=== block 1 ===
### Met3 routing, block 1

Drawn at 1 px/µm.
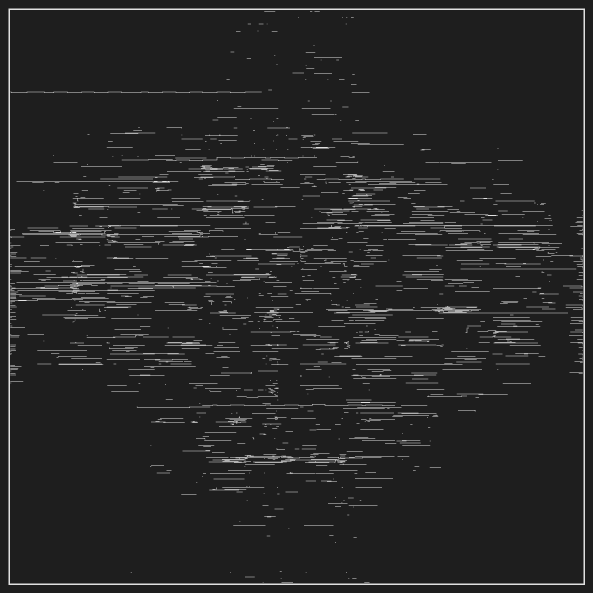
### Metal 2, block 1

Drawn at 1 px/µm.
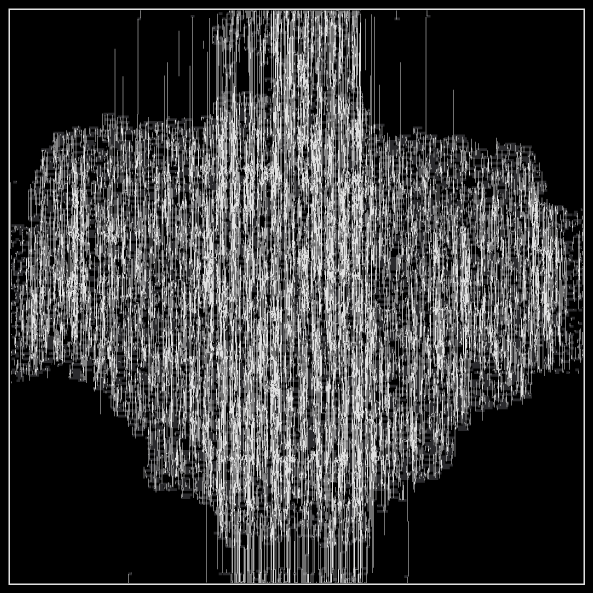
$ cat src/rtl/l1_cache.sv
// Direct-mapped, write-through, write-allocate L1 data cache.
// Exchanges whole lines with L2 using a level request and a one-cycle l2_ready pulse.
module l1_cache #(
    parameter int DATA_WIDTH    = 32,
    parameter int ADDR_WIDTH    = 11,
    parameter int CACHE_SIZE    = 64,
    parameter int L1_BLOCK_SIZE = 4
) (
    input  logic                                  clk,
    input  logic                                  rst_n,
    input  logic [ADDR_WIDTH-1:0]                 cpu_addr,
    input  logic [DATA_WIDTH-1:0]                 cpu_wdata,
    input  logic                                  cpu_read,
    input  logic                                  cpu_write,
    output logic [DATA_WIDTH-1:0]                 cpu_rdata,
    output logic                                  cpu_ready,
    output logic                                  cpu_hit,
    output logic                                  busy,
    output logic [ADDR_WIDTH-1:0]                 l2_addr,
    output logic [L1_BLOCK_SIZE*DATA_WIDTH-1:0]   l2_wdata,
    output logic                                  l2_read,
    output logic                                  l2_write,
    input  logic [L1_BLOCK_SIZE*DATA_WIDTH-1:0]   l2_rdata,
    input  logic                                  l2_ready
);

    localparam int LINES = CACHE_SIZE / L1_BLOCK_SIZE;
    localparam int OFF   = $clog2(L1_BLOCK_SIZE);
    localparam int IDX   = $clog2(LINES);
    localparam int TAG   = ADDR_WIDTH - IDX - OFF;
    localparam int BLK_W = L1_BLOCK_SIZE * DATA_WIDTH;

    typedef enum logic [1:0] {IDLE, LOOKUP, FETCH, WTHRU} state_t;

    state_t                  state, state_d;
    logic [ADDR_WIDTH-1:0]   req_addr, req_addr_d;
    logic [DATA_WIDTH-1:0]   req_wdata, req_wdata_d;
    logic                    req_write, req_write_d;
    logic                    req_hit, req_hit_d;

    logic [DATA_WIDTH-1:0]   cpu_rdata_d;
    logic                    cpu_ready_d, cpu_hit_d;
    logic [ADDR_WIDTH-1:0]   l2_addr_d;
    logic [BLK_W-1:0]        l2_wdata_d;
    logic                    l2_read_d, l2_write_d;

    logic [TAG-1:0]          tag_mem  [LINES];
    logic [BLK_W-1:0]        data_mem [LINES];
    logic [LINES-1:0]        valid;

    logic [TAG-1:0]          req_tag;
    logic [IDX-1:0]          req_idx;
    logic [OFF-1:0]          req_off;
    logic [BLK_W-1:0]        cur_line, merged_hit, merged_fill, line_wdata;
    logic                    hit, line_we;

    assign req_tag  = req_addr[ADDR_WIDTH-1:IDX+OFF];
    assign req_idx  = req_addr[IDX+OFF-1:OFF];
    assign req_off  = req_addr[OFF-1:0];
    assign cur_line = data_mem[req_idx];
    assign hit      = valid[req_idx] && (tag_mem[req_idx] == req_tag);

    // Store word spliced into either the resident line or the freshly fetched block.
    always_comb begin
        merged_hit  = cur_line;
        merged_fill = l2_rdata;
        merged_hit[req_off*DATA_WIDTH +: DATA_WIDTH]  = req_wdata;
        merged_fill[req_off*DATA_WIDTH +: DATA_WIDTH] = req_wdata;
    end

    always_comb begin
        state_d     = state;
        req_addr_d  = req_addr;
        req_wdata_d = req_wdata;
        req_write_d = req_write;
        req_hit_d   = req_hit;
        cpu_rdata_d = cpu_rdata;
        cpu_ready_d = 1'b0;
        cpu_hit_d   = cpu_hit;
        l2_addr_d   = l2_addr;
        l2_wdata_d  = l2_wdata;
        l2_read_d   = l2_read;
        l2_write_d  = l2_write;
        line_we     = 1'b0;
        line_wdata  = '0;

        unique case (state)
            IDLE: begin
                if (cpu_read || cpu_write) begin
                    req_addr_d  = cpu_addr;
                    req_wdata_d = cpu_wdata;
                    req_write_d = cpu_write;
                    state_d     = LOOKUP;
                end
            end
            LOOKUP: begin
                req_hit_d = hit;
                if (hit && !req_write) begin
                    cpu_rdata_d = cur_line[req_off*DATA_WIDTH +: DATA_WIDTH];
                    cpu_ready_d = 1'b1;
                    cpu_hit_d   = 1'b1;
                    state_d     = IDLE;
                end else if (hit) begin
                    line_we    = 1'b1;
                    line_wdata = merged_hit;
                    l2_wdata_d = merged_hit;
                    l2_addr_d  = {req_tag, req_idx, {OFF{1'b0}}};
                    l2_write_d = 1'b1;
                    state_d    = WTHRU;
                end else begin
                    l2_addr_d = {req_tag, req_idx, {OFF{1'b0}}};
                    l2_read_d = 1'b1;
                    state_d   = FETCH;
                end
            end
            FETCH: begin
                if (l2_ready) begin
                    line_we   = 1'b1;
                    l2_read_d = 1'b0;
                    if (!req_write) begin
                        line_wdata  = l2_rdata;
                        cpu_rdata_d = l2_rdata[req_off*DATA_WIDTH +: DATA_WIDTH];
                        cpu_ready_d = 1'b1;
                        cpu_hit_d   = 1'b0;
                        state_d     = IDLE;
                    end else begin
                        line_wdata = merged_fill;
                        l2_wdata_d = merged_fill;
                        l2_write_d = 1'b1;
                        state_d    = WTHRU;
                    end
                end
            end
            WTHRU: begin
                if (l2_ready) begin
                    l2_write_d  = 1'b0;
                    cpu_ready_d = 1'b1;
                    cpu_hit_d   = req_hit;
                    state_d     = IDLE;
                end
            end
            default: state_d = IDLE;
        endcase
    end

    always_ff @(posedge clk or negedge rst_n) begin
        if (!rst_n) begin
            state     <= IDLE;
            req_addr  <= '0;
            req_wdata <= '0;
            req_write <= 1'b0;
            req_hit   <= 1'b0;
            cpu_rdata <= '0;
            cpu_ready <= 1'b0;
            cpu_hit   <= 1'b0;
            busy      <= 1'b0;
            l2_addr   <= '0;
            l2_wdata  <= '0;
            l2_read   <= 1'b0;
            l2_write  <= 1'b0;
            valid     <= '0;
        end else begin
            state     <= state_d;
            req_addr  <= req_addr_d;
            req_wdata <= req_wdata_d;
            req_write <= req_write_d;
            req_hit   <= req_hit_d;
            cpu_rdata <= cpu_rdata_d;
            cpu_ready <= cpu_ready_d;
            cpu_hit   <= cpu_hit_d;
            busy      <= (state_d != IDLE);
            l2_addr   <= l2_addr_d;
            l2_wdata  <= l2_wdata_d;
            l2_read   <= l2_read_d;
            l2_write  <= l2_write_d;
            if (line_we) valid[req_idx] <= 1'b1;
        end
    end

    // Tag and data arrays hold no reset; the valid bits gate their use.
    always_ff @(posedge clk) begin
        if (line_we) begin
            tag_mem[req_idx]  <= req_tag;
            data_mem[req_idx] <= line_wdata;
        end
    end

endmodule

$ cat config.mk
export PLATFORM = sky130hd
export DESIGN_NAME = l1_cache
export DESIGN_NICKNAME = d
export VERILOG_FILES = /design/src/rtl/l1_cache.sv
export SDC_FILE = /design/constraint.sdc
export NUM_CORES = 2
export LEC_CHECK = 0
export CAP_MARGIN = 5
export CORE_UTILIZATION = 30
export DETAILED_ROUTE_END_ITERATION = 10
export PLACE_DENSITY = 0.55
export SYNTH_ARGS = -nofsm -noshare
export SYNTH_HDL_FRONTEND = slang
export SYNTH_SLANG_ARGS = --single-unit
$ cat constraint.sdc
create_clock -name clk -period 9.6 [get_ports clk]
set_input_delay 1.92 -clock clk [delete_from_list [all_inputs] [get_ports clk]]
set_output_delay 1.92 -clock clk [all_outputs]
set_load 0.01 [all_outputs]
==> results.yml <==
# physical design summary
floorplan:
  floorplan_core_area_um2: 325000
  num_tap_cells: 4325
global_routing:
  all_layer_global_routing_usage_pct: 19.5
  grt_busiest_layer: "met2"
  grt_pass1_wl_um: 452000
  grt_overflow_total: 0
  grt_antenna_before_repair: 34
finish:
  num_sequential: 2365
  flow.area_growth_from_synthesis_pct: 17.5
  final_cell_mix: "edfxtp_1, mux4_2, clkdlybuf4s50_1"
  signal_buffers: 475
timing:
  worst_slack_ns: 3.33
  final.min_clock_period_ns: 6.27
worst_setup_path:
  crit_path_max_incr_delay_ns: 0.90
  cp_data_required_time_ns: 10.13
  r2r.worst_path.cells: 12
  start_to_end_type_of_the_worst_setup_path: "reg -> reg"
power_and_ir_drop:
  largestPowerGroup: "combinational logic"
  pg_comb_mw: 13.7
  power_per_cell_area_nw_per_um2: 321
run_status:
  failed_checks: "design-rule violations"
  run_status: "complete, but fails checks"
route:
  remaining_drc_errors: 26
  wl_met2_um: 165000
clocking:
  clock_tree_root_buffer_cell: "clkbuf_16"
  cts_buffers: 262
logic_synthesis:
  ff_type: "edfxtp_1"
  multiplexer_share_of_the_synthesized_area_pct: 20.1
  post_synth_ao_oa_area_fraction_pct: 4.39
Notes on 'Met3 routing' of block 1 above:
longest straight run: 200 µm
nets with wire on the layer: 584
vias: 54.1k
met3 routing resource usage after global routing: 2.76%

Notes on 'Metal 2' of block 1 above:
longest straight run: 226 µm
wire length on this layer: 165 mm
share of all routed wire: 50%
main direction: vertical
nets with wire on the layer: 4,877
total length of routed wires: 327,000 µm
global routing usage on met2: 33.6%


=== block 2 ===
File: config.mk
export PLATFORM = sky130hd
export DESIGN_NAME = bsg_acm_ctrl
export DESIGN_NICKNAME = d
export VERILOG_FILES = /design/src/rtl/bsg_acm_ctrl.sv
export SDC_FILE = /design/constraint.sdc
export NUM_CORES = 1
export LEC_CHECK = 0
export ABC_AREA = 0
export CAP_MARGIN = 10
export CORE_AREA = 3 3 104 106
export DETAILED_ROUTE_END_ITERATION = 10
export DIE_AREA = 0 0 107 109
export PLACE_DENSITY = 0.64
export SLEW_MARGIN = 20
export SYNTH_ARGS = -nofsm -noshare
export SYNTH_HDL_FRONTEND = slang
export SYNTH_SLANG_ARGS = --single-unit
export TNS_END_PERCENT = 100
File: constraint.sdc
create_clock -name clk_i -period 2.35 [get_ports clk_i]
set_input_delay 0.47 -clock clk_i [delete_from_list [all_inputs] [get_ports clk_i]]
set_output_delay 0.47 -clock clk_i [all_outputs]
set_load 0.02 [all_outputs]
File: src/rtl/bsg_acm_ctrl.sv
// bsg_acm_ctrl: sequencer for one Arnold cat map cell array.
// It captures an image and an iteration count, loads the image into the
// array, and pulses the array enable once per transform. It then holds the
// scrambled image on a valid/ready output until the image is taken.
// Optional build macro BSG_ACM_CTRL_PERIOD_MOD_EN reduces the iteration count
// modulo period_p at capture. The map is periodic, so the result is unchanged.
module bsg_acm_ctrl #(
  parameter int board_width_p = 8,
  parameter int iter_width_p  = 8,
  parameter int period_p      = 6
) (
  input  logic                                   clk_i,
  input  logic                                   reset_i,
  input  logic                                   v_i,
  output logic                                   ready_o,
  input  logic [board_width_p*board_width_p-1:0] data_i,
  input  logic [iter_width_p-1:0]                iters_i,
  output logic [board_width_p*board_width_p-1:0] array_data_o,
  output logic                                   array_update_o,
  output logic                                   array_en_o,
  input  logic [board_width_p*board_width_p-1:0] array_data_i,
  output logic                                   v_o,
  output logic [board_width_p*board_width_p-1:0] data_o,
  input  logic                                   ready_i,
  output logic                                   busy_o
);

  typedef enum logic [1:0] {
    ST_IDLE = 2'd0,
    ST_RUN  = 2'd1,
    ST_DONE = 2'd2
  } state_e;

  localparam logic [iter_width_p-1:0] lp_one  = iter_width_p'(32'd1);
  localparam logic [iter_width_p-1:0] lp_zero = iter_width_p'(32'd0);

  state_e                  r_state;
  state_e                  w_state_next;
  logic [iter_width_p-1:0] r_cnt;
  logic [iter_width_p-1:0] w_cnt_next;
  logic [iter_width_p-1:0] w_iters_eff;

`ifdef BSG_ACM_CTRL_PERIOD_MOD_EN
  localparam logic [iter_width_p-1:0] lp_period = iter_width_p'(period_p);
  // Fold the requested count into one map period; a multiple of the period
  // yields zero and the job skips straight to DONE.
  assign w_iters_eff = iters_i % lp_period;
`else
  // Use the requested count as given.
  assign w_iters_eff = iters_i;
`endif

  // Image path: the array is loaded straight from the input, and the result
  // is the array's own output with no extra register, so it holds steady
  // while the array is idle in DONE.
  assign array_data_o = data_i;
  assign data_o       = array_data_i;

  // Next-state, counter update and handshake/array controls.
  always_comb begin
    w_state_next   = r_state;
    w_cnt_next     = r_cnt;
    ready_o        = 1'b0;
    v_o            = 1'b0;
    array_en_o     = 1'b0;
    array_update_o = 1'b0;
    busy_o         = 1'b0;
    case (r_state)
      ST_IDLE: begin
        ready_o = 1'b1;
        if (v_i) begin
          array_update_o = 1'b1;
          w_cnt_next     = w_iters_eff;
          if (w_iters_eff != lp_zero) begin
            w_state_next = ST_RUN;
          end else begin
            w_state_next = ST_DONE;
          end
        end else begin
          w_state_next = ST_IDLE;
        end
      end
      ST_RUN: begin
        busy_o     = 1'b1;
        array_en_o = 1'b1;
        w_cnt_next = r_cnt - lp_one;
        // Leave on the last pass so the counter stops at zero, never below.
        if (r_cnt == lp_one) begin
          w_state_next = ST_DONE;
        end else begin
          w_state_next = ST_RUN;
        end
      end
      ST_DONE: begin
        busy_o = 1'b1;
        v_o    = 1'b1;
        if (ready_i) begin
          w_state_next = ST_IDLE;
        end else begin
          w_state_next = ST_DONE;
        end
      end
      default: begin
        w_state_next = ST_IDLE;
        w_cnt_next   = lp_zero;
      end
    endcase
    // Reset silences every control at once, so an aborted job produces no
    // further enable pulses and no result.
    if (reset_i) begin
      ready_o        = 1'b0;
      v_o            = 1'b0;
      array_en_o     = 1'b0;
      array_update_o = 1'b0;
      busy_o         = 1'b0;
    end else begin
      busy_o = busy_o;
    end
  end

  // State and iteration counter registers with synchronous reset.
  always_ff @(posedge clk_i) begin
    if (reset_i) begin
      r_state <= ST_IDLE;
      r_cnt   <= lp_zero;
    end else begin
      r_state <= w_state_next;
      r_cnt   <= w_cnt_next;
    end
  end

endmodule
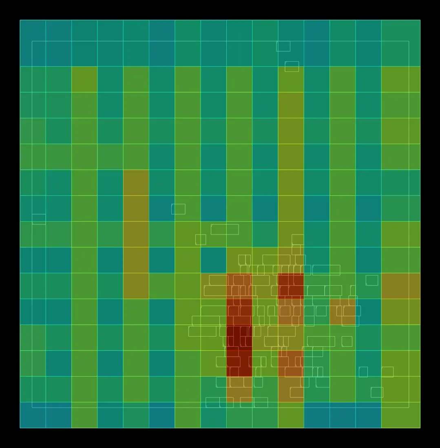
*Track usage over the die, block 2*
met1 Resource Use GR: 4.78%
gr busiest metal: met4
post-layout utilization of the core: 11.2%

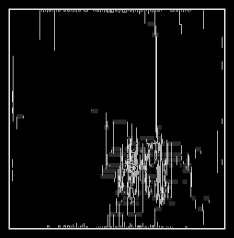
*Metal 2, block 2*
Drawn at 2 px/µm.
nets with wire on the layer: 185
wire length on this layer: 1,370 µm
share of all routed wire: 40%
main direction: vertical

==> results.yml <==
# physical design summary
power_and_ir_drop:
  p_seq_share_pct: 36.3
  power.internal_mw: 0.389
finish:
  mostFrequentLayoutCell: "clkdlybuf4s50_1"
  layout.area.top_class: "combinational gates"
  non_clock_inverter_count: 7
  seq_area_um2: 200
  layout.filler_cells: 1122
  signal_buffers: 22
worst_setup_path:
  crit_path_max_incr_delay_ns: 0.63
  crit_end: "v_o"
  critPathBufInv: 2
  critPathCaptureType: "output port"
  crit_start: "reset_i"
  reg_to_reg_slack_setup_ns: 0.75
timing:
  rsz0062_at_grt: "false"
  final.min_clock_period_ns: 2.26
  fin_crit_sh_pct: 96.3
logic_synthesis:
  netlist_area_um2: 1680
  area_leaders: "buf_4, dfxtp_1, ha_1"
  yosys-stat-area_um2: 1680
  area_share_of_the_largest_cell_type_after_synthesis_pct: 57.3
route:
  remaining_drc_errors: 0
  routed_via_density: 3.76
run_status:
  run_status: "finished, final reports clean"
job:
  warnings: 30
  cap_violations: 0
clocking:
  clock_tree_root_buffer_cell: "clkbuf_8"
floorplan:
  dieArea_um2: 11700
hold_path:
  worstHoldEndpoint: "r_cnt[6]$_SDFFE_PP0P_"
placed_design:
  post-dp-hpwl_um: 2770

=== block 3 ===
==> config.mk <==
export PLATFORM = sky130hd
export DESIGN_NAME = bin_to_bcd_seq
export DESIGN_NICKNAME = d
export VERILOG_FILES = /design/src/rtl/bin_to_bcd_seq.sv
export SDC_FILE = /design/constraint.sdc
export NUM_CORES = 1
export LEC_CHECK = 0
export CAP_MARGIN = 20
export CORE_ASPECT_RATIO = 1.25
export CORE_MARGIN = 5
export CORE_UTILIZATION = 40
export DETAILED_ROUTE_END_ITERATION = 7
export GPL_TIMING_DRIVEN = 0
export PLACE_DENSITY = 0.63
export SLEW_MARGIN = 5
export SYNTH_ARGS = -nofsm -noshare
export SYNTH_HDL_FRONTEND = slang
export SYNTH_SLANG_ARGS = --single-unit
==> constraint.sdc <==
create_clock -name clk -period 2 [get_ports clk]
set_input_delay 0.4 -clock clk [delete_from_list [all_inputs] [get_ports clk]]
set_output_delay 0.4 -clock clk [all_outputs]
set_load 0.02 [all_outputs]
==> src/rtl/bin_to_bcd_seq.sv <==
// bin_to_bcd_seq
// Sequential binary-to-BCD converter for the four-digit seven-segment mux.
// A value is accepted on start while idle and converted with a shift-and-add-3
// (double-dabble) loop, one input bit per clock. Results are registered and
// held until the next conversion completes. Values above 9999 clamp to 9999.
//
// Ports
//   clk       in   system clock, rising edge
//   rst       in   asynchronous reset, active-high
//   start     in   conversion request, sampled only while idle
//   bin       in   unsigned binary value [IN_WIDTH-1:0], captured on accept
//   busy      out  conversion in progress
//   done      out  one-cycle pulse when new digits are valid
//   overflow  out  last accepted value exceeded 9999
//   digit0..3 out  BCD units, tens, hundreds, thousands
//
// State   | meaning
// S_IDLE  | waiting for start; outputs hold the last result
// S_SHIFT | one adjust/shift step per clock, r_cnt steps remaining

module bin_to_bcd_seq #(
  parameter int IN_WIDTH = 14
) (
  input  logic                clk,
  input  logic                rst,
  input  logic                start,
  input  logic [IN_WIDTH-1:0] bin,
  output logic                busy,
  output logic                done,
  output logic                overflow,
  output logic [3:0]          digit0,
  output logic [3:0]          digit1,
  output logic [3:0]          digit2,
  output logic [3:0]          digit3
);

  localparam int                  CNT_W    = $clog2(IN_WIDTH + 1);
  localparam logic [CNT_W-1:0]    CNT_LOAD = CNT_W'(IN_WIDTH);
  localparam logic [CNT_W-1:0]    CNT_ONE  = CNT_W'(1);
  localparam logic [IN_WIDTH-1:0] BCD_MAX  = IN_WIDTH'(9999);

  typedef enum logic {
    S_IDLE,
    S_SHIFT
  } state_t;

  state_t              r_state;
  logic [IN_WIDTH-1:0] r_bin;
  logic [15:0]         r_acc;
  logic [CNT_W-1:0]    r_cnt;
  logic                r_ovf_pend;

  logic [15:0]         w_adj;
  logic [15:0]         w_acc_next;
  logic [IN_WIDTH-1:0] w_bin_next;

  // Per-nibble add-3 correction; 4-bit adds so no carry crosses nibbles.
  always_comb begin
    w_adj = r_acc;
    for (int i = 0; i < 4; i++) begin
      if (r_acc[4*i +: 4] >= 4'd5) begin
        w_adj[4*i +: 4] = r_acc[4*i +: 4] + 4'd3;
      end
    end
  end

  // Accumulator bit 15 falls off the top; only possible for clamped values.
  assign w_acc_next = {w_adj[14:0], r_bin[IN_WIDTH-1]};
  assign w_bin_next = {r_bin[IN_WIDTH-2:0], 1'b0};

  always_ff @(posedge clk or posedge rst) begin
    if (rst) begin
      r_state    <= S_IDLE;
      r_bin      <= '0;
      r_acc      <= '0;
      r_cnt      <= '0;
      r_ovf_pend <= 1'b0;
      busy       <= 1'b0;
      done       <= 1'b0;
      overflow   <= 1'b0;
      digit0     <= 4'd0;
      digit1     <= 4'd0;
      digit2     <= 4'd0;
      digit3     <= 4'd0;
    end else begin
      done <= 1'b0;
      case (r_state)
        S_IDLE: begin
          if (start) begin
            r_bin      <= bin;
            r_acc      <= '0;
            r_ovf_pend <= (bin > BCD_MAX);
            r_cnt      <= CNT_LOAD;
            busy       <= 1'b1;
            r_state    <= S_SHIFT;
          end
        end
        S_SHIFT: begin
          r_acc <= w_acc_next;
          r_bin <= w_bin_next;
          r_cnt <= r_cnt - CNT_ONE;
          if (r_cnt == CNT_ONE) begin
            // Last step goes straight to the outputs so the display never
            // sees a partially converted value.
            busy    <= 1'b0;
            done    <= 1'b1;
            r_state <= S_IDLE;
            if (r_ovf_pend) begin
              digit0   <= 4'd9;
              digit1   <= 4'd9;
              digit2   <= 4'd9;
              digit3   <= 4'd9;
              overflow <= 1'b1;
            end else begin
              digit0   <= w_acc_next[3:0];
              digit1   <= w_acc_next[7:4];
              digit2   <= w_acc_next[11:8];
              digit3   <= w_acc_next[15:12];
              overflow <= 1'b0;
            end
          end
        end
        default: r_state <= S_IDLE;
      endcase
    end
  end

endmodule

==> results.yml <==
# physical design summary
placed_design:
  dpl_cells: 377
finish:
  layout.core_utilization_pct: 49.9
  num_sequential: 55
  layout.nets: 324
  final-comb-area_um2: 1190
  layout_top_registers: "r_acc (16), r_bin (14)"
power_and_ir_drop:
  p_seq_share_pct: 38.8
  power_per_cell_area_nw_per_um2: 1540
  sequentialPower_mw: 1.95
  largestPowerGroup: "combinational logic"
  net-switching-power_mw: 1.98
  swShare_pct: 39.4
  vdd_ir_drop_max_v: 0.000522
logic_synthesis:
  netlist_area_um2: 2700
  netlist_logic_family_top: "AND-OR/OR-AND gates"
  synth.most_common_cell: "dfrtp_1"
clocking:
  worstSkewPairLatency_ns: 0.31
  cts.htree.levels: 2
timing:
  fin_crit_sh_pct: 84.3
  transition_time_of_the_tightest_slew_check_pin_ns: 0.713
run_status:
  run_status: "finished, final reports clean"
global_routing:
  grt_busiest_layer: "met2"
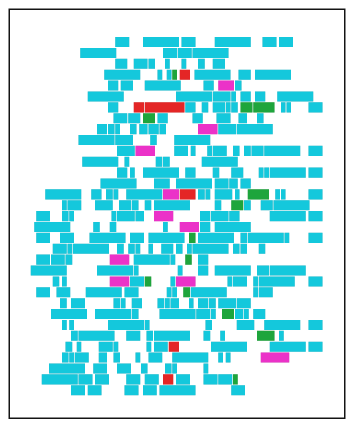
*Cell sizes after repair, block 3*
Drawn at 4 px/µm.
legend:
  green:
    size: _2 cells
    cells: 13
    share: 4.4%
  cyan:
    size: _0 and _1 cells
    cells: 269
    share: 90%
    most_used: dfrtp_1
  magenta:
    size: _6 and larger
    cells: 10
    share: 3.4%
    most_used: clkbuf_8
  red:
    size: _3 and _4 cells
    cells: 6
    share: 2.0%
    most_used: buf_4


=== block 4 ===
## src/rtl/alu_op_sequencer_pkg.sv

```systemverilog
// Shared definitions for the ALU op sequencer.
//   - ALU opcode encoding (matches the ALU's opcode input)
//   - sequencer FSM state encoding
//   - width helper for counters that must hold 0..DEPTH
package alu_op_sequencer_pkg;

  localparam int unsigned OpcodeW = 3;

  typedef enum logic [OpcodeW-1:0] {
    OpAdd    = 3'd0,
    OpSub    = 3'd1,
    OpMult   = 3'd2,
    OpShiftl = 3'd3,
    OpAnd    = 3'd4,
    OpOr     = 3'd5,
    OpXor    = 3'd6,
    OpNot    = 3'd7
  } alu_op_e;

  typedef enum logic [2:0] {
    StIdle  = 3'd0,
    StRun   = 3'd1,
    StDrain = 3'd2,
    StFlush = 3'd3,
    StDone  = 3'd4
  } seq_state_e;

  // Bits needed to count from 0 up to and including depth.
  function automatic int unsigned count_width(input int unsigned depth);
    return $clog2(depth + 1);
  endfunction

endpackage

```

## src/rtl/alu_op_sequencer_fifo.sv

```systemverilog
// Instruction FIFO for the ALU op sequencer.
// First-word-fall-through: the head entry is visible on rdata whenever empty=0.
// Ports:
//   clk, rst     clock, asynchronous active-high reset (clears pointers and count)
//   push, wdata  write request and data; accepted when not full, or when full and popping
//   pop          remove the head entry; ignored when empty
//   rdata        head entry (stale when empty)
//   full, empty  occupancy flags
module seq_fifo
  import alu_op_sequencer_pkg::*;
#(
  parameter int unsigned Depth = 4,
  parameter int unsigned Width = 36
) (
  input  logic             clk,
  input  logic             rst,
  input  logic             push,
  input  logic [Width-1:0] wdata,
  input  logic             pop,
  output logic [Width-1:0] rdata,
  output logic             full,
  output logic             empty
);

  localparam int unsigned PtrW = (Depth > 1) ? $clog2(Depth) : 1;
  localparam int unsigned CntW = count_width(Depth);

  logic [Width-1:0] mem_q [Depth];
  logic [PtrW-1:0]  wptr_q, wptr_d;
  logic [PtrW-1:0]  rptr_q, rptr_d;
  logic [CntW-1:0]  count_q, count_d;
  logic             do_push, do_pop;

  assign full  = (count_q == CntW'(Depth));
  assign empty = (count_q == '0);
  assign rdata = mem_q[rptr_q];

  assign do_pop  = pop & ~empty;
  // A pop frees the slot this cycle, so a full FIFO can still take a push.
  assign do_push = push & (~full | do_pop);

  always_comb begin
    wptr_d  = wptr_q;
    rptr_d  = rptr_q;
    count_d = count_q;
    if (do_push) begin
      wptr_d = (wptr_q == PtrW'(Depth - 1)) ? '0 : wptr_q + PtrW'(1);
    end
    if (do_pop) begin
      rptr_d = (rptr_q == PtrW'(Depth - 1)) ? '0 : rptr_q + PtrW'(1);
    end
    if (do_push && !do_pop) begin
      count_d = count_q + CntW'(1);
    end else if (!do_push && do_pop) begin
      count_d = count_q - CntW'(1);
    end
  end

  always_ff @(posedge clk or posedge rst) begin
    if (rst) begin
      wptr_q  <= '0;
      rptr_q  <= '0;
      count_q <= '0;
    end else begin
      wptr_q  <= wptr_d;
      rptr_q  <= rptr_d;
      count_q <= count_d;
    end
  end

  // Storage needs no reset: nothing is read before it is written.
  always_ff @(posedge clk) begin
    if (do_push) begin
      mem_q[wptr_q] <= wdata;
    end
  end

endmodule

```

## src/rtl/alu_op_sequencer.sv

```systemverilog
// ALU op sequencer: buffers instruction chains from a valid/ready source and issues each
// complete chain to the ALU back-to-back, one op per clock. The ALU cannot stall, so a
// chain only starts once its final entry is buffered. The final accumulator (or the value
// that raised carry/borrow/overflow) is returned on a valid/ready result port.
// Ports:
//   clk, rst                     clock, asynchronous active-high reset
//   in_valid/in_ready            instruction handshake (in_ready = FIFO not full)
//   in_opcode, in_a, in_b        op and operands; in_a only matters for a chain's first op
//   in_last                      final op of the chain (forced after DEPTH entries)
//   alu_rst                      ALU reset; high whenever no op is being issued
//   alu_opcode, alu_a, alu_b     ALU inputs, driven from the FIFO head
//   alu_out, alu_status          registered ALU result and error flag of the previous op
//   res_valid/res_ready          result handshake
//   res_data, res_error, res_ops result value, error flag, ops executed (incl. erroring op)
//   busy                         FSM not idle
module alu_op_sequencer
  import alu_op_sequencer_pkg::*;
#(
  parameter  int unsigned DEPTH = 4,
  parameter  int unsigned W     = 16,
  localparam int unsigned CW    = $clog2(DEPTH + 1)
) (
  input  logic               clk,
  input  logic               rst,
  input  logic               in_valid,
  output logic               in_ready,
  input  logic [OpcodeW-1:0] in_opcode,
  input  logic [W-1:0]       in_a,
  input  logic [W-1:0]       in_b,
  input  logic               in_last,
  output logic               alu_rst,
  output logic [OpcodeW-1:0] alu_opcode,
  output logic [W-1:0]       alu_a,
  output logic [W-1:0]       alu_b,
  input  logic [W-1:0]       alu_out,
  input  logic               alu_status,
  output logic               res_valid,
  input  logic               res_ready,
  output logic [W-1:0]       res_data,
  output logic               res_error,
  output logic [CW-1:0]      res_ops,
  output logic               busy
);

  typedef struct packed {
    logic               last;
    logic [OpcodeW-1:0] opcode;
    logic [W-1:0]       a;
    logic [W-1:0]       b;
  } entry_t;

  localparam int unsigned EntryW = $bits(entry_t);

  // ---------------------------------------------------------------------------------------
  // Instruction FIFO
  // ---------------------------------------------------------------------------------------
  entry_t push_entry;
  entry_t head;
  logic   fifo_full, fifo_empty;
  logic   push, pop;
  logic   eff_last;
  logic   head_last;

  seq_state_e state_q;

  logic [CW-1:0] push_len_q, push_len_d;
  logic [CW-1:0] last_cnt_q, last_cnt_d;

  // Chains longer than the FIFO could never be fully buffered, so the DEPTH-th entry of a
  // chain is always treated as its last.
  assign eff_last = in_last | (push_len_q == CW'(DEPTH - 1));

  assign in_ready = ~fifo_full;
  assign push     = in_valid & in_ready;

  always_comb begin
    push_entry        = '0;
    push_entry.last   = eff_last;
    push_entry.opcode = in_opcode;
    push_entry.a      = in_a;
    push_entry.b      = in_b;
  end

  // RUN and FLUSH both consume one entry per cycle; RUN discards the entry at the head when
  // an error is reported, just as FLUSH does.
  assign pop       = ((state_q == StRun) | (state_q == StFlush)) & ~fifo_empty;
  assign head_last = ~fifo_empty & head.last;

  seq_fifo #(
    .Depth (DEPTH),
    .Width (EntryW)
  ) u_fifo (
    .clk   (clk),
    .rst   (rst),
    .push  (push),
    .wdata (push_entry),
    .pop   (pop),
    .rdata (head),
    .full  (fifo_full),
    .empty (fifo_empty)
  );

  // ---------------------------------------------------------------------------------------
  // Chain bookkeeping: entries in the chain being pushed, and complete chains buffered
  // ---------------------------------------------------------------------------------------
  always_comb begin
    push_len_d = push_len_q;
    if (push) begin
      push_len_d = eff_last ? '0 : push_len_q + CW'(1);
    end
  end

  always_comb begin
    last_cnt_d = last_cnt_q;
    unique case ({push & eff_last, pop & head_last})
      2'b10:   last_cnt_d = last_cnt_q + CW'(1);
      2'b01:   last_cnt_d = last_cnt_q - CW'(1);
      default: last_cnt_d = last_cnt_q;
    endcase
  end

  always_ff @(posedge clk or posedge rst) begin
    if (rst) begin
      push_len_q <= '0;
      last_cnt_q <= '0;
    end else begin
      push_len_q <= push_len_d;
      last_cnt_q <= last_cnt_d;
    end
  end

  // ---------------------------------------------------------------------------------------
  // Issue FSM with registered result outputs
  // ---------------------------------------------------------------------------------------
  logic          first_q;
  logic [CW-1:0] ops_q;
  logic          res_valid_q;
  logic [W-1:0]  res_data_q;
  logic          res_error_q;
  logic [CW-1:0] res_ops_q;

  always_ff @(posedge clk or posedge rst) begin
    if (rst) begin
      state_q     <= StIdle;
      first_q     <= 1'b0;
      ops_q       <= '0;
      res_valid_q <= 1'b0;
      res_data_q  <= '0;
      res_error_q <= 1'b0;
      res_ops_q   <= '0;
    end else begin
      if (res_valid_q && res_ready) begin
        res_valid_q <= 1'b0;
      end
      // res_valid is raised on the transition into DONE so that it is visible while the
      // FSM sits in DONE, two cycles after the final issue.
      unique case (state_q)
        StIdle: begin
          if ((last_cnt_q != '0) && !res_valid_q) begin
            state_q <= StRun;
            first_q <= 1'b1;
            ops_q   <= '0;
          end
        end
        StRun: begin
          first_q <= 1'b0;
          if (alu_status) begin
            // The previous op failed; the head entry is dropped without being executed.
            res_data_q  <= alu_out;
            res_error_q <= 1'b1;
            res_ops_q   <= ops_q;
            if (head_last) begin
              state_q     <= StDone;
              res_valid_q <= 1'b1;
            end else begin
              state_q <= StFlush;
            end
          end else begin
            ops_q <= ops_q + CW'(1);
            if (head_last) begin
              state_q <= StDrain;
            end
          end
        end
        StDrain: begin
          // Final op's result and status arrive one cycle after its issue.
          res_data_q  <= alu_out;
          res_error_q <= alu_status;
          res_ops_q   <= ops_q;
          res_valid_q <= 1'b1;
          state_q     <= StDone;
        end
        StFlush: begin
          if (head_last) begin
            state_q     <= StDone;
            res_valid_q <= 1'b1;
          end
        end
        StDone: begin
          state_q <= StIdle;
        end
        default: begin
          state_q <= StIdle;
        end
      endcase
    end
  end

  // ---------------------------------------------------------------------------------------
  // ALU drive and outputs
  // ---------------------------------------------------------------------------------------
  // Holding the ALU in reset on an error stops the failing chain from executing further.
  assign alu_rst    = (state_q != StRun) | ((state_q == StRun) & alu_status);
  assign alu_opcode = head.opcode;
  // Later ops of a chain accumulate onto the previous (registered) ALU result.
  assign alu_a      = first_q ? head.a : alu_out;
  assign alu_b      = head.b;

  assign res_valid = res_valid_q;
  assign res_data  = res_data_q;
  assign res_error = res_error_q;
  assign res_ops   = res_ops_q;
  assign busy      = (state_q != StIdle);

endmodule

```

## config.mk

```make
export PLATFORM = sky130hd
export DESIGN_NAME = alu_op_sequencer
export DESIGN_NICKNAME = d
export VERILOG_FILES = /design/src/rtl/alu_op_sequencer_pkg.sv /design/src/rtl/alu_op_sequencer_fifo.sv /design/src/rtl/alu_op_sequencer.sv
export SDC_FILE = /design/constraint.sdc
export NUM_CORES = 1
export LEC_CHECK = 0
export CAP_MARGIN = 5
export CORE_MARGIN = 3
export CORE_UTILIZATION = 48
export DETAILED_ROUTE_END_ITERATION = 12
export PLACE_DENSITY = 0.81
export SLEW_MARGIN = 20
export SYNTH_ARGS = -nofsm -noshare
export SYNTH_HDL_FRONTEND = slang
export SYNTH_SLANG_ARGS = --single-unit
```

## constraint.sdc

```tcl
create_clock -name clk -period 2.35 [get_ports clk]
set_input_delay 0.3525 -clock clk [delete_from_list [all_inputs] [get_ports clk]]
set_output_delay 0.3525 -clock clk [all_outputs]
set_load 0.02 [all_outputs]
```

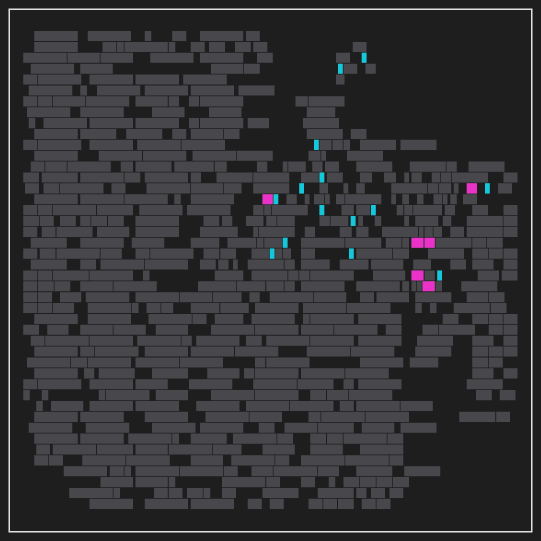
*Logic cells by family, block 4*
Drawn at 4 px/µm.
legend:
  cyan:
    family: inverters
    cells: 14
    most_used: inv_1
  magenta:
    family: AND-OR and OR-AND gates
    cells: 6
    where: east
multi-input gate share of total cell area: 19.5%
non-filler cells in the finished layout: 726

==> results.yml <==
# physical design summary
run_status:
  run_status: "complete, but fails checks"
  failed_checks: "negative setup slack"
power_and_ir_drop:
  pwr-share-clk_pct: 20.9
  power.internal_mw: 9.09
worst_setup_path:
  crit_chain: "buf_12 -> buf_6 -> mux4_2 -> mux2_4 -> buf_6"
  arrival_ns: 2.06
  cp_data_required_time_ns: 2.00
global_routing:
  global_route.usage.met2_pct: 33.0
  gr-usage-met1_pct: 24.7
timing:
  setup_violations: 11
  worst_slack_ns: -0.0651
  maxSlewHeadroom_pct: 62.0
hold_path:
  min-delay-path-class: "in -> async"
floorplan:
  die_width_um: 130
  die_height_um: 130
  rows: 44
route:
  remaining_drc_errors: 0
  dr_wl_met3_um: 1040
placed_design:
  post-dp-hpwl_um: 9640
finish:
  layout.area.top_class: "registers"
  layout.buffer.nonclock.area_share_pct: 16.5
  antenna-diode-count: 0
  signal_buffers: 157
  seq_area_um2: 5350
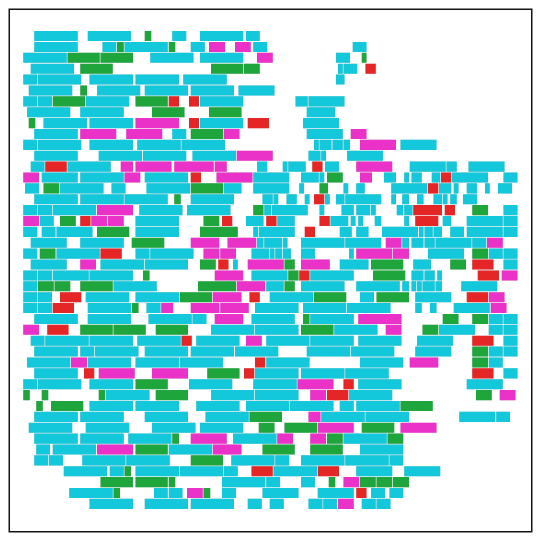
*Cell sizes after repair, block 4*
Drawn at 4 px/µm.
legend:
  red:
    size: _3 and _4 cells
    cells: 40
    share: 7.4%
    most_used: buf_4
  cyan:
    size: _0 and _1 cells
    cells: 349
    share: 64%
    most_used: edfxtp_1
  green:
    size: _2 cells
    cells: 87
    share: 16%
    most_used: mux4_2
  magenta:
    size: _6 and larger
    cells: 66
    share: 12%
    most_used: buf_6


=== block 5 ===
File: config.mk
export PLATFORM = sky130hd
export DESIGN_NAME = alu_cmd_sequencer
export DESIGN_NICKNAME = d
export VERILOG_FILES = /design/src/rtl/alu_seq_pkg.sv /design/src/rtl/alu_seq_regfile.sv /design/src/rtl/alu_cmd_sequencer.sv
export SDC_FILE = /design/constraint.sdc
export NUM_CORES = 1
export LEC_CHECK = 0
export CORE_ASPECT_RATIO = 2
export CORE_UTILIZATION = 55
export DETAILED_ROUTE_END_ITERATION = 10
export GPL_ROUTABILITY_DRIVEN = 0
export GPL_TIMING_DRIVEN = 0
export PLACE_DENSITY_LB_ADDON = 0.3
export SYNTH_ARGS = -nofsm -noshare
export SYNTH_HDL_FRONTEND = slang
export SYNTH_SLANG_ARGS = --single-unit
File: constraint.sdc
create_clock -name clk -period 4.2 [get_ports clk]
set_input_delay 0.84 -clock clk [delete_from_list [all_inputs] [get_ports clk]]
set_output_delay 0.84 -clock clk [all_outputs]
set_load 0.01 [all_outputs]
File: src/rtl/alu_seq_pkg.sv
// rtl/alu_seq_pkg.sv - shared types and constants for the ALU command sequencer
package alu_seq_pkg;

    // Sequencer phases: waiting for a command, waiting on the ALU, committing the result
    typedef enum logic [1:0] {
        ST_IDLE = 2'd0,
        ST_EXEC = 2'd1,
        ST_WB   = 2'd2
    } seq_state_e;

    localparam int FUN_W  = 4;
    localparam int FLAG_W = 5;

    // ALU_FUN codes; the sequencer passes them through without interpreting them
    localparam logic [FUN_W-1:0] OP_ADD    = 4'd0;
    localparam logic [FUN_W-1:0] OP_SUB    = 4'd1;
    localparam logic [FUN_W-1:0] OP_MUL    = 4'd2;
    localparam logic [FUN_W-1:0] OP_DIV    = 4'd3;
    localparam logic [FUN_W-1:0] OP_AND    = 4'd4;
    localparam logic [FUN_W-1:0] OP_OR     = 4'd5;
    localparam logic [FUN_W-1:0] OP_NAND   = 4'd6;
    localparam logic [FUN_W-1:0] OP_NOR    = 4'd7;
    localparam logic [FUN_W-1:0] OP_XOR    = 4'd8;
    localparam logic [FUN_W-1:0] OP_XNOR   = 4'd9;
    localparam logic [FUN_W-1:0] OP_CMP_EQ = 4'd10;
    localparam logic [FUN_W-1:0] OP_CMP_GT = 4'd11;
    localparam logic [FUN_W-1:0] OP_CMP_LT = 4'd12;
    localparam logic [FUN_W-1:0] OP_SHR    = 4'd13;
    localparam logic [FUN_W-1:0] OP_SHL    = 4'd14;
    localparam logic [FUN_W-1:0] OP_NOP    = 4'd15;

    // Bit positions inside the {Carry, Arith, Logic, CMP, Shift} flag vector
    localparam int FLAG_CARRY = 4;
    localparam int FLAG_ARITH = 3;
    localparam int FLAG_LOGIC = 2;
    localparam int FLAG_CMP   = 1;
    localparam int FLAG_SHIFT = 0;

endpackage

File: src/rtl/alu_seq_regfile.sv
// rtl/alu_seq_regfile.sv - operand register file, two async reads and one sync write
module alu_seq_regfile #(
    parameter int WIDTH = 16,
    parameter int DEPTH = 8,
    parameter int AW    = $clog2(DEPTH)
) (
    input  logic             clk,
    input  logic             rst,
    input  logic             we_i,
    input  logic [AW-1:0]    waddr_i,
    input  logic [WIDTH-1:0] wdata_i,
    input  logic [AW-1:0]    raddr_a_i,
    input  logic [AW-1:0]    raddr_b_i,
    output logic [WIDTH-1:0] rdata_a_o,
    output logic [WIDTH-1:0] rdata_b_o
);

    logic [WIDTH-1:0] mem_q [DEPTH];

    // Reads see the contents before any write on the same edge
    assign rdata_a_o = mem_q[raddr_a_i];
    assign rdata_b_o = mem_q[raddr_b_i];

    // Clear every entry on reset, otherwise commit the single write port
    always_ff @(posedge clk) begin
        if (rst) begin
            for (int i = 0; i < DEPTH; i++) begin
                mem_q[i] <= '0;
            end
        end else if (we_i) begin
            mem_q[waddr_i] <= wdata_i;
        end
    end

endmodule

File: src/rtl/alu_cmd_sequencer.sv
// rtl/alu_cmd_sequencer.sv - register-addressed command issue stage for a registered ALU
module alu_cmd_sequencer
    import alu_seq_pkg::*;
#(
    parameter int WIDTH   = 16,
    parameter int DEPTH   = 8,
    parameter int ALU_LAT = 1,
    parameter int AW      = $clog2(DEPTH)
) (
    input  logic              clk,
    input  logic              rst,
    input  logic              cmd_valid,
    output logic              cmd_ready,
    input  logic [FUN_W-1:0]  cmd_op,
    input  logic [AW-1:0]     cmd_src_a,
    input  logic [AW-1:0]     cmd_src_b,
    input  logic [AW-1:0]     cmd_dst,
    input  logic              wr_en,
    input  logic [AW-1:0]     wr_addr,
    input  logic [WIDTH-1:0]  wr_data,
    output logic              wr_err,
    output logic [WIDTH-1:0]  alu_a,
    output logic [WIDTH-1:0]  alu_b,
    output logic [FUN_W-1:0]  alu_fun,
    input  logic [WIDTH-1:0]  alu_out,
    input  logic [FLAG_W-1:0] alu_flags,
    output logic              rsp_valid,
    output logic [WIDTH-1:0]  rsp_data,
    output logic [FLAG_W-1:0] rsp_flags
);

    // EXEC lasts ALU_LAT cycles; the counter runs 0 .. ALU_LAT-1
    localparam logic [2:0] LAST_CNT = 3'(ALU_LAT - 1);

    seq_state_e        state_q, state_d;
    logic [2:0]        cnt_q, cnt_d;
    logic [AW-1:0]     dst_q;
    logic [WIDTH-1:0]  alu_a_q, alu_b_q;
    logic [FUN_W-1:0]  alu_fun_q;
    logic [WIDTH-1:0]  rsp_data_q;
    logic [FLAG_W-1:0] rsp_flags_q;
    logic              rsp_valid_q;
    logic              wr_err_q;

    logic              accept;
    logic              wb_fire;
    logic              rf_we;
    logic [AW-1:0]     rf_waddr;
    logic [WIDTH-1:0]  rf_wdata;
    logic [WIDTH-1:0]  rd_a, rd_b;

    alu_seq_regfile #(
        .WIDTH (WIDTH),
        .DEPTH (DEPTH),
        .AW    (AW)
    ) u_regfile (
        .clk       (clk),
        .rst       (rst),
        .we_i      (rf_we),
        .waddr_i   (rf_waddr),
        .wdata_i   (rf_wdata),
        .raddr_a_i (cmd_src_a),
        .raddr_b_i (cmd_src_b),
        .rdata_a_o (rd_a),
        .rdata_b_o (rd_b)
    );

    // Next-state, handshake and regfile write-port mux; host loads and writeback never share a state
    always_comb begin
        state_d   = state_q;
        cnt_d     = cnt_q;
        cmd_ready = 1'b0;
        accept    = 1'b0;
        wb_fire   = 1'b0;
        rf_we     = 1'b0;
        rf_waddr  = wr_addr;
        rf_wdata  = wr_data;
        case (state_q)
            ST_IDLE: begin
                cmd_ready = ~rst;
                accept    = cmd_valid & ~rst;
                rf_we     = wr_en;
                if (accept) begin
                    state_d = ST_EXEC;
                    cnt_d   = '0;
                end
            end
            ST_EXEC: begin
                cnt_d = cnt_q + 3'd1;
                if (cnt_q == LAST_CNT) begin
                    state_d = ST_WB;
                end
            end
            ST_WB: begin
                wb_fire  = 1'b1;
                rf_we    = 1'b1;
                rf_waddr = dst_q;
                rf_wdata = alu_out;
                state_d  = ST_IDLE;
            end
            default: begin
                state_d = ST_IDLE;
            end
        endcase
    end

    // State and wait-counter registers
    always_ff @(posedge clk) begin
        if (rst) begin
            state_q <= ST_IDLE;
            cnt_q   <= '0;
        end else begin
            state_q <= state_d;
            cnt_q   <= cnt_d;
        end
    end

    // Operand capture at acceptance, response capture at writeback, dropped-load flag
    always_ff @(posedge clk) begin
        if (rst) begin
            dst_q       <= '0;
            alu_a_q     <= '0;
            alu_b_q     <= '0;
            alu_fun_q   <= '0;
            rsp_data_q  <= '0;
            rsp_flags_q <= '0;
            rsp_valid_q <= 1'b0;
            wr_err_q    <= 1'b0;
        end else begin
            rsp_valid_q <= wb_fire;
            wr_err_q    <= wr_en & (state_q != ST_IDLE);
            if (accept) begin
                alu_a_q   <= rd_a;
                alu_b_q   <= rd_b;
                alu_fun_q <= cmd_op;
                dst_q     <= cmd_dst;
            end
            if (wb_fire) begin
                rsp_data_q  <= alu_out;
                rsp_flags_q <= alu_flags;
            end
        end
    end

    assign alu_a     = alu_a_q;
    assign alu_b     = alu_b_q;
    assign alu_fun   = alu_fun_q;
    assign rsp_valid = rsp_valid_q;
    assign rsp_data  = rsp_data_q;
    assign rsp_flags = rsp_flags_q;
    assign wr_err    = wr_err_q;

endmodule

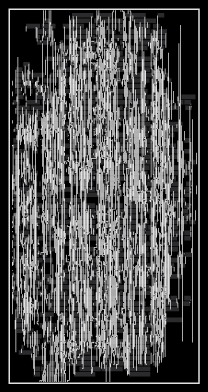
*Metal 2, block 5*
Drawn at 2 px/µm.
share of all routed wire: 51%
wire length on this layer: 15,700 µm
longest straight run: 131 µm
main direction: vertical
nets with wire on the layer: 868
vias: 7,511
total length of routed wires: 30,700 µm
global routing usage on met2: 64.3%

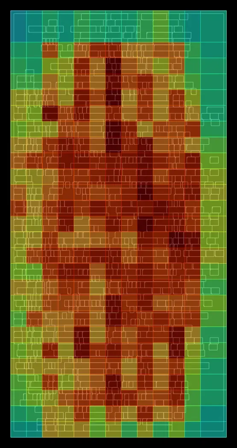
*Track usage over the die, block 5*
met1 Resource Use GR: 37.2%
post-layout utilization of the core: 68.1%
met3 routing resource usage after global routing: 7.52%
Routed wire per std cell: 27.8 µm

==> results.yml <==
# physical design summary
finish:
  flow.area_growth_from_synthesis_pct: 21.7
  drive_above_1_share_pct: 14.5
  antenna-diode-count: 1
  instances_no_fill: 1103
  final_cell_area_um2: 11400
  seq_area_um2: 5180
floorplan:
  die_height_um: 186
  io_pins: 117
  floorplan_core_area_um2: 16700
  fp_util_pct: 56.0
logic_synthesis:
  synth-seq-area-share_pct: 55.5
  numSynthFlops: 195
  area_leaders: "edfxtp_1, dfxtp_1, mux4_2"
  synth.most_common_cell: "nor3_1"
placed_design:
  placement.cell_area_um2: 10800
run_status:
  run_status: "finished, final reports clean"
hold_path:
  min-delay-path-class: "reg -> reg"
route:
  drt_first_pass_iters: 5
clocking:
  cts_tree: "yes"
  cts_buffers: 17
worst_setup_path:
  worstReg2RegStart: "state_q[1]$_SDFFE_PP0P_"
  critPathBufInv: 4
  path_depth: 5
  start_kind: "input port"
global_routing:
  grt_pass1_wl_um: 45300
timing:
  max_clock_freq_mhz: 275

=== block 6 ===
### Metal 2, block 6

Drawn at 2 px/µm.
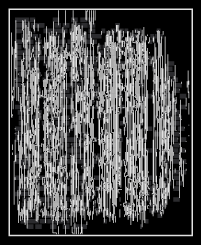
### Met3 routing, block 6

Drawn at 2 px/µm.
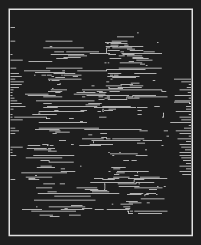
==> src/rtl/bit_isolate_pkg.sv <==
// Shared types for the bit-isolating serializer: FSM state encoding and
// word-ordering mode constants.
package bit_isolate_pkg;

   typedef enum logic {
      ST_IDLE = 1'b0,
      ST_EMIT = 1'b1
   } state_t;

   localparam logic MODE_LSB = 1'b0;
   localparam logic MODE_MSB = 1'b1;

endpackage

==> src/rtl/bit_isolate_serializer_if.sv <==
// Handshake bundle between a word producer / beat consumer and the serializer.
// The slave modport is the serializer's view.
interface bit_isolate_serializer_if #(
   parameter int WIDTH = 32
);
   localparam int IDXW = $clog2(WIDTH);

   logic              in_valid;
   logic              in_ready;
   logic [WIDTH-1:0]  in_data;
   logic              in_mode;
   logic              out_valid;
   logic              out_ready;
   logic [WIDTH-1:0]  out_onehot;
   logic [IDXW-1:0]   out_index;
   logic              out_last;
   logic              out_zero;
   logic [IDXW:0]     out_seq;

   modport slave (
      input  in_valid, in_data, in_mode, out_ready,
      output in_ready, out_valid, out_onehot, out_index, out_last, out_zero, out_seq
   );

   modport master (
      output in_valid, in_data, in_mode, out_ready,
      input  in_ready, out_valid, out_onehot, out_index, out_last, out_zero, out_seq
   );

endinterface

==> src/rtl/bit_isolate_core.sv <==
// Combinational bit isolator: picks the lowest or highest set bit of the
// residue, encodes its position and flags whether it is the final one.
module bit_isolate_core
   import bit_isolate_pkg::*;
#(
   parameter  int WIDTH = 32,
   localparam int IDXW  = $clog2(WIDTH)
) (
   input  logic [WIDTH-1:0] i_residue,
   input  logic             i_mode,
   output logic [WIDTH-1:0] o_onehot,
   output logic [IDXW-1:0]  o_index,
   output logic             o_last
);

   logic [WIDTH-1:0] w_lsb;
   logic [WIDTH-1:0] w_msb;

   assign w_lsb = i_residue & (-i_residue);

   // A bit is the MSB when it is set and nothing above it is.
   for (genvar gi = 0; gi < WIDTH; gi++) begin : g_msb
      if (gi == WIDTH - 1) begin : g_top
         assign w_msb[gi] = i_residue[gi];
      end else begin : g_rest
         assign w_msb[gi] = i_residue[gi] & ~(|i_residue[WIDTH-1:gi+1]);
      end
   end

   assign o_onehot = (i_mode == MODE_MSB) ? w_msb : w_lsb;

   always_comb begin
      o_index = '0;
      for (int i = 0; i < WIDTH; i++) begin
         if (o_onehot[i]) begin
            o_index = o_index | IDXW'(i);
         end
      end
   end

   assign o_last = ((i_residue & ~o_onehot) == '0);

endmodule

==> src/rtl/bit_isolate_serializer.sv <==
// Accepts a word and emits its set bits one per beat as one-hot/index pairs,
// lowest-first or highest-first; an all-zero word yields a single zero beat.
module bit_isolate_serializer
   import bit_isolate_pkg::*;
#(
   parameter int WIDTH = 32
) (
   input  logic                     clk,
   input  logic                     rst_n,
   bit_isolate_serializer_if.slave  bus
);

   localparam int IDXW = $clog2(WIDTH);
   localparam logic [IDXW:0] SEQ_ONE = {{IDXW{1'b0}}, 1'b1};

   state_t            r_state;
   state_t            w_state_next;
   logic [WIDTH-1:0]  r_residue;
   logic [WIDTH-1:0]  w_residue_next;
   logic              r_mode;
   logic              w_mode_next;
   logic [IDXW:0]     r_seq;
   logic [IDXW:0]     w_seq_next;
   logic              r_zero;
   logic              w_zero_next;

   logic [WIDTH-1:0]  w_onehot;
   logic [IDXW-1:0]   w_index;
   logic              w_core_last;
   logic              w_emit;
   logic              w_last;
   logic              w_fire_out;
   logic              w_in_ready;
   logic              w_accept;

   bit_isolate_core #(
      .WIDTH (WIDTH)
   ) u_core (
      .i_residue (r_residue),
      .i_mode    (r_mode),
      .o_onehot  (w_onehot),
      .o_index   (w_index),
      .o_last    (w_core_last)
   );

   assign w_emit     = (r_state == ST_EMIT);
   assign w_last     = w_emit & w_core_last;
   assign w_fire_out = w_emit & bus.out_ready;
   // Accepting while the final beat drains keeps words back-to-back.
   assign w_in_ready = ~w_emit | (w_fire_out & w_last);
   assign w_accept   = bus.in_valid & w_in_ready;

   always_ff @(posedge clk) begin
      if (!rst_n) begin
         r_state   <= ST_IDLE;
         r_residue <= '0;
         r_mode    <= MODE_LSB;
         r_seq     <= '0;
         r_zero    <= 1'b0;
      end else begin
         r_state   <= w_state_next;
         r_residue <= w_residue_next;
         r_mode    <= w_mode_next;
         r_seq     <= w_seq_next;
         r_zero    <= w_zero_next;
      end
   end

   always_comb begin
      w_state_next   = r_state;
      w_residue_next = r_residue;
      w_mode_next    = r_mode;
      w_seq_next     = r_seq;
      w_zero_next    = r_zero;

      unique case (r_state)
         ST_IDLE: begin
            w_state_next = ST_IDLE;
         end
         ST_EMIT: begin
            if (w_fire_out) begin
               w_residue_next = r_residue & ~w_onehot;
               w_seq_next     = r_seq + SEQ_ONE;
               if (w_last) begin
                  w_state_next = ST_IDLE;
                  w_zero_next  = 1'b0;
               end
            end
         end
      endcase

      if (w_accept) begin
         w_state_next   = ST_EMIT;
         w_residue_next = bus.in_data;
         w_mode_next    = bus.in_mode;
         w_seq_next     = '0;
         w_zero_next    = (bus.in_data == '0);
      end
   end

   assign bus.in_ready   = w_in_ready;
   assign bus.out_valid  = w_emit;
   assign bus.out_onehot = w_onehot;
   assign bus.out_index  = w_index;
   assign bus.out_last   = w_last;
   assign bus.out_zero   = r_zero & w_emit;
   assign bus.out_seq    = r_seq;

endmodule

==> src/flat_wrapper.sv <==
// flat-port wrapper written by rule: the top's interface ports become plain ports
module bit_isolate_serializer_flat import bit_isolate_pkg::*;
#(
   parameter int WIDTH = 32
)
  (clk, rst_n, bus_in_valid, bus_in_data, bus_in_mode, bus_out_ready, bus_in_ready, bus_out_valid, bus_out_onehot, bus_out_index, bus_out_last, bus_out_zero, bus_out_seq);
  bit_isolate_serializer_if #(.WIDTH(WIDTH)) bus_i ();
  input  logic clk;
  input  logic rst_n;
  input wire logic [$bits(bus_i.in_valid)-1:0] bus_in_valid;
  input wire logic [$bits(bus_i.in_data)-1:0] bus_in_data;
  input wire logic [$bits(bus_i.in_mode)-1:0] bus_in_mode;
  input wire logic [$bits(bus_i.out_ready)-1:0] bus_out_ready;
  output wire logic [$bits(bus_i.in_ready)-1:0] bus_in_ready;
  output wire logic [$bits(bus_i.out_valid)-1:0] bus_out_valid;
  output wire logic [$bits(bus_i.out_onehot)-1:0] bus_out_onehot;
  output wire logic [$bits(bus_i.out_index)-1:0] bus_out_index;
  output wire logic [$bits(bus_i.out_last)-1:0] bus_out_last;
  output wire logic [$bits(bus_i.out_zero)-1:0] bus_out_zero;
  output wire logic [$bits(bus_i.out_seq)-1:0] bus_out_seq;
  assign bus_i.in_valid = bus_in_valid;
  assign bus_i.in_data = bus_in_data;
  assign bus_i.in_mode = bus_in_mode;
  assign bus_i.out_ready = bus_out_ready;
  assign bus_in_ready = bus_i.in_ready;
  assign bus_out_valid = bus_i.out_valid;
  assign bus_out_onehot = bus_i.out_onehot;
  assign bus_out_index = bus_i.out_index;
  assign bus_out_last = bus_i.out_last;
  assign bus_out_zero = bus_i.out_zero;
  assign bus_out_seq = bus_i.out_seq;
  bit_isolate_serializer #(.WIDTH(WIDTH)) u_core (.clk(clk), .rst_n(rst_n), .bus(bus_i));
endmodule
==> config.mk <==
export PLATFORM = sky130hd
export DESIGN_NAME = bit_isolate_serializer_flat
export DESIGN_NICKNAME = d
export VERILOG_FILES = /design/src/rtl/bit_isolate_pkg.sv /design/src/rtl/bit_isolate_serializer_if.sv /design/src/rtl/bit_isolate_core.sv /design/src/rtl/bit_isolate_serializer.sv /design/src/flat_wrapper.sv
export SDC_FILE = /design/constraint.sdc
export NUM_CORES = 1
export LEC_CHECK = 0
export CORE_ASPECT_RATIO = 1.25
export CORE_MARGIN = 2
export CORE_UTILIZATION = 42
export CTS_CLUSTER_SIZE = 20
export DETAILED_ROUTE_END_ITERATION = 16
export GPL_TIMING_DRIVEN = 0
export PLACE_DENSITY = 0.65
export RECOVER_POWER = 25
export SLEW_MARGIN = 40
export SYNTH_ARGS = -nofsm -noshare
export SYNTH_HDL_FRONTEND = slang
export SYNTH_SLANG_ARGS = --single-unit
==> constraint.sdc <==
create_clock -name clk -period 10.3 [get_ports clk]
set_clock_uncertainty 0.05 [all_clocks]
set_input_delay 1.03 -clock clk [delete_from_list [all_inputs] [get_ports clk]]
set_output_delay 1.03 -clock clk [all_outputs]
set_load 0.01 [all_outputs]
==> results.yml <==
# physical design summary
route:
  first_iter_violations: 810
  drt_first_pass_iters: 7
finish:
  largest_register_ffs: 32
  drive_above_1_share_pct: 6.00
  final-comb-area_um2: 2780
  final_cell_mix: "clkdlybuf4s50_1, clkbuf_1, nand2_1"
floorplan:
  dieArea_um2: 10200
timing:
  final.hold.worst_slack_ns: 0.485
  timing_max_transition_violations_final: 1
logic_synthesis:
  post-synth-top-area-cell: "dfxtp_1"
run_status:
  run_status: "complete, but fails checks"
  failed_checks: "max-capacitance violations, max-slew violations"
worst_setup_path:
  cp_slowest_cell: "nor4_1"
hold_path:
  worst_hold_startpoint: "u_core.bus.out_seq[5]$_SDFFE_PP0P_"
  min-delay-path-class: "reg -> reg"
job:
  cap_violations: 1
power_and_ir_drop:
  swShare_pct: 41.9
## Picture notes: 'Metal 2' of block 6
share of all routed wire: 46%
wire length on this layer: 9,170 µm
longest straight run: 63.6 µm
main direction: vertical
nets with wire on the layer: 582

## Picture notes: 'Met3 routing' of block 6
main direction: horizontal
nets with wire on the layer: 210
share of all routed wire: 10%
longest straight run: 40.5 µm


=== block 7 ===
### Logic cells by family, block 7

Drawn at 8 px/µm.
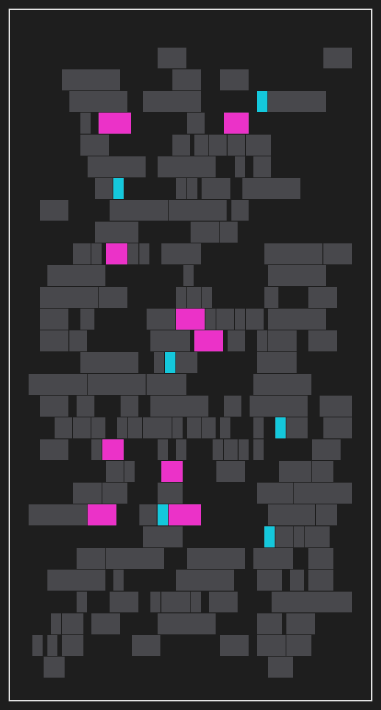
### Track usage over the die, block 7

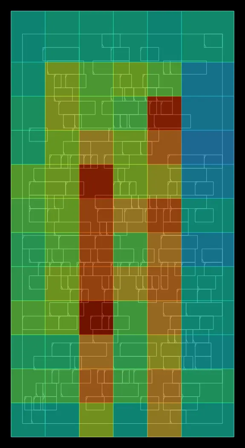
File: src/rtl/reflet_interrupt_ctrl_if.sv
// CPU data-bus slice seen by the interrupt controller: address, write data/strobe,
// bus enable and the OR-able registered read data.
interface reflet_int_bus_if #(
    parameter int unsigned wordsize = 8
);
    logic                enable;
    logic [wordsize-1:0] addr;
    logic [wordsize-1:0] data_in;
    logic                write_en;
    logic [wordsize-1:0] data_out;

    modport master (
        output enable, addr, data_in, write_en,
        input  data_out
    );

    modport slave (
        input  enable, addr, data_in, write_en,
        output data_out
    );
endinterface

File: src/rtl/reflet_interrupt_ctrl.sv
// Memory-mapped 4-line interrupt controller (PENDING/MASK/MODE/STATUS) for reflet_cpu.
// Define REFLET_INT_SYNC_EN to insert a 2-flop synchronizer on every irq_in line.
module reflet_interrupt_ctrl #(
    parameter int unsigned         wordsize  = 8,
    parameter logic [wordsize-1:0] base_addr = wordsize'('hF0)
) (
    input  logic                   clk,
    input  logic                   reset,
    reflet_int_bus_if.slave        bus,
    input  logic [3:0]             irq_in,
    output logic [3:0]             interrupt_request
);

    localparam int unsigned nlines = 4;
`ifdef REFLET_INT_SYNC_EN
    localparam int unsigned warm_len = 3;
`else
    localparam int unsigned warm_len = 1;
`endif

    logic [nlines-1:0]   s;
    logic [nlines-1:0]   prev;
    logic [warm_len-1:0] warm;
    logic                primed;
    logic [nlines-1:0]   pending, mask, mode;
    logic [nlines-1:0]   pending_next, mask_next, mode_next;
    logic [nlines-1:0]   clr, set, act;
    logic [1:0]          act_idx;
    logic [wordsize-1:0] offset, rd_data;
    logic [1:0]          reg_sel;
    logic [nlines-1:0]   wdata;
    logic                selected, wr_hit, rd_hit;

`ifdef REFLET_INT_SYNC_EN
    logic [nlines-1:0] sync1, sync2;

    always_ff @(posedge clk) begin
        if (reset) begin
            sync1 <= '0;
            sync2 <= '0;
        end else begin
            sync1 <= irq_in;
            sync2 <= sync1;
        end
    end

    assign s = sync2;
`else
    assign s = irq_in;
`endif

    // Edge detect stays blind until prev holds a genuine post-reset sample.
    assign primed = warm[warm_len-1];

    assign offset   = bus.addr - base_addr;
    assign selected = (bus.addr >= base_addr) && (offset < wordsize'(4));
    assign wr_hit   = selected & bus.write_en & bus.enable;
    assign rd_hit   = selected & bus.enable & ~bus.write_en;
    assign reg_sel  = offset[1:0];
    assign wdata    = bus.data_in[nlines-1:0];

    assign act = pending & mask;
    assign set = (mode & s) | (~mode & s & ~prev & {nlines{primed}});

    always_comb begin
        clr       = '0;
        mask_next = mask;
        mode_next = mode;
        if (wr_hit) begin
            case (reg_sel)
                2'd0:    clr       = wdata;
                2'd1:    mask_next = wdata;
                2'd2:    mode_next = wdata;
                default: ;
            endcase
        end
        // Set after clear so a request arriving with its own W1C is kept.
        pending_next = (pending & ~clr) | set;
    end

    always_comb begin
        act_idx = 2'd0;
        for (int i = nlines - 1; i >= 0; i--) begin
            if (act[i]) act_idx = 2'(i);
        end
    end

    always_comb begin
        rd_data = '0;
        case (reg_sel)
            2'd0: rd_data[nlines-1:0] = pending;
            2'd1: rd_data[nlines-1:0] = mask;
            2'd2: rd_data[nlines-1:0] = mode;
            default: begin
                rd_data[7]   = |act;
                rd_data[1:0] = act_idx;
            end
        endcase
    end

    always_ff @(posedge clk) begin
        if (reset) begin
            prev              <= '0;
            warm              <= '0;
            pending           <= '0;
            mask              <= '0;
            mode              <= '0;
            interrupt_request <= '0;
            bus.data_out      <= '0;
        end else begin
            prev              <= s;
            warm              <= warm_len'({warm, 1'b1});
            pending           <= pending_next;
            mask              <= mask_next;
            mode              <= mode_next;
            interrupt_request <= pending_next & mask_next;
            bus.data_out      <= rd_hit ? rd_data : '0;
        end
    end

endmodule

File: src/flat_wrapper.sv
// flat-port wrapper written by rule: the top's interface ports become plain ports
module reflet_interrupt_ctrl_flat 
#(
    parameter int unsigned         wordsize  = 8,
    parameter logic [wordsize-1:0] base_addr = wordsize'('hF0)
)
  (clk, reset, irq_in, interrupt_request, bus_enable, bus_addr, bus_data_in, bus_write_en, bus_data_out);
  reflet_int_bus_if #(.wordsize(wordsize)) bus_i ();
  input  logic clk;
  input  logic reset;
  input  logic [3:0] irq_in;
  output logic [3:0] interrupt_request;
  input wire logic [$bits(bus_i.enable)-1:0] bus_enable;
  input wire logic [$bits(bus_i.addr)-1:0] bus_addr;
  input wire logic [$bits(bus_i.data_in)-1:0] bus_data_in;
  input wire logic [$bits(bus_i.write_en)-1:0] bus_write_en;
  output wire logic [$bits(bus_i.data_out)-1:0] bus_data_out;
  assign bus_i.enable = bus_enable;
  assign bus_i.addr = bus_addr;
  assign bus_i.data_in = bus_data_in;
  assign bus_i.write_en = bus_write_en;
  assign bus_data_out = bus_i.data_out;
  reflet_interrupt_ctrl #(.wordsize(wordsize), .base_addr(base_addr)) u_core (.clk(clk), .reset(reset), .bus(bus_i), .irq_in(irq_in), .interrupt_request(interrupt_request));
endmodule
File: config.mk
export PLATFORM = sky130hd
export DESIGN_NAME = reflet_interrupt_ctrl_flat
export DESIGN_NICKNAME = d
export VERILOG_FILES = /design/src/rtl/reflet_interrupt_ctrl_if.sv /design/src/rtl/reflet_interrupt_ctrl.sv /design/src/flat_wrapper.sv
export SDC_FILE = /design/constraint.sdc
export NUM_CORES = 1
export LEC_CHECK = 0
export ABC_AREA = 0
export CORE_ASPECT_RATIO = 2
export CORE_MARGIN = 2
export CORE_UTILIZATION = 36
export DETAILED_ROUTE_END_ITERATION = 10
export GPL_TIMING_DRIVEN = 0
export PLACE_DENSITY_LB_ADDON = 0.1
export SLEW_MARGIN = 30
export SYNTH_ARGS = -nofsm -noshare
export SYNTH_HDL_FRONTEND = slang
export SYNTH_SLANG_ARGS = --single-unit
File: constraint.sdc
create_clock -name clk -period 1.5 [get_ports clk]
set_clock_uncertainty 0.1 [all_clocks]
set_input_delay 0.15 -clock clk [delete_from_list [all_inputs] [get_ports clk]]
set_output_delay 0.15 -clock clk [all_outputs]
set_load 0.005 [all_outputs]
==> results.yml <==
# physical design summary
job:
  warnings: 30
logic_synthesis:
  synthAdderAreaFrac_pct: 0
  synth-async-reset-ratio_pct: 0
power_and_ir_drop:
  pg_comb_mw: 0.139
global_routing:
  grt_overflow_total: 0
  grt_pass1_wl_um: 4910
worst_setup_path:
  arrival_ns: 1.47
  critPathBufInv: 1
  path_depth: 4
  cp_data_required_time_ns: 1.56
clocking:
  clockBufferDepth: 2
hold_path:
  worst_hold_startpoint: "bus_addr[1]"
timing:
  final.hold.worst_slack_ns: 0.125
route:
  route.top_layer_used: "met4"
  dr_wl_met3_um: 100
finish:
  layout.filler_cells: 331
placed_design:
  post-dp-hpwl_um: 2220
run_status:
  run_status: "finished, final reports clean"
floorplan:
  num_tap_cells: 31
  dieArea_um2: 3890
## Picture notes: 'Logic cells by family' of block 7
legend:
  magenta:
    family: AND-OR and OR-AND gates
    cells: 9
    most_used: a21o_1
  cyan:
    family: inverters
    cells: 6
    most_used: inv_1

## Picture notes: 'Track usage over the die' of block 7
met1 Resource Use GR: 19.7%
met3 routing resource usage after global routing: 2.08%
post-layout utilization of the core: 51.0%
global routing usage on met2: 28.6%
all-layer global routing usage: 16.8%


=== block 8 ===
### Metal 2, block 8

Drawn at 4 px/µm.
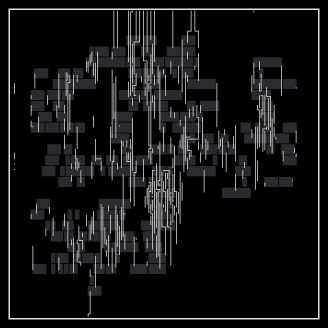
### Cell sizes after repair, block 8

Drawn at 6 px/µm.
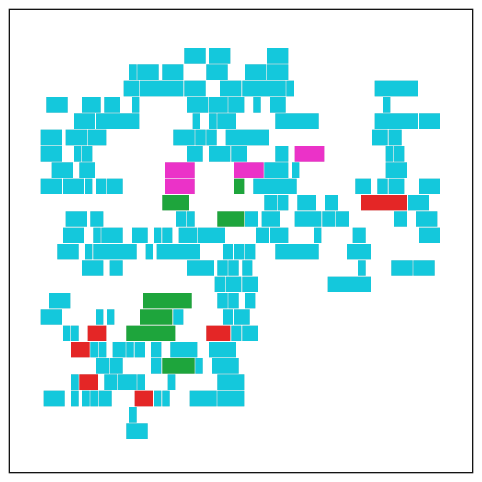
### Track usage over the die, block 8

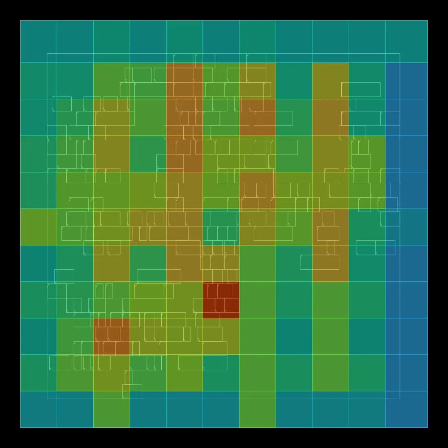
==> config.mk <==
export PLATFORM = sky130hd
export DESIGN_NAME = fifo_wr_arbiter
export DESIGN_NICKNAME = d
export VERILOG_FILES = /design/src/rtl/fifo_arb_pkg.sv /design/src/rtl/fifo_wr_arbiter_rr_pick.sv /design/src/rtl/fifo_wr_arbiter.sv
export SDC_FILE = /design/constraint.sdc
export NUM_CORES = 1
export LEC_CHECK = 0
export CAP_MARGIN = 40
export CORE_MARGIN = 5
export CORE_UTILIZATION = 25
export DETAILED_ROUTE_END_ITERATION = 8
export PLACE_DENSITY_LB_ADDON = 0.12
export SYNTH_ARGS = -nofsm -noshare
export SYNTH_HDL_FRONTEND = slang
export SYNTH_HIERARCHICAL = 1
export SYNTH_SLANG_ARGS = --single-unit
export TNS_END_PERCENT = 30
==> constraint.sdc <==
create_clock -name clk -period 7.2 [get_ports clk]
set_input_delay 1.44 -clock clk [delete_from_list [all_inputs] [get_ports clk]]
set_output_delay 1.44 -clock clk [all_outputs]
set_load 0.02 [all_outputs]
==> src/rtl/fifo_arb_pkg.sv <==
// Shared types, helpers and default parameters for the FIFO write-port arbiter.
//   lock_state_e : lock FSM states (ARB, LOCK)
//   cred_w()     : bit width needed to hold values 0..n
//   DEF_*        : default parameter values
// Optional feature macro used by the arbiter: FIFO_ARB_LOCK_EN.
package fifo_arb_pkg;

  localparam int unsigned DEF_NUM_REQ    = 4;
  localparam int unsigned DEF_DATA_WIDTH = 4;
  localparam int unsigned DEF_DEPTH      = 8;
  localparam int unsigned DEF_BURST_MAX  = 4;

  typedef enum logic {
    ARB  = 1'b0,
    LOCK = 1'b1
  } lock_state_e;

  // Width of a counter that must reach n inclusive.
  function automatic int unsigned cred_w(input int unsigned n);
    return $clog2(n + 1);
  endfunction

endpackage

==> src/rtl/fifo_wr_arbiter_rr_pick.sv <==
// Combinational round-robin picker.
// Ports:
//   i_req  : request vector
//   i_ptr  : index of the last winner; search starts at i_ptr+1
//   i_mask : requests outside the mask are ignored (used to force an owner)
//   o_gnt  : one-hot grant, zero when no masked request is set
module rr_pick
  import fifo_arb_pkg::*;
#(
  parameter int unsigned NUM_REQ = DEF_NUM_REQ
) (
  input  logic [NUM_REQ-1:0]         i_req,
  input  logic [$clog2(NUM_REQ)-1:0] i_ptr,
  input  logic [NUM_REQ-1:0]         i_mask,
  output logic [NUM_REQ-1:0]         o_gnt
);

  localparam int unsigned PW = $clog2(NUM_REQ);

  logic [NUM_REQ-1:0] w_req_m;
  logic [PW-1:0]      w_idx;
  logic               w_found;

  assign w_req_m = i_req & i_mask;

  // Walk the ring starting just after the pointer; first masked request wins.
  always_comb begin
    o_gnt   = '0;
    w_found = 1'b0;
    w_idx   = '0;
    for (int unsigned k = 1; k <= NUM_REQ; k++) begin
      w_idx = PW'((32'(i_ptr) + k) % NUM_REQ);
      if (!w_found && w_req_m[w_idx]) begin
        o_gnt[w_idx] = 1'b1;
        w_found      = 1'b1;
      end
    end
  end

endmodule

==> src/rtl/fifo_wr_arbiter.sv <==
// Round-robin arbiter sharing one FIFO write port between NUM_REQ producers,
// with credit-based occupancy tracking so a full FIFO is never written.
// Optional burst lock (owner keeps the port for up to BURST_MAX grants) is
// built only when FIFO_ARB_LOCK_EN is defined.
// Ports:
//   clk, rst    : clock, synchronous active-high reset
//   req         : per-producer write request, held with data until granted
//   req_data    : producer i word at [i*DATA_WIDTH +: DATA_WIDTH]
//   req_lock    : burst ownership request (lock build only)
//   gnt         : combinational one-hot grant
//   fifo_winc   : registered write strobe
//   fifo_wdata  : registered write data
//   fifo_rd     : accepted FIFO read, returns one credit
//   credits     : free FIFO slots as seen by the arbiter
//   cred_err    : sticky credit over-return flag
module fifo_wr_arbiter
  import fifo_arb_pkg::*;
#(
  parameter int unsigned NUM_REQ    = DEF_NUM_REQ,
  parameter int unsigned DATA_WIDTH = DEF_DATA_WIDTH,
  parameter int unsigned DEPTH      = DEF_DEPTH,
  parameter int unsigned BURST_MAX  = DEF_BURST_MAX
) (
  input  logic                          clk,
  input  logic                          rst,
  input  logic [NUM_REQ-1:0]            req,
  input  logic [NUM_REQ*DATA_WIDTH-1:0] req_data,
  input  logic [NUM_REQ-1:0]            req_lock,
  output logic [NUM_REQ-1:0]            gnt,
  output logic                          fifo_winc,
  output logic [DATA_WIDTH-1:0]         fifo_wdata,
  input  logic                          fifo_rd,
  output logic [cred_w(DEPTH)-1:0]      credits,
  output logic                          cred_err
);

  localparam int unsigned PW = $clog2(NUM_REQ);
  localparam int unsigned CW = cred_w(DEPTH);

  logic [PW-1:0]         r_rr_ptr;
  logic [CW-1:0]         r_credits;
  logic                  r_winc;
  logic [DATA_WIDTH-1:0] r_wdata;
  logic                  r_cred_err;

  logic [NUM_REQ-1:0]    w_mask;
  logic [NUM_REQ-1:0]    w_pick;
  logic                  w_grant;
  logic [PW-1:0]         w_gnt_idx;
  logic [DATA_WIDTH-1:0] w_sel_data;
  logic [CW-1:0]         w_credits_nxt;
  logic                  w_lock_exit;
  logic [PW-1:0]         w_lock_owner;

  rr_pick #(.NUM_REQ(NUM_REQ)) u_pick (
    .i_req  (req),
    .i_ptr  (r_rr_ptr),
    .i_mask (w_mask),
    .o_gnt  (w_pick)
  );

  // No grant without a free slot, and none while reset is held.
  assign gnt     = (r_credits != '0 && !rst) ? w_pick : '0;
  assign w_grant = |gnt;

  // Encode the winner and select its word.
  always_comb begin
    w_gnt_idx  = '0;
    w_sel_data = '0;
    for (int unsigned i = 0; i < NUM_REQ; i++) begin
      if (gnt[i]) begin
        w_gnt_idx  = PW'(i);
        w_sel_data = req_data[i*DATA_WIDTH +: DATA_WIDTH];
      end
    end
  end

  // A grant and a returned credit in the same cycle cancel out.
  always_comb begin
    w_credits_nxt = r_credits;
    if (w_grant && !fifo_rd) begin
      w_credits_nxt = r_credits - CW'(1);
    end else if (!w_grant && fifo_rd && r_credits != CW'(DEPTH)) begin
      w_credits_nxt = r_credits + CW'(1);
    end
  end

`ifdef FIFO_ARB_LOCK_EN
  localparam int unsigned BW = cred_w(BURST_MAX);

  lock_state_e   r_state;
  lock_state_e   w_state_nxt;
  logic [PW-1:0] r_owner;
  logic [PW-1:0] w_owner_nxt;
  logic [BW-1:0] r_burst;
  logic [BW-1:0] w_burst_nxt;

  // While locked only the owner may be picked; depends on registered state only.
  assign w_mask       = (r_state == LOCK) ? (NUM_REQ'(1) << r_owner) : '1;
  assign w_lock_owner = r_owner;

  always_ff @(posedge clk) begin
    if (rst) begin
      r_state <= ARB;
      r_owner <= '0;
      r_burst <= '0;
    end else begin
      r_state <= w_state_nxt;
      r_owner <= w_owner_nxt;
      r_burst <= w_burst_nxt;
    end
  end

  always_comb begin
    w_state_nxt = r_state;
    w_owner_nxt = r_owner;
    w_burst_nxt = r_burst;
    w_lock_exit = 1'b0;
    case (r_state)
      ARB: begin
        if (w_grant && req_lock[w_gnt_idx] && BURST_MAX > 1) begin
          w_state_nxt = LOCK;
          w_owner_nxt = w_gnt_idx;
          w_burst_nxt = BW'(1);
        end
      end
      LOCK: begin
        if (w_grant) begin
          w_burst_nxt = r_burst + BW'(1);
        end
        if (!req_lock[r_owner] ||
            (w_grant && (r_burst + BW'(1)) == BW'(BURST_MAX))) begin
          w_state_nxt = ARB;
          w_burst_nxt = '0;
          w_lock_exit = 1'b1;
        end
      end
      default: w_state_nxt = ARB;
    endcase
  end
`else
  logic w_unused;

  assign w_mask       = '1;
  assign w_lock_exit  = 1'b0;
  assign w_lock_owner = '0;
  assign w_unused     = ^{req_lock, 32'(BURST_MAX)};
`endif

  always_ff @(posedge clk) begin
    if (rst) begin
      r_rr_ptr   <= PW'(NUM_REQ - 1);
      r_credits  <= CW'(DEPTH);
      r_winc     <= 1'b0;
      r_wdata    <= '0;
      r_cred_err <= 1'b0;
    end else begin
      r_winc    <= w_grant;
      r_credits <= w_credits_nxt;
      if (w_grant) begin
        r_wdata  <= w_sel_data;
        r_rr_ptr <= w_gnt_idx;
      end else if (w_lock_exit) begin
        r_rr_ptr <= w_lock_owner;
      end
      if (fifo_rd && r_credits == CW'(DEPTH)) begin
        r_cred_err <= 1'b1;
      end
    end
  end

  assign fifo_winc  = r_winc;
  assign fifo_wdata = r_wdata;
  assign credits    = r_credits;
  assign cred_err   = r_cred_err;

endmodule

==> results.yml <==
# physical design summary
worst_setup_path:
  critical_path_peak_fanout: 13
  crit_start: "req[2]"
  r2r.worst_path.cells: 14
  cp_data_required_time_ns: 5.76
  start_to_end_type_of_the_worst_setup_path: "in -> out"
logic_synthesis:
  synthSimpleGateAreaFrac_pct: 32.8
  netlist_area_um2: 1120
  ys_warn_count: 6
  ys_cells: 136
timing:
  worst_slack_ns: 1.66
  setup_violations: 0
  transition_time_of_the_tightest_slew_check_pin_ns: 0.683
  fin_worst_skew_ns: 0.00106
  final.min_clock_period_ns: 5.54
placed_design:
  gpl.final_weighted_congestion: 0.761
power_and_ir_drop:
  p_seq_share_pct: 22.6
  sequentialPower_mw: 0.125
route:
  remaining_drc_errors: 0
  dr_wl_met3_um: 208
finish:
  clk_share_pct: 3.42
  mostFrequentLayoutCell: "clkdlybuf4s50_1"
run_status:
  run_status: "finished, final reports clean"
About 'Metal 2' of block 8:
share of all routed wire: 44%
longest straight run: 20.9 µm
main direction: vertical
wire length on this layer: 1,330 µm
nets with wire on the layer: 164

About 'Cell sizes after repair' of block 8:
legend:
  magenta:
    size: _6 and larger
    cells: 4
    share: 2.2%
    most_used: clkbuf_8
  cyan:
    size: _0 and _1 cells
    cells: 163
    share: 91%
    most_used: clkdlybuf4s50_1
  green:
    size: _2 cells
    cells: 7
    share: 3.9%
  red:
    size: _3 and _4 cells
    cells: 6
    share: 3.3%
    most_used: and2_4

About 'Track usage over the die' of block 8:
gr busiest metal: met2
all-layer global routing usage: 9.97%


=== block 9 ===
### Track usage over the die, block 9

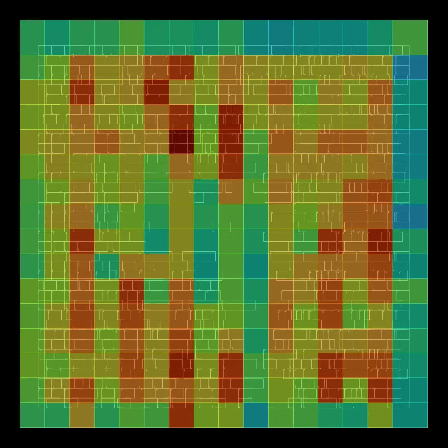
### Metal 2, block 9

Drawn at 2 px/µm.
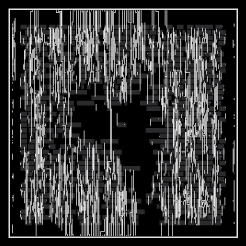
===== config.mk =====
export PLATFORM = sky130hd
export DESIGN_NAME = dmem_arbiter
export DESIGN_NICKNAME = d
export VERILOG_FILES = /design/src/rtl/dmem_arbiter.sv
export SDC_FILE = /design/constraint.sdc
export NUM_CORES = 1
export LEC_CHECK = 0
export CAP_MARGIN = 20
export CORE_MARGIN = 5
export CORE_UTILIZATION = 43
export CTS_CLUSTER_SIZE = 20
export DETAILED_ROUTE_END_ITERATION = 6
export PLACE_DENSITY = 0.89
export SYNTH_ARGS = -nofsm -noshare
export SYNTH_HDL_FRONTEND = slang
export SYNTH_SLANG_ARGS = --single-unit
export TNS_END_PERCENT = 30

===== constraint.sdc =====
create_clock -name clk -period 2.6 [get_ports clk]
set_input_delay 0.52 -clock clk [delete_from_list [all_inputs] [get_ports clk]]
set_output_delay 0.52 -clock clk [all_outputs]
set_load 0.005 [all_outputs]

===== src/rtl/dmem_arbiter.sv =====
// Two-port arbiter/sequencer in front of the single-port data memory.
// Optional alignment checking is enabled with `define DMEM_ARB_ALIGN_CHK_EN.
module dmem_arbiter #(
    parameter int DM_ADDRESS = 9,
    parameter int DATA_W     = 32,
    parameter int FIXED_PRIO = 0
) (
    input  logic                  clk,
    input  logic                  rst_n,
    input  logic                  p0_req,
    input  logic                  p0_we,
    input  logic [DM_ADDRESS-1:0] p0_addr,
    input  logic [DATA_W-1:0]     p0_wdata,
    input  logic [2:0]            p0_funct3,
    output logic                  p0_gnt,
    output logic                  p0_rvalid,
    output logic [DATA_W-1:0]     p0_rdata,
    input  logic                  p1_req,
    input  logic                  p1_we,
    input  logic [DM_ADDRESS-1:0] p1_addr,
    input  logic [DATA_W-1:0]     p1_wdata,
    input  logic [2:0]            p1_funct3,
    output logic                  p1_gnt,
    output logic                  p1_rvalid,
    output logic [DATA_W-1:0]     p1_rdata,
    output logic                  mem_read,
    output logic                  mem_write,
    output logic [DM_ADDRESS-1:0] mem_a,
    output logic [DATA_W-1:0]     mem_wd,
    output logic [2:0]            mem_funct3,
    input  logic [DATA_W-1:0]     mem_rd,
`ifdef DMEM_ARB_ALIGN_CHK_EN
    output logic                  p0_err,
    output logic                  p1_err,
`endif
    output logic                  busy
);

    // state  | meaning
    // IDLE   | no transaction in flight; may grant
    // ACCESS | one memory access from the latched fields
    // RESP   | rvalid on owning port; may grant the next transaction
    typedef enum logic [1:0] {
        ST_IDLE   = 2'd0,
        ST_ACCESS = 2'd1,
        ST_RESP   = 2'd2
    } state_t;

    state_t                r_state;
    state_t                w_state_nxt;
    logic                  r_rr_last;
    logic                  r_id;
    logic                  r_we;
    logic [DM_ADDRESS-1:0] r_addr;
    logic [DATA_W-1:0]     r_wdata;
    logic [2:0]            r_funct3;
    logic                  r_err;
    logic [DATA_W-1:0]     r_p0_rdata;
    logic [DATA_W-1:0]     r_p1_rdata;

    logic                  w_grant;
    logic                  w_win;
    logic                  w_sel_we;
    logic [DM_ADDRESS-1:0] w_sel_addr;
    logic [DATA_W-1:0]     w_sel_wdata;
    logic [2:0]            w_sel_funct3;
    logic                  w_chk_fail;
    logic [DATA_W-1:0]     w_cap;

    // On a tie, round-robin favours the port that did not win last.
    always_comb begin
        w_win = 1'b0;
        if (p0_req && p1_req)
            w_win = (FIXED_PRIO != 0) ? 1'b0 : ~r_rr_last;
        else if (p1_req)
            w_win = 1'b1;
    end

    assign w_grant      = ((r_state == ST_IDLE) || (r_state == ST_RESP)) && (p0_req || p1_req);
    assign p0_gnt       = w_grant && !w_win;
    assign p1_gnt       = w_grant && w_win;
    assign w_sel_we     = w_win ? p1_we     : p0_we;
    assign w_sel_addr   = w_win ? p1_addr   : p0_addr;
    assign w_sel_wdata  = w_win ? p1_wdata  : p0_wdata;
    assign w_sel_funct3 = w_win ? p1_funct3 : p0_funct3;

`ifdef DMEM_ARB_ALIGN_CHK_EN
    assign w_chk_fail = ((w_sel_funct3[1:0] == 2'b01) && w_sel_addr[0]) ||
                        ((w_sel_funct3[1:0] == 2'b10) && (w_sel_addr[1:0] != 2'b00));
    assign p0_err     = (r_state == ST_RESP) && !r_id && r_err;
    assign p1_err     = (r_state == ST_RESP) && r_id && r_err;
`else
    assign w_chk_fail = 1'b0;
`endif

    always_ff @(posedge clk or negedge rst_n) begin
        if (!rst_n)
            r_state <= ST_IDLE;
        else
            r_state <= w_state_nxt;
    end

    always_comb begin
        w_state_nxt = r_state;
        case (r_state)
            ST_IDLE:   if (w_grant) w_state_nxt = ST_ACCESS;
            ST_ACCESS: w_state_nxt = ST_RESP;
            ST_RESP:   w_state_nxt = w_grant ? ST_ACCESS : ST_IDLE;
            default:   w_state_nxt = ST_IDLE;
        endcase
    end

    always_ff @(posedge clk or negedge rst_n) begin
        if (!rst_n) begin
            r_rr_last <= 1'b1;
            r_id      <= 1'b0;
            r_we      <= 1'b0;
            r_addr    <= '0;
            r_wdata   <= '0;
            r_funct3  <= '0;
            r_err     <= 1'b0;
        end else if (w_grant) begin
            r_rr_last <= w_win;
            r_id      <= w_win;
            r_we      <= w_sel_we;
            r_addr    <= w_sel_addr;
            r_wdata   <= w_sel_wdata;
            r_funct3  <= w_sel_funct3;
            r_err     <= w_chk_fail;
        end
    end

    // Stores and blocked accesses report zero read data.
    assign w_cap = (r_we || r_err) ? '0 : mem_rd;

    always_ff @(posedge clk or negedge rst_n) begin
        if (!rst_n) begin
            r_p0_rdata <= '0;
            r_p1_rdata <= '0;
        end else if (r_state == ST_ACCESS) begin
            if (r_id)
                r_p1_rdata <= w_cap;
            else
                r_p0_rdata <= w_cap;
        end
    end

    assign mem_read   = (r_state == ST_ACCESS) && !r_we && !r_err;
    assign mem_write  = (r_state == ST_ACCESS) && r_we && !r_err;
    assign mem_a      = r_addr;
    assign mem_wd     = r_wdata;
    assign mem_funct3 = r_funct3;
    assign p0_rvalid  = (r_state == ST_RESP) && !r_id;
    assign p1_rvalid  = (r_state == ST_RESP) && r_id;
    assign p0_rdata   = r_p0_rdata;
    assign p1_rdata   = r_p1_rdata;
    assign busy       = (r_state != ST_IDLE);

endmodule

==> results.yml <==
# physical design summary
run_status:
  run_status: "finished, final reports clean"
route:
  detail_route.wirelength_um: 15000
  first_iter_violations: 365
worst_setup_path:
  crit_chain: "inv_2 -> nor2_1 -> and2_1 -> clkdlybuf4s50_1"
  critical_path_peak_fanout: 7
  cp_slowest_cell: "clkdlybuf4s50_1"
floorplan:
  rows: 37
  die_height_um: 113
timing:
  fin_worst_skew_ns: 0.00666
logic_synthesis:
  synth.most_common_cell: "dfrtp_1"
  postSynthCellCount: 410
power_and_ir_drop:
  power_per_cell_area_nw_per_um2: 962
finish:
  final_cell_mix: "clkdlybuf4s50_1, dfrtp_1, nand2_1"
placed_design:
  pre_cts_slack_ns: 0.218
job:
  cap_violations: 0
Notes on 'Track usage over the die' of block 9 above:
global routing usage on met2: 39.7%
Routed wire per std cell: 18.8 µm
all-layer global routing usage: 23.7%

Notes on 'Metal 2' of block 9 above:
share of all routed wire: 48%
nets with wire on the layer: 708
longest straight run: 44.2 µm


=== block 10 ===
### Logic cells by family, block 10

Drawn at 8 px/µm.
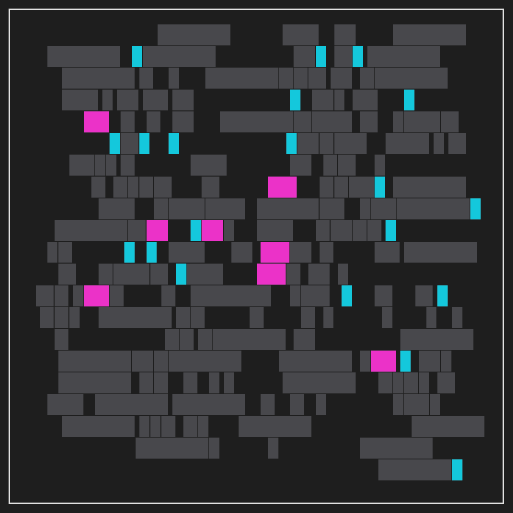
### Cell sizes after repair, block 10

Drawn at 8 px/µm.
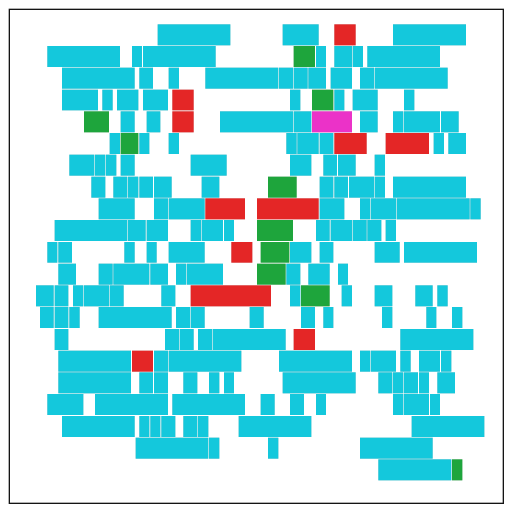
### Metal 2, block 10

Drawn at 4 px/µm.
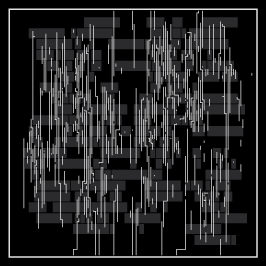
`config.mk`:
```
export PLATFORM = sky130hd
export DESIGN_NAME = comparator_sweep
export DESIGN_NICKNAME = d
export VERILOG_FILES = /design/src/rtl/comparator_sweep.sv
export SDC_FILE = /design/constraint.sdc
export NUM_CORES = 1
export LEC_CHECK = 0
export CORE_MARGIN = 1.5
export CORE_UTILIZATION = 50
export CTS_BUF_LIST = sky130_fd_sc_hd__clkbuf_4 sky130_fd_sc_hd__clkbuf_8
export DETAILED_ROUTE_END_ITERATION = 12
export DONT_BUFFER_PORTS = 1
export SETUP_SLACK_MARGIN = 0.15
export SLEW_MARGIN = 25
export SYNTH_ARGS = -nofsm -noshare
export SYNTH_HDL_FRONTEND = slang
export SYNTH_SLANG_ARGS = --single-unit
```
`constraint.sdc`:
```
create_clock -name clk -period 4.6 [get_ports clk]
set_input_delay 0.69 -clock clk [delete_from_list [all_inputs] [get_ports clk]]
set_output_delay 0.69 -clock clk [all_outputs]
set_load 0.02 [all_outputs]
```
`src/rtl/comparator_sweep.sv`:
```
// ---------------------------------------------------------------------------
// comparator_sweep
//
// On-chip stimulus engine and checker for a WIDTH-bit magnitude comparator.
// Walks every operand pair (A, B) with A and B in 0..LIMIT-1, B fastest.
// Each pair is driven, left to settle for SETTLE cycles and then checked
// against the ideal comparator result. The block reports a saturating
// mismatch count and the first pair that failed.
//
// Parameters
//   WIDTH   operand width, matches the comparator A/B ports
//   LIMIT   sweep bound, 2 <= LIMIT <= 2**WIDTH
//   SETTLE  cycles spent waiting between driving a pair and sampling P (>= 1)
//
// Ports
//   clk                              single rising-edge clock
//   reset                            asynchronous, active-high reset
//   comparator_sweep_port_start      one-cycle start request (IDLE/DONE only)
//   comparator_sweep_port_P          comparator result {gt, eq, lt}
//   comparator_sweep_oport_A/B       registered operands to the comparator
//   comparator_sweep_oport_busy      sweep in progress
//   comparator_sweep_oport_done      sweep complete, held until next start
//   comparator_sweep_oport_pass      with done: no mismatches were seen
//   comparator_sweep_oport_err_count mismatch count, saturates at 255
//   comparator_sweep_oport_fail_A/B  first mismatching pair, 0 if none
// ---------------------------------------------------------------------------
module comparator_sweep #(
   parameter int WIDTH  = 4,
   parameter int LIMIT  = 10,
   parameter int SETTLE = 2
) (
   input  logic             clk,
   input  logic             reset,
   input  logic             comparator_sweep_port_start,
   input  logic [2:0]       comparator_sweep_port_P,
   output logic [WIDTH-1:0] comparator_sweep_oport_A,
   output logic [WIDTH-1:0] comparator_sweep_oport_B,
   output logic             comparator_sweep_oport_busy,
   output logic             comparator_sweep_oport_done,
   output logic             comparator_sweep_oport_pass,
   output logic [7:0]       comparator_sweep_oport_err_count,
   output logic [WIDTH-1:0] comparator_sweep_oport_fail_A,
   output logic [WIDTH-1:0] comparator_sweep_oport_fail_B
);

   localparam logic [2:0] ST_IDLE   = 3'd0;
   localparam logic [2:0] ST_DRIVE  = 3'd1;
   localparam logic [2:0] ST_SETTLE = 3'd2;
   localparam logic [2:0] ST_CHECK  = 3'd3;
   localparam logic [2:0] ST_DONE   = 3'd4;

   // The settle counter only ever holds SETTLE-1 down to 0.
   localparam int               CNT_W       = (SETTLE > 1) ? $clog2(SETTLE) : 1;
   localparam logic [CNT_W-1:0] SETTLE_LOAD = CNT_W'(SETTLE - 1);
   localparam logic [WIDTH-1:0] LAST        = WIDTH'(LIMIT - 1);

   logic [2:0]       state;
   logic [WIDTH-1:0] a_q;
   logic [WIDTH-1:0] b_q;
   logic [CNT_W-1:0] settle_cnt;
   logic [7:0]       err_q;
   logic [WIDTH-1:0] fail_a_q;
   logic [WIDTH-1:0] fail_b_q;
   logic             first_seen;
   logic [2:0]       expected_p;
   logic             mismatch;

   // Ideal comparator result for the pair currently on the outputs.
   // Anything other than this exact one-hot code counts as a mismatch,
   // so stuck-at-zero or multi-hot results are caught as well.
   always_comb begin
      expected_p = 3'b001;
      if (a_q > b_q) begin
         expected_p = 3'b100;
      end else if (a_q == b_q) begin
         expected_p = 3'b010;
      end
      mismatch = (comparator_sweep_port_P != expected_p);
   end

   // Sweep sequencer. A pair costs one DRIVE cycle, SETTLE cycles of waiting
   // and one CHECK cycle. Start is only honoured from IDLE or DONE, so a
   // start landing on the final CHECK edge is dropped and DONE is entered.
   always_ff @(posedge clk or posedge reset) begin
      if (reset) begin
         state      <= ST_IDLE;
         a_q        <= '0;
         b_q        <= '0;
         settle_cnt <= '0;
         err_q      <= '0;
         fail_a_q   <= '0;
         fail_b_q   <= '0;
         first_seen <= 1'b0;
      end else begin
         case (state)
            ST_IDLE, ST_DONE: begin
               if (comparator_sweep_port_start) begin
                  state      <= ST_DRIVE;
                  a_q        <= '0;
                  b_q        <= '0;
                  err_q      <= '0;
                  fail_a_q   <= '0;
                  fail_b_q   <= '0;
                  first_seen <= 1'b0;
               end
            end
            ST_DRIVE: begin
               settle_cnt <= SETTLE_LOAD;
               state      <= ST_SETTLE;
            end
            ST_SETTLE: begin
               if (settle_cnt == '0) begin
                  state <= ST_CHECK;
               end else begin
                  settle_cnt <= settle_cnt - 1'b1;
               end
            end
            ST_CHECK: begin
               if (mismatch) begin
                  if (err_q != 8'hFF) begin
                     err_q <= err_q + 8'd1;
                  end
                  if (!first_seen) begin
                     fail_a_q   <= a_q;
                     fail_b_q   <= b_q;
                     first_seen <= 1'b1;
                  end
               end
               if (b_q < LAST) begin
                  b_q   <= b_q + 1'b1;
                  state <= ST_DRIVE;
               end else if (a_q < LAST) begin
                  b_q   <= '0;
                  a_q   <= a_q + 1'b1;
                  state <= ST_DRIVE;
               end else begin
                  state <= ST_DONE;
               end
            end
            default: begin
               state <= ST_IDLE;
            end
         endcase
      end
   end

   assign comparator_sweep_oport_A         = a_q;
   assign comparator_sweep_oport_B         = b_q;
   assign comparator_sweep_oport_busy      = (state == ST_DRIVE) || (state == ST_SETTLE) ||
                                             (state == ST_CHECK);
   assign comparator_sweep_oport_done      = (state == ST_DONE);
   assign comparator_sweep_oport_pass      = (state == ST_DONE) && (err_q == 8'd0);
   assign comparator_sweep_oport_err_count = err_q;
   assign comparator_sweep_oport_fail_A    = fail_a_q;
   assign comparator_sweep_oport_fail_B    = fail_b_q;

endmodule
```
==> results.yml <==
# physical design summary
floorplan:
  num_tap_cells: 46
finish:
  layout.filler_cells: 330
  seq_area_um2: 726
  layout.core_utilization_pct: 55.3
  instances_no_fill: 241
  final-comb-area_um2: 912
  layout.nets: 211
route:
  routed_via_density: 5.95
  drt_first_pass_iters: 4
worst_setup_path:
  cp_slowest_cell: "nor4_1"
  critical_path_peak_fanout: 5
  critPathCaptureType: "output port"
  rr_endpoint: "comparator_sweep_oport_err_count[7]$_DFFE_PP0P_"
  cp_data_required_time_ns: 3.91
placed_design:
  placement.cell_area_um2: 1760
  dpl_cells: 234
logic_synthesis:
  synthAdderAreaFrac_pct: 7.29
  netlist_logic_family_top: "simple AND/OR/NAND/NOR gates"
timing:
  fin_setup_tns_ns: 0
  final.min_clock_period_ns: 2.77
hold_path:
  min-delay-path-class: "in -> async"
power_and_ir_drop:
  comb_power_share_pct: 42.5
global_routing:
  gr-usage-met1_pct: 27.1
  grt_pass1_vias: 1320
run_status:
  run_status: "finished, final reports clean"
## Picture notes: 'Logic cells by family' of block 10
legend:
  cyan:
    family: inverters
    cells: 20
    most_used: inv_1
  magenta:
    family: AND-OR and OR-AND gates
    cells: 8
    most_used: o31a_2

## Picture notes: 'Cell sizes after repair' of block 10
legend:
  magenta:
    size: _6 and larger
    cells: 1
    share: 0.51%
    most_used: clkbuf_8
  red:
    size: _3 and _4 cells
    cells: 11
    share: 5.6%
    most_used: clkbuf_4
  cyan:
    size: _0 and _1 cells
    cells: 173
    share: 89%
    most_used: dfrtp_1
  green:
    size: _2 cells
    cells: 10
    share: 5.1%
    most_used: o31a_2
worst path setup slack after routing: 1.83 ns
design area: 1830 µm²
Area growth, synth to finish: 6.64%
number of buffers outside the clock class in the layout: 0

## Picture notes: 'Metal 2' of block 10
wire length on this layer: 1,880 µm
nets with wire on the layer: 177
longest straight run: 32.1 µm


=== block 11 ===
### Metal 2, block 11

Drawn at 4 px/µm.
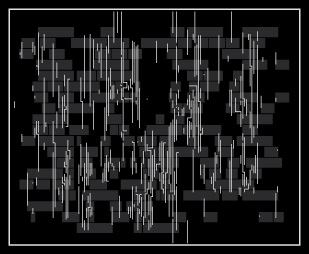
### Logic cells by family, block 11

Drawn at 6 px/µm.
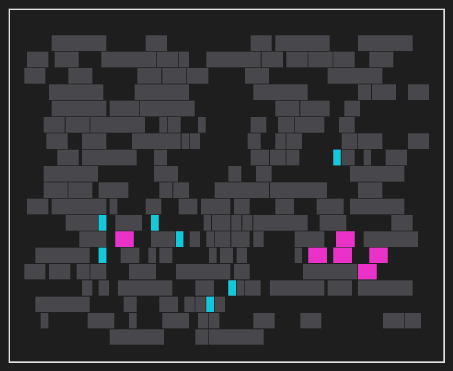
File: config.mk
export PLATFORM = sky130hd
export DESIGN_NAME = result_uart_tx
export DESIGN_NICKNAME = d
export VERILOG_FILES = /design/src/rtl/result_uart_tx.sv
export SDC_FILE = /design/constraint.sdc
export NUM_CORES = 1
export LEC_CHECK = 0
export CELL_PAD_IN_SITES_DETAIL_PLACEMENT = 0
export CELL_PAD_IN_SITES_GLOBAL_PLACEMENT = 1
export CORE_ASPECT_RATIO = 0.8
export CORE_MARGIN = 2
export CORE_UTILIZATION = 42
export CTS_CLUSTER_SIZE = 40
export DETAILED_ROUTE_END_ITERATION = 12
export PLACE_DENSITY_LB_ADDON = 0.12
export SYNTH_ARGS = -nofsm -noshare
export SYNTH_HDL_FRONTEND = slang
export SYNTH_SLANG_ARGS = --single-unit
File: constraint.sdc
create_clock -name CLK -period 2.8 [get_ports CLK]
set_input_delay 0.56 -clock CLK [delete_from_list [all_inputs] [get_ports CLK]]
set_output_delay 0.56 -clock CLK [all_outputs]
set_load 0.02 [all_outputs]
File: src/rtl/result_uart_tx.sv
// Purpose : frames a 16-bit result word as three 8N1 UART bytes (HEADER, hi, lo) on TXD.
// Latency : TXD drops to the start bit on the accepting edge; the frame lasts 30*CLKS_PER_BIT cycles.
// Backpr. : RES_READY is high only when idle; RES_VALID while a frame is in flight is ignored, not queued.
//
// Ports:
//   CLK        system clock, rising-edge active
//   RESET      asynchronous active-low reset
//   RES_DATA   result word, captured on the accepting edge
//   RES_VALID  source-side valid
//   RES_READY  block can accept a word this cycle
//   TXD        UART serial output, idle high, registered
//   BUSY       a frame is in flight
//   FRAME_DONE one-cycle pulse when the last stop bit has completed

module result_uart_tx #(
  parameter int unsigned CLKS_PER_BIT = 16,
  parameter logic [7:0]  HEADER       = 8'hA5
) (
  input  logic        CLK,
  input  logic        RESET,
  input  logic [15:0] RES_DATA,
  input  logic        RES_VALID,
  output logic        RES_READY,
  output logic        TXD,
  output logic        BUSY,
  output logic        FRAME_DONE
);

  // Counter only needs to reach CLKS_PER_BIT-1; keep at least one bit.
  localparam int unsigned     CNT_W    = (CLKS_PER_BIT > 1) ? $clog2(CLKS_PER_BIT) : 1;
  localparam logic [CNT_W-1:0] CNT_LAST = CNT_W'(CLKS_PER_BIT - 1);

  typedef enum logic [1:0] {
    IDLE  = 2'd0,
    START = 2'd1,
    DATA  = 2'd2,
    STOP  = 2'd3
  } state_t;

  state_t           state_q, state_d;
  logic [CNT_W-1:0] cnt_q, cnt_d;
  logic [2:0]       bit_idx_q, bit_idx_d;
  logic [1:0]       byte_idx_q, byte_idx_d;
  logic [15:0]      data_q, data_d;
  logic             txd_q, txd_d;
  logic             done_q, done_d;
  logic             armed_q;

  logic             accept;
  logic             bit_last;
  logic [2:0]       nxt_bit;
  logic [7:0]       cur_byte;

  // armed_q holds RES_READY low through reset and lets it rise on the
  // first clock edge after release, even though the FSM already sits in IDLE.
  assign RES_READY  = armed_q && (state_q == IDLE);
  assign BUSY       = (state_q != IDLE);
  assign TXD        = txd_q;
  assign FRAME_DONE = done_q;

  assign accept   = RES_VALID && RES_READY;
  assign bit_last = (cnt_q == CNT_LAST);
  assign nxt_bit  = bit_idx_q + 3'd1;

  // Byte currently being shifted out; uses only the captured word so the
  // source may change RES_DATA freely once the word has been accepted.
  always_comb begin
    cur_byte = HEADER;
    case (byte_idx_q)
      2'd0:    cur_byte = HEADER;
      2'd1:    cur_byte = data_q[15:8];
      default: cur_byte = data_q[7:0];
    endcase
  end

  // Next-state logic. txd_d is the value TXD will show after the edge, so
  // each transition loads the first level of the bit it enters.
  always_comb begin
    state_d    = state_q;
    cnt_d      = cnt_q;
    bit_idx_d  = bit_idx_q;
    byte_idx_d = byte_idx_q;
    data_d     = data_q;
    txd_d      = txd_q;
    done_d     = 1'b0;

    case (state_q)
      IDLE: begin
        txd_d      = 1'b1;
        cnt_d      = '0;
        bit_idx_d  = 3'd0;
        byte_idx_d = 2'd0;
        if (accept) begin
          data_d  = RES_DATA;
          state_d = START;
          txd_d   = 1'b0;
        end
      end

      START: begin
        if (bit_last) begin
          cnt_d     = '0;
          bit_idx_d = 3'd0;
          state_d   = DATA;
          txd_d     = cur_byte[0];
        end else begin
          cnt_d = cnt_q + CNT_W'(1);
        end
      end

      DATA: begin
        if (bit_last) begin
          cnt_d = '0;
          if (bit_idx_q == 3'd7) begin
            state_d = STOP;
            txd_d   = 1'b1;
          end else begin
            bit_idx_d = nxt_bit;
            txd_d     = cur_byte[nxt_bit];
          end
        end else begin
          cnt_d = cnt_q + CNT_W'(1);
        end
      end

      STOP: begin
        if (bit_last) begin
          cnt_d     = '0;
          bit_idx_d = 3'd0;
          if (byte_idx_q < 2'd2) begin
            // No idle gap: the next start bit follows the stop bit directly.
            byte_idx_d = byte_idx_q + 2'd1;
            state_d    = START;
            txd_d      = 1'b0;
          end else begin
            byte_idx_d = 2'd0;
            state_d    = IDLE;
            txd_d      = 1'b1;
            done_d     = 1'b1;
          end
        end else begin
          cnt_d = cnt_q + CNT_W'(1);
        end
      end

      default: begin
        state_d = IDLE;
        txd_d   = 1'b1;
        cnt_d   = '0;
      end
    endcase
  end

  always_ff @(posedge CLK or negedge RESET) begin
    if (!RESET) begin
      state_q    <= IDLE;
      cnt_q      <= '0;
      bit_idx_q  <= 3'd0;
      byte_idx_q <= 2'd0;
      data_q     <= 16'h0000;
      txd_q      <= 1'b1;
      done_q     <= 1'b0;
      armed_q    <= 1'b0;
    end else begin
      state_q    <= state_d;
      cnt_q      <= cnt_d;
      bit_idx_q  <= bit_idx_d;
      byte_idx_q <= byte_idx_d;
      data_q     <= data_d;
      txd_q      <= txd_d;
      done_q     <= done_d;
      armed_q    <= 1'b1;
    end
  end

endmodule

==> results.yml <==
# physical design summary
logic_synthesis:
  synthAdderAreaFrac_pct: 5.60
  area_share_of_the_largest_cell_type_after_synthesis_pct: 46.4
  post_synth_ao_oa_area_fraction_pct: 13.9
  ff_type: "dfrtp_1"
  numSynthFlops: 30
floorplan:
  dieArea_um2: 4230
  die_height_um: 58.6
run_status:
  run_status: "finished, final reports clean"
finish:
  largest_register_ffs: 16
worst_setup_path:
  reg_to_reg_slack_setup_ns: 0.70
  cp_slowest_cell: "clkdlybuf4s50_1"
power_and_ir_drop:
  power.internal_mw: 0.655
timing:
  setup_violations: 0
global_routing:
  grt_overflow_total: 0
route:
  drt_first_pass_iters: 4
## Picture notes: 'Metal 2' of block 11
nets with wire on the layer: 160
longest straight run: 21.1 µm
vias: 1,143
global routing usage on met2: 25.2%
total length of routed wires: 3230 µm

## Picture notes: 'Logic cells by family' of block 11
legend:
  magenta:
    family: AND-OR and OR-AND gates
    cells: 6
    most_used: a22o_1
  cyan:
    family: inverters
    cells: 7
    most_used: inv_1
commonest non-fill, non-tap cell in the layout: dfrtp_1
multi-input gate share of total cell area: 39.4%
non-filler cells in the finished layout: 205


=== block 12 ===
### Metal 2, block 12

Drawn at 4 px/µm.
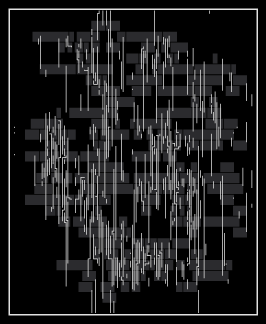
### Track usage over the die, block 12

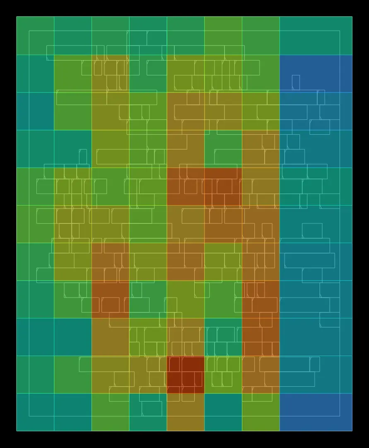
**src/rtl/fare_pkg.sv**
```systemverilog
// Shared definitions for the taxi-meter fare engine.
package fare_pkg;

  localparam int unsigned BCD_W = 16;

  localparam logic [BCD_W-1:0] FARE_MAX = 16'h9999;

  typedef enum logic [1:0] {
    ST_IDLE = 2'd0,
    ST_RUN  = 2'd1,
    ST_DONE = 2'd2
  } state_e;

endpackage

```
**src/rtl/bcd_adder_4.sv**
```systemverilog
// Four-digit packed BCD adder with carry in and carry out.
module bcd_adder_4
  import fare_pkg::*;
(
  input  logic [BCD_W-1:0] a,
  input  logic [BCD_W-1:0] b,
  input  logic             c_in,
  output logic [BCD_W-1:0] sum,
  output logic             c_out
);

  logic [4:0] dig_sum;
  logic       carry;

  // Ripple through the digits, applying the +6 decimal correction above 9.
  always_comb begin
    carry   = c_in;
    sum     = '0;
    dig_sum = '0;
    for (int i = 0; i < 4; i++) begin
      dig_sum = {1'b0, a[4*i +: 4]} + {1'b0, b[4*i +: 4]} + {4'd0, carry};
      if (dig_sum > 5'd9) begin
        dig_sum = dig_sum + 5'd6;
        carry   = 1'b1;
      end else begin
        carry   = 1'b0;
      end
      sum[4*i +: 4] = dig_sum[3:0];
    end
    c_out = carry;
  end

endmodule

```
**src/rtl/fare_accumulator.sv**
```systemverilog
// Taxi-meter fare engine: base fare at start, per-km and per-wait increments in BCD.
module fare_accumulator
  import fare_pkg::*;
#(
  parameter logic [BCD_W-1:0] BASE_FARE = 16'h0080,
  parameter logic [3:0]       BASE_KM   = 4'd3,
  parameter logic [BCD_W-1:0] KM_RATE   = 16'h0020,
  parameter logic [BCD_W-1:0] WAIT_RATE = 16'h0010
) (
  input  logic             clk,
  input  logic             rst_n,
  input  logic             start,
  input  logic             stop,
  input  logic             km_pulse,
  input  logic             wait_tick,
  output logic [BCD_W-1:0] fare,
  output logic             running,
  output logic             overflow
);

  state_e           state_q;
  logic [BCD_W-1:0] fare_q;
  logic             running_q;
  logic             overflow_q;
  logic [3:0]       km_cnt_q;
  logic             wait_pend_q;
  logic             wait_pend_d;

  logic             km_free;
  logic             km_charge;
  logic             add_en;
  logic [BCD_W-1:0] add_inc;
  logic [BCD_W-1:0] add_sum;
  logic             add_cout;

  // Km pulses inside the included distance only count; beyond it they are charged.
  assign km_free   = km_pulse && (km_cnt_q < BASE_KM);
  assign km_charge = km_pulse && !km_free;

  // Pick the single increment for this cycle; a charged km defers any wait tick.
  always_comb begin
    add_en      = 1'b0;
    add_inc     = '0;
    wait_pend_d = wait_pend_q;
    if (km_charge) begin
      add_en      = 1'b1;
      add_inc     = KM_RATE;
      wait_pend_d = wait_pend_q | wait_tick;
    end else if (wait_pend_q) begin
      add_en      = 1'b1;
      add_inc     = WAIT_RATE;
      wait_pend_d = wait_tick;
    end else if (wait_tick) begin
      add_en      = 1'b1;
      add_inc     = WAIT_RATE;
      wait_pend_d = 1'b0;
    end
  end

  bcd_adder_4 u_adder (
    .a     (fare_q),
    .b     (add_inc),
    .c_in  (1'b0),
    .sum   (add_sum),
    .c_out (add_cout)
  );

  // Trip FSM with registered fare, running and sticky overflow.
  always_ff @(posedge clk or negedge rst_n) begin
    if (!rst_n) begin
      state_q     <= ST_IDLE;
      fare_q      <= '0;
      running_q   <= 1'b0;
      overflow_q  <= 1'b0;
      km_cnt_q    <= '0;
      wait_pend_q <= 1'b0;
    end else begin
      case (state_q)
        ST_IDLE, ST_DONE: begin
          if (start) begin
            state_q     <= ST_RUN;
            running_q   <= 1'b1;
            fare_q      <= BASE_FARE;
            overflow_q  <= 1'b0;
            km_cnt_q    <= '0;
            wait_pend_q <= 1'b0;
          end
        end
        ST_RUN: begin
          if (km_free) begin
            km_cnt_q <= km_cnt_q + 4'd1;
          end
          // Once saturated the fare is pinned for the rest of the trip.
          if (add_en && !overflow_q) begin
            if (add_cout) begin
              fare_q     <= FARE_MAX;
              overflow_q <= 1'b1;
            end else begin
              fare_q <= add_sum;
            end
          end
          if (stop) begin
            state_q     <= ST_DONE;
            running_q   <= 1'b0;
            wait_pend_q <= 1'b0;
          end else begin
            wait_pend_q <= wait_pend_d;
          end
        end
        default: begin
          state_q   <= ST_IDLE;
          running_q <= 1'b0;
        end
      endcase
    end
  end

  assign fare     = fare_q;
  assign running  = running_q;
  assign overflow = overflow_q;

endmodule

```
**config.mk**
```make
export PLATFORM = sky130hd
export DESIGN_NAME = fare_accumulator
export DESIGN_NICKNAME = d
export VERILOG_FILES = /design/src/rtl/fare_pkg.sv /design/src/rtl/bcd_adder_4.sv /design/src/rtl/fare_accumulator.sv
export SDC_FILE = /design/constraint.sdc
export NUM_CORES = 1
export LEC_CHECK = 0
export ABC_CLOCK_PERIOD_IN_PS = 8900
export CORE_ASPECT_RATIO = 1.25
export CORE_MARGIN = 2
export CORE_UTILIZATION = 40
export CTS_BUF_LIST = sky130_fd_sc_hd__clkbuf_4 sky130_fd_sc_hd__clkbuf_8
export CTS_CLUSTER_DIAMETER = 120
export DETAILED_ROUTE_END_ITERATION = 10
export HOLD_SLACK_MARGIN = 0.15
export SLEW_MARGIN = 15
export SYNTH_ARGS = -nofsm -noshare
export SYNTH_HDL_FRONTEND = slang
export SYNTH_SLANG_ARGS = --single-unit
export TNS_END_PERCENT = 5
```
**constraint.sdc**
```tcl
create_clock -name clk -period 8.9 [get_ports clk]
set_input_delay 1.78 -clock clk [delete_from_list [all_inputs] [get_ports clk]]
set_output_delay 1.78 -clock clk [all_outputs]
set_load 0.01 [all_outputs]
```
==> results.yml <==
# physical design summary
logic_synthesis:
  synth-async-reset-ratio_pct: 100
  avgSynthCellArea_um2: 9.22
  post-synth-top-area-cell: "dfrtp_1"
  yosys-stat-area_um2: 1660
global_routing:
  grt_busiest_layer: "met2"
  grt_overflow_total: 0
hold_path:
  worstHoldEndpoint: "km_cnt_q[0]$_DFFE_PN0P_"
power_and_ir_drop:
  power.internal_mw: 0.276
finish:
  seq-cell-share_pct: 31.9
  layout.nets: 218
  clk_share_pct: 2.49
  mostFrequentLayoutCell: "dfrtp_1"
  seq_area_um2: 626
  num-multi-input-gates: 136
  final_cell_mix: "dfrtp_1, clkdlybuf4s50_1, o21ai_0"
  clkbuf_count: 4
route:
  first_iter_violations: 48
floorplan:
  dieArea_um2: 4690
  die_width_um: 61.6
worst_setup_path:
  rr_endpoint: "fare[6]$_DFFE_PN0P_"
  crit_end: "fare[6]$_DFFE_PN0P_"
timing:
  fin_crit_sh_pct: 77.9
  rsz0062_at_grt: "false"
  timing_max_transition_violations_final: 0
  maxSlewHeadroom_pct: 61.9
placed_design:
  gpl.final_weighted_congestion: 0.798
  dpl_cells: 250
run_status:
  run_status: "finished, final reports clean"
About 'Metal 2' of block 12:
main direction: vertical
wire length on this layer: 1,800 µm

About 'Track usage over the die' of block 12:
post-layout utilization of the core: 48.7%
Routed wire per std cell: 14.2 µm
met3 routing resource usage after global routing: 1.70%


=== block 13 ===
===== config.mk =====
export PLATFORM = sky130hd
export DESIGN_NAME = sonar_ranger
export DESIGN_NICKNAME = d
export VERILOG_FILES = /design/src/rtl/sonar_ranger.sv
export SDC_FILE = /design/constraint.sdc
export NUM_CORES = 1
export LEC_CHECK = 0
export ABC_AREA = 0
export CAP_MARGIN = 20
export CORE_UTILIZATION = 50
export CTS_CLUSTER_SIZE = 40
export DETAILED_ROUTE_END_ITERATION = 8
export GPL_TIMING_DRIVEN = 0
export PLACE_DENSITY = 0.74
export SKIP_LAST_GASP = 1
export SYNTH_ARGS = -nofsm -noshare
export SYNTH_HDL_FRONTEND = slang
export SYNTH_SLANG_ARGS = --single-unit
export TNS_END_PERCENT = 20

===== constraint.sdc =====
create_clock -name inclk -period 2.5 [get_ports inclk]
set_clock_uncertainty 0.1 [all_clocks]
set_input_delay 0.5 -clock inclk [delete_from_list [all_inputs] [get_ports inclk]]
set_output_delay 0.5 -clock inclk [all_outputs]
set_load 0.01 [all_outputs]

===== src/rtl/sonar_ranger.sv =====
// sonar_ranger: HC-SR04 style trigger / echo-width controller timed by a sampled 1 MHz tick.
// Optional SONAR_AUTO_EN: ignore start and re-arm automatically after every holdoff.
module sonar_ranger #(
   parameter int TRIG_US    = 10,
   parameter int TIMEOUT_US = 30000,
   parameter int HOLDOFF_US = 60000,
   parameter int W          = 16
) (
   input  logic         inclk,
   input  logic         rst,
   input  logic         clk_1m,
   input  logic         start,
   input  logic         echo,
   output logic         trig,
   output logic         busy,
   output logic         done,
   output logic         timeout,
   output logic [W-1:0] echo_us
);
   localparam logic [2:0] IDLE = 3'd0, TRIG = 3'd1, WAIT_RISE = 3'd2, MEASURE = 3'd3, HOLDOFF = 3'd4;
   localparam logic [W-1:0] TRIG_END = W'(TRIG_US - 1);
   localparam logic [W-1:0] TO_END   = W'(TIMEOUT_US - 1);
   localparam logic [W-1:0] TO_FULL  = W'(TIMEOUT_US);
   localparam logic [W-1:0] HO_END   = W'(HOLDOFF_US - 1);
   logic [2:0]   state;
   logic [W-1:0] cnt;
   logic         pend, c1, c2, e1, echo_s, tick;
   assign tick = c1 & ~c2;
   assign busy = state != IDLE;
   always_ff @(posedge inclk or posedge rst)
      if (rst) begin
         {c1, c2, e1, echo_s, pend, trig, done, timeout} <= '0;
         cnt     <= '0;
         echo_us <= '0;
         state   <= IDLE;
      end else begin
         c1     <= clk_1m;
         c2     <= c1;
         e1     <= echo;
         echo_s <= e1;
         done   <= 1'b0;
         case (state)
            IDLE: begin
`ifdef SONAR_AUTO_EN
               pend <= 1'b1;
`else
               if (start) pend <= 1'b1;
`endif
               if (pend && tick) begin
                  pend  <= 1'b0;
                  cnt   <= '0;
                  trig  <= 1'b1;
                  state <= TRIG;
               end
            end
            TRIG:
               if (tick) begin
                  if (cnt == TRIG_END) begin
                     trig  <= 1'b0;
                     cnt   <= '0;
                     state <= WAIT_RISE;
                  end else cnt <= cnt + 1'b1;
               end
            // echo is checked before the tick so a coincident tick never times out
            WAIT_RISE:
               if (echo_s) begin
                  cnt   <= '0;
                  state <= MEASURE;
               end else if (tick) begin
                  if (cnt == TO_END) begin
                     timeout <= 1'b1;
                     echo_us <= '0;
                     done    <= 1'b1;
                     cnt     <= '0;
                     state   <= HOLDOFF;
                  end else cnt <= cnt + 1'b1;
               end
            MEASURE:
               if (!echo_s) begin
                  echo_us <= cnt;
                  timeout <= 1'b0;
                  done    <= 1'b1;
                  cnt     <= '0;
                  state   <= HOLDOFF;
               end else if (tick) begin
                  if (cnt == TO_END) begin
                     echo_us <= TO_FULL;
                     timeout <= 1'b1;
                     done    <= 1'b1;
                     cnt     <= '0;
                     state   <= HOLDOFF;
                  end else cnt <= cnt + 1'b1;
               end
            HOLDOFF:
               if (tick) begin
                  if (cnt == HO_END) begin
                     cnt   <= '0;
                     state <= IDLE;
                  end else cnt <= cnt + 1'b1;
               end
            default: state <= IDLE;
         endcase
      end
endmodule


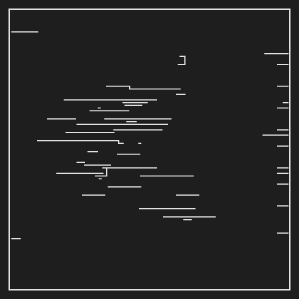
*Met3 routing, block 13*
Drawn at 4 px/µm.
main direction: horizontal
nets with wire on the layer: 37
share of all routed wire: 5.9%
longest straight run: 23.0 µm
total length of routed wires: 5330 µm
vias: 2,013
met3 routing resource usage after global routing: 4.36%

==> results.yml <==
# physical design summary
run_status:
  run_status: "finished, final reports clean"
logic_synthesis:
  netlist_area_um2: 2290
  synthSimpleGateAreaFrac_pct: 23.6
  post-synth-top-area-cell: "dfrtp_1"
  multiplexer_share_of_the_synthesized_area_pct: 1.42
  synth.top_cells.by_count: "dfrtp_1, nand2_1, o21ai_0"
worst_setup_path:
  r2r.worst_path.cells: 7
  cp_slowest_cell: "or4_4"
  crit_start: "cnt[13]$_DFFE_PP0P_"
  crit_path_max_incr_delay_ns: 0.56
  start_kind: "flop"
finish:
  signal_buffers: 39
route:
  routed_wire_length_per_instance_um: 16.0
  wl_met1_um: 2540
  remaining_drc_errors: 0
timing:
  hold_viol: 0
  fin_crit_sh_pct: 98.7
  final.min_clock_period_ns: 2.47
  maxSlewHeadroom_pct: 40.7
power_and_ir_drop:
  p_seq_share_pct: 40.3
global_routing:
  global_route.usage.met2_pct: 34.1
  all_layer_global_routing_usage_pct: 23.1
hold_path:
  worst_hold_startpoint: "e1$_DFF_PP0_"
clocking:
  cts_tree: "yes"
floorplan:
  num_tap_cells: 52
placed_design:
  post-dp-hpwl_um: 3680

=== block 14 ===
### Track usage over the die, block 14

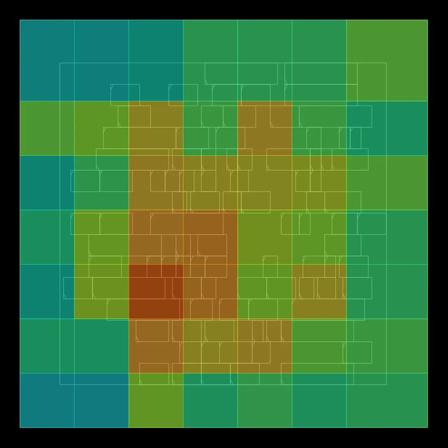
### Cell sizes after repair, block 14

Drawn at 10 px/µm.
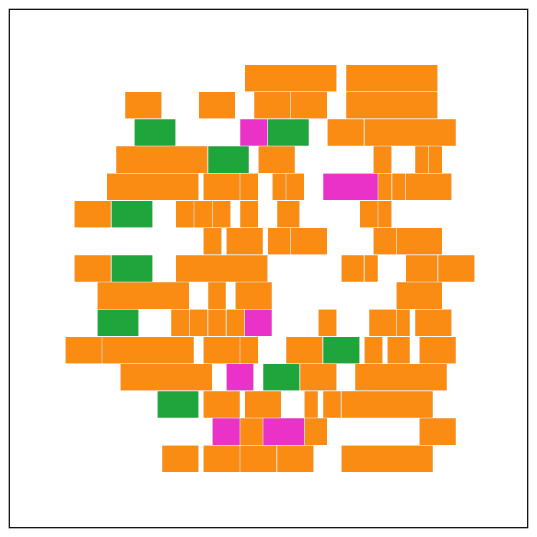
--- src/rtl/piso_serializer_pkg.sv ---
// Shared types and helpers for the parallel-in/serial-out transmitter.
//   state_e     : IDLE (waiting for a word) / SHIFT (a frame is on the wire)
//   cnt_width() : bit-counter width for an N-bit word
package piso_serializer_pkg;

  typedef enum logic {
    IDLE  = 1'b0,
    SHIFT = 1'b1
  } state_e;

  // Width of the bit index counter. $clog2(2) is already 1, so a two-bit
  // word still gets a one-bit counter.
  function automatic int cnt_width(input int n);
    return (n <= 2) ? 1 : $clog2(n);
  endfunction

endpackage

--- src/rtl/piso_serializer.sv ---
// Parallel-in/serial-out transmitter.
// Accepts an N-bit word over a valid/ready handshake and emits it one bit per
// consumed cycle on a serial valid/ready stream, MSB or LSB first per word.
// Ports:
//   clk          : clock, all state changes on the rising edge
//   reset_n      : asynchronous active-low reset
//   in_data      : parallel word to transmit
//   in_valid     : in_data is valid
//   in_ready     : a word is accepted on this cycle's edge if in_valid is high
//   lsb_first    : bit order captured with the word (1 = LSB first)
//   serial_out   : current serial bit
//   serial_valid : serial_out holds a valid bit
//   shift_en     : downstream consumes the current bit this cycle
//   frame_first  : current bit is bit 0 of the frame
//   frame_last   : current bit is the last bit of the frame
//   busy         : a frame is in progress
module piso_serializer
  import piso_serializer_pkg::*;
#(
  parameter int N = 8
) (
  input  logic         clk,
  input  logic         reset_n,
  input  logic [N-1:0] in_data,
  input  logic         in_valid,
  output logic         in_ready,
  input  logic         lsb_first,
  output logic         serial_out,
  output logic         serial_valid,
  input  logic         shift_en,
  output logic         frame_first,
  output logic         frame_last,
  output logic         busy
);

  localparam int CNT_W = cnt_width(N);
  localparam logic [CNT_W-1:0] LAST_IDX = CNT_W'(N - 1);

  state_e           state_q, state_d;
  logic [N-1:0]     shreg_q, shreg_d;
  logic [CNT_W-1:0] cnt_q, cnt_d;
  logic             lsb_q, lsb_d;

  logic load;
  logic consume;

  // Output flags are derived straight from state and counter so that an
  // asynchronous reset clears them immediately, not at the next edge.
  assign serial_valid = (state_q == SHIFT);
  assign busy         = (state_q == SHIFT);
  assign serial_out   = serial_valid & (lsb_q ? shreg_q[0] : shreg_q[N-1]);
  assign frame_first  = serial_valid & (cnt_q == '0);
  assign frame_last   = serial_valid & (cnt_q == LAST_IDX);

  // Ready also opens while the last bit is being consumed, which is what lets
  // consecutive words go out with no gap. Held low while in reset.
  assign in_ready = reset_n & ((state_q == IDLE) | (frame_last & shift_en));

  assign load    = in_valid & in_ready;
  assign consume = serial_valid & shift_en;

  always_comb begin
    state_d = state_q;
    shreg_d = shreg_q;
    cnt_d   = cnt_q;
    lsb_d   = lsb_q;

    if (load) begin
      // A load takes priority: it also covers the last-bit consume edge.
      state_d = SHIFT;
      shreg_d = in_data;
      lsb_d   = lsb_first;
      cnt_d   = '0;
    end else if (consume) begin
      shreg_d = lsb_q ? {1'b0, shreg_q[N-1:1]} : {shreg_q[N-2:0], 1'b0};
      if (frame_last) begin
        state_d = IDLE;
        cnt_d   = '0;
      end else begin
        cnt_d = cnt_q + 1'b1;
      end
    end
  end

  always_ff @(posedge clk or negedge reset_n) begin
    if (!reset_n) begin
      state_q <= IDLE;
      shreg_q <= '0;
      cnt_q   <= '0;
      lsb_q   <= 1'b0;
    end else begin
      state_q <= state_d;
      shreg_q <= shreg_d;
      cnt_q   <= cnt_d;
      lsb_q   <= lsb_d;
    end
  end

endmodule

--- config.mk ---
export PLATFORM = sky130hd
export DESIGN_NAME = piso_serializer
export DESIGN_NICKNAME = d
export VERILOG_FILES = /design/src/rtl/piso_serializer_pkg.sv /design/src/rtl/piso_serializer.sv
export SDC_FILE = /design/constraint.sdc
export NUM_CORES = 1
export LEC_CHECK = 0
export CAP_MARGIN = 20
export CORE_MARGIN = 5
export CORE_UTILIZATION = 45
export CTS_BUF_LIST = sky130_fd_sc_hd__clkbuf_4
export DETAILED_ROUTE_END_ITERATION = 12
export HOLD_SLACK_MARGIN = 0.08
export PLACE_DENSITY_LB_ADDON = 0.25
export SYNTH_ARGS = -nofsm -noshare
export SYNTH_HDL_FRONTEND = slang
export SYNTH_SLANG_ARGS = --single-unit
--- constraint.sdc ---
create_clock -name clk -period 4.8 [get_ports clk]
set_clock_uncertainty 0.15 [all_clocks]
set_input_delay 0.48 -clock clk [delete_from_list [all_inputs] [get_ports clk]]
set_output_delay 0.48 -clock clk [all_outputs]
set_load 0.01 [all_outputs]
==> results.yml <==
# physical design summary
power_and_ir_drop:
  pg_comb_mw: 0.229
  pwr-share-clk_pct: 14.2
  power_per_cell_area_nw_per_um2: 532
worst_setup_path:
  cp_data_required_time_ns: 4.17
  reg_to_reg_slack_setup_ns: 2.93
  critPathCaptureType: "output port"
  critPathBufInv: 2
  critical-path-top-delay-family: "buffers and inverters"
  r2r.worst_path.cells: 5
finish:
  layout_top_registers: "shreg_q (8), cnt_q (3)"
  clkbuf_count: 4
  largest_register_ffs: 8
  mostFrequentLayoutCell: "clkdlybuf4s50_1"
  layout.buffer.nonclock.area_share_pct: 18.3
  antenna-diode-count: 0
placed_design:
  dpl_cells: 106
run_status:
  run_status: "finished, final reports clean"
timing:
  rsz0062_at_grt: "false"
  final.hold.worst_slack_ns: 0.399
  fin_setup_tns_ns: 0
route:
  wl_met1_um: 635
  vias: 609
logic_synthesis:
  synthAdderAreaFrac_pct: 4.80
  synth-edff-count: 0
  ys_warn_count: 0
  numSynthFlops: 13
global_routing:
  all_layer_global_routing_usage_pct: 13.9
## Picture notes: 'Track usage over the die' of block 14
met3 routing resource usage after global routing: 3.15%
gr busiest metal: met2
post-layout utilization of the core: 58.2%

## Picture notes: 'Cell sizes after repair' of block 14
legend:
  green:
    size: _2 cells
    cells: 9
    share: 9.7%
    most_used: mux2_2
  magenta:
    size: _3 and _4 cells
    cells: 6
    share: 6.5%
    most_used: clkbuf_4
  orange:
    size: _0 and _1 cells
    cells: 78
    share: 84%
    most_used: clkdlybuf4s50_1
worst path setup slack after routing: 1.99 ns
Area growth, synth to finish: 25.8%
number of buffers outside the clock class in the layout: 18


=== block 15 ===
### Cell sizes after repair, block 15

Drawn at 4 px/µm.
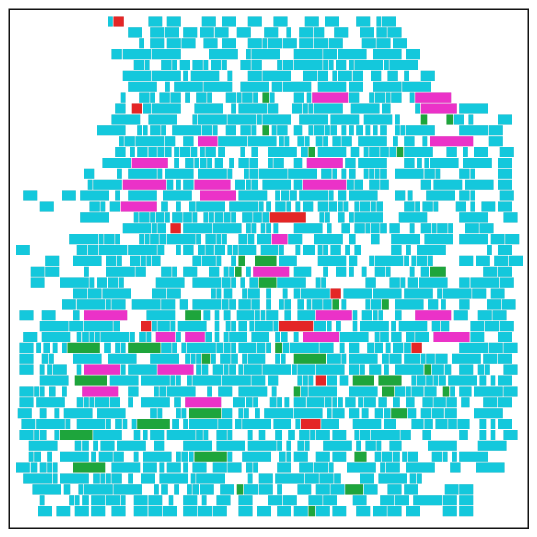
### Met3 routing, block 15

Drawn at 2 px/µm.
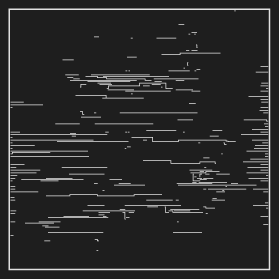
--- config.mk ---
export PLATFORM = sky130hd
export DESIGN_NAME = mem_ctrl
export DESIGN_NICKNAME = d
export VERILOG_FILES = /design/src/rtl/mem_ctrl.sv
export SDC_FILE = /design/constraint.sdc
export NUM_CORES = 1
export LEC_CHECK = 0
export CORE_UTILIZATION = 49
export DETAILED_ROUTE_END_ITERATION = 12
export GPL_TIMING_DRIVEN = 0
export PLACE_DENSITY = 0.83
export SETUP_SLACK_MARGIN = 0.5
export SYNTH_ARGS = -nofsm -noshare
export SYNTH_HDL_FRONTEND = slang
export SYNTH_SLANG_ARGS = --single-unit
--- constraint.sdc ---
create_clock -name clk -period 3.7 [get_ports clk]
set_clock_uncertainty 0.15 [all_clocks]
set_input_delay 0.74 -clock clk [delete_from_list [all_inputs] [get_ports clk]]
set_output_delay 0.74 -clock clk [all_outputs]
set_load 0.02 [all_outputs]
--- src/rtl/mem_ctrl.sv ---
// mem_ctrl: byte-serial memory controller between the CPU core and an 8-bit synchronous RAM.
//
// Two request ports share the RAM: instruction fetch (if_*) and data load/store (mem_*).
// A data request wins when both arrive in the same idle cycle. Each 1/2/4-byte access is
// split into consecutive RAM byte cycles, and the result is reassembled little-endian.
//
// Optional feature macro: MEMCTRL_ALIGN_CHECK_EN. When it is defined, a misaligned
// 2- or 4-byte request completes at once with err_o set and no RAM cycle. When it is
// undefined, err_o is always 0.
//
// Ports:
//   clk, rst        clock; synchronous active-high reset
//   if_req_i        fetch request, sampled only while idle
//   if_addr_i       fetch byte address
//   flush_i         aborts an in-flight fetch
//   if_inst_o       fetched instruction, valid with if_done_o
//   if_done_o       one-cycle fetch completion pulse
//   mem_req_i       data request, sampled only while idle
//   mem_we_i        1 = store, 0 = load
//   mem_len_i       0 = 1 byte, 1 = 2 bytes, 2/3 = 4 bytes
//   mem_addr_i      data byte address
//   mem_wdata_i     store data, low byte first
//   mem_rdata_o     load data, zero-extended, valid with mem_done_o
//   mem_done_o      one-cycle data completion pulse
//   err_o           misalignment flag, qualified by a done pulse
//   mem_busy        high whenever the controller is not idle
//   ram_addr_o      RAM byte address
//   ram_we_o        RAM write enable
//   ram_dout_o      RAM write byte
//   ram_din_i       RAM read byte, valid the cycle after its address
module mem_ctrl #(
  parameter int unsigned RAM_AW = 17
) (
  input  logic              clk,
  input  logic              rst,
  input  logic              if_req_i,
  input  logic [31:0]       if_addr_i,
  input  logic              flush_i,
  output logic [31:0]       if_inst_o,
  output logic              if_done_o,
  input  logic              mem_req_i,
  input  logic              mem_we_i,
  input  logic [1:0]        mem_len_i,
  input  logic [31:0]       mem_addr_i,
  input  logic [31:0]       mem_wdata_i,
  output logic [31:0]       mem_rdata_o,
  output logic              mem_done_o,
  output logic              err_o,
  output logic              mem_busy,
  output logic [RAM_AW-1:0] ram_addr_o,
  output logic              ram_we_o,
  output logic [7:0]        ram_dout_o,
  input  logic [7:0]        ram_din_i
);

  typedef enum logic [1:0] {StIdle, StRd, StWr} state_e;

  state_e state_q, state_d;

  // Transaction context latched on acceptance
  logic [RAM_AW-1:0] base_q, base_d;
  logic [1:0]        nm1_q, nm1_d;        // byte count minus one (0, 1 or 3)
  logic [2:0]        cnt_q, cnt_d;        // cycles spent in RD/WR so far
  logic [31:0]       wdata_q, wdata_d;
  logic              port_data_q, port_data_d;
  logic [31:0]       asm_q, asm_d;

  // Registered outputs
  logic [31:0]       if_inst_q, if_inst_d;
  logic              if_done_q, if_done_d;
  logic [31:0]       mem_rdata_q, mem_rdata_d;
  logic              mem_done_q, mem_done_d;
  logic              err_q, err_d;
  logic [RAM_AW-1:0] ram_addr_q, ram_addr_d;
  logic              ram_we_q, ram_we_d;
  logic [7:0]        ram_dout_q, ram_dout_d;

  // Request arbitration: data port has priority
  logic        sel_data;
  logic        req_go;
  logic [31:0] req_addr;
  logic [1:0]  mem_nm1;
  logic [1:0]  req_nm1;
  logic        misalign;

  assign sel_data = mem_req_i;
  assign req_go   = mem_req_i | if_req_i;
  assign req_addr = sel_data ? mem_addr_i : if_addr_i;
  assign mem_nm1  = (mem_len_i == 2'd0) ? 2'd0 : (mem_len_i == 2'd1) ? 2'd1 : 2'd3;
  assign req_nm1  = sel_data ? mem_nm1 : 2'd3;

`ifdef MEMCTRL_ALIGN_CHECK_EN
  assign misalign = ((req_nm1 == 2'd3) && (req_addr[1:0] != 2'd0)) ||
                    ((req_nm1 == 2'd1) && req_addr[0]);
`else
  assign misalign = 1'b0;
`endif

  // Only the low RAM_AW address bits reach the RAM
  logic unused_addr_hi;
  assign unused_addr_hi = ^req_addr[31:RAM_AW];

  logic              fetch_flush;
  logic              rd_last;
  logic              wr_last;
  logic [2:0]        cnt_inc;
  logic [RAM_AW-1:0] addr_next;
  logic [1:0]        lane;
  logic [31:0]       asm_cap;

  assign fetch_flush = !port_data_q && flush_i;
  // RD lasts N+1 cycles: N address cycles plus one for the final capture
  assign rd_last     = (cnt_q == ({1'b0, nm1_q} + 3'd1));
  assign wr_last     = (cnt_q[1:0] == nm1_q);
  assign cnt_inc     = cnt_q + 3'd1;
  assign addr_next   = base_q + RAM_AW'(cnt_inc);
  // Data on ram_din_i belongs to the address issued one cycle earlier
  assign lane        = cnt_q[1:0] - 2'd1;

  always_comb begin
    asm_cap = asm_q;
    asm_cap[{lane, 3'b000} +: 8] = ram_din_i;
  end

  // State register
  always_ff @(posedge clk) begin
    if (rst) begin
      state_q <= StIdle;
    end else begin
      state_q <= state_d;
    end
  end

  // Next-state logic
  always_comb begin
    state_d = state_q;
    unique case (state_q)
      StIdle: begin
        if (req_go && !misalign) begin
          state_d = (sel_data && mem_we_i) ? StWr : StRd;
        end
      end
      StRd: begin
        if (fetch_flush || rd_last) begin
          state_d = StIdle;
        end
      end
      StWr: begin
        if (wr_last) begin
          state_d = StIdle;
        end
      end
      default: state_d = StIdle;
    endcase
  end

  // Output and datapath next-state logic
  always_comb begin
    base_d      = base_q;
    nm1_d       = nm1_q;
    cnt_d       = cnt_q;
    wdata_d     = wdata_q;
    port_data_d = port_data_q;
    asm_d       = asm_q;
    if_inst_d   = if_inst_q;
    if_done_d   = 1'b0;
    mem_rdata_d = mem_rdata_q;
    mem_done_d  = 1'b0;
    err_d       = 1'b0;
    ram_addr_d  = ram_addr_q;
    ram_we_d    = 1'b0;
    ram_dout_d  = ram_dout_q;

    unique case (state_q)
      StIdle: begin
        if (req_go) begin
          base_d      = req_addr[RAM_AW-1:0];
          nm1_d       = req_nm1;
          cnt_d       = 3'd0;
          wdata_d     = mem_wdata_i;
          port_data_d = sel_data;
          asm_d       = 32'd0;
          if (misalign) begin
            err_d = 1'b1;
            if (sel_data) begin
              mem_done_d  = 1'b1;
              mem_rdata_d = 32'd0;
            end else begin
              if_done_d = 1'b1;
              if_inst_d = 32'd0;
            end
          end else begin
            ram_addr_d = req_addr[RAM_AW-1:0];
            if (sel_data && mem_we_i) begin
              ram_we_d   = 1'b1;
              ram_dout_d = mem_wdata_i[7:0];
            end
          end
        end
      end
      StRd: begin
        cnt_d = cnt_inc;
        if (cnt_q != 3'd0) begin
          asm_d = asm_cap;
        end
        if (cnt_q < {1'b0, nm1_q}) begin
          ram_addr_d = addr_next;
        end
        if (!fetch_flush && rd_last) begin
          if (port_data_q) begin
            mem_done_d  = 1'b1;
            mem_rdata_d = asm_cap;
          end else begin
            if_done_d = 1'b1;
            if_inst_d = asm_cap;
          end
        end
      end
      StWr: begin
        if (wr_last) begin
          mem_done_d = 1'b1;
        end else begin
          cnt_d      = cnt_inc;
          ram_we_d   = 1'b1;
          ram_addr_d = addr_next;
          ram_dout_d = wdata_q[{cnt_inc[1:0], 3'b000} +: 8];
        end
      end
      default: ;
    endcase
  end

  always_ff @(posedge clk) begin
    if (rst) begin
      base_q      <= '0;
      nm1_q       <= '0;
      cnt_q       <= '0;
      wdata_q     <= '0;
      port_data_q <= 1'b0;
      asm_q       <= '0;
      if_inst_q   <= '0;
      if_done_q   <= 1'b0;
      mem_rdata_q <= '0;
      mem_done_q  <= 1'b0;
      err_q       <= 1'b0;
      ram_addr_q  <= '0;
      ram_we_q    <= 1'b0;
      ram_dout_q  <= '0;
    end else begin
      base_q      <= base_d;
      nm1_q       <= nm1_d;
      cnt_q       <= cnt_d;
      wdata_q     <= wdata_d;
      port_data_q <= port_data_d;
      asm_q       <= asm_d;
      if_inst_q   <= if_inst_d;
      if_done_q   <= if_done_d;
      mem_rdata_q <= mem_rdata_d;
      mem_done_q  <= mem_done_d;
      err_q       <= err_d;
      ram_addr_q  <= ram_addr_d;
      ram_we_q    <= ram_we_d;
      ram_dout_q  <= ram_dout_d;
    end
  end

  assign if_inst_o   = if_inst_q;
  assign if_done_o   = if_done_q;
  assign mem_rdata_o = mem_rdata_q;
  assign mem_done_o  = mem_done_q;
  assign err_o       = err_q;
  assign ram_addr_o  = ram_addr_q;
  assign ram_we_o    = ram_we_q;
  assign ram_dout_o  = ram_dout_q;
  assign mem_busy    = (state_q != StIdle);

endmodule

==> results.yml <==
# physical design summary
run_status:
  run_status: "finished, final reports clean"
logic_synthesis:
  netlist_area_um2: 7950
  postSynthCellCount: 926
  ys_sh_xor_pct: 1.32
  area_leaders: "dfxtp_1, a211oi_1, nor2_1"
global_routing:
  maximum_number_of_pins_on_one_net_before_global_route_repair: 17
  grt_pass1_vias: 7231
  all_layer_global_routing_usage_pct: 28.8
hold_path:
  min_path_cells: 2
finish:
  layout.core_utilization_pct: 66.9
  antenna-diode-count: 0
power_and_ir_drop:
  post-layout-total-power_mw: 5.55
  vdd_ir_drop_max_v: 0.000375
clocking:
  ctsResizeCount: 10
job:
  warnings: 65
timing:
  timing_max_transition_violations_final: 0
About 'Cell sizes after repair' of block 15:
legend:
  magenta:
    size: _6 and larger
    cells: 25
    share: 2.2%
    most_used: clkbuf_16
  green:
    size: _2 cells
    cells: 36
    share: 3.2%
    most_used: buf_2
  red:
    size: _3 and _4 cells
    cells: 10
    share: 0.88%
    most_used: clkinvlp_4
  cyan:
    size: _0 and _1 cells
    cells: 1,059
    share: 94%
    most_used: dfxtp_1
design area: 10,600 µm²
worst path setup slack after routing: 0.678 ns
number of buffers outside the clock class in the layout: 248
Area growth, synth to finish: 33.8%

About 'Met3 routing' of block 15:
main direction: horizontal
wire length on this layer: 1,830 µm
longest straight run: 48.1 µm
share of all routed wire: 7.6%
nets with wire on the layer: 164
met3 routing resource usage after global routing: 7.10%
vias: 7,733
total length of routed wires: 24,000 µm


=== block 16 ===
**src/rtl/branch_predict_unit.sv**
```systemverilog
// Branch resolution and bimodal prediction: Decode-side counter lookup, Execute-side
// outcome/PC-select/flush generation, table training and wrapping performance counters.
module branch_predict_unit #(
  parameter int XLEN        = 32,
  parameter int BHT_ENTRIES = 16,
  parameter int CTR_BITS    = 2,
  parameter int PRED_MODE   = 1,
  parameter int CNT_W       = 32
) (
  input  logic              clk,
  input  logic              rst,
  input  logic [XLEN-1:0]   pcD,
  input  logic [2:0]        branchD,
  output logic              predTakenD,
  input  logic [XLEN-1:0]   pcE,
  input  logic [2:0]        branchE,
  input  logic [1:0]        jumpE,
  input  logic              predTakenE,
  input  logic              zero,
  input  logic              neg,
  input  logic              ltu,
  output logic [1:0]        PCSrcE,
  output logic              flushE,
  input  logic              statClr,
  output logic [CNT_W-1:0]  branchCnt,
  output logic [CNT_W-1:0]  mispredCnt
);

  localparam int IDX = $clog2(BHT_ENTRIES);
  localparam logic [CTR_BITS-1:0] CTR_INIT = CTR_BITS'((2 ** (CTR_BITS - 1)) - 1);
  localparam logic [CTR_BITS-1:0] CTR_MAX  = {CTR_BITS{1'b1}};

  localparam logic [2:0] BR_BEQ  = 3'b001;
  localparam logic [2:0] BR_BNE  = 3'b010;
  localparam logic [2:0] BR_BLT  = 3'b011;
  localparam logic [2:0] BR_BGE  = 3'b100;
  localparam logic [2:0] BR_BLTU = 3'b101;
  localparam logic [2:0] BR_BGEU = 3'b110;

  localparam logic [1:0] JMP_JAL  = 2'b01;
  localparam logic [1:0] JMP_JALR = 2'b11;

  localparam logic [1:0] SRC_SEQ     = 2'b00;
  localparam logic [1:0] SRC_TARGET  = 2'b01;
  localparam logic [1:0] SRC_JALR    = 2'b10;
  localparam logic [1:0] SRC_RECOVER = 2'b11;

  logic [CTR_BITS-1:0] r_bht [BHT_ENTRIES];
  logic [CNT_W-1:0]    r_branch_cnt;
  logic [CNT_W-1:0]    r_mispred_cnt;

  logic [IDX-1:0]      w_idx_d;
  logic [IDX-1:0]      w_idx_e;
  logic [CTR_BITS-1:0] w_ctr_d;
  logic [CTR_BITS-1:0] w_ctr_e;
  logic [CTR_BITS-1:0] w_ctr_next;
  logic                w_cond_d;
  logic                w_cond_e;
  logic                w_taken_e;
  logic                w_mispred_e;
  logic                w_train;
  logic [1:0]          w_pc_src;
  logic                w_unused_bits;

  assign w_idx_d = pcD[IDX+1:2];
  assign w_idx_e = pcE[IDX+1:2];

  // Only the index bits of the PCs matter to the table.
  assign w_unused_bits = ^{pcD[XLEN-1:IDX+2], pcD[1:0], pcE[XLEN-1:IDX+2], pcE[1:0]};

  // Encoding 111 is reserved and behaves as no branch.
  assign w_cond_d = (branchD != 3'b000) && (branchD != 3'b111);
  assign w_cond_e = (branchE != 3'b000) && (branchE != 3'b111);

  assign w_ctr_d = r_bht[w_idx_d];
  assign w_ctr_e = r_bht[w_idx_e];

  assign predTakenD = (PRED_MODE == 1) && w_cond_d && w_ctr_d[CTR_BITS-1];

  always_comb begin
    w_taken_e = 1'b0;
    case (branchE)
      BR_BEQ:  w_taken_e = zero;
      BR_BNE:  w_taken_e = ~zero;
      BR_BLT:  w_taken_e = neg;
      BR_BGE:  w_taken_e = zero | ~neg;
      BR_BLTU: w_taken_e = ltu;
      BR_BGEU: w_taken_e = ~ltu;
      default: w_taken_e = 1'b0;
    endcase
  end

  assign w_mispred_e = w_cond_e && (w_taken_e != predTakenE);

  // A conditional branch in E owns the PC select; jump codes are ignored then.
  always_comb begin
    w_pc_src = SRC_SEQ;
    if (w_cond_e) begin
      if (w_taken_e && !predTakenE) begin
        w_pc_src = SRC_TARGET;
      end else if (!w_taken_e && predTakenE) begin
        w_pc_src = SRC_RECOVER;
      end
    end else if (jumpE == JMP_JAL) begin
      w_pc_src = SRC_TARGET;
    end else if (jumpE == JMP_JALR) begin
      w_pc_src = SRC_JALR;
    end
  end

  assign PCSrcE = w_pc_src;
  assign flushE = (w_pc_src != SRC_SEQ);

  always_comb begin
    w_ctr_next = w_ctr_e;
    if (w_taken_e) begin
      if (w_ctr_e != CTR_MAX) begin
        w_ctr_next = w_ctr_e + CTR_BITS'(1);
      end
    end else if (w_ctr_e != '0) begin
      w_ctr_next = w_ctr_e - CTR_BITS'(1);
    end
  end

  assign w_train = (PRED_MODE == 1) && w_cond_e;

  // No bypass: a Decode read of the entry being trained sees the old value.
  always_ff @(posedge clk or posedge rst) begin
    if (rst) begin
      for (int i = 0; i < BHT_ENTRIES; i++) begin
        r_bht[i] <= CTR_INIT;
      end
    end else if (w_train) begin
      r_bht[w_idx_e] <= w_ctr_next;
    end
  end

  // Clear wins over a same-cycle increment.
  always_ff @(posedge clk or posedge rst) begin
    if (rst) begin
      r_branch_cnt  <= '0;
      r_mispred_cnt <= '0;
    end else if (statClr) begin
      r_branch_cnt  <= '0;
      r_mispred_cnt <= '0;
    end else if (w_cond_e) begin
      r_branch_cnt <= r_branch_cnt + CNT_W'(1);
      if (w_mispred_e) begin
        r_mispred_cnt <= r_mispred_cnt + CNT_W'(1);
      end
    end
  end

  assign branchCnt  = r_branch_cnt;
  assign mispredCnt = r_mispred_cnt;

endmodule

```
**config.mk**
```make
export PLATFORM = sky130hd
export DESIGN_NAME = branch_predict_unit
export DESIGN_NICKNAME = d
export VERILOG_FILES = /design/src/rtl/branch_predict_unit.sv
export SDC_FILE = /design/constraint.sdc
export NUM_CORES = 1
export LEC_CHECK = 0
export ABC_AREA = 1
export CAP_MARGIN = 20
export CORE_MARGIN = 2
export CORE_UTILIZATION = 54
export CTS_BUF_LIST = sky130_fd_sc_hd__clkbuf_4 sky130_fd_sc_hd__clkbuf_8 sky130_fd_sc_hd__clkbuf_16
export DETAILED_ROUTE_END_ITERATION = 12
export PLACE_DENSITY = 0.88
export SYNTH_ARGS = -nofsm -noshare
export SYNTH_HDL_FRONTEND = slang
export SYNTH_SLANG_ARGS = --single-unit
```
**constraint.sdc**
```tcl
create_clock -name clk -period 6 [get_ports clk]
set_clock_uncertainty 0.15 [all_clocks]
set_input_delay 1.2 -clock clk [delete_from_list [all_inputs] [get_ports clk]]
set_output_delay 1.2 -clock clk [all_outputs]
set_load 0.01 [all_outputs]
```
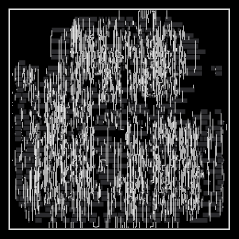
*Metal 2, block 16*
Drawn at 2 px/µm.
wire length on this layer: 7,230 µm
main direction: vertical
longest straight run: 43.9 µm
nets with wire on the layer: 800
share of all routed wire: 45%
vias: 6,261
total length of routed wires: 16,000 µm
global routing usage on met2: 42.3%

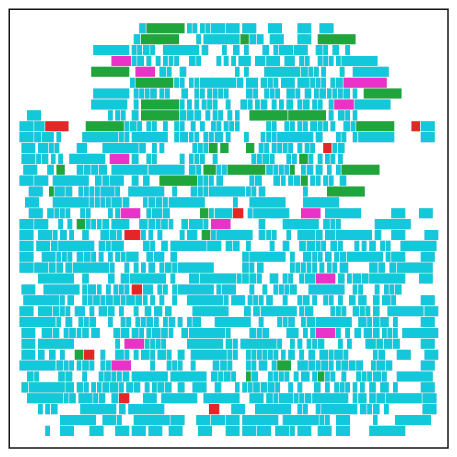
*Cell sizes after repair, block 16*
Drawn at 4 px/µm.
legend:
  cyan:
    size: _0 and _1 cells
    cells: 919
    share: 94%
    most_used: nand2_1
  red:
    size: _3 and _4 cells
    cells: 9
    share: 0.92%
    most_used: buf_4
  green:
    size: _2 cells
    cells: 33
    share: 3.4%
    most_used: dfstp_2
  magenta:
    size: _6 and larger
    cells: 12
    share: 1.2%
    most_used: clkbuf_8

==> results.yml <==
# physical design summary
run_status:
  run_status: "finished, final reports clean"
logic_synthesis:
  netlist_logic_family_top: "simple AND/OR/NAND/NOR gates"
  synth.most_common_cell: "nand2_1"
  synth.net_count: 967
  synthAdderAreaFrac_pct: 0.627
clocking:
  clockBufferDepth: 2
  cts_buffers: 9
  worstSkewPairLatency_ns: 0.38
floorplan:
  io_pins: 147
  die_width_um: 109
  rows: 38
job:
  cap_violations: 0
hold_path:
  min-delay-path-class: "reg -> reg"
  worstHoldEndpoint: "r_bht[14]$_DFFE_PP1P_"
worst_setup_path:
  reg_to_reg_slack_setup_ns: 3.73
  arrival_ns: 3.68
  worstReg2RegStart: "r_bht[5]$_DFFE_PP0P_"
global_routing:
  grt_overflow_total: 0
finish:
  combAreaFraction_pct: 42.4
timing:
  maxSlewHeadroom_pct: 30.0
placed_design:
  post-dp-hpwl_um: 11300

=== block 17 ===
### Met3 routing, block 17

Drawn at 1 px/µm.
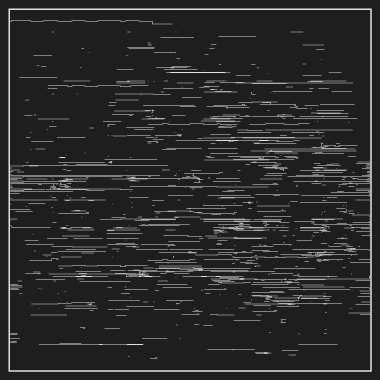
### Metal 2, block 17

Drawn at 1 px/µm.
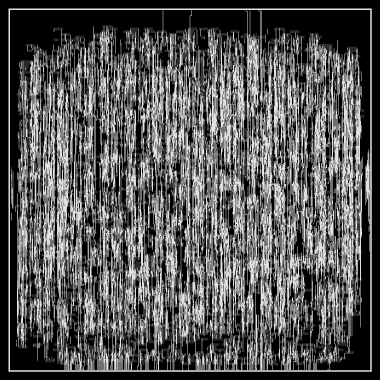
**src/rtl/mips_pkg.sv**
```systemverilog
// mips_pkg: shared widths and types for the MIPS datapath blocks
package mips_pkg;
    localparam int REG_NUM = 32;
    localparam int REG_AW = 5;
    localparam int WORD_W = 32;
    typedef logic [WORD_W-1:0] word_t;
    typedef logic [REG_AW-1:0] regidx_t;
    localparam regidx_t ZERO_REG = 5'd0;
endpackage

```
**src/rtl/grf_rport.sv**
```systemverilog
// grf_rport: one combinational register-file read port with $0 and write-through handling
module grf_rport
    import mips_pkg::*;
#(
    parameter int BYPASS = 1
) (
    input  regidx_t addr,
    input  regidx_t wr_addr,
    input  word_t   wd,
    input  logic    we,
    input  word_t   regs [1:REG_NUM-1],
    output word_t   rd
);
    assign rd = (addr == ZERO_REG) ? '0 :
                ((BYPASS != 0) && we && addr == wr_addr) ? wd : regs[addr];
endmodule

```
**src/rtl/grf_wb.sv**
```systemverilog
// grf_wb: 31-entry general register file with write-back trace capture
module grf_wb
    import mips_pkg::*;
#(
    parameter int BYPASS = 1,
    parameter int CNT_W = 32
) (
    input  logic             clk,
    input  logic             reset,
    input  regidx_t          A1,
    input  regidx_t          A2,
    input  regidx_t          A3,
    input  word_t            WD,
    input  logic             RegWr,
    input  word_t            PC,
    output word_t            RD1,
    output word_t            RD2,
    output logic             wb_valid,
    output word_t            wb_pc,
    output regidx_t          wb_reg,
    output word_t            wb_data,
    output logic [CNT_W-1:0] wb_count
);
    word_t regs [1:REG_NUM-1];
    grf_rport #(.BYPASS(BYPASS)) u_rp1 (
        .addr(A1), .wr_addr(A3), .wd(WD), .we(RegWr), .regs(regs), .rd(RD1)
    );
    grf_rport #(.BYPASS(BYPASS)) u_rp2 (
        .addr(A2), .wr_addr(A3), .wd(WD), .we(RegWr), .regs(regs), .rd(RD2)
    );
    always_ff @(posedge clk or posedge reset) begin
        if (reset) begin
            for (int i = 1; i < REG_NUM; i++) regs[i] <= '0;
        end else if (RegWr && A3 != ZERO_REG) begin
            regs[A3] <= WD;
        end
    end
    // writes to $0 are still traced, with the committed value reported as 0
    always_ff @(posedge clk or posedge reset) begin
        if (reset) begin
            wb_valid <= 1'b0;
            wb_pc    <= '0;
            wb_reg   <= '0;
            wb_data  <= '0;
            wb_count <= '0;
        end else begin
            wb_valid <= RegWr;
            if (RegWr) begin
                wb_pc    <= PC;
                wb_reg   <= A3;
                wb_data  <= (A3 == ZERO_REG) ? '0 : WD;
                wb_count <= wb_count + CNT_W'(1);
            end
        end
    end
endmodule

```
**config.mk**
```make
export PLATFORM = sky130hd
export DESIGN_NAME = grf_wb
export DESIGN_NICKNAME = d
export VERILOG_FILES = /design/src/rtl/mips_pkg.sv /design/src/rtl/grf_rport.sv /design/src/rtl/grf_wb.sv
export SDC_FILE = /design/constraint.sdc
export NUM_CORES = 2
export LEC_CHECK = 0
export CAP_MARGIN = 20
export CELL_PAD_IN_SITES_DETAIL_PLACEMENT = 0
export CELL_PAD_IN_SITES_GLOBAL_PLACEMENT = 2
export CORE_MARGIN = 5
export CORE_UTILIZATION = 47
export DETAILED_ROUTE_END_ITERATION = 8
export DONT_BUFFER_PORTS = 1
export PLACE_DENSITY_LB_ADDON = 0.12
export SLEW_MARGIN = 0
export SYNTH_ARGS = -nofsm -noshare
export SYNTH_HDL_FRONTEND = slang
export SYNTH_SLANG_ARGS = --single-unit
```
**constraint.sdc**
```tcl
create_clock -name clk -period 46 [get_ports clk]
set_input_delay 11.5 -clock clk [delete_from_list [all_inputs] [get_ports clk]]
set_output_delay 11.5 -clock clk [all_outputs]
set_load 0.005 [all_outputs]
```
==> results.yml <==
# physical design summary
finish:
  non_clock_inverter_count: 38
  num_sequential: 1094
  layout.nets: 3982
  max_flop_register: "regs"
floorplan:
  rows: 128
run_status:
  failed_checks: "max-slew violations"
  run_status: "complete, but fails checks"
job:
  cap_violations: 0
timing:
  worst_slack_ns: 19.27
  transition_time_of_the_tightest_slew_check_pin_ns: 1.91
  timing_max_transition_violations_final: 90
hold_path:
  min_path_cells: 1
logic_synthesis:
  multiplexer_share_of_the_synthesized_area_pct: 39.5
worst_setup_path:
  cp_data_required_time_ns: 34.50
power_and_ir_drop:
  net-switching-power_mw: 0.752
  vdd_ir_drop_max_v: 0.0000425
  pg_comb_mw: 0.507
clocking:
  cts_buffers: 132
route:
  wl_met1_um: 82700
About 'Met3 routing' of block 17:
wire length on this layer: 14,100 µm
nets with wire on the layer: 397
share of all routed wire: 7.0%
met3 routing resource usage after global routing: 6.28%
total length of routed wires: 201,000 µm
vias: 38.1k

About 'Metal 2' of block 17:
longest straight run: 231 µm
share of all routed wire: 48%
nets with wire on the layer: 3,650
global routing usage on met2: 49.2%


=== block 18 ===
$ cat src/rtl/uart_rx.sv
// 8N1 UART receiver: two-flop input synchronizer, mid-bit sampling FSM and a
// single-entry valid/ready holding register with framing-error and overrun pulses.
`timescale 1ns/1ps
module uart_rx #(
    parameter int CLOCK_FREQ = 12_000_000,
    parameter int BAUD_RATE  = 115200
) (
    input  logic       clk,
    input  logic       rst,
    input  logic       rx,
    output logic [7:0] data,
    output logic       data_valid,
    input  logic       data_ready,
    output logic       framing_error,
    output logic       overrun,
    output logic       busy
);
    localparam int CLKS_PER_BIT = CLOCK_FREQ / BAUD_RATE;
    localparam int HALF_BIT     = CLKS_PER_BIT / 2;
    localparam int CNT_W        = $clog2(CLKS_PER_BIT) + 1;
    localparam logic [CNT_W-1:0] BIT_LAST  = CNT_W'(CLKS_PER_BIT - 1);
    localparam logic [CNT_W-1:0] HALF_LAST = CNT_W'(HALF_BIT - 1);

    localparam logic [2:0] IDLE      = 3'd0;
    localparam logic [2:0] START     = 3'd1;
    localparam logic [2:0] DATA      = 3'd2;
    localparam logic [2:0] STOP      = 3'd3;
    localparam logic [2:0] WAIT_HIGH = 3'd4;

    logic [1:0]       sync_reg;
    logic             rx_s;
    logic [2:0]       state_reg;
    logic [CNT_W-1:0] cnt_reg;
    logic [2:0]       bit_idx_reg;
    logic [7:0]       shift_reg;
    logic             complete_reg;
    logic             framing_error_reg;
    logic [7:0]       data_reg;
    logic             data_valid_reg;
    logic             overrun_reg;

    // Both stages reset high so a reset never looks like a start edge.
    generate
        for (genvar gi = 0; gi < 2; gi++) begin : g_sync
            always_ff @(posedge clk) begin
                if (rst) begin
                    sync_reg[gi] <= 1'b1;
                end else if (gi == 0) begin
                    sync_reg[gi] <= rx;
                end else begin
                    sync_reg[gi] <= sync_reg[gi-1];
                end
            end
        end
    endgenerate

    assign rx_s = sync_reg[1];

    always_ff @(posedge clk) begin
        if (rst) begin
            state_reg         <= IDLE;
            cnt_reg           <= '0;
            bit_idx_reg       <= 3'd0;
            shift_reg         <= 8'd0;
            complete_reg      <= 1'b0;
            framing_error_reg <= 1'b0;
        end else begin
            complete_reg      <= 1'b0;
            framing_error_reg <= 1'b0;
            case (state_reg)
                IDLE: begin
                    if (!rx_s) begin
                        state_reg <= START;
                        cnt_reg   <= '0;
                    end
                end
                START: begin
                    if (cnt_reg == HALF_LAST) begin
                        cnt_reg     <= '0;
                        bit_idx_reg <= 3'd0;
                        state_reg   <= rx_s ? IDLE : DATA;
                    end else begin
                        cnt_reg <= cnt_reg + 1'b1;
                    end
                end
                DATA: begin
                    if (cnt_reg == BIT_LAST) begin
                        cnt_reg   <= '0;
                        shift_reg <= {rx_s, shift_reg[7:1]};
                        if (bit_idx_reg == 3'd7) begin
                            state_reg <= STOP;
                        end else begin
                            bit_idx_reg <= bit_idx_reg + 3'd1;
                        end
                    end else begin
                        cnt_reg <= cnt_reg + 1'b1;
                    end
                end
                STOP: begin
                    if (cnt_reg == BIT_LAST) begin
                        cnt_reg <= '0;
                        if (rx_s) begin
                            complete_reg <= 1'b1;
                            state_reg    <= IDLE;
                        end else begin
                            framing_error_reg <= 1'b1;
                            state_reg         <= WAIT_HIGH;
                        end
                    end else begin
                        cnt_reg <= cnt_reg + 1'b1;
                    end
                end
                WAIT_HIGH: begin
                    // A break must end before another start edge is accepted.
                    if (rx_s) begin
                        state_reg <= IDLE;
                    end
                end
                default: state_reg <= IDLE;
            endcase
        end
    end

    // A new byte wins over a same-cycle handshake; otherwise it is dropped.
    always_ff @(posedge clk) begin
        if (rst) begin
            data_reg       <= 8'd0;
            data_valid_reg <= 1'b0;
            overrun_reg    <= 1'b0;
        end else begin
            overrun_reg <= 1'b0;
            if (complete_reg) begin
                if (!data_valid_reg || data_ready) begin
                    data_reg       <= shift_reg;
                    data_valid_reg <= 1'b1;
                end else begin
                    overrun_reg <= 1'b1;
                end
            end else if (data_valid_reg && data_ready) begin
                data_valid_reg <= 1'b0;
            end
        end
    end

    assign data          = data_reg;
    assign data_valid    = data_valid_reg;
    assign overrun       = overrun_reg;
    assign framing_error = framing_error_reg;
    assign busy          = (state_reg != IDLE);
endmodule

$ cat config.mk
export PLATFORM = sky130hd
export DESIGN_NAME = uart_rx
export DESIGN_NICKNAME = d
export VERILOG_FILES = /design/src/rtl/uart_rx.sv
export SDC_FILE = /design/constraint.sdc
export NUM_CORES = 1
export LEC_CHECK = 0
export CORE_AREA = 2 2 52 64
export DETAILED_ROUTE_END_ITERATION = 8
export DIE_AREA = 0 0 54 66
export PLACE_DENSITY = 0.85
export SLEW_MARGIN = 20
export SYNTH_ARGS = -nofsm -noshare
export SYNTH_HDL_FRONTEND = slang
export SYNTH_SLANG_ARGS = --single-unit
$ cat constraint.sdc
create_clock -name clk -period 3.8 [get_ports clk]
set_clock_uncertainty 0.2 [all_clocks]
set_input_delay 0.38 -clock clk [delete_from_list [all_inputs] [get_ports clk]]
set_output_delay 0.38 -clock clk [all_outputs]
set_load 0.005 [all_outputs]
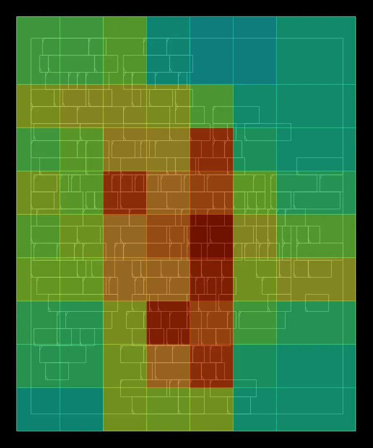
*Track usage over the die, block 18*
all-layer global routing usage: 20.1%
Routed wire per std cell: 13.9 µm
gr busiest metal: met2

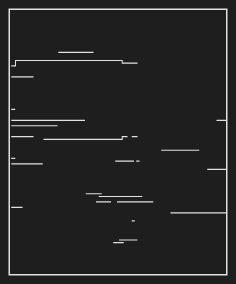
*Met3 routing, block 18*
Drawn at 4 px/µm.
share of all routed wire: 5.9%
main direction: horizontal
wire length on this layer: 183 µm
nets with wire on the layer: 20
met3 routing resource usage after global routing: 8.37%
total length of routed wires: 3080 µm

==> results.yml <==
# physical design summary
worst_setup_path:
  r2r.worst_path.cells: 6
  reg_to_reg_slack_setup_ns: 1.57
finish:
  flow.area_growth_from_synthesis_pct: 17.1
  clkbuf_count: 5
  layout.filler_cells: 243
  seq_area_um2: 721
run_status:
  run_status: "finished, final reports clean"
route:
  routed_via_density: 5.59
  route.top_layer_used: "met4"
floorplan:
  floorplan_core_area_um2: 2970
  fp_util_pct: 52.4
  num_tap_cells: 36
  rows: 22
clocking:
  clockBufferDepth: 2
  ctsResizeCount: 0
global_routing:
  global_route.usage.met2_pct: 31.3
power_and_ir_drop:
  net-switching-power_mw: 0.292
  swShare_pct: 31.4
timing:
  rsz0062_at_grt: "false"
placed_design:
  pre_cts_slack_ns: 1.56
  post-dp-hpwl_um: 2200
logic_synthesis:
  area_share_of_the_largest_cell_type_after_synthesis_pct: 46.2
  synthAdderAreaFrac_pct: 2.41
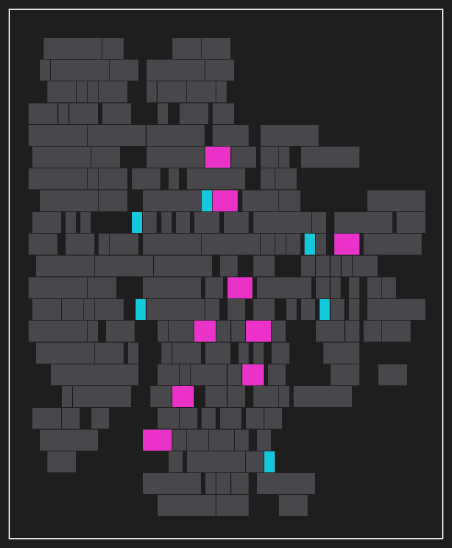
*Logic cells by family, block 18*
Drawn at 8 px/µm.
legend:
  cyan:
    family: inverters
    cells: 6
    most_used: inv_1
    where: centre
  magenta:
    family: AND-OR and OR-AND gates
    cells: 9
    most_used: a21o_1
commonest non-fill, non-tap cell in the layout: dfxtp_1
multi-input gate share of total cell area: 43.6%
non-filler cells in the finished layout: 222


=== block 19 ===
### Logic cells by family, block 19

Drawn at 6 px/µm.
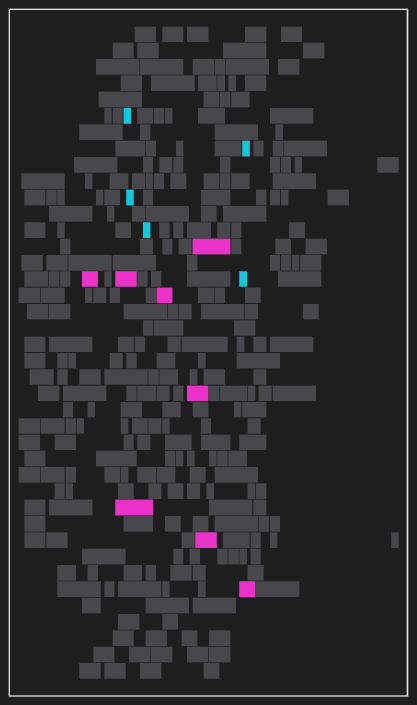
### Metal 2, block 19

Drawn at 3 px/µm.
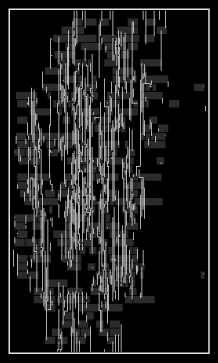
$ cat config.mk
export PLATFORM = sky130hd
export DESIGN_NAME = i2c_codec_config
export DESIGN_NICKNAME = d
export VERILOG_FILES = /design/src/rtl/i2c_codec_config.sv
export SDC_FILE = /design/constraint.sdc
export NUM_CORES = 1
export LEC_CHECK = 0
export CORE_ASPECT_RATIO = 1.75
export CORE_UTILIZATION = 28
export CTS_BUF_LIST = sky130_fd_sc_hd__clkbuf_4 sky130_fd_sc_hd__clkbuf_8
export CTS_CLUSTER_SIZE = 20
export DETAILED_ROUTE_END_ITERATION = 10
export PLACE_DENSITY_LB_ADDON = 0.3
export SYNTH_ARGS = -nofsm -noshare
export SYNTH_HDL_FRONTEND = slang
export SYNTH_SLANG_ARGS = --single-unit
$ cat constraint.sdc
create_clock -name clock -period 2.6 [get_ports clock]
set_clock_uncertainty 0.1 [all_clocks]
set_input_delay 0.52 -clock clock [delete_from_list [all_inputs] [get_ports clock]]
set_output_delay 0.52 -clock clock [all_outputs]
set_load 0.05 [all_outputs]
$ cat src/rtl/i2c_codec_config.sv
// Boot-time codec register loader: walks a table of {reg_addr, reg_data} words and issues one
// I2C write per entry through i2c_master, retrying NACKed writes and reporting done or fail.
module i2c_codec_config #(
    parameter int unsigned NUM_REGS   = 11,
    parameter int unsigned IDX_W      = 4,
    parameter logic [6:0]  DEV_ADDR   = 7'h1A,
    parameter int unsigned MAX_RETRY  = 3,
    parameter int unsigned GAP_CYCLES = 16,
    parameter bit          AUTO_START = 1'b1
) (
    input  logic             clock,
    input  logic             reset_n,
    input  logic             start,
    output logic [IDX_W-1:0] tbl_index,
    input  logic [15:0]      tbl_word,
    output logic             m_start_transaction,
    output logic             m_end_transaction,
    output logic             m_start_write,
    output logic             m_start_read,
    output logic [7:0]       m_data_out,
    input  logic             m_ready,
    input  logic             m_error,
    output logic             busy,
    output logic             done,
    output logic             fail,
    output logic [IDX_W-1:0] fail_index,
    output logic [3:0]       state_dbg,
    output logic [1:0]       phase_dbg
);

    typedef enum logic [3:0] {
        S_IDLE, S_GAP, S_START, S_WR_DEV, S_WR_HI, S_WR_LO, S_STOP, S_NEXT, S_DONE, S_FAIL
    } state_t;

    typedef enum logic [1:0] {PH_ISSUE, PH_HOLD, PH_WAIT} phase_t;

    localparam int unsigned    GAP_W    = $clog2(GAP_CYCLES);
    localparam logic [GAP_W-1:0] GAP_LAST = GAP_W'(GAP_CYCLES - 1);
    localparam logic [IDX_W-1:0] LAST_IDX = IDX_W'(NUM_REGS - 1);
    localparam logic [3:0]     MAX_R    = 4'(MAX_RETRY);

    state_t           state;
    phase_t           phase;
    logic [GAP_W-1:0] gap_cnt;
    logic [3:0]       retry;
    logic             retry_pend;
    logic             auto_go;
    logic             is_write;
    logic [7:0]       cmd_byte;
    state_t           next_write;

    assign m_start_read = 1'b0;
    assign state_dbg    = state;
    assign phase_dbg    = phase;

    always_comb begin
        is_write   = 1'b0;
        cmd_byte   = 8'h00;
        next_write = S_STOP;
        case (state)
            S_WR_DEV: begin is_write = 1'b1; cmd_byte = {DEV_ADDR, 1'b0}; next_write = S_WR_HI; end
            S_WR_HI:  begin is_write = 1'b1; cmd_byte = tbl_word[15:8];   next_write = S_WR_LO; end
            S_WR_LO:  begin is_write = 1'b1; cmd_byte = tbl_word[7:0];    next_write = S_STOP;  end
            default:  ;
        endcase
    end

    // Command handshake with i2c_master: a command pulse is launched only while m_ready=1,
    // lasts exactly one clock, the following clock is skipped (ready is still stale), and the
    // command is complete on the first later clock with m_ready=1, when m_error is valid.
    always_ff @(posedge clock) begin
        if (!reset_n) begin
            state               <= S_IDLE;
            phase               <= PH_ISSUE;
            gap_cnt             <= '0;
            retry               <= '0;
            retry_pend          <= 1'b0;
            auto_go             <= AUTO_START;
            tbl_index           <= '0;
            m_start_transaction <= 1'b0;
            m_end_transaction   <= 1'b0;
            m_start_write       <= 1'b0;
            m_data_out          <= 8'h00;
            busy                <= 1'b0;
            done                <= 1'b0;
            fail                <= 1'b0;
            fail_index          <= '0;
        end else begin
            m_start_transaction <= 1'b0;
            m_end_transaction   <= 1'b0;
            m_start_write       <= 1'b0;
            case (state)
                S_IDLE: begin
                    if (start || auto_go) begin
                        auto_go    <= 1'b0;
                        busy       <= 1'b1;
                        done       <= 1'b0;
                        fail       <= 1'b0;
                        tbl_index  <= '0;
                        retry      <= '0;
                        retry_pend <= 1'b0;
                        gap_cnt    <= '0;
                        state      <= S_GAP;
                    end
                end
                S_GAP: begin
                    if (gap_cnt == GAP_LAST) begin
                        gap_cnt <= '0;
                        phase   <= PH_ISSUE;
                        state   <= S_START;
                    end else begin
                        gap_cnt <= gap_cnt + GAP_W'(1);
                    end
                end
                S_NEXT: begin
                    retry <= '0;
                    if (tbl_index == LAST_IDX) begin
                        state <= S_DONE;
                    end else begin
                        tbl_index <= tbl_index + IDX_W'(1);
                        gap_cnt   <= '0;
                        state     <= S_GAP;
                    end
                end
                S_DONE: begin
                    done  <= 1'b1;
                    busy  <= 1'b0;
                    state <= S_IDLE;
                end
                S_FAIL: begin
                    fail  <= 1'b1;
                    busy  <= 1'b0;
                    state <= S_IDLE;
                end
                default: begin
                    case (phase)
                        PH_ISSUE: begin
                            if (m_ready) begin
                                m_start_transaction <= (state == S_START);
                                m_end_transaction   <= (state == S_STOP);
                                m_start_write       <= is_write;
                                if (is_write) m_data_out <= cmd_byte;
                                phase <= PH_HOLD;
                            end
                        end
                        PH_HOLD: phase <= PH_WAIT;
                        default: begin
                            if (m_ready) begin
                                phase <= PH_ISSUE;
                                if (state == S_START) begin
                                    state <= S_WR_DEV;
                                end else if (is_write) begin
                                    // A NACK abandons the remaining bytes; STOP then decides on a retry.
                                    if (m_error) begin
                                        retry_pend <= 1'b1;
                                        state      <= S_STOP;
                                    end else begin
                                        state <= next_write;
                                    end
                                end else if (!retry_pend) begin
                                    state <= S_NEXT;
                                end else if (retry < MAX_R) begin
                                    retry      <= retry + 4'd1;
                                    retry_pend <= 1'b0;
                                    gap_cnt    <= '0;
                                    state      <= S_GAP;
                                end else begin
                                    retry_pend <= 1'b0;
                                    fail_index <= tbl_index;
                                    state      <= S_FAIL;
                                end
                            end
                        end
                    endcase
                end
            endcase
        end
    end

endmodule

==> results.yml <==
# physical design summary
run_status:
  run_status: "finished, final reports clean"
global_routing:
  grt_busiest_layer: "met2"
  grt_pass1_wl_um: 8690
power_and_ir_drop:
  pwr-share-clk_pct: 16.8
  comb_power_share_pct: 49.8
  p_leak_nw: 0.980
route:
  dr_wl_met3_um: 215
placed_design:
  post-dp-hpwl_um: 3970
  gpl.final_weighted_congestion: 0.823
worst_setup_path:
  worstReg2RegStart: "state_dbg[1]$_SDFFE_PN0P_"
  start_kind: "input port"
  r2r.worst_path.cells: 5
  crit_end: "retry[1]$_SDFFE_PN0P_"
floorplan:
  die_height_um: 114
  floorplan_core_area_um2: 6910
finish:
  largest_register_ffs: 8
  seq_area_um2: 761
  final_cell_mix: "clkdlybuf4s50_1, dfxtp_1, nand2_1"
  final_cell_area_um2: 2680
hold_path:
  worst_hold_startpoint: "busy$_SDFFE_PN0P_"
clocking:
  clk_transition_reported_paths_ns: 0.07
  cts.htree.levels: 2
  clock_tree_root_buffer_cell: "clkbuf_8"
logic_synthesis:
  avgSynthCellArea_um2: 8.50
  area_leaders: "dfxtp_1, a21oi_1, o21ai_0"
  synth.top_cells.by_count: "dfxtp_1, nand2_1, a21oi_1"
  synth-seq-area-share_pct: 37.8
job:
  warnings: 27
Notes on 'Logic cells by family' of block 19 above:
legend:
  cyan:
    family: inverters
    cells: 5
    most_used: inv_1
  magenta:
    family: AND-OR and OR-AND gates
    cells: 8
    most_used: o211a_1
    where: centre

Notes on 'Metal 2' of block 19 above:
longest straight run: 36.4 µm
nets with wire on the layer: 266
total length of routed wires: 5260 µm
global routing usage on met2: 27.1%


=== block 20 ===
===== src/rtl/multiplication.sv =====
// rtl/multiplication.sv - sequential shift-and-add fixed-point by small-integer multiplier
module multiplication #(
    parameter int A_W  = 20,
    parameter int B_W  = 3,
    parameter int FRAC = 10
) (
    input  logic                    clk,
    input  logic                    rst_n,
    input  logic                    in_valid,
    input  logic [A_W-1:0]          in_data_1,
    input  logic [B_W-1:0]          in_data_2,
    output logic                    out_valid,
    output logic [A_W+B_W-1:0]      out_data,
    output logic [A_W-FRAC+B_W-1:0] out_int
);

    localparam int P_W = A_W + B_W;
    localparam int I_W = A_W - FRAC + B_W;
    localparam logic [P_W-1:0] HALF = P_W'(1) << (FRAC - 1);

    typedef enum logic [1:0] {
        IDLE,
        LOAD,
        MULT,
        DONE
    } state_t;

    state_t           state_q, state_d;
    logic [P_W-1:0]   a_q, a_d;
    logic [B_W-1:0]   b_q, b_d;
    logic [P_W-1:0]   acc_q, acc_d;
    logic             out_valid_q, out_valid_d;
    logic [P_W-1:0]   out_data_q, out_data_d;
    logic [I_W-1:0]   out_int_q, out_int_d;

    // Accumulator after the current multiplier bit, and its round-half-up form.
    // The shifted multiplicand is product-wide, so neither sum can overflow.
    logic [P_W-1:0]   partial;
    logic [P_W-1:0]   acc_sum;
    logic [P_W-1:0]   rounded;
    logic [B_W-1:0]   b_shifted;

    assign partial   = b_q[0] ? a_q : '0;
    assign acc_sum   = acc_q + partial;
    assign rounded   = acc_sum + HALF;
    assign b_shifted = b_q >> 1;

    // Next-state logic: capture operands, iterate LSB-first, publish on exit.
    always_comb begin
        state_d     = state_q;
        a_d         = a_q;
        b_d         = b_q;
        acc_d       = acc_q;
        out_valid_d = 1'b0;
        out_data_d  = out_data_q;
        out_int_d   = out_int_q;
        case (state_q)
            IDLE: begin
                if (in_valid) begin
                    a_d     = {{B_W{1'b0}}, in_data_1};
                    b_d     = in_data_2;
                    state_d = LOAD;
                end
            end
            LOAD: begin
                if (in_valid) begin
                    a_d = {{B_W{1'b0}}, in_data_1};
                    b_d = in_data_2;
                end else begin
                    acc_d   = '0;
                    state_d = MULT;
                end
            end
            MULT: begin
                acc_d = acc_sum;
                a_d   = a_q << 1;
                b_d   = b_shifted;
                // Results are registered on the exit edge so they line up with DONE.
                if (b_shifted == '0) begin
                    out_valid_d = 1'b1;
                    out_data_d  = acc_sum;
                    out_int_d   = rounded[P_W-1:FRAC];
                    state_d     = DONE;
                end
            end
            DONE: begin
                state_d = IDLE;
            end
            default: begin
                state_d = IDLE;
            end
        endcase
    end

    // State and datapath registers; reset aborts any transaction at once.
    always_ff @(posedge clk or negedge rst_n) begin
        if (!rst_n) begin
            state_q     <= IDLE;
            a_q         <= '0;
            b_q         <= '0;
            acc_q       <= '0;
            out_valid_q <= 1'b0;
            out_data_q  <= '0;
            out_int_q   <= '0;
        end else begin
            state_q     <= state_d;
            a_q         <= a_d;
            b_q         <= b_d;
            acc_q       <= acc_d;
            out_valid_q <= out_valid_d;
            out_data_q  <= out_data_d;
            out_int_q   <= out_int_d;
        end
    end

    assign out_valid = out_valid_q;
    assign out_data  = out_data_q;
    assign out_int   = out_int_q;

endmodule


===== config.mk =====
export PLATFORM = sky130hd
export DESIGN_NAME = multiplication
export DESIGN_NICKNAME = d
export VERILOG_FILES = /design/src/rtl/multiplication.sv
export SDC_FILE = /design/constraint.sdc
export NUM_CORES = 1
export LEC_CHECK = 0
export ABC_AREA = 0
export CAP_MARGIN = 15
export CORE_ASPECT_RATIO = 0.5
export CORE_UTILIZATION = 40
export DETAILED_ROUTE_END_ITERATION = 10
export PLACE_DENSITY_LB_ADDON = 0.25
export SETUP_SLACK_MARGIN = 0.15
export SLEW_MARGIN = 40
export SYNTH_ARGS = -nofsm -noshare
export SYNTH_HDL_FRONTEND = slang
export SYNTH_SLANG_ARGS = --single-unit
export TNS_END_PERCENT = 10

===== constraint.sdc =====
create_clock -name clk -period 5.9 [get_ports clk]
set_clock_uncertainty 0.2 [all_clocks]
set_input_delay 1.18 -clock clk [delete_from_list [all_inputs] [get_ports clk]]
set_output_delay 1.18 -clock clk [all_outputs]
set_load 0.02 [all_outputs]

==> results.yml <==
# physical design summary
logic_synthesis:
  netlist_area_um2: 5000
  area_leaders: "dfrtp_1, ha_1, nand2_1"
  post-synth-top-area-cell: "dfrtp_1"
floorplan:
  floorplan_core_area_um2: 12000
worst_setup_path:
  critical-path-top-delay-family: "AND-OR/OR-AND gates"
  cp_slowest_cell: "dfrtp_1"
  cp_data_required_time_ns: 5.94
  critPathCaptureType: "flop"
clocking:
  cts.sink_count: 88
  worstSkewPairLatency_ns: 0.34
  cts_setup_buffers: 0
finish:
  instances_no_fill: 763
run_status:
  run_status: "finished, final reports clean"
timing:
  transition_time_of_the_tightest_slew_check_pin_ns: 0.753
global_routing:
  all_layer_global_routing_usage_pct: 19.3
power_and_ir_drop:
  power_per_cell_area_nw_per_um2: 638
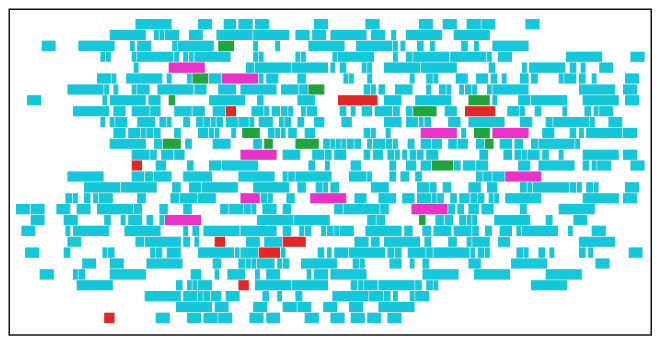
*Cell sizes after repair, block 20*
Drawn at 4 px/µm.
legend:
  green:
    size: _2 cells
    cells: 14
    share: 2.3%
    most_used: mux2_2
  red:
    size: _3 and _4 cells
    cells: 9
    share: 1.5%
    most_used: buf_4
  magenta:
    size: _6 and larger
    cells: 10
    share: 1.7%
    most_used: clkbuf_16
  cyan:
    size: _0 and _1 cells
    cells: 565
    share: 94%
    most_used: dfrtp_1

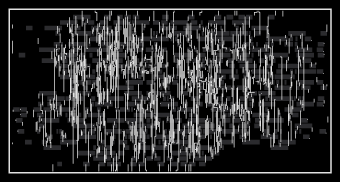
*Metal 2, block 20*
Drawn at 2 px/µm.
longest straight run: 43.5 µm
main direction: vertical
wire length on this layer: 5,010 µm


=== block 21 ===
$ cat src/rtl/iir_pkg.sv
// Shared IIR definitions: sample width, sample type, drop-counter width and a
// saturating increment helper used by the output buffer.
package iir_pkg;

  localparam int unsigned DATA_W     = 9;
  localparam int unsigned DROP_CNT_W = 16;

  typedef logic signed [DATA_W-1:0] sample_t;

  // Increment that sticks at all-ones instead of wrapping.
  function automatic logic [DROP_CNT_W-1:0] sat_inc(input logic [DROP_CNT_W-1:0] v);
    if (v == {DROP_CNT_W{1'b1}}) begin
      return v;
    end
    return v + DROP_CNT_W'(1);
  endfunction

endpackage

$ cat src/rtl/iir_fifo_mem.sv
// DEPTH x DATA_W register array: one synchronous write port and one
// asynchronous read port. No reset; contents are meaningless until written.
module iir_fifo_mem #(
  parameter int unsigned DATA_W = 9,
  parameter int unsigned DEPTH  = 8,
  parameter int unsigned PTR_W  = $clog2(DEPTH)
) (
  input  logic              clk,
  input  logic              we,
  input  logic [PTR_W-1:0]  waddr,
  input  logic [DATA_W-1:0] wdata,
  input  logic [PTR_W-1:0]  raddr,
  output logic [DATA_W-1:0] rdata
);

  logic [DATA_W-1:0] mem [DEPTH];

  // Write port: store the incoming sample at the write pointer.
  always_ff @(posedge clk) begin
    if (we) begin
      mem[waddr] <= wdata;
    end
  end

  assign rdata = mem[raddr];

endmodule

$ cat src/rtl/iir_out_buffer.sv
// Output buffer behind the IIR filter. Captures every valid filter sample into
// a small FIFO and re-presents it over a valid/ready handshake, so a stalling
// consumer cannot lose data until the FIFO is full. Reports level, full/empty
// and a sticky overflow flag.
// Optional build macro IIR_OUT_BUF_DROPCNT_EN adds a saturating 16-bit
// drop_cnt output counting discarded samples.
module iir_out_buffer #(
  parameter int unsigned DATA_W = iir_pkg::DATA_W,
  parameter int unsigned DEPTH  = 8,  // power of two, >= 2
  parameter int unsigned LVL_W  = $clog2(DEPTH + 1)
) (
  input  logic                            clk,
  input  logic                            rst_n,
  input  logic [DATA_W-1:0]               din,
  input  logic                            vin,
  input  logic                            clr,
  input  logic                            rdy,
  output logic [DATA_W-1:0]               dout,
  output logic                            vout,
  output logic [LVL_W-1:0]                level,
  output logic                            full,
  output logic                            empty,
  output logic                            ovf
`ifdef IIR_OUT_BUF_DROPCNT_EN
  ,
  output logic [iir_pkg::DROP_CNT_W-1:0]  drop_cnt
`endif
);

  import iir_pkg::*;

  localparam int unsigned PTR_W = $clog2(DEPTH);
  localparam logic [LVL_W-1:0] LVL_FULL = LVL_W'(DEPTH);

  logic [PTR_W-1:0]  wr_ptr_q, wr_ptr_d;
  logic [PTR_W-1:0]  rd_ptr_q, rd_ptr_d;
  logic [LVL_W-1:0]  level_q, level_d;
  logic              ovf_q, ovf_d;
  logic              push, pop, drop;
  logic [DATA_W-1:0] rd_data;

  // Flags decode from the registered level only; pointer equality is never
  // used, since it is ambiguous between full and empty.
  assign full  = (level_q == LVL_FULL);
  assign empty = (level_q == '0);
  assign level = level_q;
  assign vout  = ~empty;
  assign ovf   = ovf_q;

  // Head sample is forced to zero while empty so reset shows dout=0 even
  // though the array itself is never reset.
  assign dout = empty ? '0 : rd_data;

  // Handshake decode. clr suppresses everything in its cycle, including the
  // drop accounting for the sample on din.
  always_comb begin
    pop  = ~empty & rdy & ~clr;
    push = vin & (~full | pop) & ~clr;
    drop = vin & full & ~pop & ~clr;
  end

  // Next-state for pointers, level and overflow.
  always_comb begin
    wr_ptr_d = wr_ptr_q;
    rd_ptr_d = rd_ptr_q;
    level_d  = level_q;
    ovf_d    = ovf_q;
    if (clr) begin
      wr_ptr_d = '0;
      rd_ptr_d = '0;
      level_d  = '0;
      ovf_d    = 1'b0;
    end else begin
      if (push) begin
        wr_ptr_d = wr_ptr_q + PTR_W'(1);
      end
      if (pop) begin
        rd_ptr_d = rd_ptr_q + PTR_W'(1);
      end
      unique case ({push, pop})
        2'b10:   level_d = level_q + LVL_W'(1);
        2'b01:   level_d = level_q - LVL_W'(1);
        default: level_d = level_q;
      endcase
      if (drop) begin
        ovf_d = 1'b1;
      end
    end
  end

  // Control state registers.
  always_ff @(posedge clk or negedge rst_n) begin
    if (!rst_n) begin
      wr_ptr_q <= '0;
      rd_ptr_q <= '0;
      level_q  <= '0;
      ovf_q    <= 1'b0;
    end else begin
      wr_ptr_q <= wr_ptr_d;
      rd_ptr_q <= rd_ptr_d;
      level_q  <= level_d;
      ovf_q    <= ovf_d;
    end
  end

`ifdef IIR_OUT_BUF_DROPCNT_EN
  logic [DROP_CNT_W-1:0] drop_cnt_q, drop_cnt_d;

  // Drop counter next-state: flush wins, otherwise saturating count of drops.
  always_comb begin
    drop_cnt_d = drop_cnt_q;
    if (clr) begin
      drop_cnt_d = '0;
    end else if (drop) begin
      drop_cnt_d = sat_inc(drop_cnt_q);
    end
  end

  // Drop counter register.
  always_ff @(posedge clk or negedge rst_n) begin
    if (!rst_n) begin
      drop_cnt_q <= '0;
    end else begin
      drop_cnt_q <= drop_cnt_d;
    end
  end

  assign drop_cnt = drop_cnt_q;
`endif

  iir_fifo_mem #(
    .DATA_W (DATA_W),
    .DEPTH  (DEPTH),
    .PTR_W  (PTR_W)
  ) u_mem (
    .clk   (clk),
    .we    (push),
    .waddr (wr_ptr_q),
    .wdata (din),
    .raddr (rd_ptr_q),
    .rdata (rd_data)
  );

endmodule

$ cat config.mk
export PLATFORM = sky130hd
export DESIGN_NAME = iir_out_buffer
export DESIGN_NICKNAME = d
export VERILOG_FILES = /design/src/rtl/iir_pkg.sv /design/src/rtl/iir_fifo_mem.sv /design/src/rtl/iir_out_buffer.sv
export SDC_FILE = /design/constraint.sdc
export NUM_CORES = 1
export LEC_CHECK = 0
export CORE_MARGIN = 2
export CORE_UTILIZATION = 54
export DETAILED_ROUTE_END_ITERATION = 7
export GPL_ROUTABILITY_DRIVEN = 0
export MAX_ROUTING_LAYER = met4
export PLACE_DENSITY_LB_ADDON = 0.05
export SYNTH_ARGS = -nofsm -noshare
export SYNTH_HDL_FRONTEND = slang
export SYNTH_SLANG_ARGS = --single-unit
$ cat constraint.sdc
create_clock -name clk -period 3.5 [get_ports clk]
set_input_delay 0.875 -clock clk [delete_from_list [all_inputs] [get_ports clk]]
set_output_delay 0.875 -clock clk [all_outputs]
set_load 0.03 [all_outputs]
==> results.yml <==
# physical design summary
timing:
  timing_max_transition_violations_final: 0
  fin_setup_tns_ns: 0
  fin_crit_sh_pct: 96.5
  hold_viol: 0
floorplan:
  die_height_um: 84.0
global_routing:
  grt_antenna_before_repair: 0
  grt_pass1_vias: 2035
  global_route.usage.met2_pct: 34.3
clocking:
  cts.htree.levels: 3
route:
  route.top_layer_used: "met4"
  routed_via_density: 5.81
worst_setup_path:
  start_to_end_type_of_the_worst_setup_path: "reg -> out"
  path_depth: 3
  arrival_ns: 2.50
run_status:
  run_status: "finished, final reports clean"
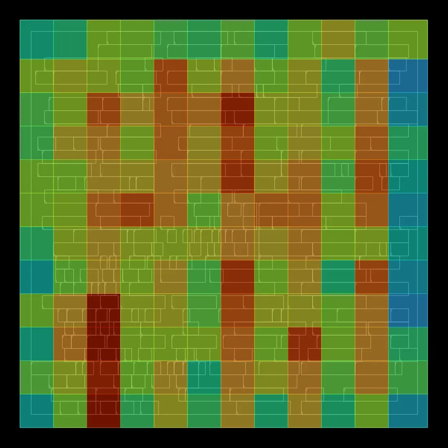
*Track usage over the die, block 21*
post-layout utilization of the core: 67.1%
met1 Resource Use GR: 27.6%

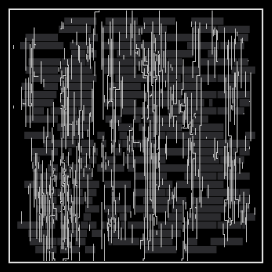
*Metal 2, block 21*
Drawn at 3 px/µm.
share of all routed wire: 50%
nets with wire on the layer: 242


=== block 22 ===
### src/rtl/sim_uart_cosim_if.sv
// Host-side handshake bundle for sim_uart_cosim: byte TX (valid/ready) and RX strobe.
// master = host/testbench side, slave = the UART endpoint.
interface sim_uart_cosim_if;
  logic [7:0] tx_data;
  logic       tx_valid;
  logic       tx_ready;
  logic [7:0] rx_data;
  logic       rx_valid;
  logic       rx_frame_err;

  modport master (
    output tx_data, tx_valid,
    input  tx_ready, rx_data, rx_valid, rx_frame_err
  );

  modport slave (
    input  tx_data, tx_valid,
    output tx_ready, rx_data, rx_valid, rx_frame_err
  );
endinterface

### src/rtl/sim_uart_cosim.sv
// sim_uart_cosim: UART endpoint for the simulation top. Serialises host bytes from a
// TX FIFO onto dut_uart_rx and deserialises dut_uart_tx into an RX strobe.
// Optional feature: define SIM_UART_PARITY_EN for an even-parity bit in both directions.
module sim_uart_cosim #(
  parameter int unsigned TICKS_PER_BAUD = 4,
  parameter int unsigned DATA_BITS      = 8,
  parameter int unsigned STOP_BITS      = 1,
  parameter int unsigned FIFO_DEPTH     = 4
) (
  input  logic                 clk,
  input  logic                 rst_n,
  sim_uart_cosim_if.slave      host,
  input  logic                 dut_uart_tx,
  output logic                 dut_uart_rx,
  output logic                 uart_sampling,
  output logic [7:0]           uart_ticks_counter,
  output logic [31:0]          uart_ticks_per_baud
);

  localparam int unsigned AW        = $clog2(FIFO_DEPTH);
  localparam logic [7:0]  TICK_LAST = 8'(TICKS_PER_BAUD - 1);
  localparam logic [7:0]  TICK_HALF = 8'(TICKS_PER_BAUD / 2);
  localparam logic [2:0]  BIT_LAST  = 3'(DATA_BITS - 1);
  localparam logic        STOP_LAST = 1'(STOP_BITS - 1);

  typedef enum logic [2:0] {
    TX_IDLE, TX_START, TX_DATA,
`ifdef SIM_UART_PARITY_EN
    TX_PARITY,
`endif
    TX_STOP
  } tx_state_e;

  typedef enum logic [2:0] {
    RX_IDLE, RX_START, RX_DATA,
`ifdef SIM_UART_PARITY_EN
    RX_PARITY,
`endif
    RX_STOP, RX_WAIT_HIGH
  } rx_state_e;

  // TX FIFO and serialiser state
  logic [DATA_BITS-1:0] fifo_mem_q [FIFO_DEPTH];
  logic [DATA_BITS-1:0] fifo_mem_d [FIFO_DEPTH];
  logic [AW:0]          wr_ptr_q, wr_ptr_d, rd_ptr_q, rd_ptr_d;
  logic                 fifo_empty, fifo_full, push, pop;
  tx_state_e            tx_state_q, tx_state_d;
  logic [7:0]           tx_tick_q, tx_tick_d;
  logic [2:0]           tx_bit_q, tx_bit_d;
  logic                 tx_stop_q, tx_stop_d;
  logic [DATA_BITS-1:0] tx_shift_q, tx_shift_d;
  logic                 tx_line_q, tx_line_d;
`ifdef SIM_UART_PARITY_EN
  logic                 tx_par_q, tx_par_d;
`endif

  // RX synchroniser and deserialiser state
  logic [1:0]           sync_q;
  logic                 rx_prev_q;
  logic                 rx_line;
  rx_state_e            rx_state_q, rx_state_d;
  logic [7:0]           rx_tick_q, rx_tick_d;
  logic [2:0]           rx_bit_q, rx_bit_d;
  logic [DATA_BITS-1:0] rx_shift_q, rx_shift_d;
  logic [7:0]           rx_data_q, rx_data_d;
  logic                 rx_err_q, rx_err_d;
  logic                 rx_valid_q, rx_valid_d;
  logic                 rx_samp_q, rx_samp_d;
`ifdef SIM_UART_PARITY_EN
  logic                 rx_par_err_q, rx_par_err_d;
`endif

  // FIFO bookkeeping plus TX frame sequencing; IDLE pops the head and drives the start bit next cycle
  always_comb begin
    fifo_empty    = (wr_ptr_q == rd_ptr_q);
    fifo_full     = (wr_ptr_q[AW] != rd_ptr_q[AW]) && (wr_ptr_q[AW-1:0] == rd_ptr_q[AW-1:0]);
    pop           = (tx_state_q == TX_IDLE) && !fifo_empty;
    // a pop in the same cycle frees the slot, so a full FIFO can still accept
    host.tx_ready = !fifo_full || pop;
    push          = host.tx_valid && host.tx_ready;
    fifo_mem_d    = fifo_mem_q;
    wr_ptr_d      = wr_ptr_q;
    rd_ptr_d      = rd_ptr_q;
    if (push) begin
      fifo_mem_d[wr_ptr_q[AW-1:0]] = host.tx_data[DATA_BITS-1:0];
      wr_ptr_d                     = wr_ptr_q + 1'b1;
    end
    if (pop) rd_ptr_d = rd_ptr_q + 1'b1;

    tx_state_d = tx_state_q;
    tx_tick_d  = (tx_tick_q == TICK_LAST) ? '0 : tx_tick_q + 8'd1;
    tx_bit_d   = tx_bit_q;
    tx_stop_d  = tx_stop_q;
    tx_shift_d = tx_shift_q;
    tx_line_d  = tx_line_q;
`ifdef SIM_UART_PARITY_EN
    tx_par_d   = tx_par_q;
`endif
    case (tx_state_q)
      TX_IDLE: begin
        tx_tick_d = '0;
        tx_line_d = 1'b1;
        if (pop) begin
          tx_shift_d = fifo_mem_q[rd_ptr_q[AW-1:0]];
`ifdef SIM_UART_PARITY_EN
          tx_par_d   = ^fifo_mem_q[rd_ptr_q[AW-1:0]];
`endif
          tx_state_d = TX_START;
          tx_line_d  = 1'b0;
        end
      end
      TX_START: if (tx_tick_q == TICK_LAST) begin
        tx_state_d = TX_DATA;
        tx_bit_d   = '0;
        tx_line_d  = tx_shift_q[0];
      end
      TX_DATA: if (tx_tick_q == TICK_LAST) begin
        if (tx_bit_q == BIT_LAST) begin
          tx_stop_d = 1'b0;
`ifdef SIM_UART_PARITY_EN
          tx_state_d = TX_PARITY;
          tx_line_d  = tx_par_q;
`else
          tx_state_d = TX_STOP;
          tx_line_d  = 1'b1;
`endif
        end else begin
          tx_bit_d   = tx_bit_q + 3'd1;
          tx_shift_d = tx_shift_q >> 1;
          tx_line_d  = tx_shift_q[1];
        end
      end
`ifdef SIM_UART_PARITY_EN
      TX_PARITY: if (tx_tick_q == TICK_LAST) begin
        tx_state_d = TX_STOP;
        tx_line_d  = 1'b1;
      end
`endif
      TX_STOP: if (tx_tick_q == TICK_LAST) begin
        if (tx_stop_q == STOP_LAST) tx_state_d = TX_IDLE;
        else                        tx_stop_d  = 1'b1;
      end
      default: begin
        tx_state_d = TX_IDLE;
        tx_line_d  = 1'b1;
      end
    endcase
  end

  // TX register stage; a reset mid-frame returns the line high on the next cycle
  always_ff @(posedge clk) begin
    if (!rst_n) begin
      fifo_mem_q <= '{default: '0};
      wr_ptr_q   <= '0;
      rd_ptr_q   <= '0;
      tx_state_q <= TX_IDLE;
      tx_tick_q  <= '0;
      tx_bit_q   <= '0;
      tx_stop_q  <= 1'b0;
      tx_shift_q <= '0;
      tx_line_q  <= 1'b1;
`ifdef SIM_UART_PARITY_EN
      tx_par_q   <= 1'b0;
`endif
    end else begin
      fifo_mem_q <= fifo_mem_d;
      wr_ptr_q   <= wr_ptr_d;
      rd_ptr_q   <= rd_ptr_d;
      tx_state_q <= tx_state_d;
      tx_tick_q  <= tx_tick_d;
      tx_bit_q   <= tx_bit_d;
      tx_stop_q  <= tx_stop_d;
      tx_shift_q <= tx_shift_d;
      tx_line_q  <= tx_line_d;
`ifdef SIM_UART_PARITY_EN
      tx_par_q   <= tx_par_d;
`endif
    end
  end

  assign rx_line = sync_q[1];

  // RX decode: every sample lands where the tick counter equals TICKS_PER_BAUD/2
  always_comb begin
    rx_state_d = rx_state_q;
    rx_tick_d  = (rx_tick_q == TICK_LAST) ? '0 : rx_tick_q + 8'd1;
    rx_bit_d   = rx_bit_q;
    rx_shift_d = rx_shift_q;
    rx_data_d  = rx_data_q;
    rx_err_d   = rx_err_q;
    rx_valid_d = 1'b0;
    rx_samp_d  = 1'b0;
`ifdef SIM_UART_PARITY_EN
    rx_par_err_d = rx_par_err_q;
`endif
    case (rx_state_q)
      RX_IDLE: begin
        rx_tick_d = '0;
        if (!rx_line && rx_prev_q) rx_state_d = RX_START;
      end
      RX_START: if (rx_tick_q == TICK_HALF) begin
        rx_samp_d = 1'b1;
        if (rx_line) begin
          rx_state_d = RX_IDLE;
          rx_tick_d  = '0;
        end else begin
          rx_state_d = RX_DATA;
          rx_bit_d   = '0;
        end
      end
      RX_DATA: if (rx_tick_q == TICK_HALF) begin
        rx_samp_d  = 1'b1;
        rx_shift_d = {rx_line, rx_shift_q[DATA_BITS-1:1]};
        if (rx_bit_q == BIT_LAST) begin
`ifdef SIM_UART_PARITY_EN
          rx_state_d = RX_PARITY;
`else
          rx_state_d = RX_STOP;
`endif
        end else begin
          rx_bit_d = rx_bit_q + 3'd1;
        end
      end
`ifdef SIM_UART_PARITY_EN
      RX_PARITY: if (rx_tick_q == TICK_HALF) begin
        rx_samp_d    = 1'b1;
        rx_par_err_d = rx_line ^ (^rx_shift_q);
        rx_state_d   = RX_STOP;
      end
`endif
      RX_STOP: if (rx_tick_q == TICK_HALF) begin
        rx_samp_d  = 1'b1;
        rx_valid_d = 1'b1;
        rx_data_d  = 8'(rx_shift_q);
`ifdef SIM_UART_PARITY_EN
        rx_err_d   = !rx_line || rx_par_err_q;
`else
        rx_err_d   = !rx_line;
`endif
        if (rx_line) begin
          rx_state_d = RX_IDLE;
          rx_tick_d  = '0;
        end else begin
          rx_state_d = RX_WAIT_HIGH;
        end
      end
      RX_WAIT_HIGH: if (rx_line) begin
        rx_state_d = RX_IDLE;
        rx_tick_d  = '0;
      end
      default: begin
        rx_state_d = RX_IDLE;
        rx_tick_d  = '0;
      end
    endcase
  end

  // RX synchroniser, edge history and registered host/cosim outputs
  always_ff @(posedge clk) begin
    if (!rst_n) begin
      sync_q       <= 2'b11;
      rx_prev_q    <= 1'b1;
      rx_state_q   <= RX_IDLE;
      rx_tick_q    <= '0;
      rx_bit_q     <= '0;
      rx_shift_q   <= '0;
      rx_data_q    <= '0;
      rx_err_q     <= 1'b0;
      rx_valid_q   <= 1'b0;
      rx_samp_q    <= 1'b0;
`ifdef SIM_UART_PARITY_EN
      rx_par_err_q <= 1'b0;
`endif
    end else begin
      sync_q       <= {sync_q[0], dut_uart_tx};
      rx_prev_q    <= rx_line;
      rx_state_q   <= rx_state_d;
      rx_tick_q    <= rx_tick_d;
      rx_bit_q     <= rx_bit_d;
      rx_shift_q   <= rx_shift_d;
      rx_data_q    <= rx_data_d;
      rx_err_q     <= rx_err_d;
      rx_valid_q   <= rx_valid_d;
      rx_samp_q    <= rx_samp_d;
`ifdef SIM_UART_PARITY_EN
      rx_par_err_q <= rx_par_err_d;
`endif
    end
  end

  assign dut_uart_rx         = tx_line_q;
  assign host.rx_data        = rx_data_q;
  assign host.rx_valid       = rx_valid_q;
  assign host.rx_frame_err   = rx_err_q;
  assign uart_sampling       = rx_samp_q;
  assign uart_ticks_counter  = rx_tick_q;
  assign uart_ticks_per_baud = 32'(TICKS_PER_BAUD);

endmodule
### src/flat_wrapper.sv
// flat-port wrapper written by rule: the top's interface ports become plain ports
module sim_uart_cosim_flat 
#(
  parameter int unsigned TICKS_PER_BAUD = 4,
  parameter int unsigned DATA_BITS      = 8,
  parameter int unsigned STOP_BITS      = 1,
  parameter int unsigned FIFO_DEPTH     = 4
)
  (clk, rst_n, dut_uart_tx, dut_uart_rx, uart_sampling, uart_ticks_counter, uart_ticks_per_baud, host_tx_data, host_tx_valid, host_tx_ready, host_rx_data, host_rx_valid, host_rx_frame_err);
  sim_uart_cosim_if host_i ();
  input  logic clk;
  input  logic rst_n;
  input  logic dut_uart_tx;
  output logic dut_uart_rx;
  output logic uart_sampling;
  output logic [7:0] uart_ticks_counter;
  output logic [31:0] uart_ticks_per_baud;
  input wire logic [$bits(host_i.tx_data)-1:0] host_tx_data;
  input wire logic [$bits(host_i.tx_valid)-1:0] host_tx_valid;
  output wire logic [$bits(host_i.tx_ready)-1:0] host_tx_ready;
  output wire logic [$bits(host_i.rx_data)-1:0] host_rx_data;
  output wire logic [$bits(host_i.rx_valid)-1:0] host_rx_valid;
  output wire logic [$bits(host_i.rx_frame_err)-1:0] host_rx_frame_err;
  assign host_i.tx_data = host_tx_data;
  assign host_i.tx_valid = host_tx_valid;
  assign host_tx_ready = host_i.tx_ready;
  assign host_rx_data = host_i.rx_data;
  assign host_rx_valid = host_i.rx_valid;
  assign host_rx_frame_err = host_i.rx_frame_err;
  sim_uart_cosim #(.TICKS_PER_BAUD(TICKS_PER_BAUD), .DATA_BITS(DATA_BITS), .STOP_BITS(STOP_BITS), .FIFO_DEPTH(FIFO_DEPTH)) u_core (.clk(clk), .rst_n(rst_n), .host(host_i), .dut_uart_tx(dut_uart_tx), .dut_uart_rx(dut_uart_rx), .uart_sampling(uart_sampling), .uart_ticks_counter(uart_ticks_counter), .uart_ticks_per_baud(uart_ticks_per_baud));
endmodule
### config.mk
export PLATFORM = sky130hd
export DESIGN_NAME = sim_uart_cosim_flat
export DESIGN_NICKNAME = d
export VERILOG_FILES = /design/src/rtl/sim_uart_cosim_if.sv /design/src/rtl/sim_uart_cosim.sv /design/src/flat_wrapper.sv
export SDC_FILE = /design/constraint.sdc
export NUM_CORES = 1
export LEC_CHECK = 0
export ABC_AREA = 0
export CAP_MARGIN = 20
export CORE_ASPECT_RATIO = 1.75
export CORE_MARGIN = 3
export CORE_UTILIZATION = 40
export CTS_CLUSTER_SIZE = 8
export DETAILED_ROUTE_END_ITERATION = 8
export PLACE_DENSITY = 0.69
export SLEW_MARGIN = 20
export SYNTH_ARGS = -nofsm -noshare
export SYNTH_HDL_FRONTEND = slang
export SYNTH_SLANG_ARGS = --single-unit
### constraint.sdc
create_clock -name clk -period 3.2 [get_ports clk]
set_clock_uncertainty 0.15 [all_clocks]
set_input_delay 0.96 -clock clk [delete_from_list [all_inputs] [get_ports clk]]
set_output_delay 0.96 -clock clk [all_outputs]
set_load 0.005 [all_outputs]
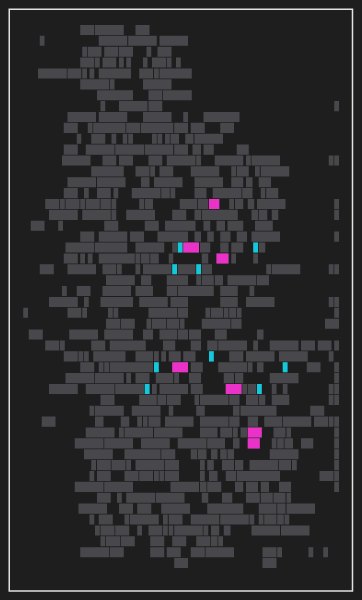
*Logic cells by family, block 22*
Drawn at 4 px/µm.
legend:
  magenta:
    family: AND-OR and OR-AND gates
    cells: 7
  cyan:
    family: inverters
    cells: 9
    most_used: inv_1
    where: centre
non-filler cells in the finished layout: 618
commonest non-fill, non-tap cell in the layout: dfxtp_1
multi-input gate share of total cell area: 44.7%

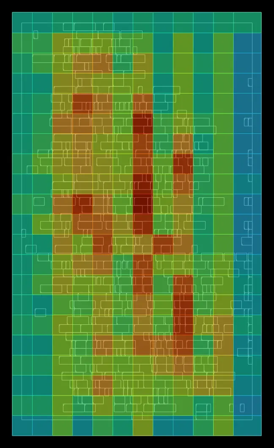
*Track usage over the die, block 22*
all-layer global routing usage: 14.0%
global routing usage on met2: 24.6%
met3 routing resource usage after global routing: 3.35%
Routed wire per std cell: 13.3 µm

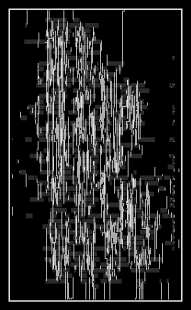
*Metal 2, block 22*
Drawn at 2 px/µm.
nets with wire on the layer: 439
wire length on this layer: 4,440 µm
main direction: vertical
share of all routed wire: 54%
longest straight run: 54.6 µm

==> results.yml <==
# physical design summary
clocking:
  cts_tree: "yes"
  cts_setup_buffers: 0
global_routing:
  grt_busiest_layer: "met2"
worst_setup_path:
  reg_to_reg_slack_setup_ns: 0.71
  critical_path_peak_fanout: 7
  r2r.worst_path.cells: 5
power_and_ir_drop:
  sequentialPower_mw: 1.32
  power.internal_mw: 2.18
logic_synthesis:
  post-synth-top-area-cell: "dfxtp_1"
  avgSynthCellArea_um2: 9.74
  ff_type: "dfxtp_1"
  post_synth_ao_oa_area_fraction_pct: 6.00
  synth-async-reset-ratio_pct: 0
floorplan:
  rows: 50
route:
  dr_wl_met3_um: 284
job:
  cap_violations: 0
finish:
  max_flop_register: "u_core.fifo_mem_q"
timing:
  timing_max_transition_violations_final: 0
  worst_slack_ns: 0.0830
run_status:
  run_status: "finished, final reports clean"

=== block 23 ===
### config.mk
export PLATFORM = sky130hd
export DESIGN_NAME = av2_mv_decoder_multi_flat
export DESIGN_NICKNAME = d
export VERILOG_FILES = /design/src/rtl/av2_mv_decoder_multi_if.sv /design/src/rtl/av2_mv_decoder_multi.sv /design/src/flat_wrapper.sv
export SDC_FILE = /design/constraint.sdc
export NUM_CORES = 1
export LEC_CHECK = 0
export CAP_MARGIN = 40
export CORE_UTILIZATION = 55
export DETAILED_ROUTE_END_ITERATION = 7
export GPL_ROUTABILITY_DRIVEN = 0
export PLACE_DENSITY = 0.77
export SLEW_MARGIN = 5
export SYNTH_ARGS = -nofsm -noshare
export SYNTH_HDL_FRONTEND = slang
export SYNTH_SLANG_ARGS = --single-unit
export TNS_END_PERCENT = 30
### constraint.sdc
create_clock -name clk -period 4.4 [get_ports clk]
set_input_delay 0.66 -clock clk [delete_from_list [all_inputs] [get_ports clk]]
set_output_delay 0.66 -clock clk [all_outputs]
set_load 0.02 [all_outputs]
### src/rtl/av2_mv_decoder_multi_if.sv
// Bus bundle for the motion-vector decoder: control, predictors, the
// entropy-decoder symbol port and the decoded-vector output port.
//
// Handshakes: a transfer happens on a rising clk edge where both valid and
// ready are high. Once the producer raises valid it holds valid and the
// payload stable until that edge. The producer never waits for ready
// before raising valid. Symbol port: decoder -> symbol_ready,
// source -> symbol_valid/decoded_symbol. Vector port: decoder ->
// mv_valid/mv_x/mv_y/mv_idx, consumer -> mv_ready.
interface av2_mv_decoder_multi_if #(
  parameter int MV_W   = 16,
  parameter int NUM_MV = 2
);
  logic                     start;
  logic                     flush;
  logic [NUM_MV*MV_W-1:0]   pred_x;
  logic [NUM_MV*MV_W-1:0]   pred_y;
  logic [15:0]              decoded_symbol;
  logic                     symbol_valid;
  logic                     symbol_ready;
  // Vector components are two's complement values.
  logic [MV_W-1:0]          mv_x;
  logic [MV_W-1:0]          mv_y;
  logic [1:0]               mv_idx;
  logic                     mv_valid;
  logic                     mv_ready;
  logic                     busy;
  logic                     done;

  // Environment side: drives control, predictors, symbols and mv_ready.
  modport master (
    output start, flush, pred_x, pred_y, decoded_symbol, symbol_valid, mv_ready,
    input  symbol_ready, mv_x, mv_y, mv_idx, mv_valid, busy, done
  );

  // Decoder side.
  modport slave (
    input  start, flush, pred_x, pred_y, decoded_symbol, symbol_valid, mv_ready,
    output symbol_ready, mv_x, mv_y, mv_idx, mv_valid, busy, done
  );
endinterface

### src/rtl/av2_mv_decoder_multi.sv
// Motion-vector decoder: reads length-coded signed differences from the
// entropy-decoder symbol stream (x then y per vector), adds them to the
// latched predictors with saturation and presents up to NUM_MV vectors.
// state_dbg encoding: 0 IDLE, 1 CLASS, 2 MAG, 3 SIGN, 4 ADD, 5 OUT, 6 DONE.
module av2_mv_decoder_multi #(
  parameter int MV_W     = 16,
  parameter int MAG_BITS = 12,
  parameter int NUM_MV   = 2
) (
  input  logic                  clk,
  input  logic                  rst_n,
  av2_mv_decoder_multi_if.slave bus,
  output logic [2:0]            state_dbg
);

  // Differences and sums carry one extra bit so pred+diff never wraps
  // (MAG_BITS < MV_W keeps the magnitude well inside this range).
  localparam int DW = MV_W + 1;
  // Length and bit counter are 5 bits: the class field gives at most 16.
  localparam logic [4:0] MAG_LEN_MAX = 5'(MAG_BITS);

  typedef enum logic [2:0] {
    S_IDLE  = 3'd0,
    S_CLASS = 3'd1,
    S_MAG   = 3'd2,
    S_SIGN  = 3'd3,
    S_ADD   = 3'd4,
    S_OUT   = 3'd5,
    S_DONE  = 3'd6
  } state_t;

  state_t                 state_q, state_d;
  logic [1:0]             vec_q, vec_d;        // vector being decoded
  logic                   comp_q, comp_d;      // 0: x component, 1: y
  logic [4:0]             len_q, len_d;
  logic [4:0]             cnt_q, cnt_d;
  logic [MAG_BITS-1:0]    mag_q, mag_d;
  logic [DW-1:0]          diff_x_q, diff_x_d;
  logic [DW-1:0]          diff_y_q, diff_y_d;
  logic [NUM_MV*MV_W-1:0] pred_x_q, pred_x_d;
  logic [NUM_MV*MV_W-1:0] pred_y_q, pred_y_d;
  logic [MV_W-1:0]        mv_x_q, mv_x_d;
  logic [MV_W-1:0]        mv_y_q, mv_y_d;
  logic [1:0]             mv_idx_q, mv_idx_d;
  logic                   mv_valid_q, mv_valid_d;
  logic                   busy_q, busy_d;
  logic                   done_q, done_d;

  logic                   sym_ready;
  logic                   sym_fire;
  logic [4:0]             len_raw;
  logic [4:0]             len_clamp;
  logic [DW-1:0]          mag_ext;
  logic [DW-1:0]          diff_val;
  logic [MV_W-1:0]        px_sel;
  logic [MV_W-1:0]        py_sel;
  logic [DW-1:0]          sum_x;
  logic [DW-1:0]          sum_y;
  logic                   last_vec;
  logic                   unused_sym;

  // Clamp a widened sum into the signed MV_W range.
  function automatic logic [MV_W-1:0] sat_mv(input logic [DW-1:0] s);
    if (s[DW-1] != s[DW-2]) begin
      sat_mv = s[DW-1] ? {1'b1, {(MV_W-1){1'b0}}} : {1'b0, {(MV_W-1){1'b1}}};
    end else begin
      sat_mv = s[MV_W-1:0];
    end
  endfunction

  // Only bit 0 (and bits 4:1 in CLASS) of a symbol carry information.
  assign unused_sym = ^bus.decoded_symbol[15:5];

  // Datapath helpers shared by the next-state logic.
  always_comb begin
    sym_ready = (state_q == S_CLASS) || (state_q == S_MAG) || (state_q == S_SIGN);
    sym_fire  = sym_ready && bus.symbol_valid;
    len_raw   = {1'b0, bus.decoded_symbol[4:1]} + 5'd1;
    len_clamp = (len_raw > MAG_LEN_MAX) ? MAG_LEN_MAX : len_raw;
    mag_ext   = {{(DW-MAG_BITS){1'b0}}, mag_q};
    // Negating a zero magnitude yields zero, so the sign of 0 is harmless.
    diff_val  = bus.decoded_symbol[0] ? (DW'(0) - mag_ext) : mag_ext;
    px_sel    = pred_x_q[int'(vec_q)*MV_W +: MV_W];
    py_sel    = pred_y_q[int'(vec_q)*MV_W +: MV_W];
    sum_x     = {px_sel[MV_W-1], px_sel} + diff_x_q;
    sum_y     = {py_sel[MV_W-1], py_sel} + diff_y_q;
    last_vec  = (vec_q == 2'(NUM_MV-1));
  end

  // Next-state and register-update logic; flush overrides everything.
  always_comb begin
    state_d    = state_q;
    vec_d      = vec_q;
    comp_d     = comp_q;
    len_d      = len_q;
    cnt_d      = cnt_q;
    mag_d      = mag_q;
    diff_x_d   = diff_x_q;
    diff_y_d   = diff_y_q;
    pred_x_d   = pred_x_q;
    pred_y_d   = pred_y_q;
    mv_x_d     = mv_x_q;
    mv_y_d     = mv_y_q;
    mv_idx_d   = mv_idx_q;
    mv_valid_d = mv_valid_q;
    busy_d     = busy_q;
    done_d     = 1'b0;

    unique case (state_q)
      S_IDLE: begin
        if (bus.start) begin
          pred_x_d = bus.pred_x;
          pred_y_d = bus.pred_y;
          vec_d    = 2'd0;
          comp_d   = 1'b0;
          busy_d   = 1'b1;
          state_d  = S_CLASS;
        end
      end
      S_CLASS: begin
        if (sym_fire) begin
          if (bus.decoded_symbol[0]) begin
            // Zero-component shortcut: no magnitude or sign follows.
            if (comp_q) begin
              diff_y_d = '0;
              state_d  = S_ADD;
            end else begin
              diff_x_d = '0;
              comp_d   = 1'b1;
            end
          end else begin
            len_d   = len_clamp;
            cnt_d   = 5'd0;
            mag_d   = '0;
            state_d = S_MAG;
          end
        end
      end
      S_MAG: begin
        if (sym_fire) begin
          // Magnitude bits arrive LSB first.
          for (int i = 0; i < MAG_BITS; i++) begin
            if (cnt_q == 5'(i)) begin
              mag_d[i] = bus.decoded_symbol[0];
            end
          end
          cnt_d = cnt_q + 5'd1;
          if ((cnt_q + 5'd1) == len_q) begin
            state_d = S_SIGN;
          end
        end
      end
      S_SIGN: begin
        if (sym_fire) begin
          if (comp_q) begin
            diff_y_d = diff_val;
            state_d  = S_ADD;
          end else begin
            diff_x_d = diff_val;
            comp_d   = 1'b1;
            state_d  = S_CLASS;
          end
        end
      end
      S_ADD: begin
        mv_x_d     = sat_mv(sum_x);
        mv_y_d     = sat_mv(sum_y);
        mv_idx_d   = vec_q;
        mv_valid_d = 1'b1;
        state_d    = S_OUT;
      end
      S_OUT: begin
        if (bus.mv_ready) begin
          mv_valid_d = 1'b0;
          if (last_vec) begin
            done_d  = 1'b1;
            state_d = S_DONE;
          end else begin
            vec_d   = vec_q + 2'd1;
            comp_d  = 1'b0;
            state_d = S_CLASS;
          end
        end
      end
      S_DONE: begin
        busy_d  = 1'b0;
        state_d = S_IDLE;
      end
      default: begin
        state_d = S_IDLE;
      end
    endcase

    if (bus.flush) begin
      state_d    = S_IDLE;
      mv_valid_d = 1'b0;
      busy_d     = 1'b0;
      done_d     = 1'b0;
    end
  end

  // State and datapath registers.
  always_ff @(posedge clk or negedge rst_n) begin
    if (!rst_n) begin
      state_q    <= S_IDLE;
      vec_q      <= '0;
      comp_q     <= 1'b0;
      len_q      <= '0;
      cnt_q      <= '0;
      mag_q      <= '0;
      diff_x_q   <= '0;
      diff_y_q   <= '0;
      pred_x_q   <= '0;
      pred_y_q   <= '0;
      mv_x_q     <= '0;
      mv_y_q     <= '0;
      mv_idx_q   <= '0;
      mv_valid_q <= 1'b0;
      busy_q     <= 1'b0;
      done_q     <= 1'b0;
    end else begin
      state_q    <= state_d;
      vec_q      <= vec_d;
      comp_q     <= comp_d;
      len_q      <= len_d;
      cnt_q      <= cnt_d;
      mag_q      <= mag_d;
      diff_x_q   <= diff_x_d;
      diff_y_q   <= diff_y_d;
      pred_x_q   <= pred_x_d;
      pred_y_q   <= pred_y_d;
      mv_x_q     <= mv_x_d;
      mv_y_q     <= mv_y_d;
      mv_idx_q   <= mv_idx_d;
      mv_valid_q <= mv_valid_d;
      busy_q     <= busy_d;
      done_q     <= done_d;
    end
  end

  assign bus.symbol_ready = sym_ready;
  assign bus.mv_x         = mv_x_q;
  assign bus.mv_y         = mv_y_q;
  assign bus.mv_idx       = mv_idx_q;
  assign bus.mv_valid     = mv_valid_q;
  assign bus.busy         = busy_q;
  assign bus.done         = done_q;
  assign state_dbg        = state_q;

endmodule

### src/flat_wrapper.sv
// flat-port wrapper written by rule: the top's interface ports become plain ports
module av2_mv_decoder_multi_flat 
#(
  parameter int MV_W     = 16,
  parameter int MAG_BITS = 12,
  parameter int NUM_MV   = 2
)
  (clk, rst_n, state_dbg, bus_start, bus_flush, bus_pred_x, bus_pred_y, bus_decoded_symbol, bus_symbol_valid, bus_mv_ready, bus_symbol_ready, bus_mv_x, bus_mv_y, bus_mv_idx, bus_mv_valid, bus_busy, bus_done);
  av2_mv_decoder_multi_if #(.MV_W(MV_W), .NUM_MV(NUM_MV)) bus_i ();
  input  logic clk;
  input  logic rst_n;
  output logic [2:0] state_dbg;
  input wire logic [$bits(bus_i.start)-1:0] bus_start;
  input wire logic [$bits(bus_i.flush)-1:0] bus_flush;
  input wire logic [$bits(bus_i.pred_x)-1:0] bus_pred_x;
  input wire logic [$bits(bus_i.pred_y)-1:0] bus_pred_y;
  input wire logic [$bits(bus_i.decoded_symbol)-1:0] bus_decoded_symbol;
  input wire logic [$bits(bus_i.symbol_valid)-1:0] bus_symbol_valid;
  input wire logic [$bits(bus_i.mv_ready)-1:0] bus_mv_ready;
  output wire logic [$bits(bus_i.symbol_ready)-1:0] bus_symbol_ready;
  output wire logic [$bits(bus_i.mv_x)-1:0] bus_mv_x;
  output wire logic [$bits(bus_i.mv_y)-1:0] bus_mv_y;
  output wire logic [$bits(bus_i.mv_idx)-1:0] bus_mv_idx;
  output wire logic [$bits(bus_i.mv_valid)-1:0] bus_mv_valid;
  output wire logic [$bits(bus_i.busy)-1:0] bus_busy;
  output wire logic [$bits(bus_i.done)-1:0] bus_done;
  assign bus_i.start = bus_start;
  assign bus_i.flush = bus_flush;
  assign bus_i.pred_x = bus_pred_x;
  assign bus_i.pred_y = bus_pred_y;
  assign bus_i.decoded_symbol = bus_decoded_symbol;
  assign bus_i.symbol_valid = bus_symbol_valid;
  assign bus_i.mv_ready = bus_mv_ready;
  assign bus_symbol_ready = bus_i.symbol_ready;
  assign bus_mv_x = bus_i.mv_x;
  assign bus_mv_y = bus_i.mv_y;
  assign bus_mv_idx = bus_i.mv_idx;
  assign bus_mv_valid = bus_i.mv_valid;
  assign bus_busy = bus_i.busy;
  assign bus_done = bus_i.done;
  av2_mv_decoder_multi #(.MV_W(MV_W), .MAG_BITS(MAG_BITS), .NUM_MV(NUM_MV)) u_core (.clk(clk), .rst_n(rst_n), .bus(bus_i), .state_dbg(state_dbg));
endmodule
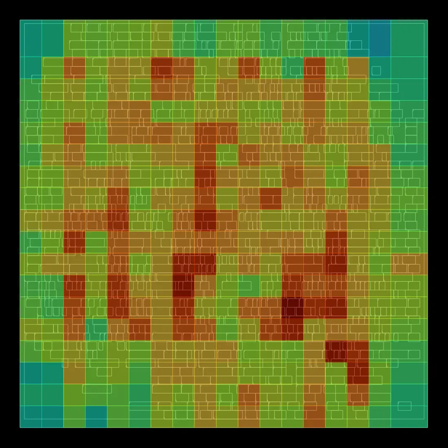
*Track usage over the die, block 23*
post-layout utilization of the core: 68.5%
all-layer global routing usage: 25.8%

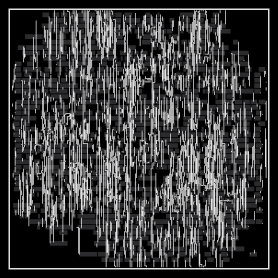
*Metal 2, block 23*
Drawn at 2 px/µm.
nets with wire on the layer: 945
wire length on this layer: 9,440 µm
share of all routed wire: 47%

==> results.yml <==
# physical design summary
run_status:
  run_status: "finished, final reports clean"
clocking:
  cts.htree.levels: 4
  clockBufferDepth: 2
  ctsResizeCount: 0
  cts_buffers: 17
logic_synthesis:
  area_share_of_the_largest_cell_type_after_synthesis_pct: 43.8
  synthSimpleGateAreaFrac_pct: 13.9
  unique_cell_types: 67
route:
  routed_wire_length_per_instance_um: 16.4
  vias: 6997
power_and_ir_drop:
  swShare_pct: 36.3
  clockNetworkPower_mw: 1.57
  p_leak_nw: 4.78
  power.internal_mw: 4.35
finish:
  mostFrequentLayoutCell: "dfrtp_1"
  num_sequential: 155
  seq_area_um2: 3880
  final-comb-area_um2: 4720
  clk_share_pct: 5.79
  combAreaFraction_pct: 43.5
worst_setup_path:
  crit_path_max_incr_delay_ns: 0.66
timing:
  fin_worst_skew_ns: 0.00709
  timing_max_transition_violations_final: 0

=== block 24 ===
--- config.mk ---
export PLATFORM = sky130hd
export DESIGN_NAME = decode_67b_64b_flat
export DESIGN_NICKNAME = d
export VERILOG_FILES = /design/src/rtl/decode_67b_64b_if.sv /design/src/rtl/decode_67b_64b.sv /design/src/flat_wrapper.sv
export SDC_FILE = /design/constraint.sdc
export NUM_CORES = 1
export LEC_CHECK = 0
export ABC_AREA = 1
export CAP_MARGIN = 40
export CORE_MARGIN = 3
export CORE_UTILIZATION = 46
export DETAILED_ROUTE_END_ITERATION = 8
export PLACE_DENSITY_LB_ADDON = 0.25
export SLEW_MARGIN = 20
export SYNTH_ARGS = -nofsm -noshare
export SYNTH_HDL_FRONTEND = slang
export SYNTH_SLANG_ARGS = --single-unit
--- constraint.sdc ---
create_clock -name USER_CLK -period 2.2 [get_ports USER_CLK]
set_input_delay 0.22 -clock USER_CLK [delete_from_list [all_inputs] [get_ports USER_CLK]]
set_output_delay 0.22 -clock USER_CLK [all_outputs]
set_load 0.05 [all_outputs]
--- src/rtl/decode_67b_64b_if.sv ---
// Bus bundle between the RX gearbox side and the 64B/67B decoder.
// The master drives line words; the slave (the decoder) returns decoded data and status.
interface decode_67b_64b_if;
    logic [66:0] data_in;
    logic        passthrough;
    logic [63:0] data_out;
    logic [1:0]  header_out;
    logic        data_valid;
    logic        block_lock;
    logic        header_err;
    logic        rx_slip;
    logic        disp_err;

    modport master (
        output data_in, passthrough,
        input  data_out, header_out, data_valid, block_lock, header_err, rx_slip, disp_err
    );

    modport slave (
        input  data_in, passthrough,
        output data_out, header_out, data_valid, block_lock, header_err, rx_slip, disp_err
    );
endinterface

--- src/rtl/decode_67b_64b.sv ---
// 64B/67B receive decoder: undoes payload inversion, acquires word lock, requests gearbox slips.
// Optional running-disparity monitor is built only when DECODE_DISP_CHECK_EN is defined.
module decode_67b_64b #(
    parameter int unsigned LOCK_GOOD  = 64,
`ifdef DECODE_DISP_CHECK_EN
    parameter int unsigned DISP_LIMIT = 128,
`endif
    parameter int unsigned WINDOW     = 64,
    parameter int unsigned UNLOCK_BAD = 16,
    parameter int unsigned SLIP_WAIT  = 32
) (
    input logic               USER_CLK,
    input logic               SYSTEM_RESET,
    decode_67b_64b_if.slave   bus
);

    localparam logic [7:0] LockGoodC  = 8'(LOCK_GOOD);
    localparam logic [7:0] WinLastC   = 8'(WINDOW - 1);
    localparam logic [7:0] UnlockBadC = 8'(UNLOCK_BAD);
    localparam logic [7:0] SlipWaitC  = 8'(SLIP_WAIT);

    typedef enum logic [1:0] {StSearch, StSlipWait, StLocked} state_e;

    state_e      state_q, state_d;
    logic [7:0]  good_cnt_q, good_cnt_d;
    logic [7:0]  wait_cnt_q, wait_cnt_d;
    logic [7:0]  hdr_cnt_q, hdr_cnt_d;
    logic [7:0]  bad_cnt_q, bad_cnt_d;
    logic        slip_d;

    logic [63:0] data_out_q;
    logic [1:0]  header_out_q;
    logic        data_valid_q;
    logic        block_lock_q;
    logic        header_err_q;
    logic        rx_slip_q;

    logic [1:0]  hdr;
    logic        hdr_good;
    logic [63:0] payload;
    logic [7:0]  good_inc, wait_inc, hdr_inc, bad_inc;

    assign hdr      = bus.data_in[65:64];
    assign hdr_good = hdr[1] ^ hdr[0];
    assign payload  = bus.data_in[63:0];
    assign good_inc = good_cnt_q + 8'd1;
    assign wait_inc = wait_cnt_q + 8'd1;
    assign hdr_inc  = hdr_cnt_q + 8'd1;
    assign bad_inc  = bad_cnt_q + 8'd1;

    always_comb begin
        state_d    = state_q;
        good_cnt_d = good_cnt_q;
        wait_cnt_d = wait_cnt_q;
        hdr_cnt_d  = hdr_cnt_q;
        bad_cnt_d  = bad_cnt_q;
        slip_d     = 1'b0;
        if (bus.passthrough) begin
            state_d    = StSearch;
            good_cnt_d = 8'd0;
            wait_cnt_d = 8'd0;
            hdr_cnt_d  = 8'd0;
            bad_cnt_d  = 8'd0;
        end else begin
            case (state_q)
                StSearch: begin
                    if (hdr_good) begin
                        if (good_inc == LockGoodC) begin
                            state_d    = StLocked;
                            good_cnt_d = 8'd0;
                            hdr_cnt_d  = 8'd0;
                            bad_cnt_d  = 8'd0;
                        end else begin
                            good_cnt_d = good_inc;
                        end
                    end else begin
                        slip_d     = 1'b1;
                        good_cnt_d = 8'd0;
                        wait_cnt_d = 8'd0;
                        state_d    = StSlipWait;
                    end
                end
                StSlipWait: begin
                    if (wait_inc == SlipWaitC) begin
                        state_d    = StSearch;
                        wait_cnt_d = 8'd0;
                    end else begin
                        wait_cnt_d = wait_inc;
                    end
                end
                StLocked: begin
                    // Unlock check takes precedence over the window wrap.
                    if (!hdr_good && (bad_inc == UnlockBadC)) begin
                        state_d    = StSearch;
                        good_cnt_d = 8'd0;
                        wait_cnt_d = 8'd0;
                        hdr_cnt_d  = 8'd0;
                        bad_cnt_d  = 8'd0;
                    end else if (hdr_cnt_q == WinLastC) begin
                        hdr_cnt_d = 8'd0;
                        bad_cnt_d = 8'd0;
                    end else begin
                        hdr_cnt_d = hdr_inc;
                        bad_cnt_d = hdr_good ? bad_cnt_q : bad_inc;
                    end
                end
                default: begin
                    state_d = StSearch;
                end
            endcase
        end
    end

    always_ff @(posedge USER_CLK) begin
        if (SYSTEM_RESET) begin
            state_q      <= StSearch;
            good_cnt_q   <= 8'd0;
            wait_cnt_q   <= 8'd0;
            hdr_cnt_q    <= 8'd0;
            bad_cnt_q    <= 8'd0;
            data_out_q   <= 64'd0;
            header_out_q <= 2'b00;
            data_valid_q <= 1'b0;
            block_lock_q <= 1'b0;
            header_err_q <= 1'b0;
            rx_slip_q    <= 1'b0;
        end else begin
            state_q      <= state_d;
            good_cnt_q   <= good_cnt_d;
            wait_cnt_q   <= wait_cnt_d;
            hdr_cnt_q    <= hdr_cnt_d;
            bad_cnt_q    <= bad_cnt_d;
            data_out_q   <= (bus.data_in[66] && !bus.passthrough) ? ~payload : payload;
            header_out_q <= hdr;
            data_valid_q <= bus.passthrough || ((state_q == StLocked) && hdr_good);
            block_lock_q <= (state_d == StLocked);
            header_err_q <= !hdr_good;
            rx_slip_q    <= slip_d;
        end
    end

    assign bus.data_out   = data_out_q;
    assign bus.header_out = header_out_q;
    assign bus.data_valid = data_valid_q;
    assign bus.block_lock = block_lock_q;
    assign bus.header_err = header_err_q;
    assign bus.rx_slip    = rx_slip_q;

`ifdef DECODE_DISP_CHECK_EN
    logic [6:0]  ones;
    logic [8:0]  wd;
    logic [16:0] rd_sum;
    logic [15:0] rd_q, rd_d, rd_sat, rd_mag;
    logic        disp_err_q;

    always_comb begin
        ones = 7'd0;
        for (int i = 0; i < 67; i++) begin
            ones = ones + {6'd0, bus.data_in[i]};
        end
    end

    // Two's-complement word disparity, range -67..+67.
    assign wd     = {1'b0, ones, 1'b0} - 9'd67;
    assign rd_sum = {rd_q[15], rd_q} + {{8{wd[8]}}, wd};

    always_comb begin
        if (rd_sum[16] != rd_sum[15]) begin
            rd_sat = rd_sum[16] ? 16'h8000 : 16'h7fff;
        end else begin
            rd_sat = rd_sum[15:0];
        end
    end

    always_comb begin
        rd_d = rd_q;
        if (bus.passthrough || ((state_q != StLocked) && (state_d == StLocked))) begin
            rd_d = 16'd0;
        end else if (state_q == StLocked) begin
            rd_d = rd_sat;
        end
    end

    assign rd_mag = rd_d[15] ? (~rd_d + 16'd1) : rd_d;

    always_ff @(posedge USER_CLK) begin
        if (SYSTEM_RESET) begin
            rd_q       <= 16'd0;
            disp_err_q <= 1'b0;
        end else begin
            rd_q       <= rd_d;
            disp_err_q <= (rd_mag > 16'(DISP_LIMIT));
        end
    end

    assign bus.disp_err = disp_err_q;
`else
    assign bus.disp_err = 1'b0;
`endif

endmodule

--- src/flat_wrapper.sv ---
// flat-port wrapper written by rule: the top's interface ports become plain ports
module decode_67b_64b_flat 
#(
    parameter int unsigned LOCK_GOOD  = 64,

    parameter int unsigned WINDOW     = 64,
    parameter int unsigned UNLOCK_BAD = 16,
    parameter int unsigned SLIP_WAIT  = 32
)
  (USER_CLK, SYSTEM_RESET, bus_data_in, bus_passthrough, bus_data_out, bus_header_out, bus_data_valid, bus_block_lock, bus_header_err, bus_rx_slip, bus_disp_err);
  decode_67b_64b_if bus_i ();
  input logic USER_CLK;
  input logic SYSTEM_RESET;
  input wire logic [$bits(bus_i.data_in)-1:0] bus_data_in;
  input wire logic [$bits(bus_i.passthrough)-1:0] bus_passthrough;
  output wire logic [$bits(bus_i.data_out)-1:0] bus_data_out;
  output wire logic [$bits(bus_i.header_out)-1:0] bus_header_out;
  output wire logic [$bits(bus_i.data_valid)-1:0] bus_data_valid;
  output wire logic [$bits(bus_i.block_lock)-1:0] bus_block_lock;
  output wire logic [$bits(bus_i.header_err)-1:0] bus_header_err;
  output wire logic [$bits(bus_i.rx_slip)-1:0] bus_rx_slip;
  output wire logic [$bits(bus_i.disp_err)-1:0] bus_disp_err;
  assign bus_i.data_in = bus_data_in;
  assign bus_i.passthrough = bus_passthrough;
  assign bus_data_out = bus_i.data_out;
  assign bus_header_out = bus_i.header_out;
  assign bus_data_valid = bus_i.data_valid;
  assign bus_block_lock = bus_i.block_lock;
  assign bus_header_err = bus_i.header_err;
  assign bus_rx_slip = bus_i.rx_slip;
  assign bus_disp_err = bus_i.disp_err;
  decode_67b_64b #(.LOCK_GOOD(LOCK_GOOD), .WINDOW(WINDOW), .UNLOCK_BAD(UNLOCK_BAD), .SLIP_WAIT(SLIP_WAIT)) u_core (.USER_CLK(USER_CLK), .SYSTEM_RESET(SYSTEM_RESET), .bus(bus_i));
endmodule
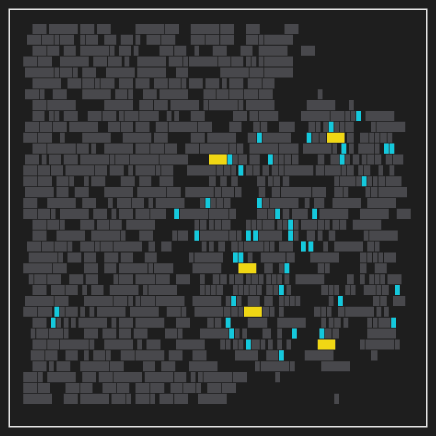
*Logic cells by family, block 24*
Drawn at 4 px/µm.
legend:
  cyan:
    family: inverters
    cells: 40
    most_used: inv_1
  yellow:
    family: adder and majority cells
    cells: 5
    most_used: ha_1
commonest non-fill, non-tap cell in the layout: clkdlybuf4s50_1
non-filler cells in the finished layout: 815
multi-input gate share of total cell area: 34.4%

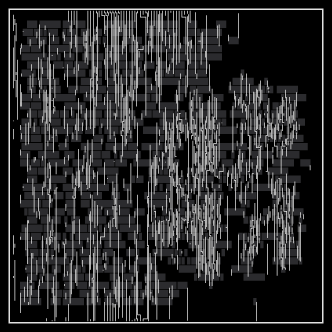
*Metal 2, block 24*
Drawn at 3 px/µm.
wire length on this layer: 5,140 µm
nets with wire on the layer: 614
share of all routed wire: 48%

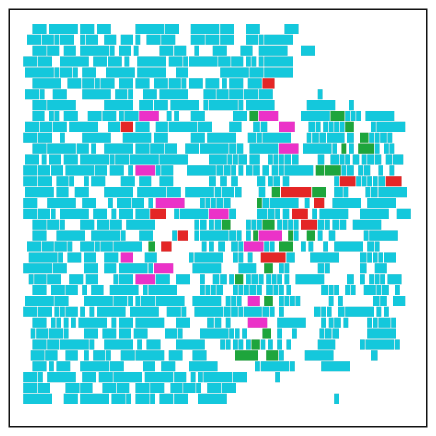
*Cell sizes after repair, block 24*
Drawn at 4 px/µm.
legend:
  magenta:
    size: _6 and larger
    cells: 14
    share: 2.0%
    most_used: clkbuf_8
  green:
    size: _2 cells
    cells: 25
    share: 3.6%
    most_used: nor2_2
  red:
    size: _3 and _4 cells
    cells: 12
    share: 1.7%
  cyan:
    size: _0 and _1 cells
    cells: 635
    share: 93%
    most_used: clkdlybuf4s50_1

==> results.yml <==
# physical design summary
logic_synthesis:
  avgSynthCellArea_um2: 8.09
timing:
  fin_worst_skew_ns: 0.00912
  fin_setup_tns_ns: 0
  max_clock_freq_mhz: 518
  worst_slack_ns: 0.268
  hold_viol: 0
finish:
  antenna-diode-count: 0
  clkbuf_count: 10
worst_setup_path:
  worstReg2RegStart: "u_core.hdr_cnt_q[0]$_SDFFE_PP0P_"
  reg_to_reg_slack_setup_ns: 0.27
  cp_slowest_cell: "dfxtp_1"
  cp_data_required_time_ns: 2.46
  crit_end: "u_core.hdr_cnt_q[4]$_SDFFE_PP0P_"
floorplan:
  rows: 35
  floorplan_core_area_um2: 9280
hold_path:
  min-delay-path-class: "in -> reg"
route:
  routed_wire_length_per_instance_um: 13.1
placed_design:
  post-dp-hpwl_um: 7990
  placement.cell_area_um2: 5930
power_and_ir_drop:
  pwr-share-clk_pct: 28.0
clocking:
  cts_hold_buffers: 0
  ctsResizeCount: 0
  clockBufferDepth: 2
global_routing:
  global_route.usage.met2_pct: 34.0
run_status:
  run_status: "finished, final reports clean"

=== block 25 ===
<file path="config.mk">
export PLATFORM = sky130hd
export DESIGN_NAME = rx_deser_gen2
export DESIGN_NICKNAME = d
export VERILOG_FILES = /design/src/rtl/rx_deser_gen2.sv
export SDC_FILE = /design/constraint.sdc
export NUM_CORES = 1
export LEC_CHECK = 0
export CAP_MARGIN = 20
export CORE_MARGIN = 1
export CORE_UTILIZATION = 47
export CTS_BUF_LIST = sky130_fd_sc_hd__clkbuf_4 sky130_fd_sc_hd__clkbuf_8
export CTS_CLUSTER_DIAMETER = 30
export DETAILED_ROUTE_END_ITERATION = 8
export PLACE_DENSITY = 0.81
export SYNTH_ARGS = -nofsm -noshare
export SYNTH_HDL_FRONTEND = slang
export SYNTH_SLANG_ARGS = --single-unit
</file>
<file path="constraint.sdc">
create_clock -name clk -period 1.85 [get_ports clk]
set_input_delay 0.37 -clock clk [delete_from_list [all_inputs] [get_ports clk]]
set_output_delay 0.37 -clock clk [all_outputs]
set_load 0.1 [all_outputs]
</file>
<file path="src/rtl/rx_deser_gen2.sv">
// rx_deser_gen2: UART-style receive deserializer.
// Captures one majority-voted bit per bit period into a shift register and
// tracks running parity and bit count. It pulses data_done once per frame and
// flags strobes that arrive after the frame has completed.
module rx_deser_gen2 #(
  parameter int DATA_WIDTH = 8,
  parameter int PRESCALE_W = 6,
  parameter int MSB_FIRST  = 0
) (
  input  logic                  clk,
  input  logic                  rst,
  input  logic                  start,
  input  logic                  enable,
  input  logic [PRESCALE_W-1:0] prescale,
  input  logic [PRESCALE_W-1:0] edge_count,
  input  logic                  sampled_bit,
  output logic [DATA_WIDTH-1:0] p_data,
  output logic                  data_done,
  output logic                  par_calc,
  output logic [3:0]            bit_idx,
  output logic                  overrun
);

  typedef enum logic [1:0] {IDLE, SHIFT, HOLD} state_t;

  state_t                  state_q, state_d;
  logic [DATA_WIDTH-1:0]   pdata_q, pdata_d;
  logic [3:0]              idx_q, idx_d;
  logic                    par_q, par_d;
  logic                    ovr_q, ovr_d;
  logic                    done_q, done_d;
  logic                    strb_lvl_q;

  logic [PRESCALE_W:0]     strobe_pt;
  logic                    strobe_lvl;
  logic                    strobe;

  // Shift one received bit into the frame in the configured bit order.
  function automatic logic [DATA_WIDTH-1:0] shift_in(
    input logic [DATA_WIDTH-1:0] cur,
    input logic                  b
  );
    if (MSB_FIRST != 0) begin
      return {cur[DATA_WIDTH-2:0], b};
    end else begin
      return {b, cur[DATA_WIDTH-1:1]};
    end
  endfunction

  // The sample point sits two edges past mid-bit; one extra bit keeps the
  // sum from wrapping at large prescale values.
  assign strobe_pt  = {1'b0, prescale >> 1} + (PRESCALE_W+1)'(2);
  assign strobe_lvl = enable & ({1'b0, edge_count} == strobe_pt);
  // Only the rising edge counts, so a stalled edge_count captures once.
  assign strobe     = strobe_lvl & ~strb_lvl_q;

  // Next-state logic: start has priority over everything, including a strobe.
  always_comb begin
    state_d = state_q;
    pdata_d = pdata_q;
    idx_d   = idx_q;
    par_d   = par_q;
    ovr_d   = ovr_q;
    done_d  = 1'b0;
    if (start) begin
      state_d = SHIFT;
      idx_d   = 4'd0;
      par_d   = 1'b0;
      ovr_d   = 1'b0;
    end else begin
      case (state_q)
        IDLE: begin
          state_d = IDLE;
        end
        SHIFT: begin
          if (strobe) begin
            pdata_d = shift_in(pdata_q, sampled_bit);
            idx_d   = idx_q + 4'd1;
            par_d   = par_q ^ sampled_bit;
            if (idx_q == 4'(DATA_WIDTH - 1)) begin
              state_d = HOLD;
              done_d  = 1'b1;
            end
          end
        end
        HOLD: begin
          if (strobe) begin
            ovr_d = 1'b1;
          end
        end
        default: begin
          state_d = IDLE;
        end
      endcase
    end
  end

  // State and datapath registers; reset aborts any frame in progress.
  always_ff @(posedge clk or posedge rst) begin
    if (rst) begin
      state_q    <= IDLE;
      pdata_q    <= '1;
      idx_q      <= 4'd0;
      par_q      <= 1'b0;
      ovr_q      <= 1'b0;
      done_q     <= 1'b0;
      strb_lvl_q <= 1'b0;
    end else begin
      state_q    <= state_d;
      pdata_q    <= pdata_d;
      idx_q      <= idx_d;
      par_q      <= par_d;
      ovr_q      <= ovr_d;
      done_q     <= done_d;
      strb_lvl_q <= strobe_lvl;
    end
  end

  assign p_data    = pdata_q;
  assign data_done = done_q;
  assign par_calc  = par_q;
  assign bit_idx   = idx_q;
  assign overrun   = ovr_q;

endmodule

</file>
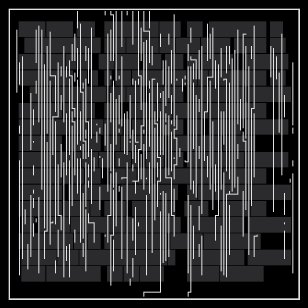
*Metal 2, block 25*
Drawn at 6 px/µm.
share of all routed wire: 52%
main direction: vertical
nets with wire on the layer: 152
wire length on this layer: 1,930 µm
global routing usage on met2: 46.5%
vias: 960

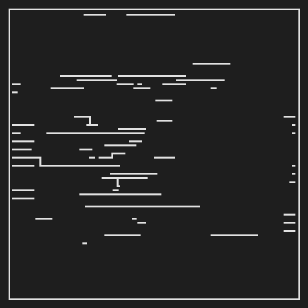
*Met3 routing, block 25*
Drawn at 6 px/µm.
longest straight run: 18.9 µm
wire length on this layer: 231 µm
main direction: horizontal
share of all routed wire: 6.3%

==> results.yml <==
# physical design summary
logic_synthesis:
  post-synth-top-area-cell: "dfrtp_1"
  synthSimpleGateAreaFrac_pct: 21.6
  synth-edff-count: 0
job:
  cap_violations: 0
run_status:
  failed_checks: "negative setup slack"
  run_status: "complete, but fails checks"
floorplan:
  io_pins: 32
timing:
  timing_max_transition_violations_final: 0
  worst_slack_ns: -0.332
  setup_violations: 15
  rsz0062_at_grt: "true"
global_routing:
  maximum_number_of_pins_on_one_net_before_global_route_repair: 12
  gr-usage-met3_pct: 5.28
worst_setup_path:
  critPathCaptureType: "flop"
  crit_top_cell: "or4_4"
clocking:
  worstSkewPairLatency_ns: 0.29
placed_design:
  placement.cell_area_um2: 1580
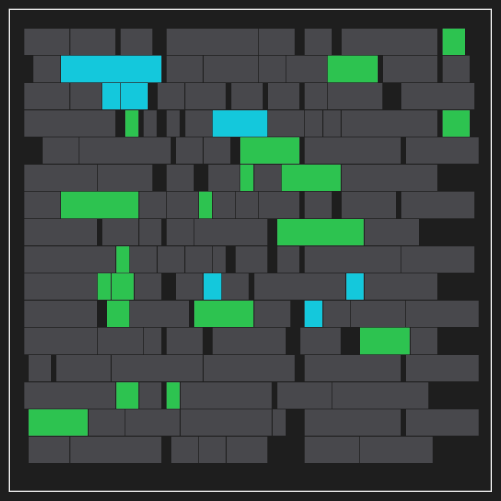
*Logic cells by family, block 25*
Drawn at 10 px/µm.
legend:
  green:
    family: NOR gates
    cells: 19
    most_used: nor2_1
  cyan:
    family: inverting AOI/OAI gates
    cells: 7
    most_used: o21ai_0
non-filler cells in the finished layout: 163
commonest non-fill, non-tap cell in the layout: buf_4
multi-input gate share of total cell area: 35.6%


=== block 26 ===
### Logic cells by family, block 26

Drawn at 6 px/µm.
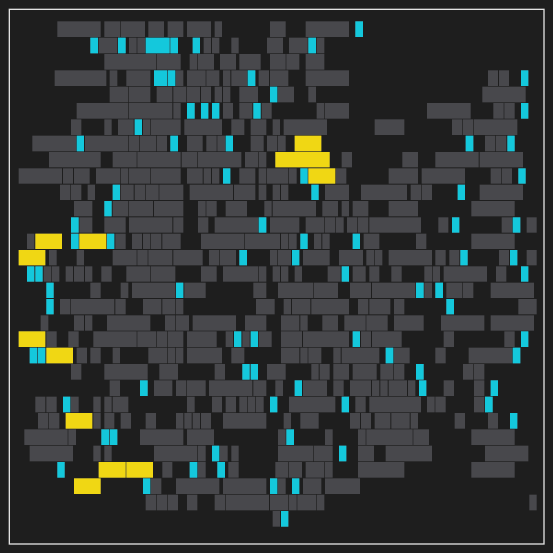
**src/rtl/rom_dump_sequencer.sv**
```systemverilog
// Autonomous ROM dump sequencer: resets the chip reader, seeks to first_addr, then steps/settles/captures each word onto a valid/ready stream.
// Optional ROM_DUMP_CHECKSUM_EN adds a 16-bit running sum of transferred words on port checksum.
module rom_dump_sequencer #(
  parameter int unsigned DATA_WIDTH     = 8,
  parameter int unsigned ADDRESS_WIDTH  = 9,
  parameter int unsigned STEP_HOLD      = 2,
  parameter int unsigned POST_STEP_WAIT = 3,
  parameter int unsigned SETTLE_CYCLES  = 4
) (
  input  logic                     clk,
  input  logic                     reset_n,
  input  logic                     start,
  input  logic [ADDRESS_WIDTH-1:0] first_addr,
  input  logic [ADDRESS_WIDTH-1:0] last_addr,
  output logic                     rdr_reset_n,
  output logic                     rdr_increment,
  output logic                     rdr_decrement,
  input  logic [ADDRESS_WIDTH-1:0] rdr_address,
  input  logic [DATA_WIDTH-1:0]    rdr_data,
  output logic                     out_valid,
  input  logic                     out_ready,
  output logic [ADDRESS_WIDTH-1:0] out_addr,
  output logic [DATA_WIDTH-1:0]    out_data,
  output logic                     out_last,
  output logic                     busy,
  output logic                     done,
  output logic                     error
`ifdef ROM_DUMP_CHECKSUM_EN
  ,
  output logic [15:0]              checksum
`endif
);

  localparam int unsigned RST_CYCLES = 2;
  localparam int unsigned MAX_AB  = (STEP_HOLD > POST_STEP_WAIT) ? STEP_HOLD : POST_STEP_WAIT;
  localparam int unsigned MAX_ABC = (MAX_AB > SETTLE_CYCLES) ? MAX_AB : SETTLE_CYCLES;
  localparam int unsigned CNT_MAX = (MAX_ABC > RST_CYCLES) ? MAX_ABC : RST_CYCLES;
  localparam int unsigned CNT_W   = (CNT_MAX > 1) ? $clog2(CNT_MAX) : 1;

  typedef enum logic [3:0] {
    IDLE, RDR_RST, SEEK_CHK, STEP_ON, STEP_OFF, SETTLE, CAPTURE, EMIT, DONE
  } state_t;

  state_t                   state;
  logic [CNT_W-1:0]         cnt;
  logic                     seek;
  logic [ADDRESS_WIDTH-1:0] first_q;
  logic [ADDRESS_WIDTH-1:0] last_q;
  logic [ADDRESS_WIDTH-1:0] exp_addr;

  // The reader only ever counts upward.
  assign rdr_decrement = 1'b0;

  // Sequencer: each timed state loads cnt with (cycles-1) on entry and leaves when it reaches zero.
  always_ff @(posedge clk) begin
    if (!reset_n) begin
      state         <= IDLE;
      cnt           <= '0;
      seek          <= 1'b0;
      first_q       <= '0;
      last_q        <= '0;
      exp_addr      <= '0;
      rdr_reset_n   <= 1'b1;
      rdr_increment <= 1'b0;
      out_valid     <= 1'b0;
      out_addr      <= '0;
      out_data      <= '0;
      out_last      <= 1'b0;
      busy          <= 1'b0;
      done          <= 1'b0;
      error         <= 1'b0;
`ifdef ROM_DUMP_CHECKSUM_EN
      checksum      <= '0;
`endif
    end else begin
      done <= 1'b0;
      case (state)
        IDLE: begin
          if (start) begin
            first_q  <= first_addr;
            last_q   <= last_addr;
            exp_addr <= '0;
            busy     <= 1'b1;
`ifdef ROM_DUMP_CHECKSUM_EN
            checksum <= '0;
`endif
            if (first_addr > last_addr) begin
              error <= 1'b1;
              done  <= 1'b1;
              state <= DONE;
            end else begin
              error       <= 1'b0;
              rdr_reset_n <= 1'b0;
              cnt         <= CNT_W'(RST_CYCLES - 1);
              state       <= RDR_RST;
            end
          end
        end

        RDR_RST: begin
          if (cnt == '0) begin
            rdr_reset_n <= 1'b1;
            state       <= SEEK_CHK;
          end else begin
            cnt <= cnt - CNT_W'(1);
          end
        end

        // Stop seeking once either side reaches first_addr; a disagreement is caught at CAPTURE.
        SEEK_CHK: begin
          if (rdr_address == first_q || exp_addr == first_q) begin
            seek  <= 1'b0;
            cnt   <= CNT_W'(SETTLE_CYCLES - 1);
            state <= SETTLE;
          end else begin
            seek          <= 1'b1;
            rdr_increment <= 1'b1;
            cnt           <= CNT_W'(STEP_HOLD - 1);
            state         <= STEP_ON;
          end
        end

        STEP_ON: begin
          if (cnt == '0) begin
            rdr_increment <= 1'b0;
            exp_addr      <= exp_addr + ADDRESS_WIDTH'(1);
            cnt           <= CNT_W'(POST_STEP_WAIT - 1);
            state         <= STEP_OFF;
          end else begin
            cnt <= cnt - CNT_W'(1);
          end
        end

        STEP_OFF: begin
          if (cnt == '0) begin
            if (seek) begin
              state <= SEEK_CHK;
            end else begin
              cnt   <= CNT_W'(SETTLE_CYCLES - 1);
              state <= SETTLE;
            end
          end else begin
            cnt <= cnt - CNT_W'(1);
          end
        end

        SETTLE: begin
          if (cnt == '0) begin
            state <= CAPTURE;
          end else begin
            cnt <= cnt - CNT_W'(1);
          end
        end

        CAPTURE: begin
          if (rdr_address != exp_addr) begin
            error <= 1'b1;
            done  <= 1'b1;
            state <= DONE;
          end else begin
            out_addr  <= exp_addr;
            out_data  <= rdr_data;
            out_last  <= (exp_addr == last_q);
            out_valid <= 1'b1;
            state     <= EMIT;
          end
        end

        EMIT: begin
          if (out_ready) begin
            out_valid <= 1'b0;
`ifdef ROM_DUMP_CHECKSUM_EN
            checksum  <= checksum + 16'(out_data);
`endif
            if (out_last) begin
              done  <= 1'b1;
              state <= DONE;
            end else begin
              rdr_increment <= 1'b1;
              cnt           <= CNT_W'(STEP_HOLD - 1);
              state         <= STEP_ON;
            end
          end
        end

        DONE: begin
          busy  <= 1'b0;
          state <= IDLE;
        end

        default: state <= IDLE;
      endcase
    end
  end

endmodule

```
**config.mk**
```make
export PLATFORM = sky130hd
export DESIGN_NAME = rom_dump_sequencer
export DESIGN_NICKNAME = d
export VERILOG_FILES = /design/src/rtl/rom_dump_sequencer.sv
export SDC_FILE = /design/constraint.sdc
export NUM_CORES = 1
export LEC_CHECK = 0
export ABC_AREA = 1
export CAP_MARGIN = 5
export CORE_UTILIZATION = 44
export DETAILED_ROUTE_END_ITERATION = 10
export DONT_BUFFER_PORTS = 1
export GPL_ROUTABILITY_DRIVEN = 0
export SETUP_SLACK_MARGIN = 0.4
export SYNTH_ARGS = -nofsm -noshare
export SYNTH_HDL_FRONTEND = slang
export SYNTH_SLANG_ARGS = --single-unit
```
**constraint.sdc**
```tcl
create_clock -name clk -period 1.8 [get_ports clk]
set_input_delay 0.18 -clock clk [delete_from_list [all_inputs] [get_ports clk]]
set_output_delay 0.18 -clock clk [all_outputs]
set_load 0.02 [all_outputs]
```
==> results.yml <==
# physical design summary
run_status:
  run_status: "finished, final reports clean"
timing:
  final.hold.worst_slack_ns: 0.0105
global_routing:
  grt_busiest_layer: "met2"
  grt_overflow_total: 0
worst_setup_path:
  worstReg2RegStart: "state[0]$_SDFFE_PN0P_"
  r2r.worst_path.cells: 12
logic_synthesis:
  netlist_area_um2: 3320
  synth.top_cells.by_count: "nand2_1, inv_1, dfxtp_1"
  area_share_of_the_largest_cell_type_after_synthesis_pct: 35.0
  yosys-stat-area_um2: 3320
  synth-async-reset-ratio_pct: 0
finish:
  clkbuf_count: 12
  instances_no_fill: 609
  seq-cell-share_pct: 28.8
  layout.filler_cells: 699
  num-multi-input-gates: 312
clocking:
  cts.htree.levels: 3
  cts.sink_count: 58
  cts_buffers: 9
floorplan:
  die_height_um: 88.9
  dieArea_um2: 7900
hold_path:
  worstHoldEndpoint: "last_q[8]$_SDFFE_PN0P_"
power_and_ir_drop:
  comb_power_share_pct: 40.3
  vdd_ir_drop_max_v: 0.000859
route:
  vias: 3098
  routed_via_density: 5.09
  routed_wire_length_per_instance_um: 14.7
## Picture notes: 'Logic cells by family' of block 26
legend:
  cyan:
    family: inverters
    cells: 84
    most_used: inv_1
    where: widely spread
  yellow:
    family: adder and majority cells
    cells: 12
    most_used: ha_1


=== block 27 ===
==> src/rtl/muldiv_unit.sv <==
// Iterative radix-2 multiply/divide engine for the ALU's MULT/DIV/MULTU/DIVU ops.
// One operation in flight at a time; it returns a 64-bit hi/lo result with a one-cycle done pulse.
module muldiv_unit #(
  parameter int unsigned WIDTH = 32
) (
  input  logic             clk,
  input  logic             rst,
  input  logic             start,
  input  logic [3:0]       opcode,
  input  logic [WIDTH-1:0] data0,
  input  logic [WIDTH-1:0] data1,
  output logic             busy,
  output logic             done,
  output logic [WIDTH-1:0] hi,
  output logic [WIDTH-1:0] lo,
  output logic             dbz
);

  localparam logic [3:0] OP_MULT  = 4'ha;
  localparam logic [3:0] OP_DIV   = 4'hb;
  localparam logic [3:0] OP_MULTU = 4'hc;
  localparam logic [3:0] OP_DIVU  = 4'hd;

  typedef enum logic [1:0] {
    S_IDLE,
    S_CALC,
    S_FIX
  } state_t;

  state_t state, state_nxt;

  logic               op_div;
  logic               neg_q;
  logic               neg_r;
  logic               dbz_pend;
  logic [5:0]         cnt;
  logic [WIDTH-1:0]   mag0;
  logic [WIDTH-1:0]   mag1;
  logic [WIDTH-1:0]   quo;
  logic [WIDTH:0]     rem;
  logic [2*WIDTH-1:0] acc;

  logic               op_valid;
  logic               op_is_div;
  logic               op_signed;
  logic               sign0;
  logic               sign1;
  logic               div_zero;
  logic               accept;
  logic               last_step;
  logic [WIDTH-1:0]   abs0;
  logic [WIDTH-1:0]   abs1;
  logic [WIDTH:0]     mul_sum;
  logic [WIDTH+1:0]   div_trial;
  logic               div_ok;

  always_comb begin
    op_valid  = (opcode == OP_MULT) || (opcode == OP_DIV) ||
                (opcode == OP_MULTU) || (opcode == OP_DIVU);
    op_is_div = (opcode == OP_DIV) || (opcode == OP_DIVU);
    op_signed = (opcode == OP_MULT) || (opcode == OP_DIV);
    sign0     = op_signed & data0[WIDTH-1];
    sign1     = op_signed & data1[WIDTH-1];
    abs0      = sign0 ? -data0 : data0;
    abs1      = sign1 ? -data1 : data1;
    div_zero  = op_is_div && (data1 == '0);
    accept    = (state == S_IDLE) && start && op_valid;
    last_step = (cnt == 6'(WIDTH - 1));

    // Multiply: add the multiplicand into the upper half when the multiplier LSB is set, then shift right.
    mul_sum   = {1'b0, acc[2*WIDTH-1:WIDTH]} + (acc[0] ? {1'b0, mag0} : '0);
    // Divide: trial-subtract the divisor from the shifted partial remainder; no borrow means quotient bit 1.
    div_trial = {rem, quo[WIDTH-1]} - {2'b00, mag1};
    div_ok    = ~div_trial[WIDTH+1];
  end

  always_comb begin
    state_nxt = state;
    case (state)
      S_IDLE: begin
        if (accept) begin
          state_nxt = div_zero ? S_FIX : S_CALC;
        end
      end
      S_CALC: begin
        if (last_step) begin
          state_nxt = S_FIX;
        end
      end
      S_FIX:   state_nxt = S_IDLE;
      default: state_nxt = S_IDLE;
    endcase
  end

  always_ff @(posedge clk) begin
    if (rst) begin
      state <= S_IDLE;
    end else begin
      state <= state_nxt;
    end
  end

  always_ff @(posedge clk) begin
    if (rst) begin
      op_div   <= 1'b0;
      neg_q    <= 1'b0;
      neg_r    <= 1'b0;
      dbz_pend <= 1'b0;
      cnt      <= '0;
      mag0     <= '0;
      mag1     <= '0;
      quo      <= '0;
      rem      <= '0;
      acc      <= '0;
      busy     <= 1'b0;
      done     <= 1'b0;
      hi       <= '0;
      lo       <= '0;
      dbz      <= 1'b0;
    end else begin
      done <= 1'b0;
      case (state)
        S_IDLE: begin
          if (accept) begin
            op_div   <= op_is_div;
            neg_q    <= sign0 ^ sign1;
            neg_r    <= sign0;
            dbz_pend <= div_zero;
            cnt      <= '0;
            busy     <= 1'b1;
            // A divide by zero skips CALC, so mag0 carries the raw dividend through to hi.
            mag0     <= div_zero ? data0 : abs0;
            mag1     <= abs1;
            acc      <= {{WIDTH{1'b0}}, abs1};
            quo      <= abs0;
            rem      <= '0;
          end
        end
        S_CALC: begin
          cnt <= cnt + 6'd1;
          if (op_div) begin
            rem <= div_ok ? div_trial[WIDTH:0] : {rem[WIDTH-1:0], quo[WIDTH-1]};
            quo <= {quo[WIDTH-2:0], div_ok};
          end else begin
            acc <= {mul_sum, acc[WIDTH-1:1]};
          end
        end
        S_FIX: begin
          done <= 1'b1;
          busy <= 1'b0;
          dbz  <= dbz_pend;
          if (dbz_pend) begin
            hi <= mag0;
            lo <= '1;
          end else if (op_div) begin
            hi <= neg_r ? -rem[WIDTH-1:0] : rem[WIDTH-1:0];
            lo <= neg_q ? -quo : quo;
          end else begin
            {hi, lo} <= neg_q ? -acc : acc;
          end
        end
        default: ;
      endcase
    end
  end

endmodule

==> config.mk <==
export PLATFORM = sky130hd
export DESIGN_NAME = muldiv_unit
export DESIGN_NICKNAME = d
export VERILOG_FILES = /design/src/rtl/muldiv_unit.sv
export SDC_FILE = /design/constraint.sdc
export NUM_CORES = 1
export LEC_CHECK = 0
export CAP_MARGIN = 20
export CELL_PAD_IN_SITES_DETAIL_PLACEMENT = 0
export CELL_PAD_IN_SITES_GLOBAL_PLACEMENT = 2
export CORE_ASPECT_RATIO = 1.25
export CORE_UTILIZATION = 35
export CTS_CLUSTER_DIAMETER = 60
export DETAILED_ROUTE_END_ITERATION = 8
export PLACE_DENSITY = 0.82
export SYNTH_ARGS = -nofsm -noshare
export SYNTH_HDL_FRONTEND = slang
export SYNTH_SLANG_ARGS = --single-unit
export TNS_END_PERCENT = 30
==> constraint.sdc <==
create_clock -name clk -period 4.5 [get_ports clk]
set_input_delay 0.9 -clock clk [delete_from_list [all_inputs] [get_ports clk]]
set_output_delay 0.9 -clock clk [all_outputs]
set_load 0.02 [all_outputs]
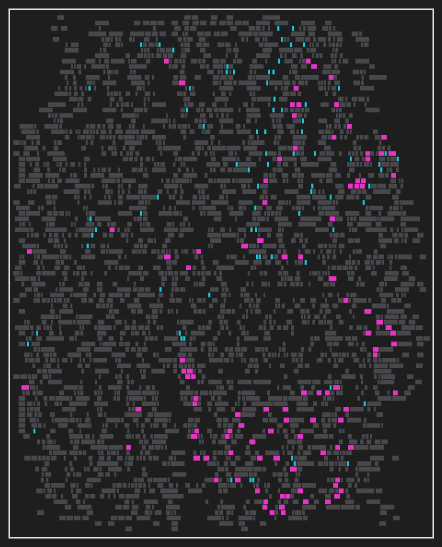
*Logic cells by family, block 27*
Drawn at 2 px/µm.
legend:
  magenta:
    family: AND-OR and OR-AND gates
    cells: 103
    most_used: a21o_1
  cyan:
    family: inverters
    cells: 76
    most_used: inv_1

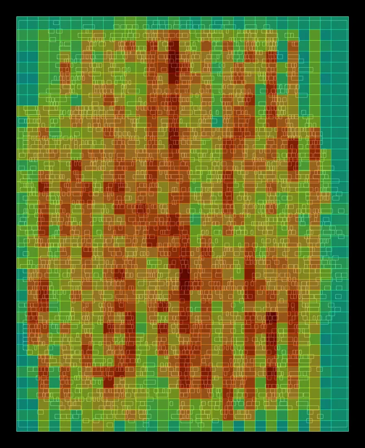
*Track usage over the die, block 27*
post-layout utilization of the core: 41.9%
met1 Resource Use GR: 33.8%

==> results.yml <==
# physical design summary
finish:
  layout.buffer.nonclock.area_share_pct: 8.03
  num-multi-input-gates: 2043
  mostFrequentLayoutCell: "nor2_1"
  clk_share_pct: 6.01
route:
  final_antenna_net_count: 0
  vias: 19200
  wl_met2_um: 36000
power_and_ir_drop:
  pg_comb_mw: 1.35
logic_synthesis:
  synth.net_count: 2710
  synthSimpleGateAreaFrac_pct: 22.3
  post-synth-top-area-cell: "dfxtp_1"
hold_path:
  min_path_cells: 2
timing:
  hold_viol: 0
  transition_time_of_the_tightest_slew_check_pin_ns: 1.12
clocking:
  clk_transition_reported_paths_ns: 0.06
  clockBufferDepth: 3
floorplan:
  dieArea_um2: 55700
run_status:
  run_status: "finished, final reports clean"


==> notes/layouts.md <==
Pictures saved along the way, in no particular order.

Met3 routing.
shot_01.png
Drawn at 2 px/µm.
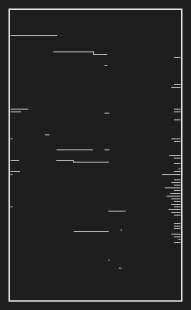
shot_02.png
Drawn at 3 px/µm.
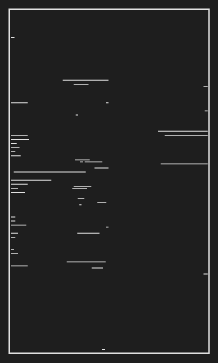
shot_03.png
Drawn at 2 px/µm.
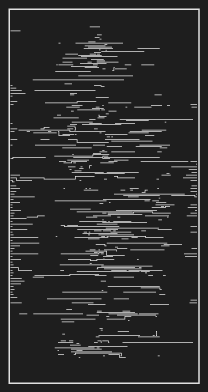
shot_04.png
Drawn at 2 px/µm.
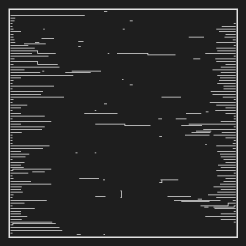
shot_05.png
Drawn at 3 px/µm.
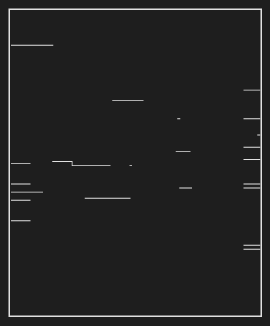
shot_06.png
Drawn at 2 px/µm.
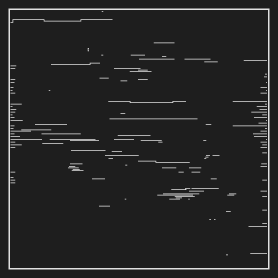
For block 19, see shot_02.png.
For block 9, see shot_04.png.
For block 23, see shot_06.png.
For block 22, see shot_01.png.
For block 5, see shot_03.png.
For block 3, see shot_05.png.

Key to shot_06.png:
nets with wire on the layer: 108
main direction: horizontal
wire length on this layer: 848 µm
longest straight run: 43.7 µm
share of all routed wire: 4.2%


==> gallery <==
Track usage over the die.
Plate I
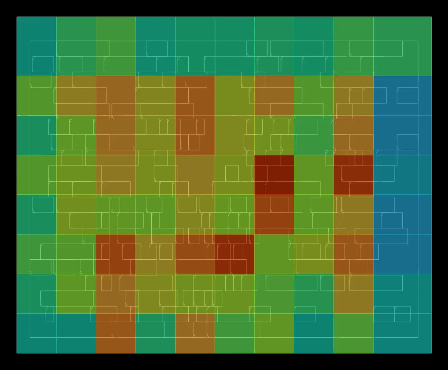
Plate II
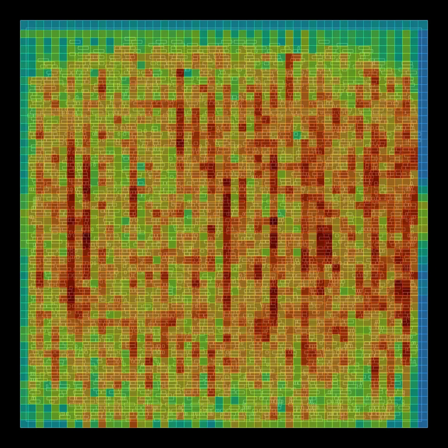
Plate III
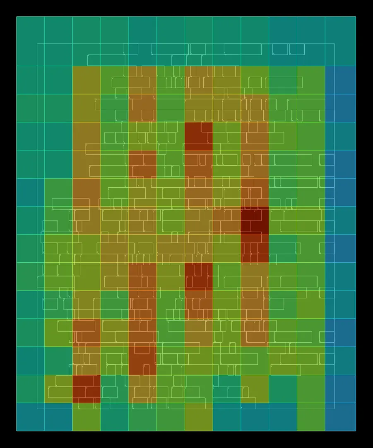
Plate IV
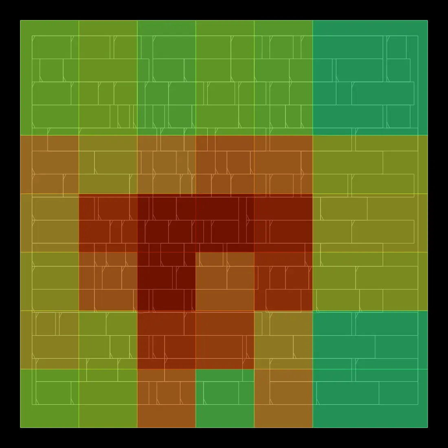
Plate V
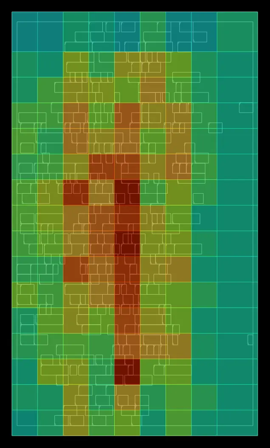
Plate VI
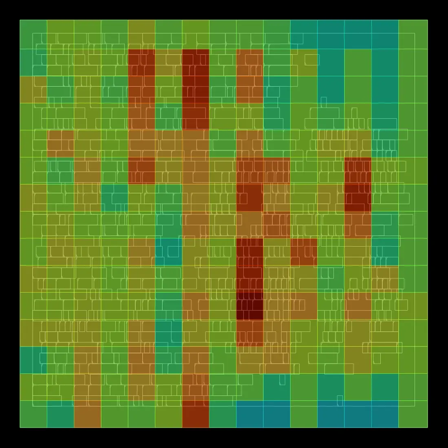
- lowest utilization: Plate V
| from | picture |
|---|---|
| block 24 | Plate VI |
| block 11 | Plate I |
| block 3 | Plate III |
| block 25 | Plate IV |
| block 19 | Plate V |
| block 17 | Plate II |

Power and IR drop assume default switching activity.
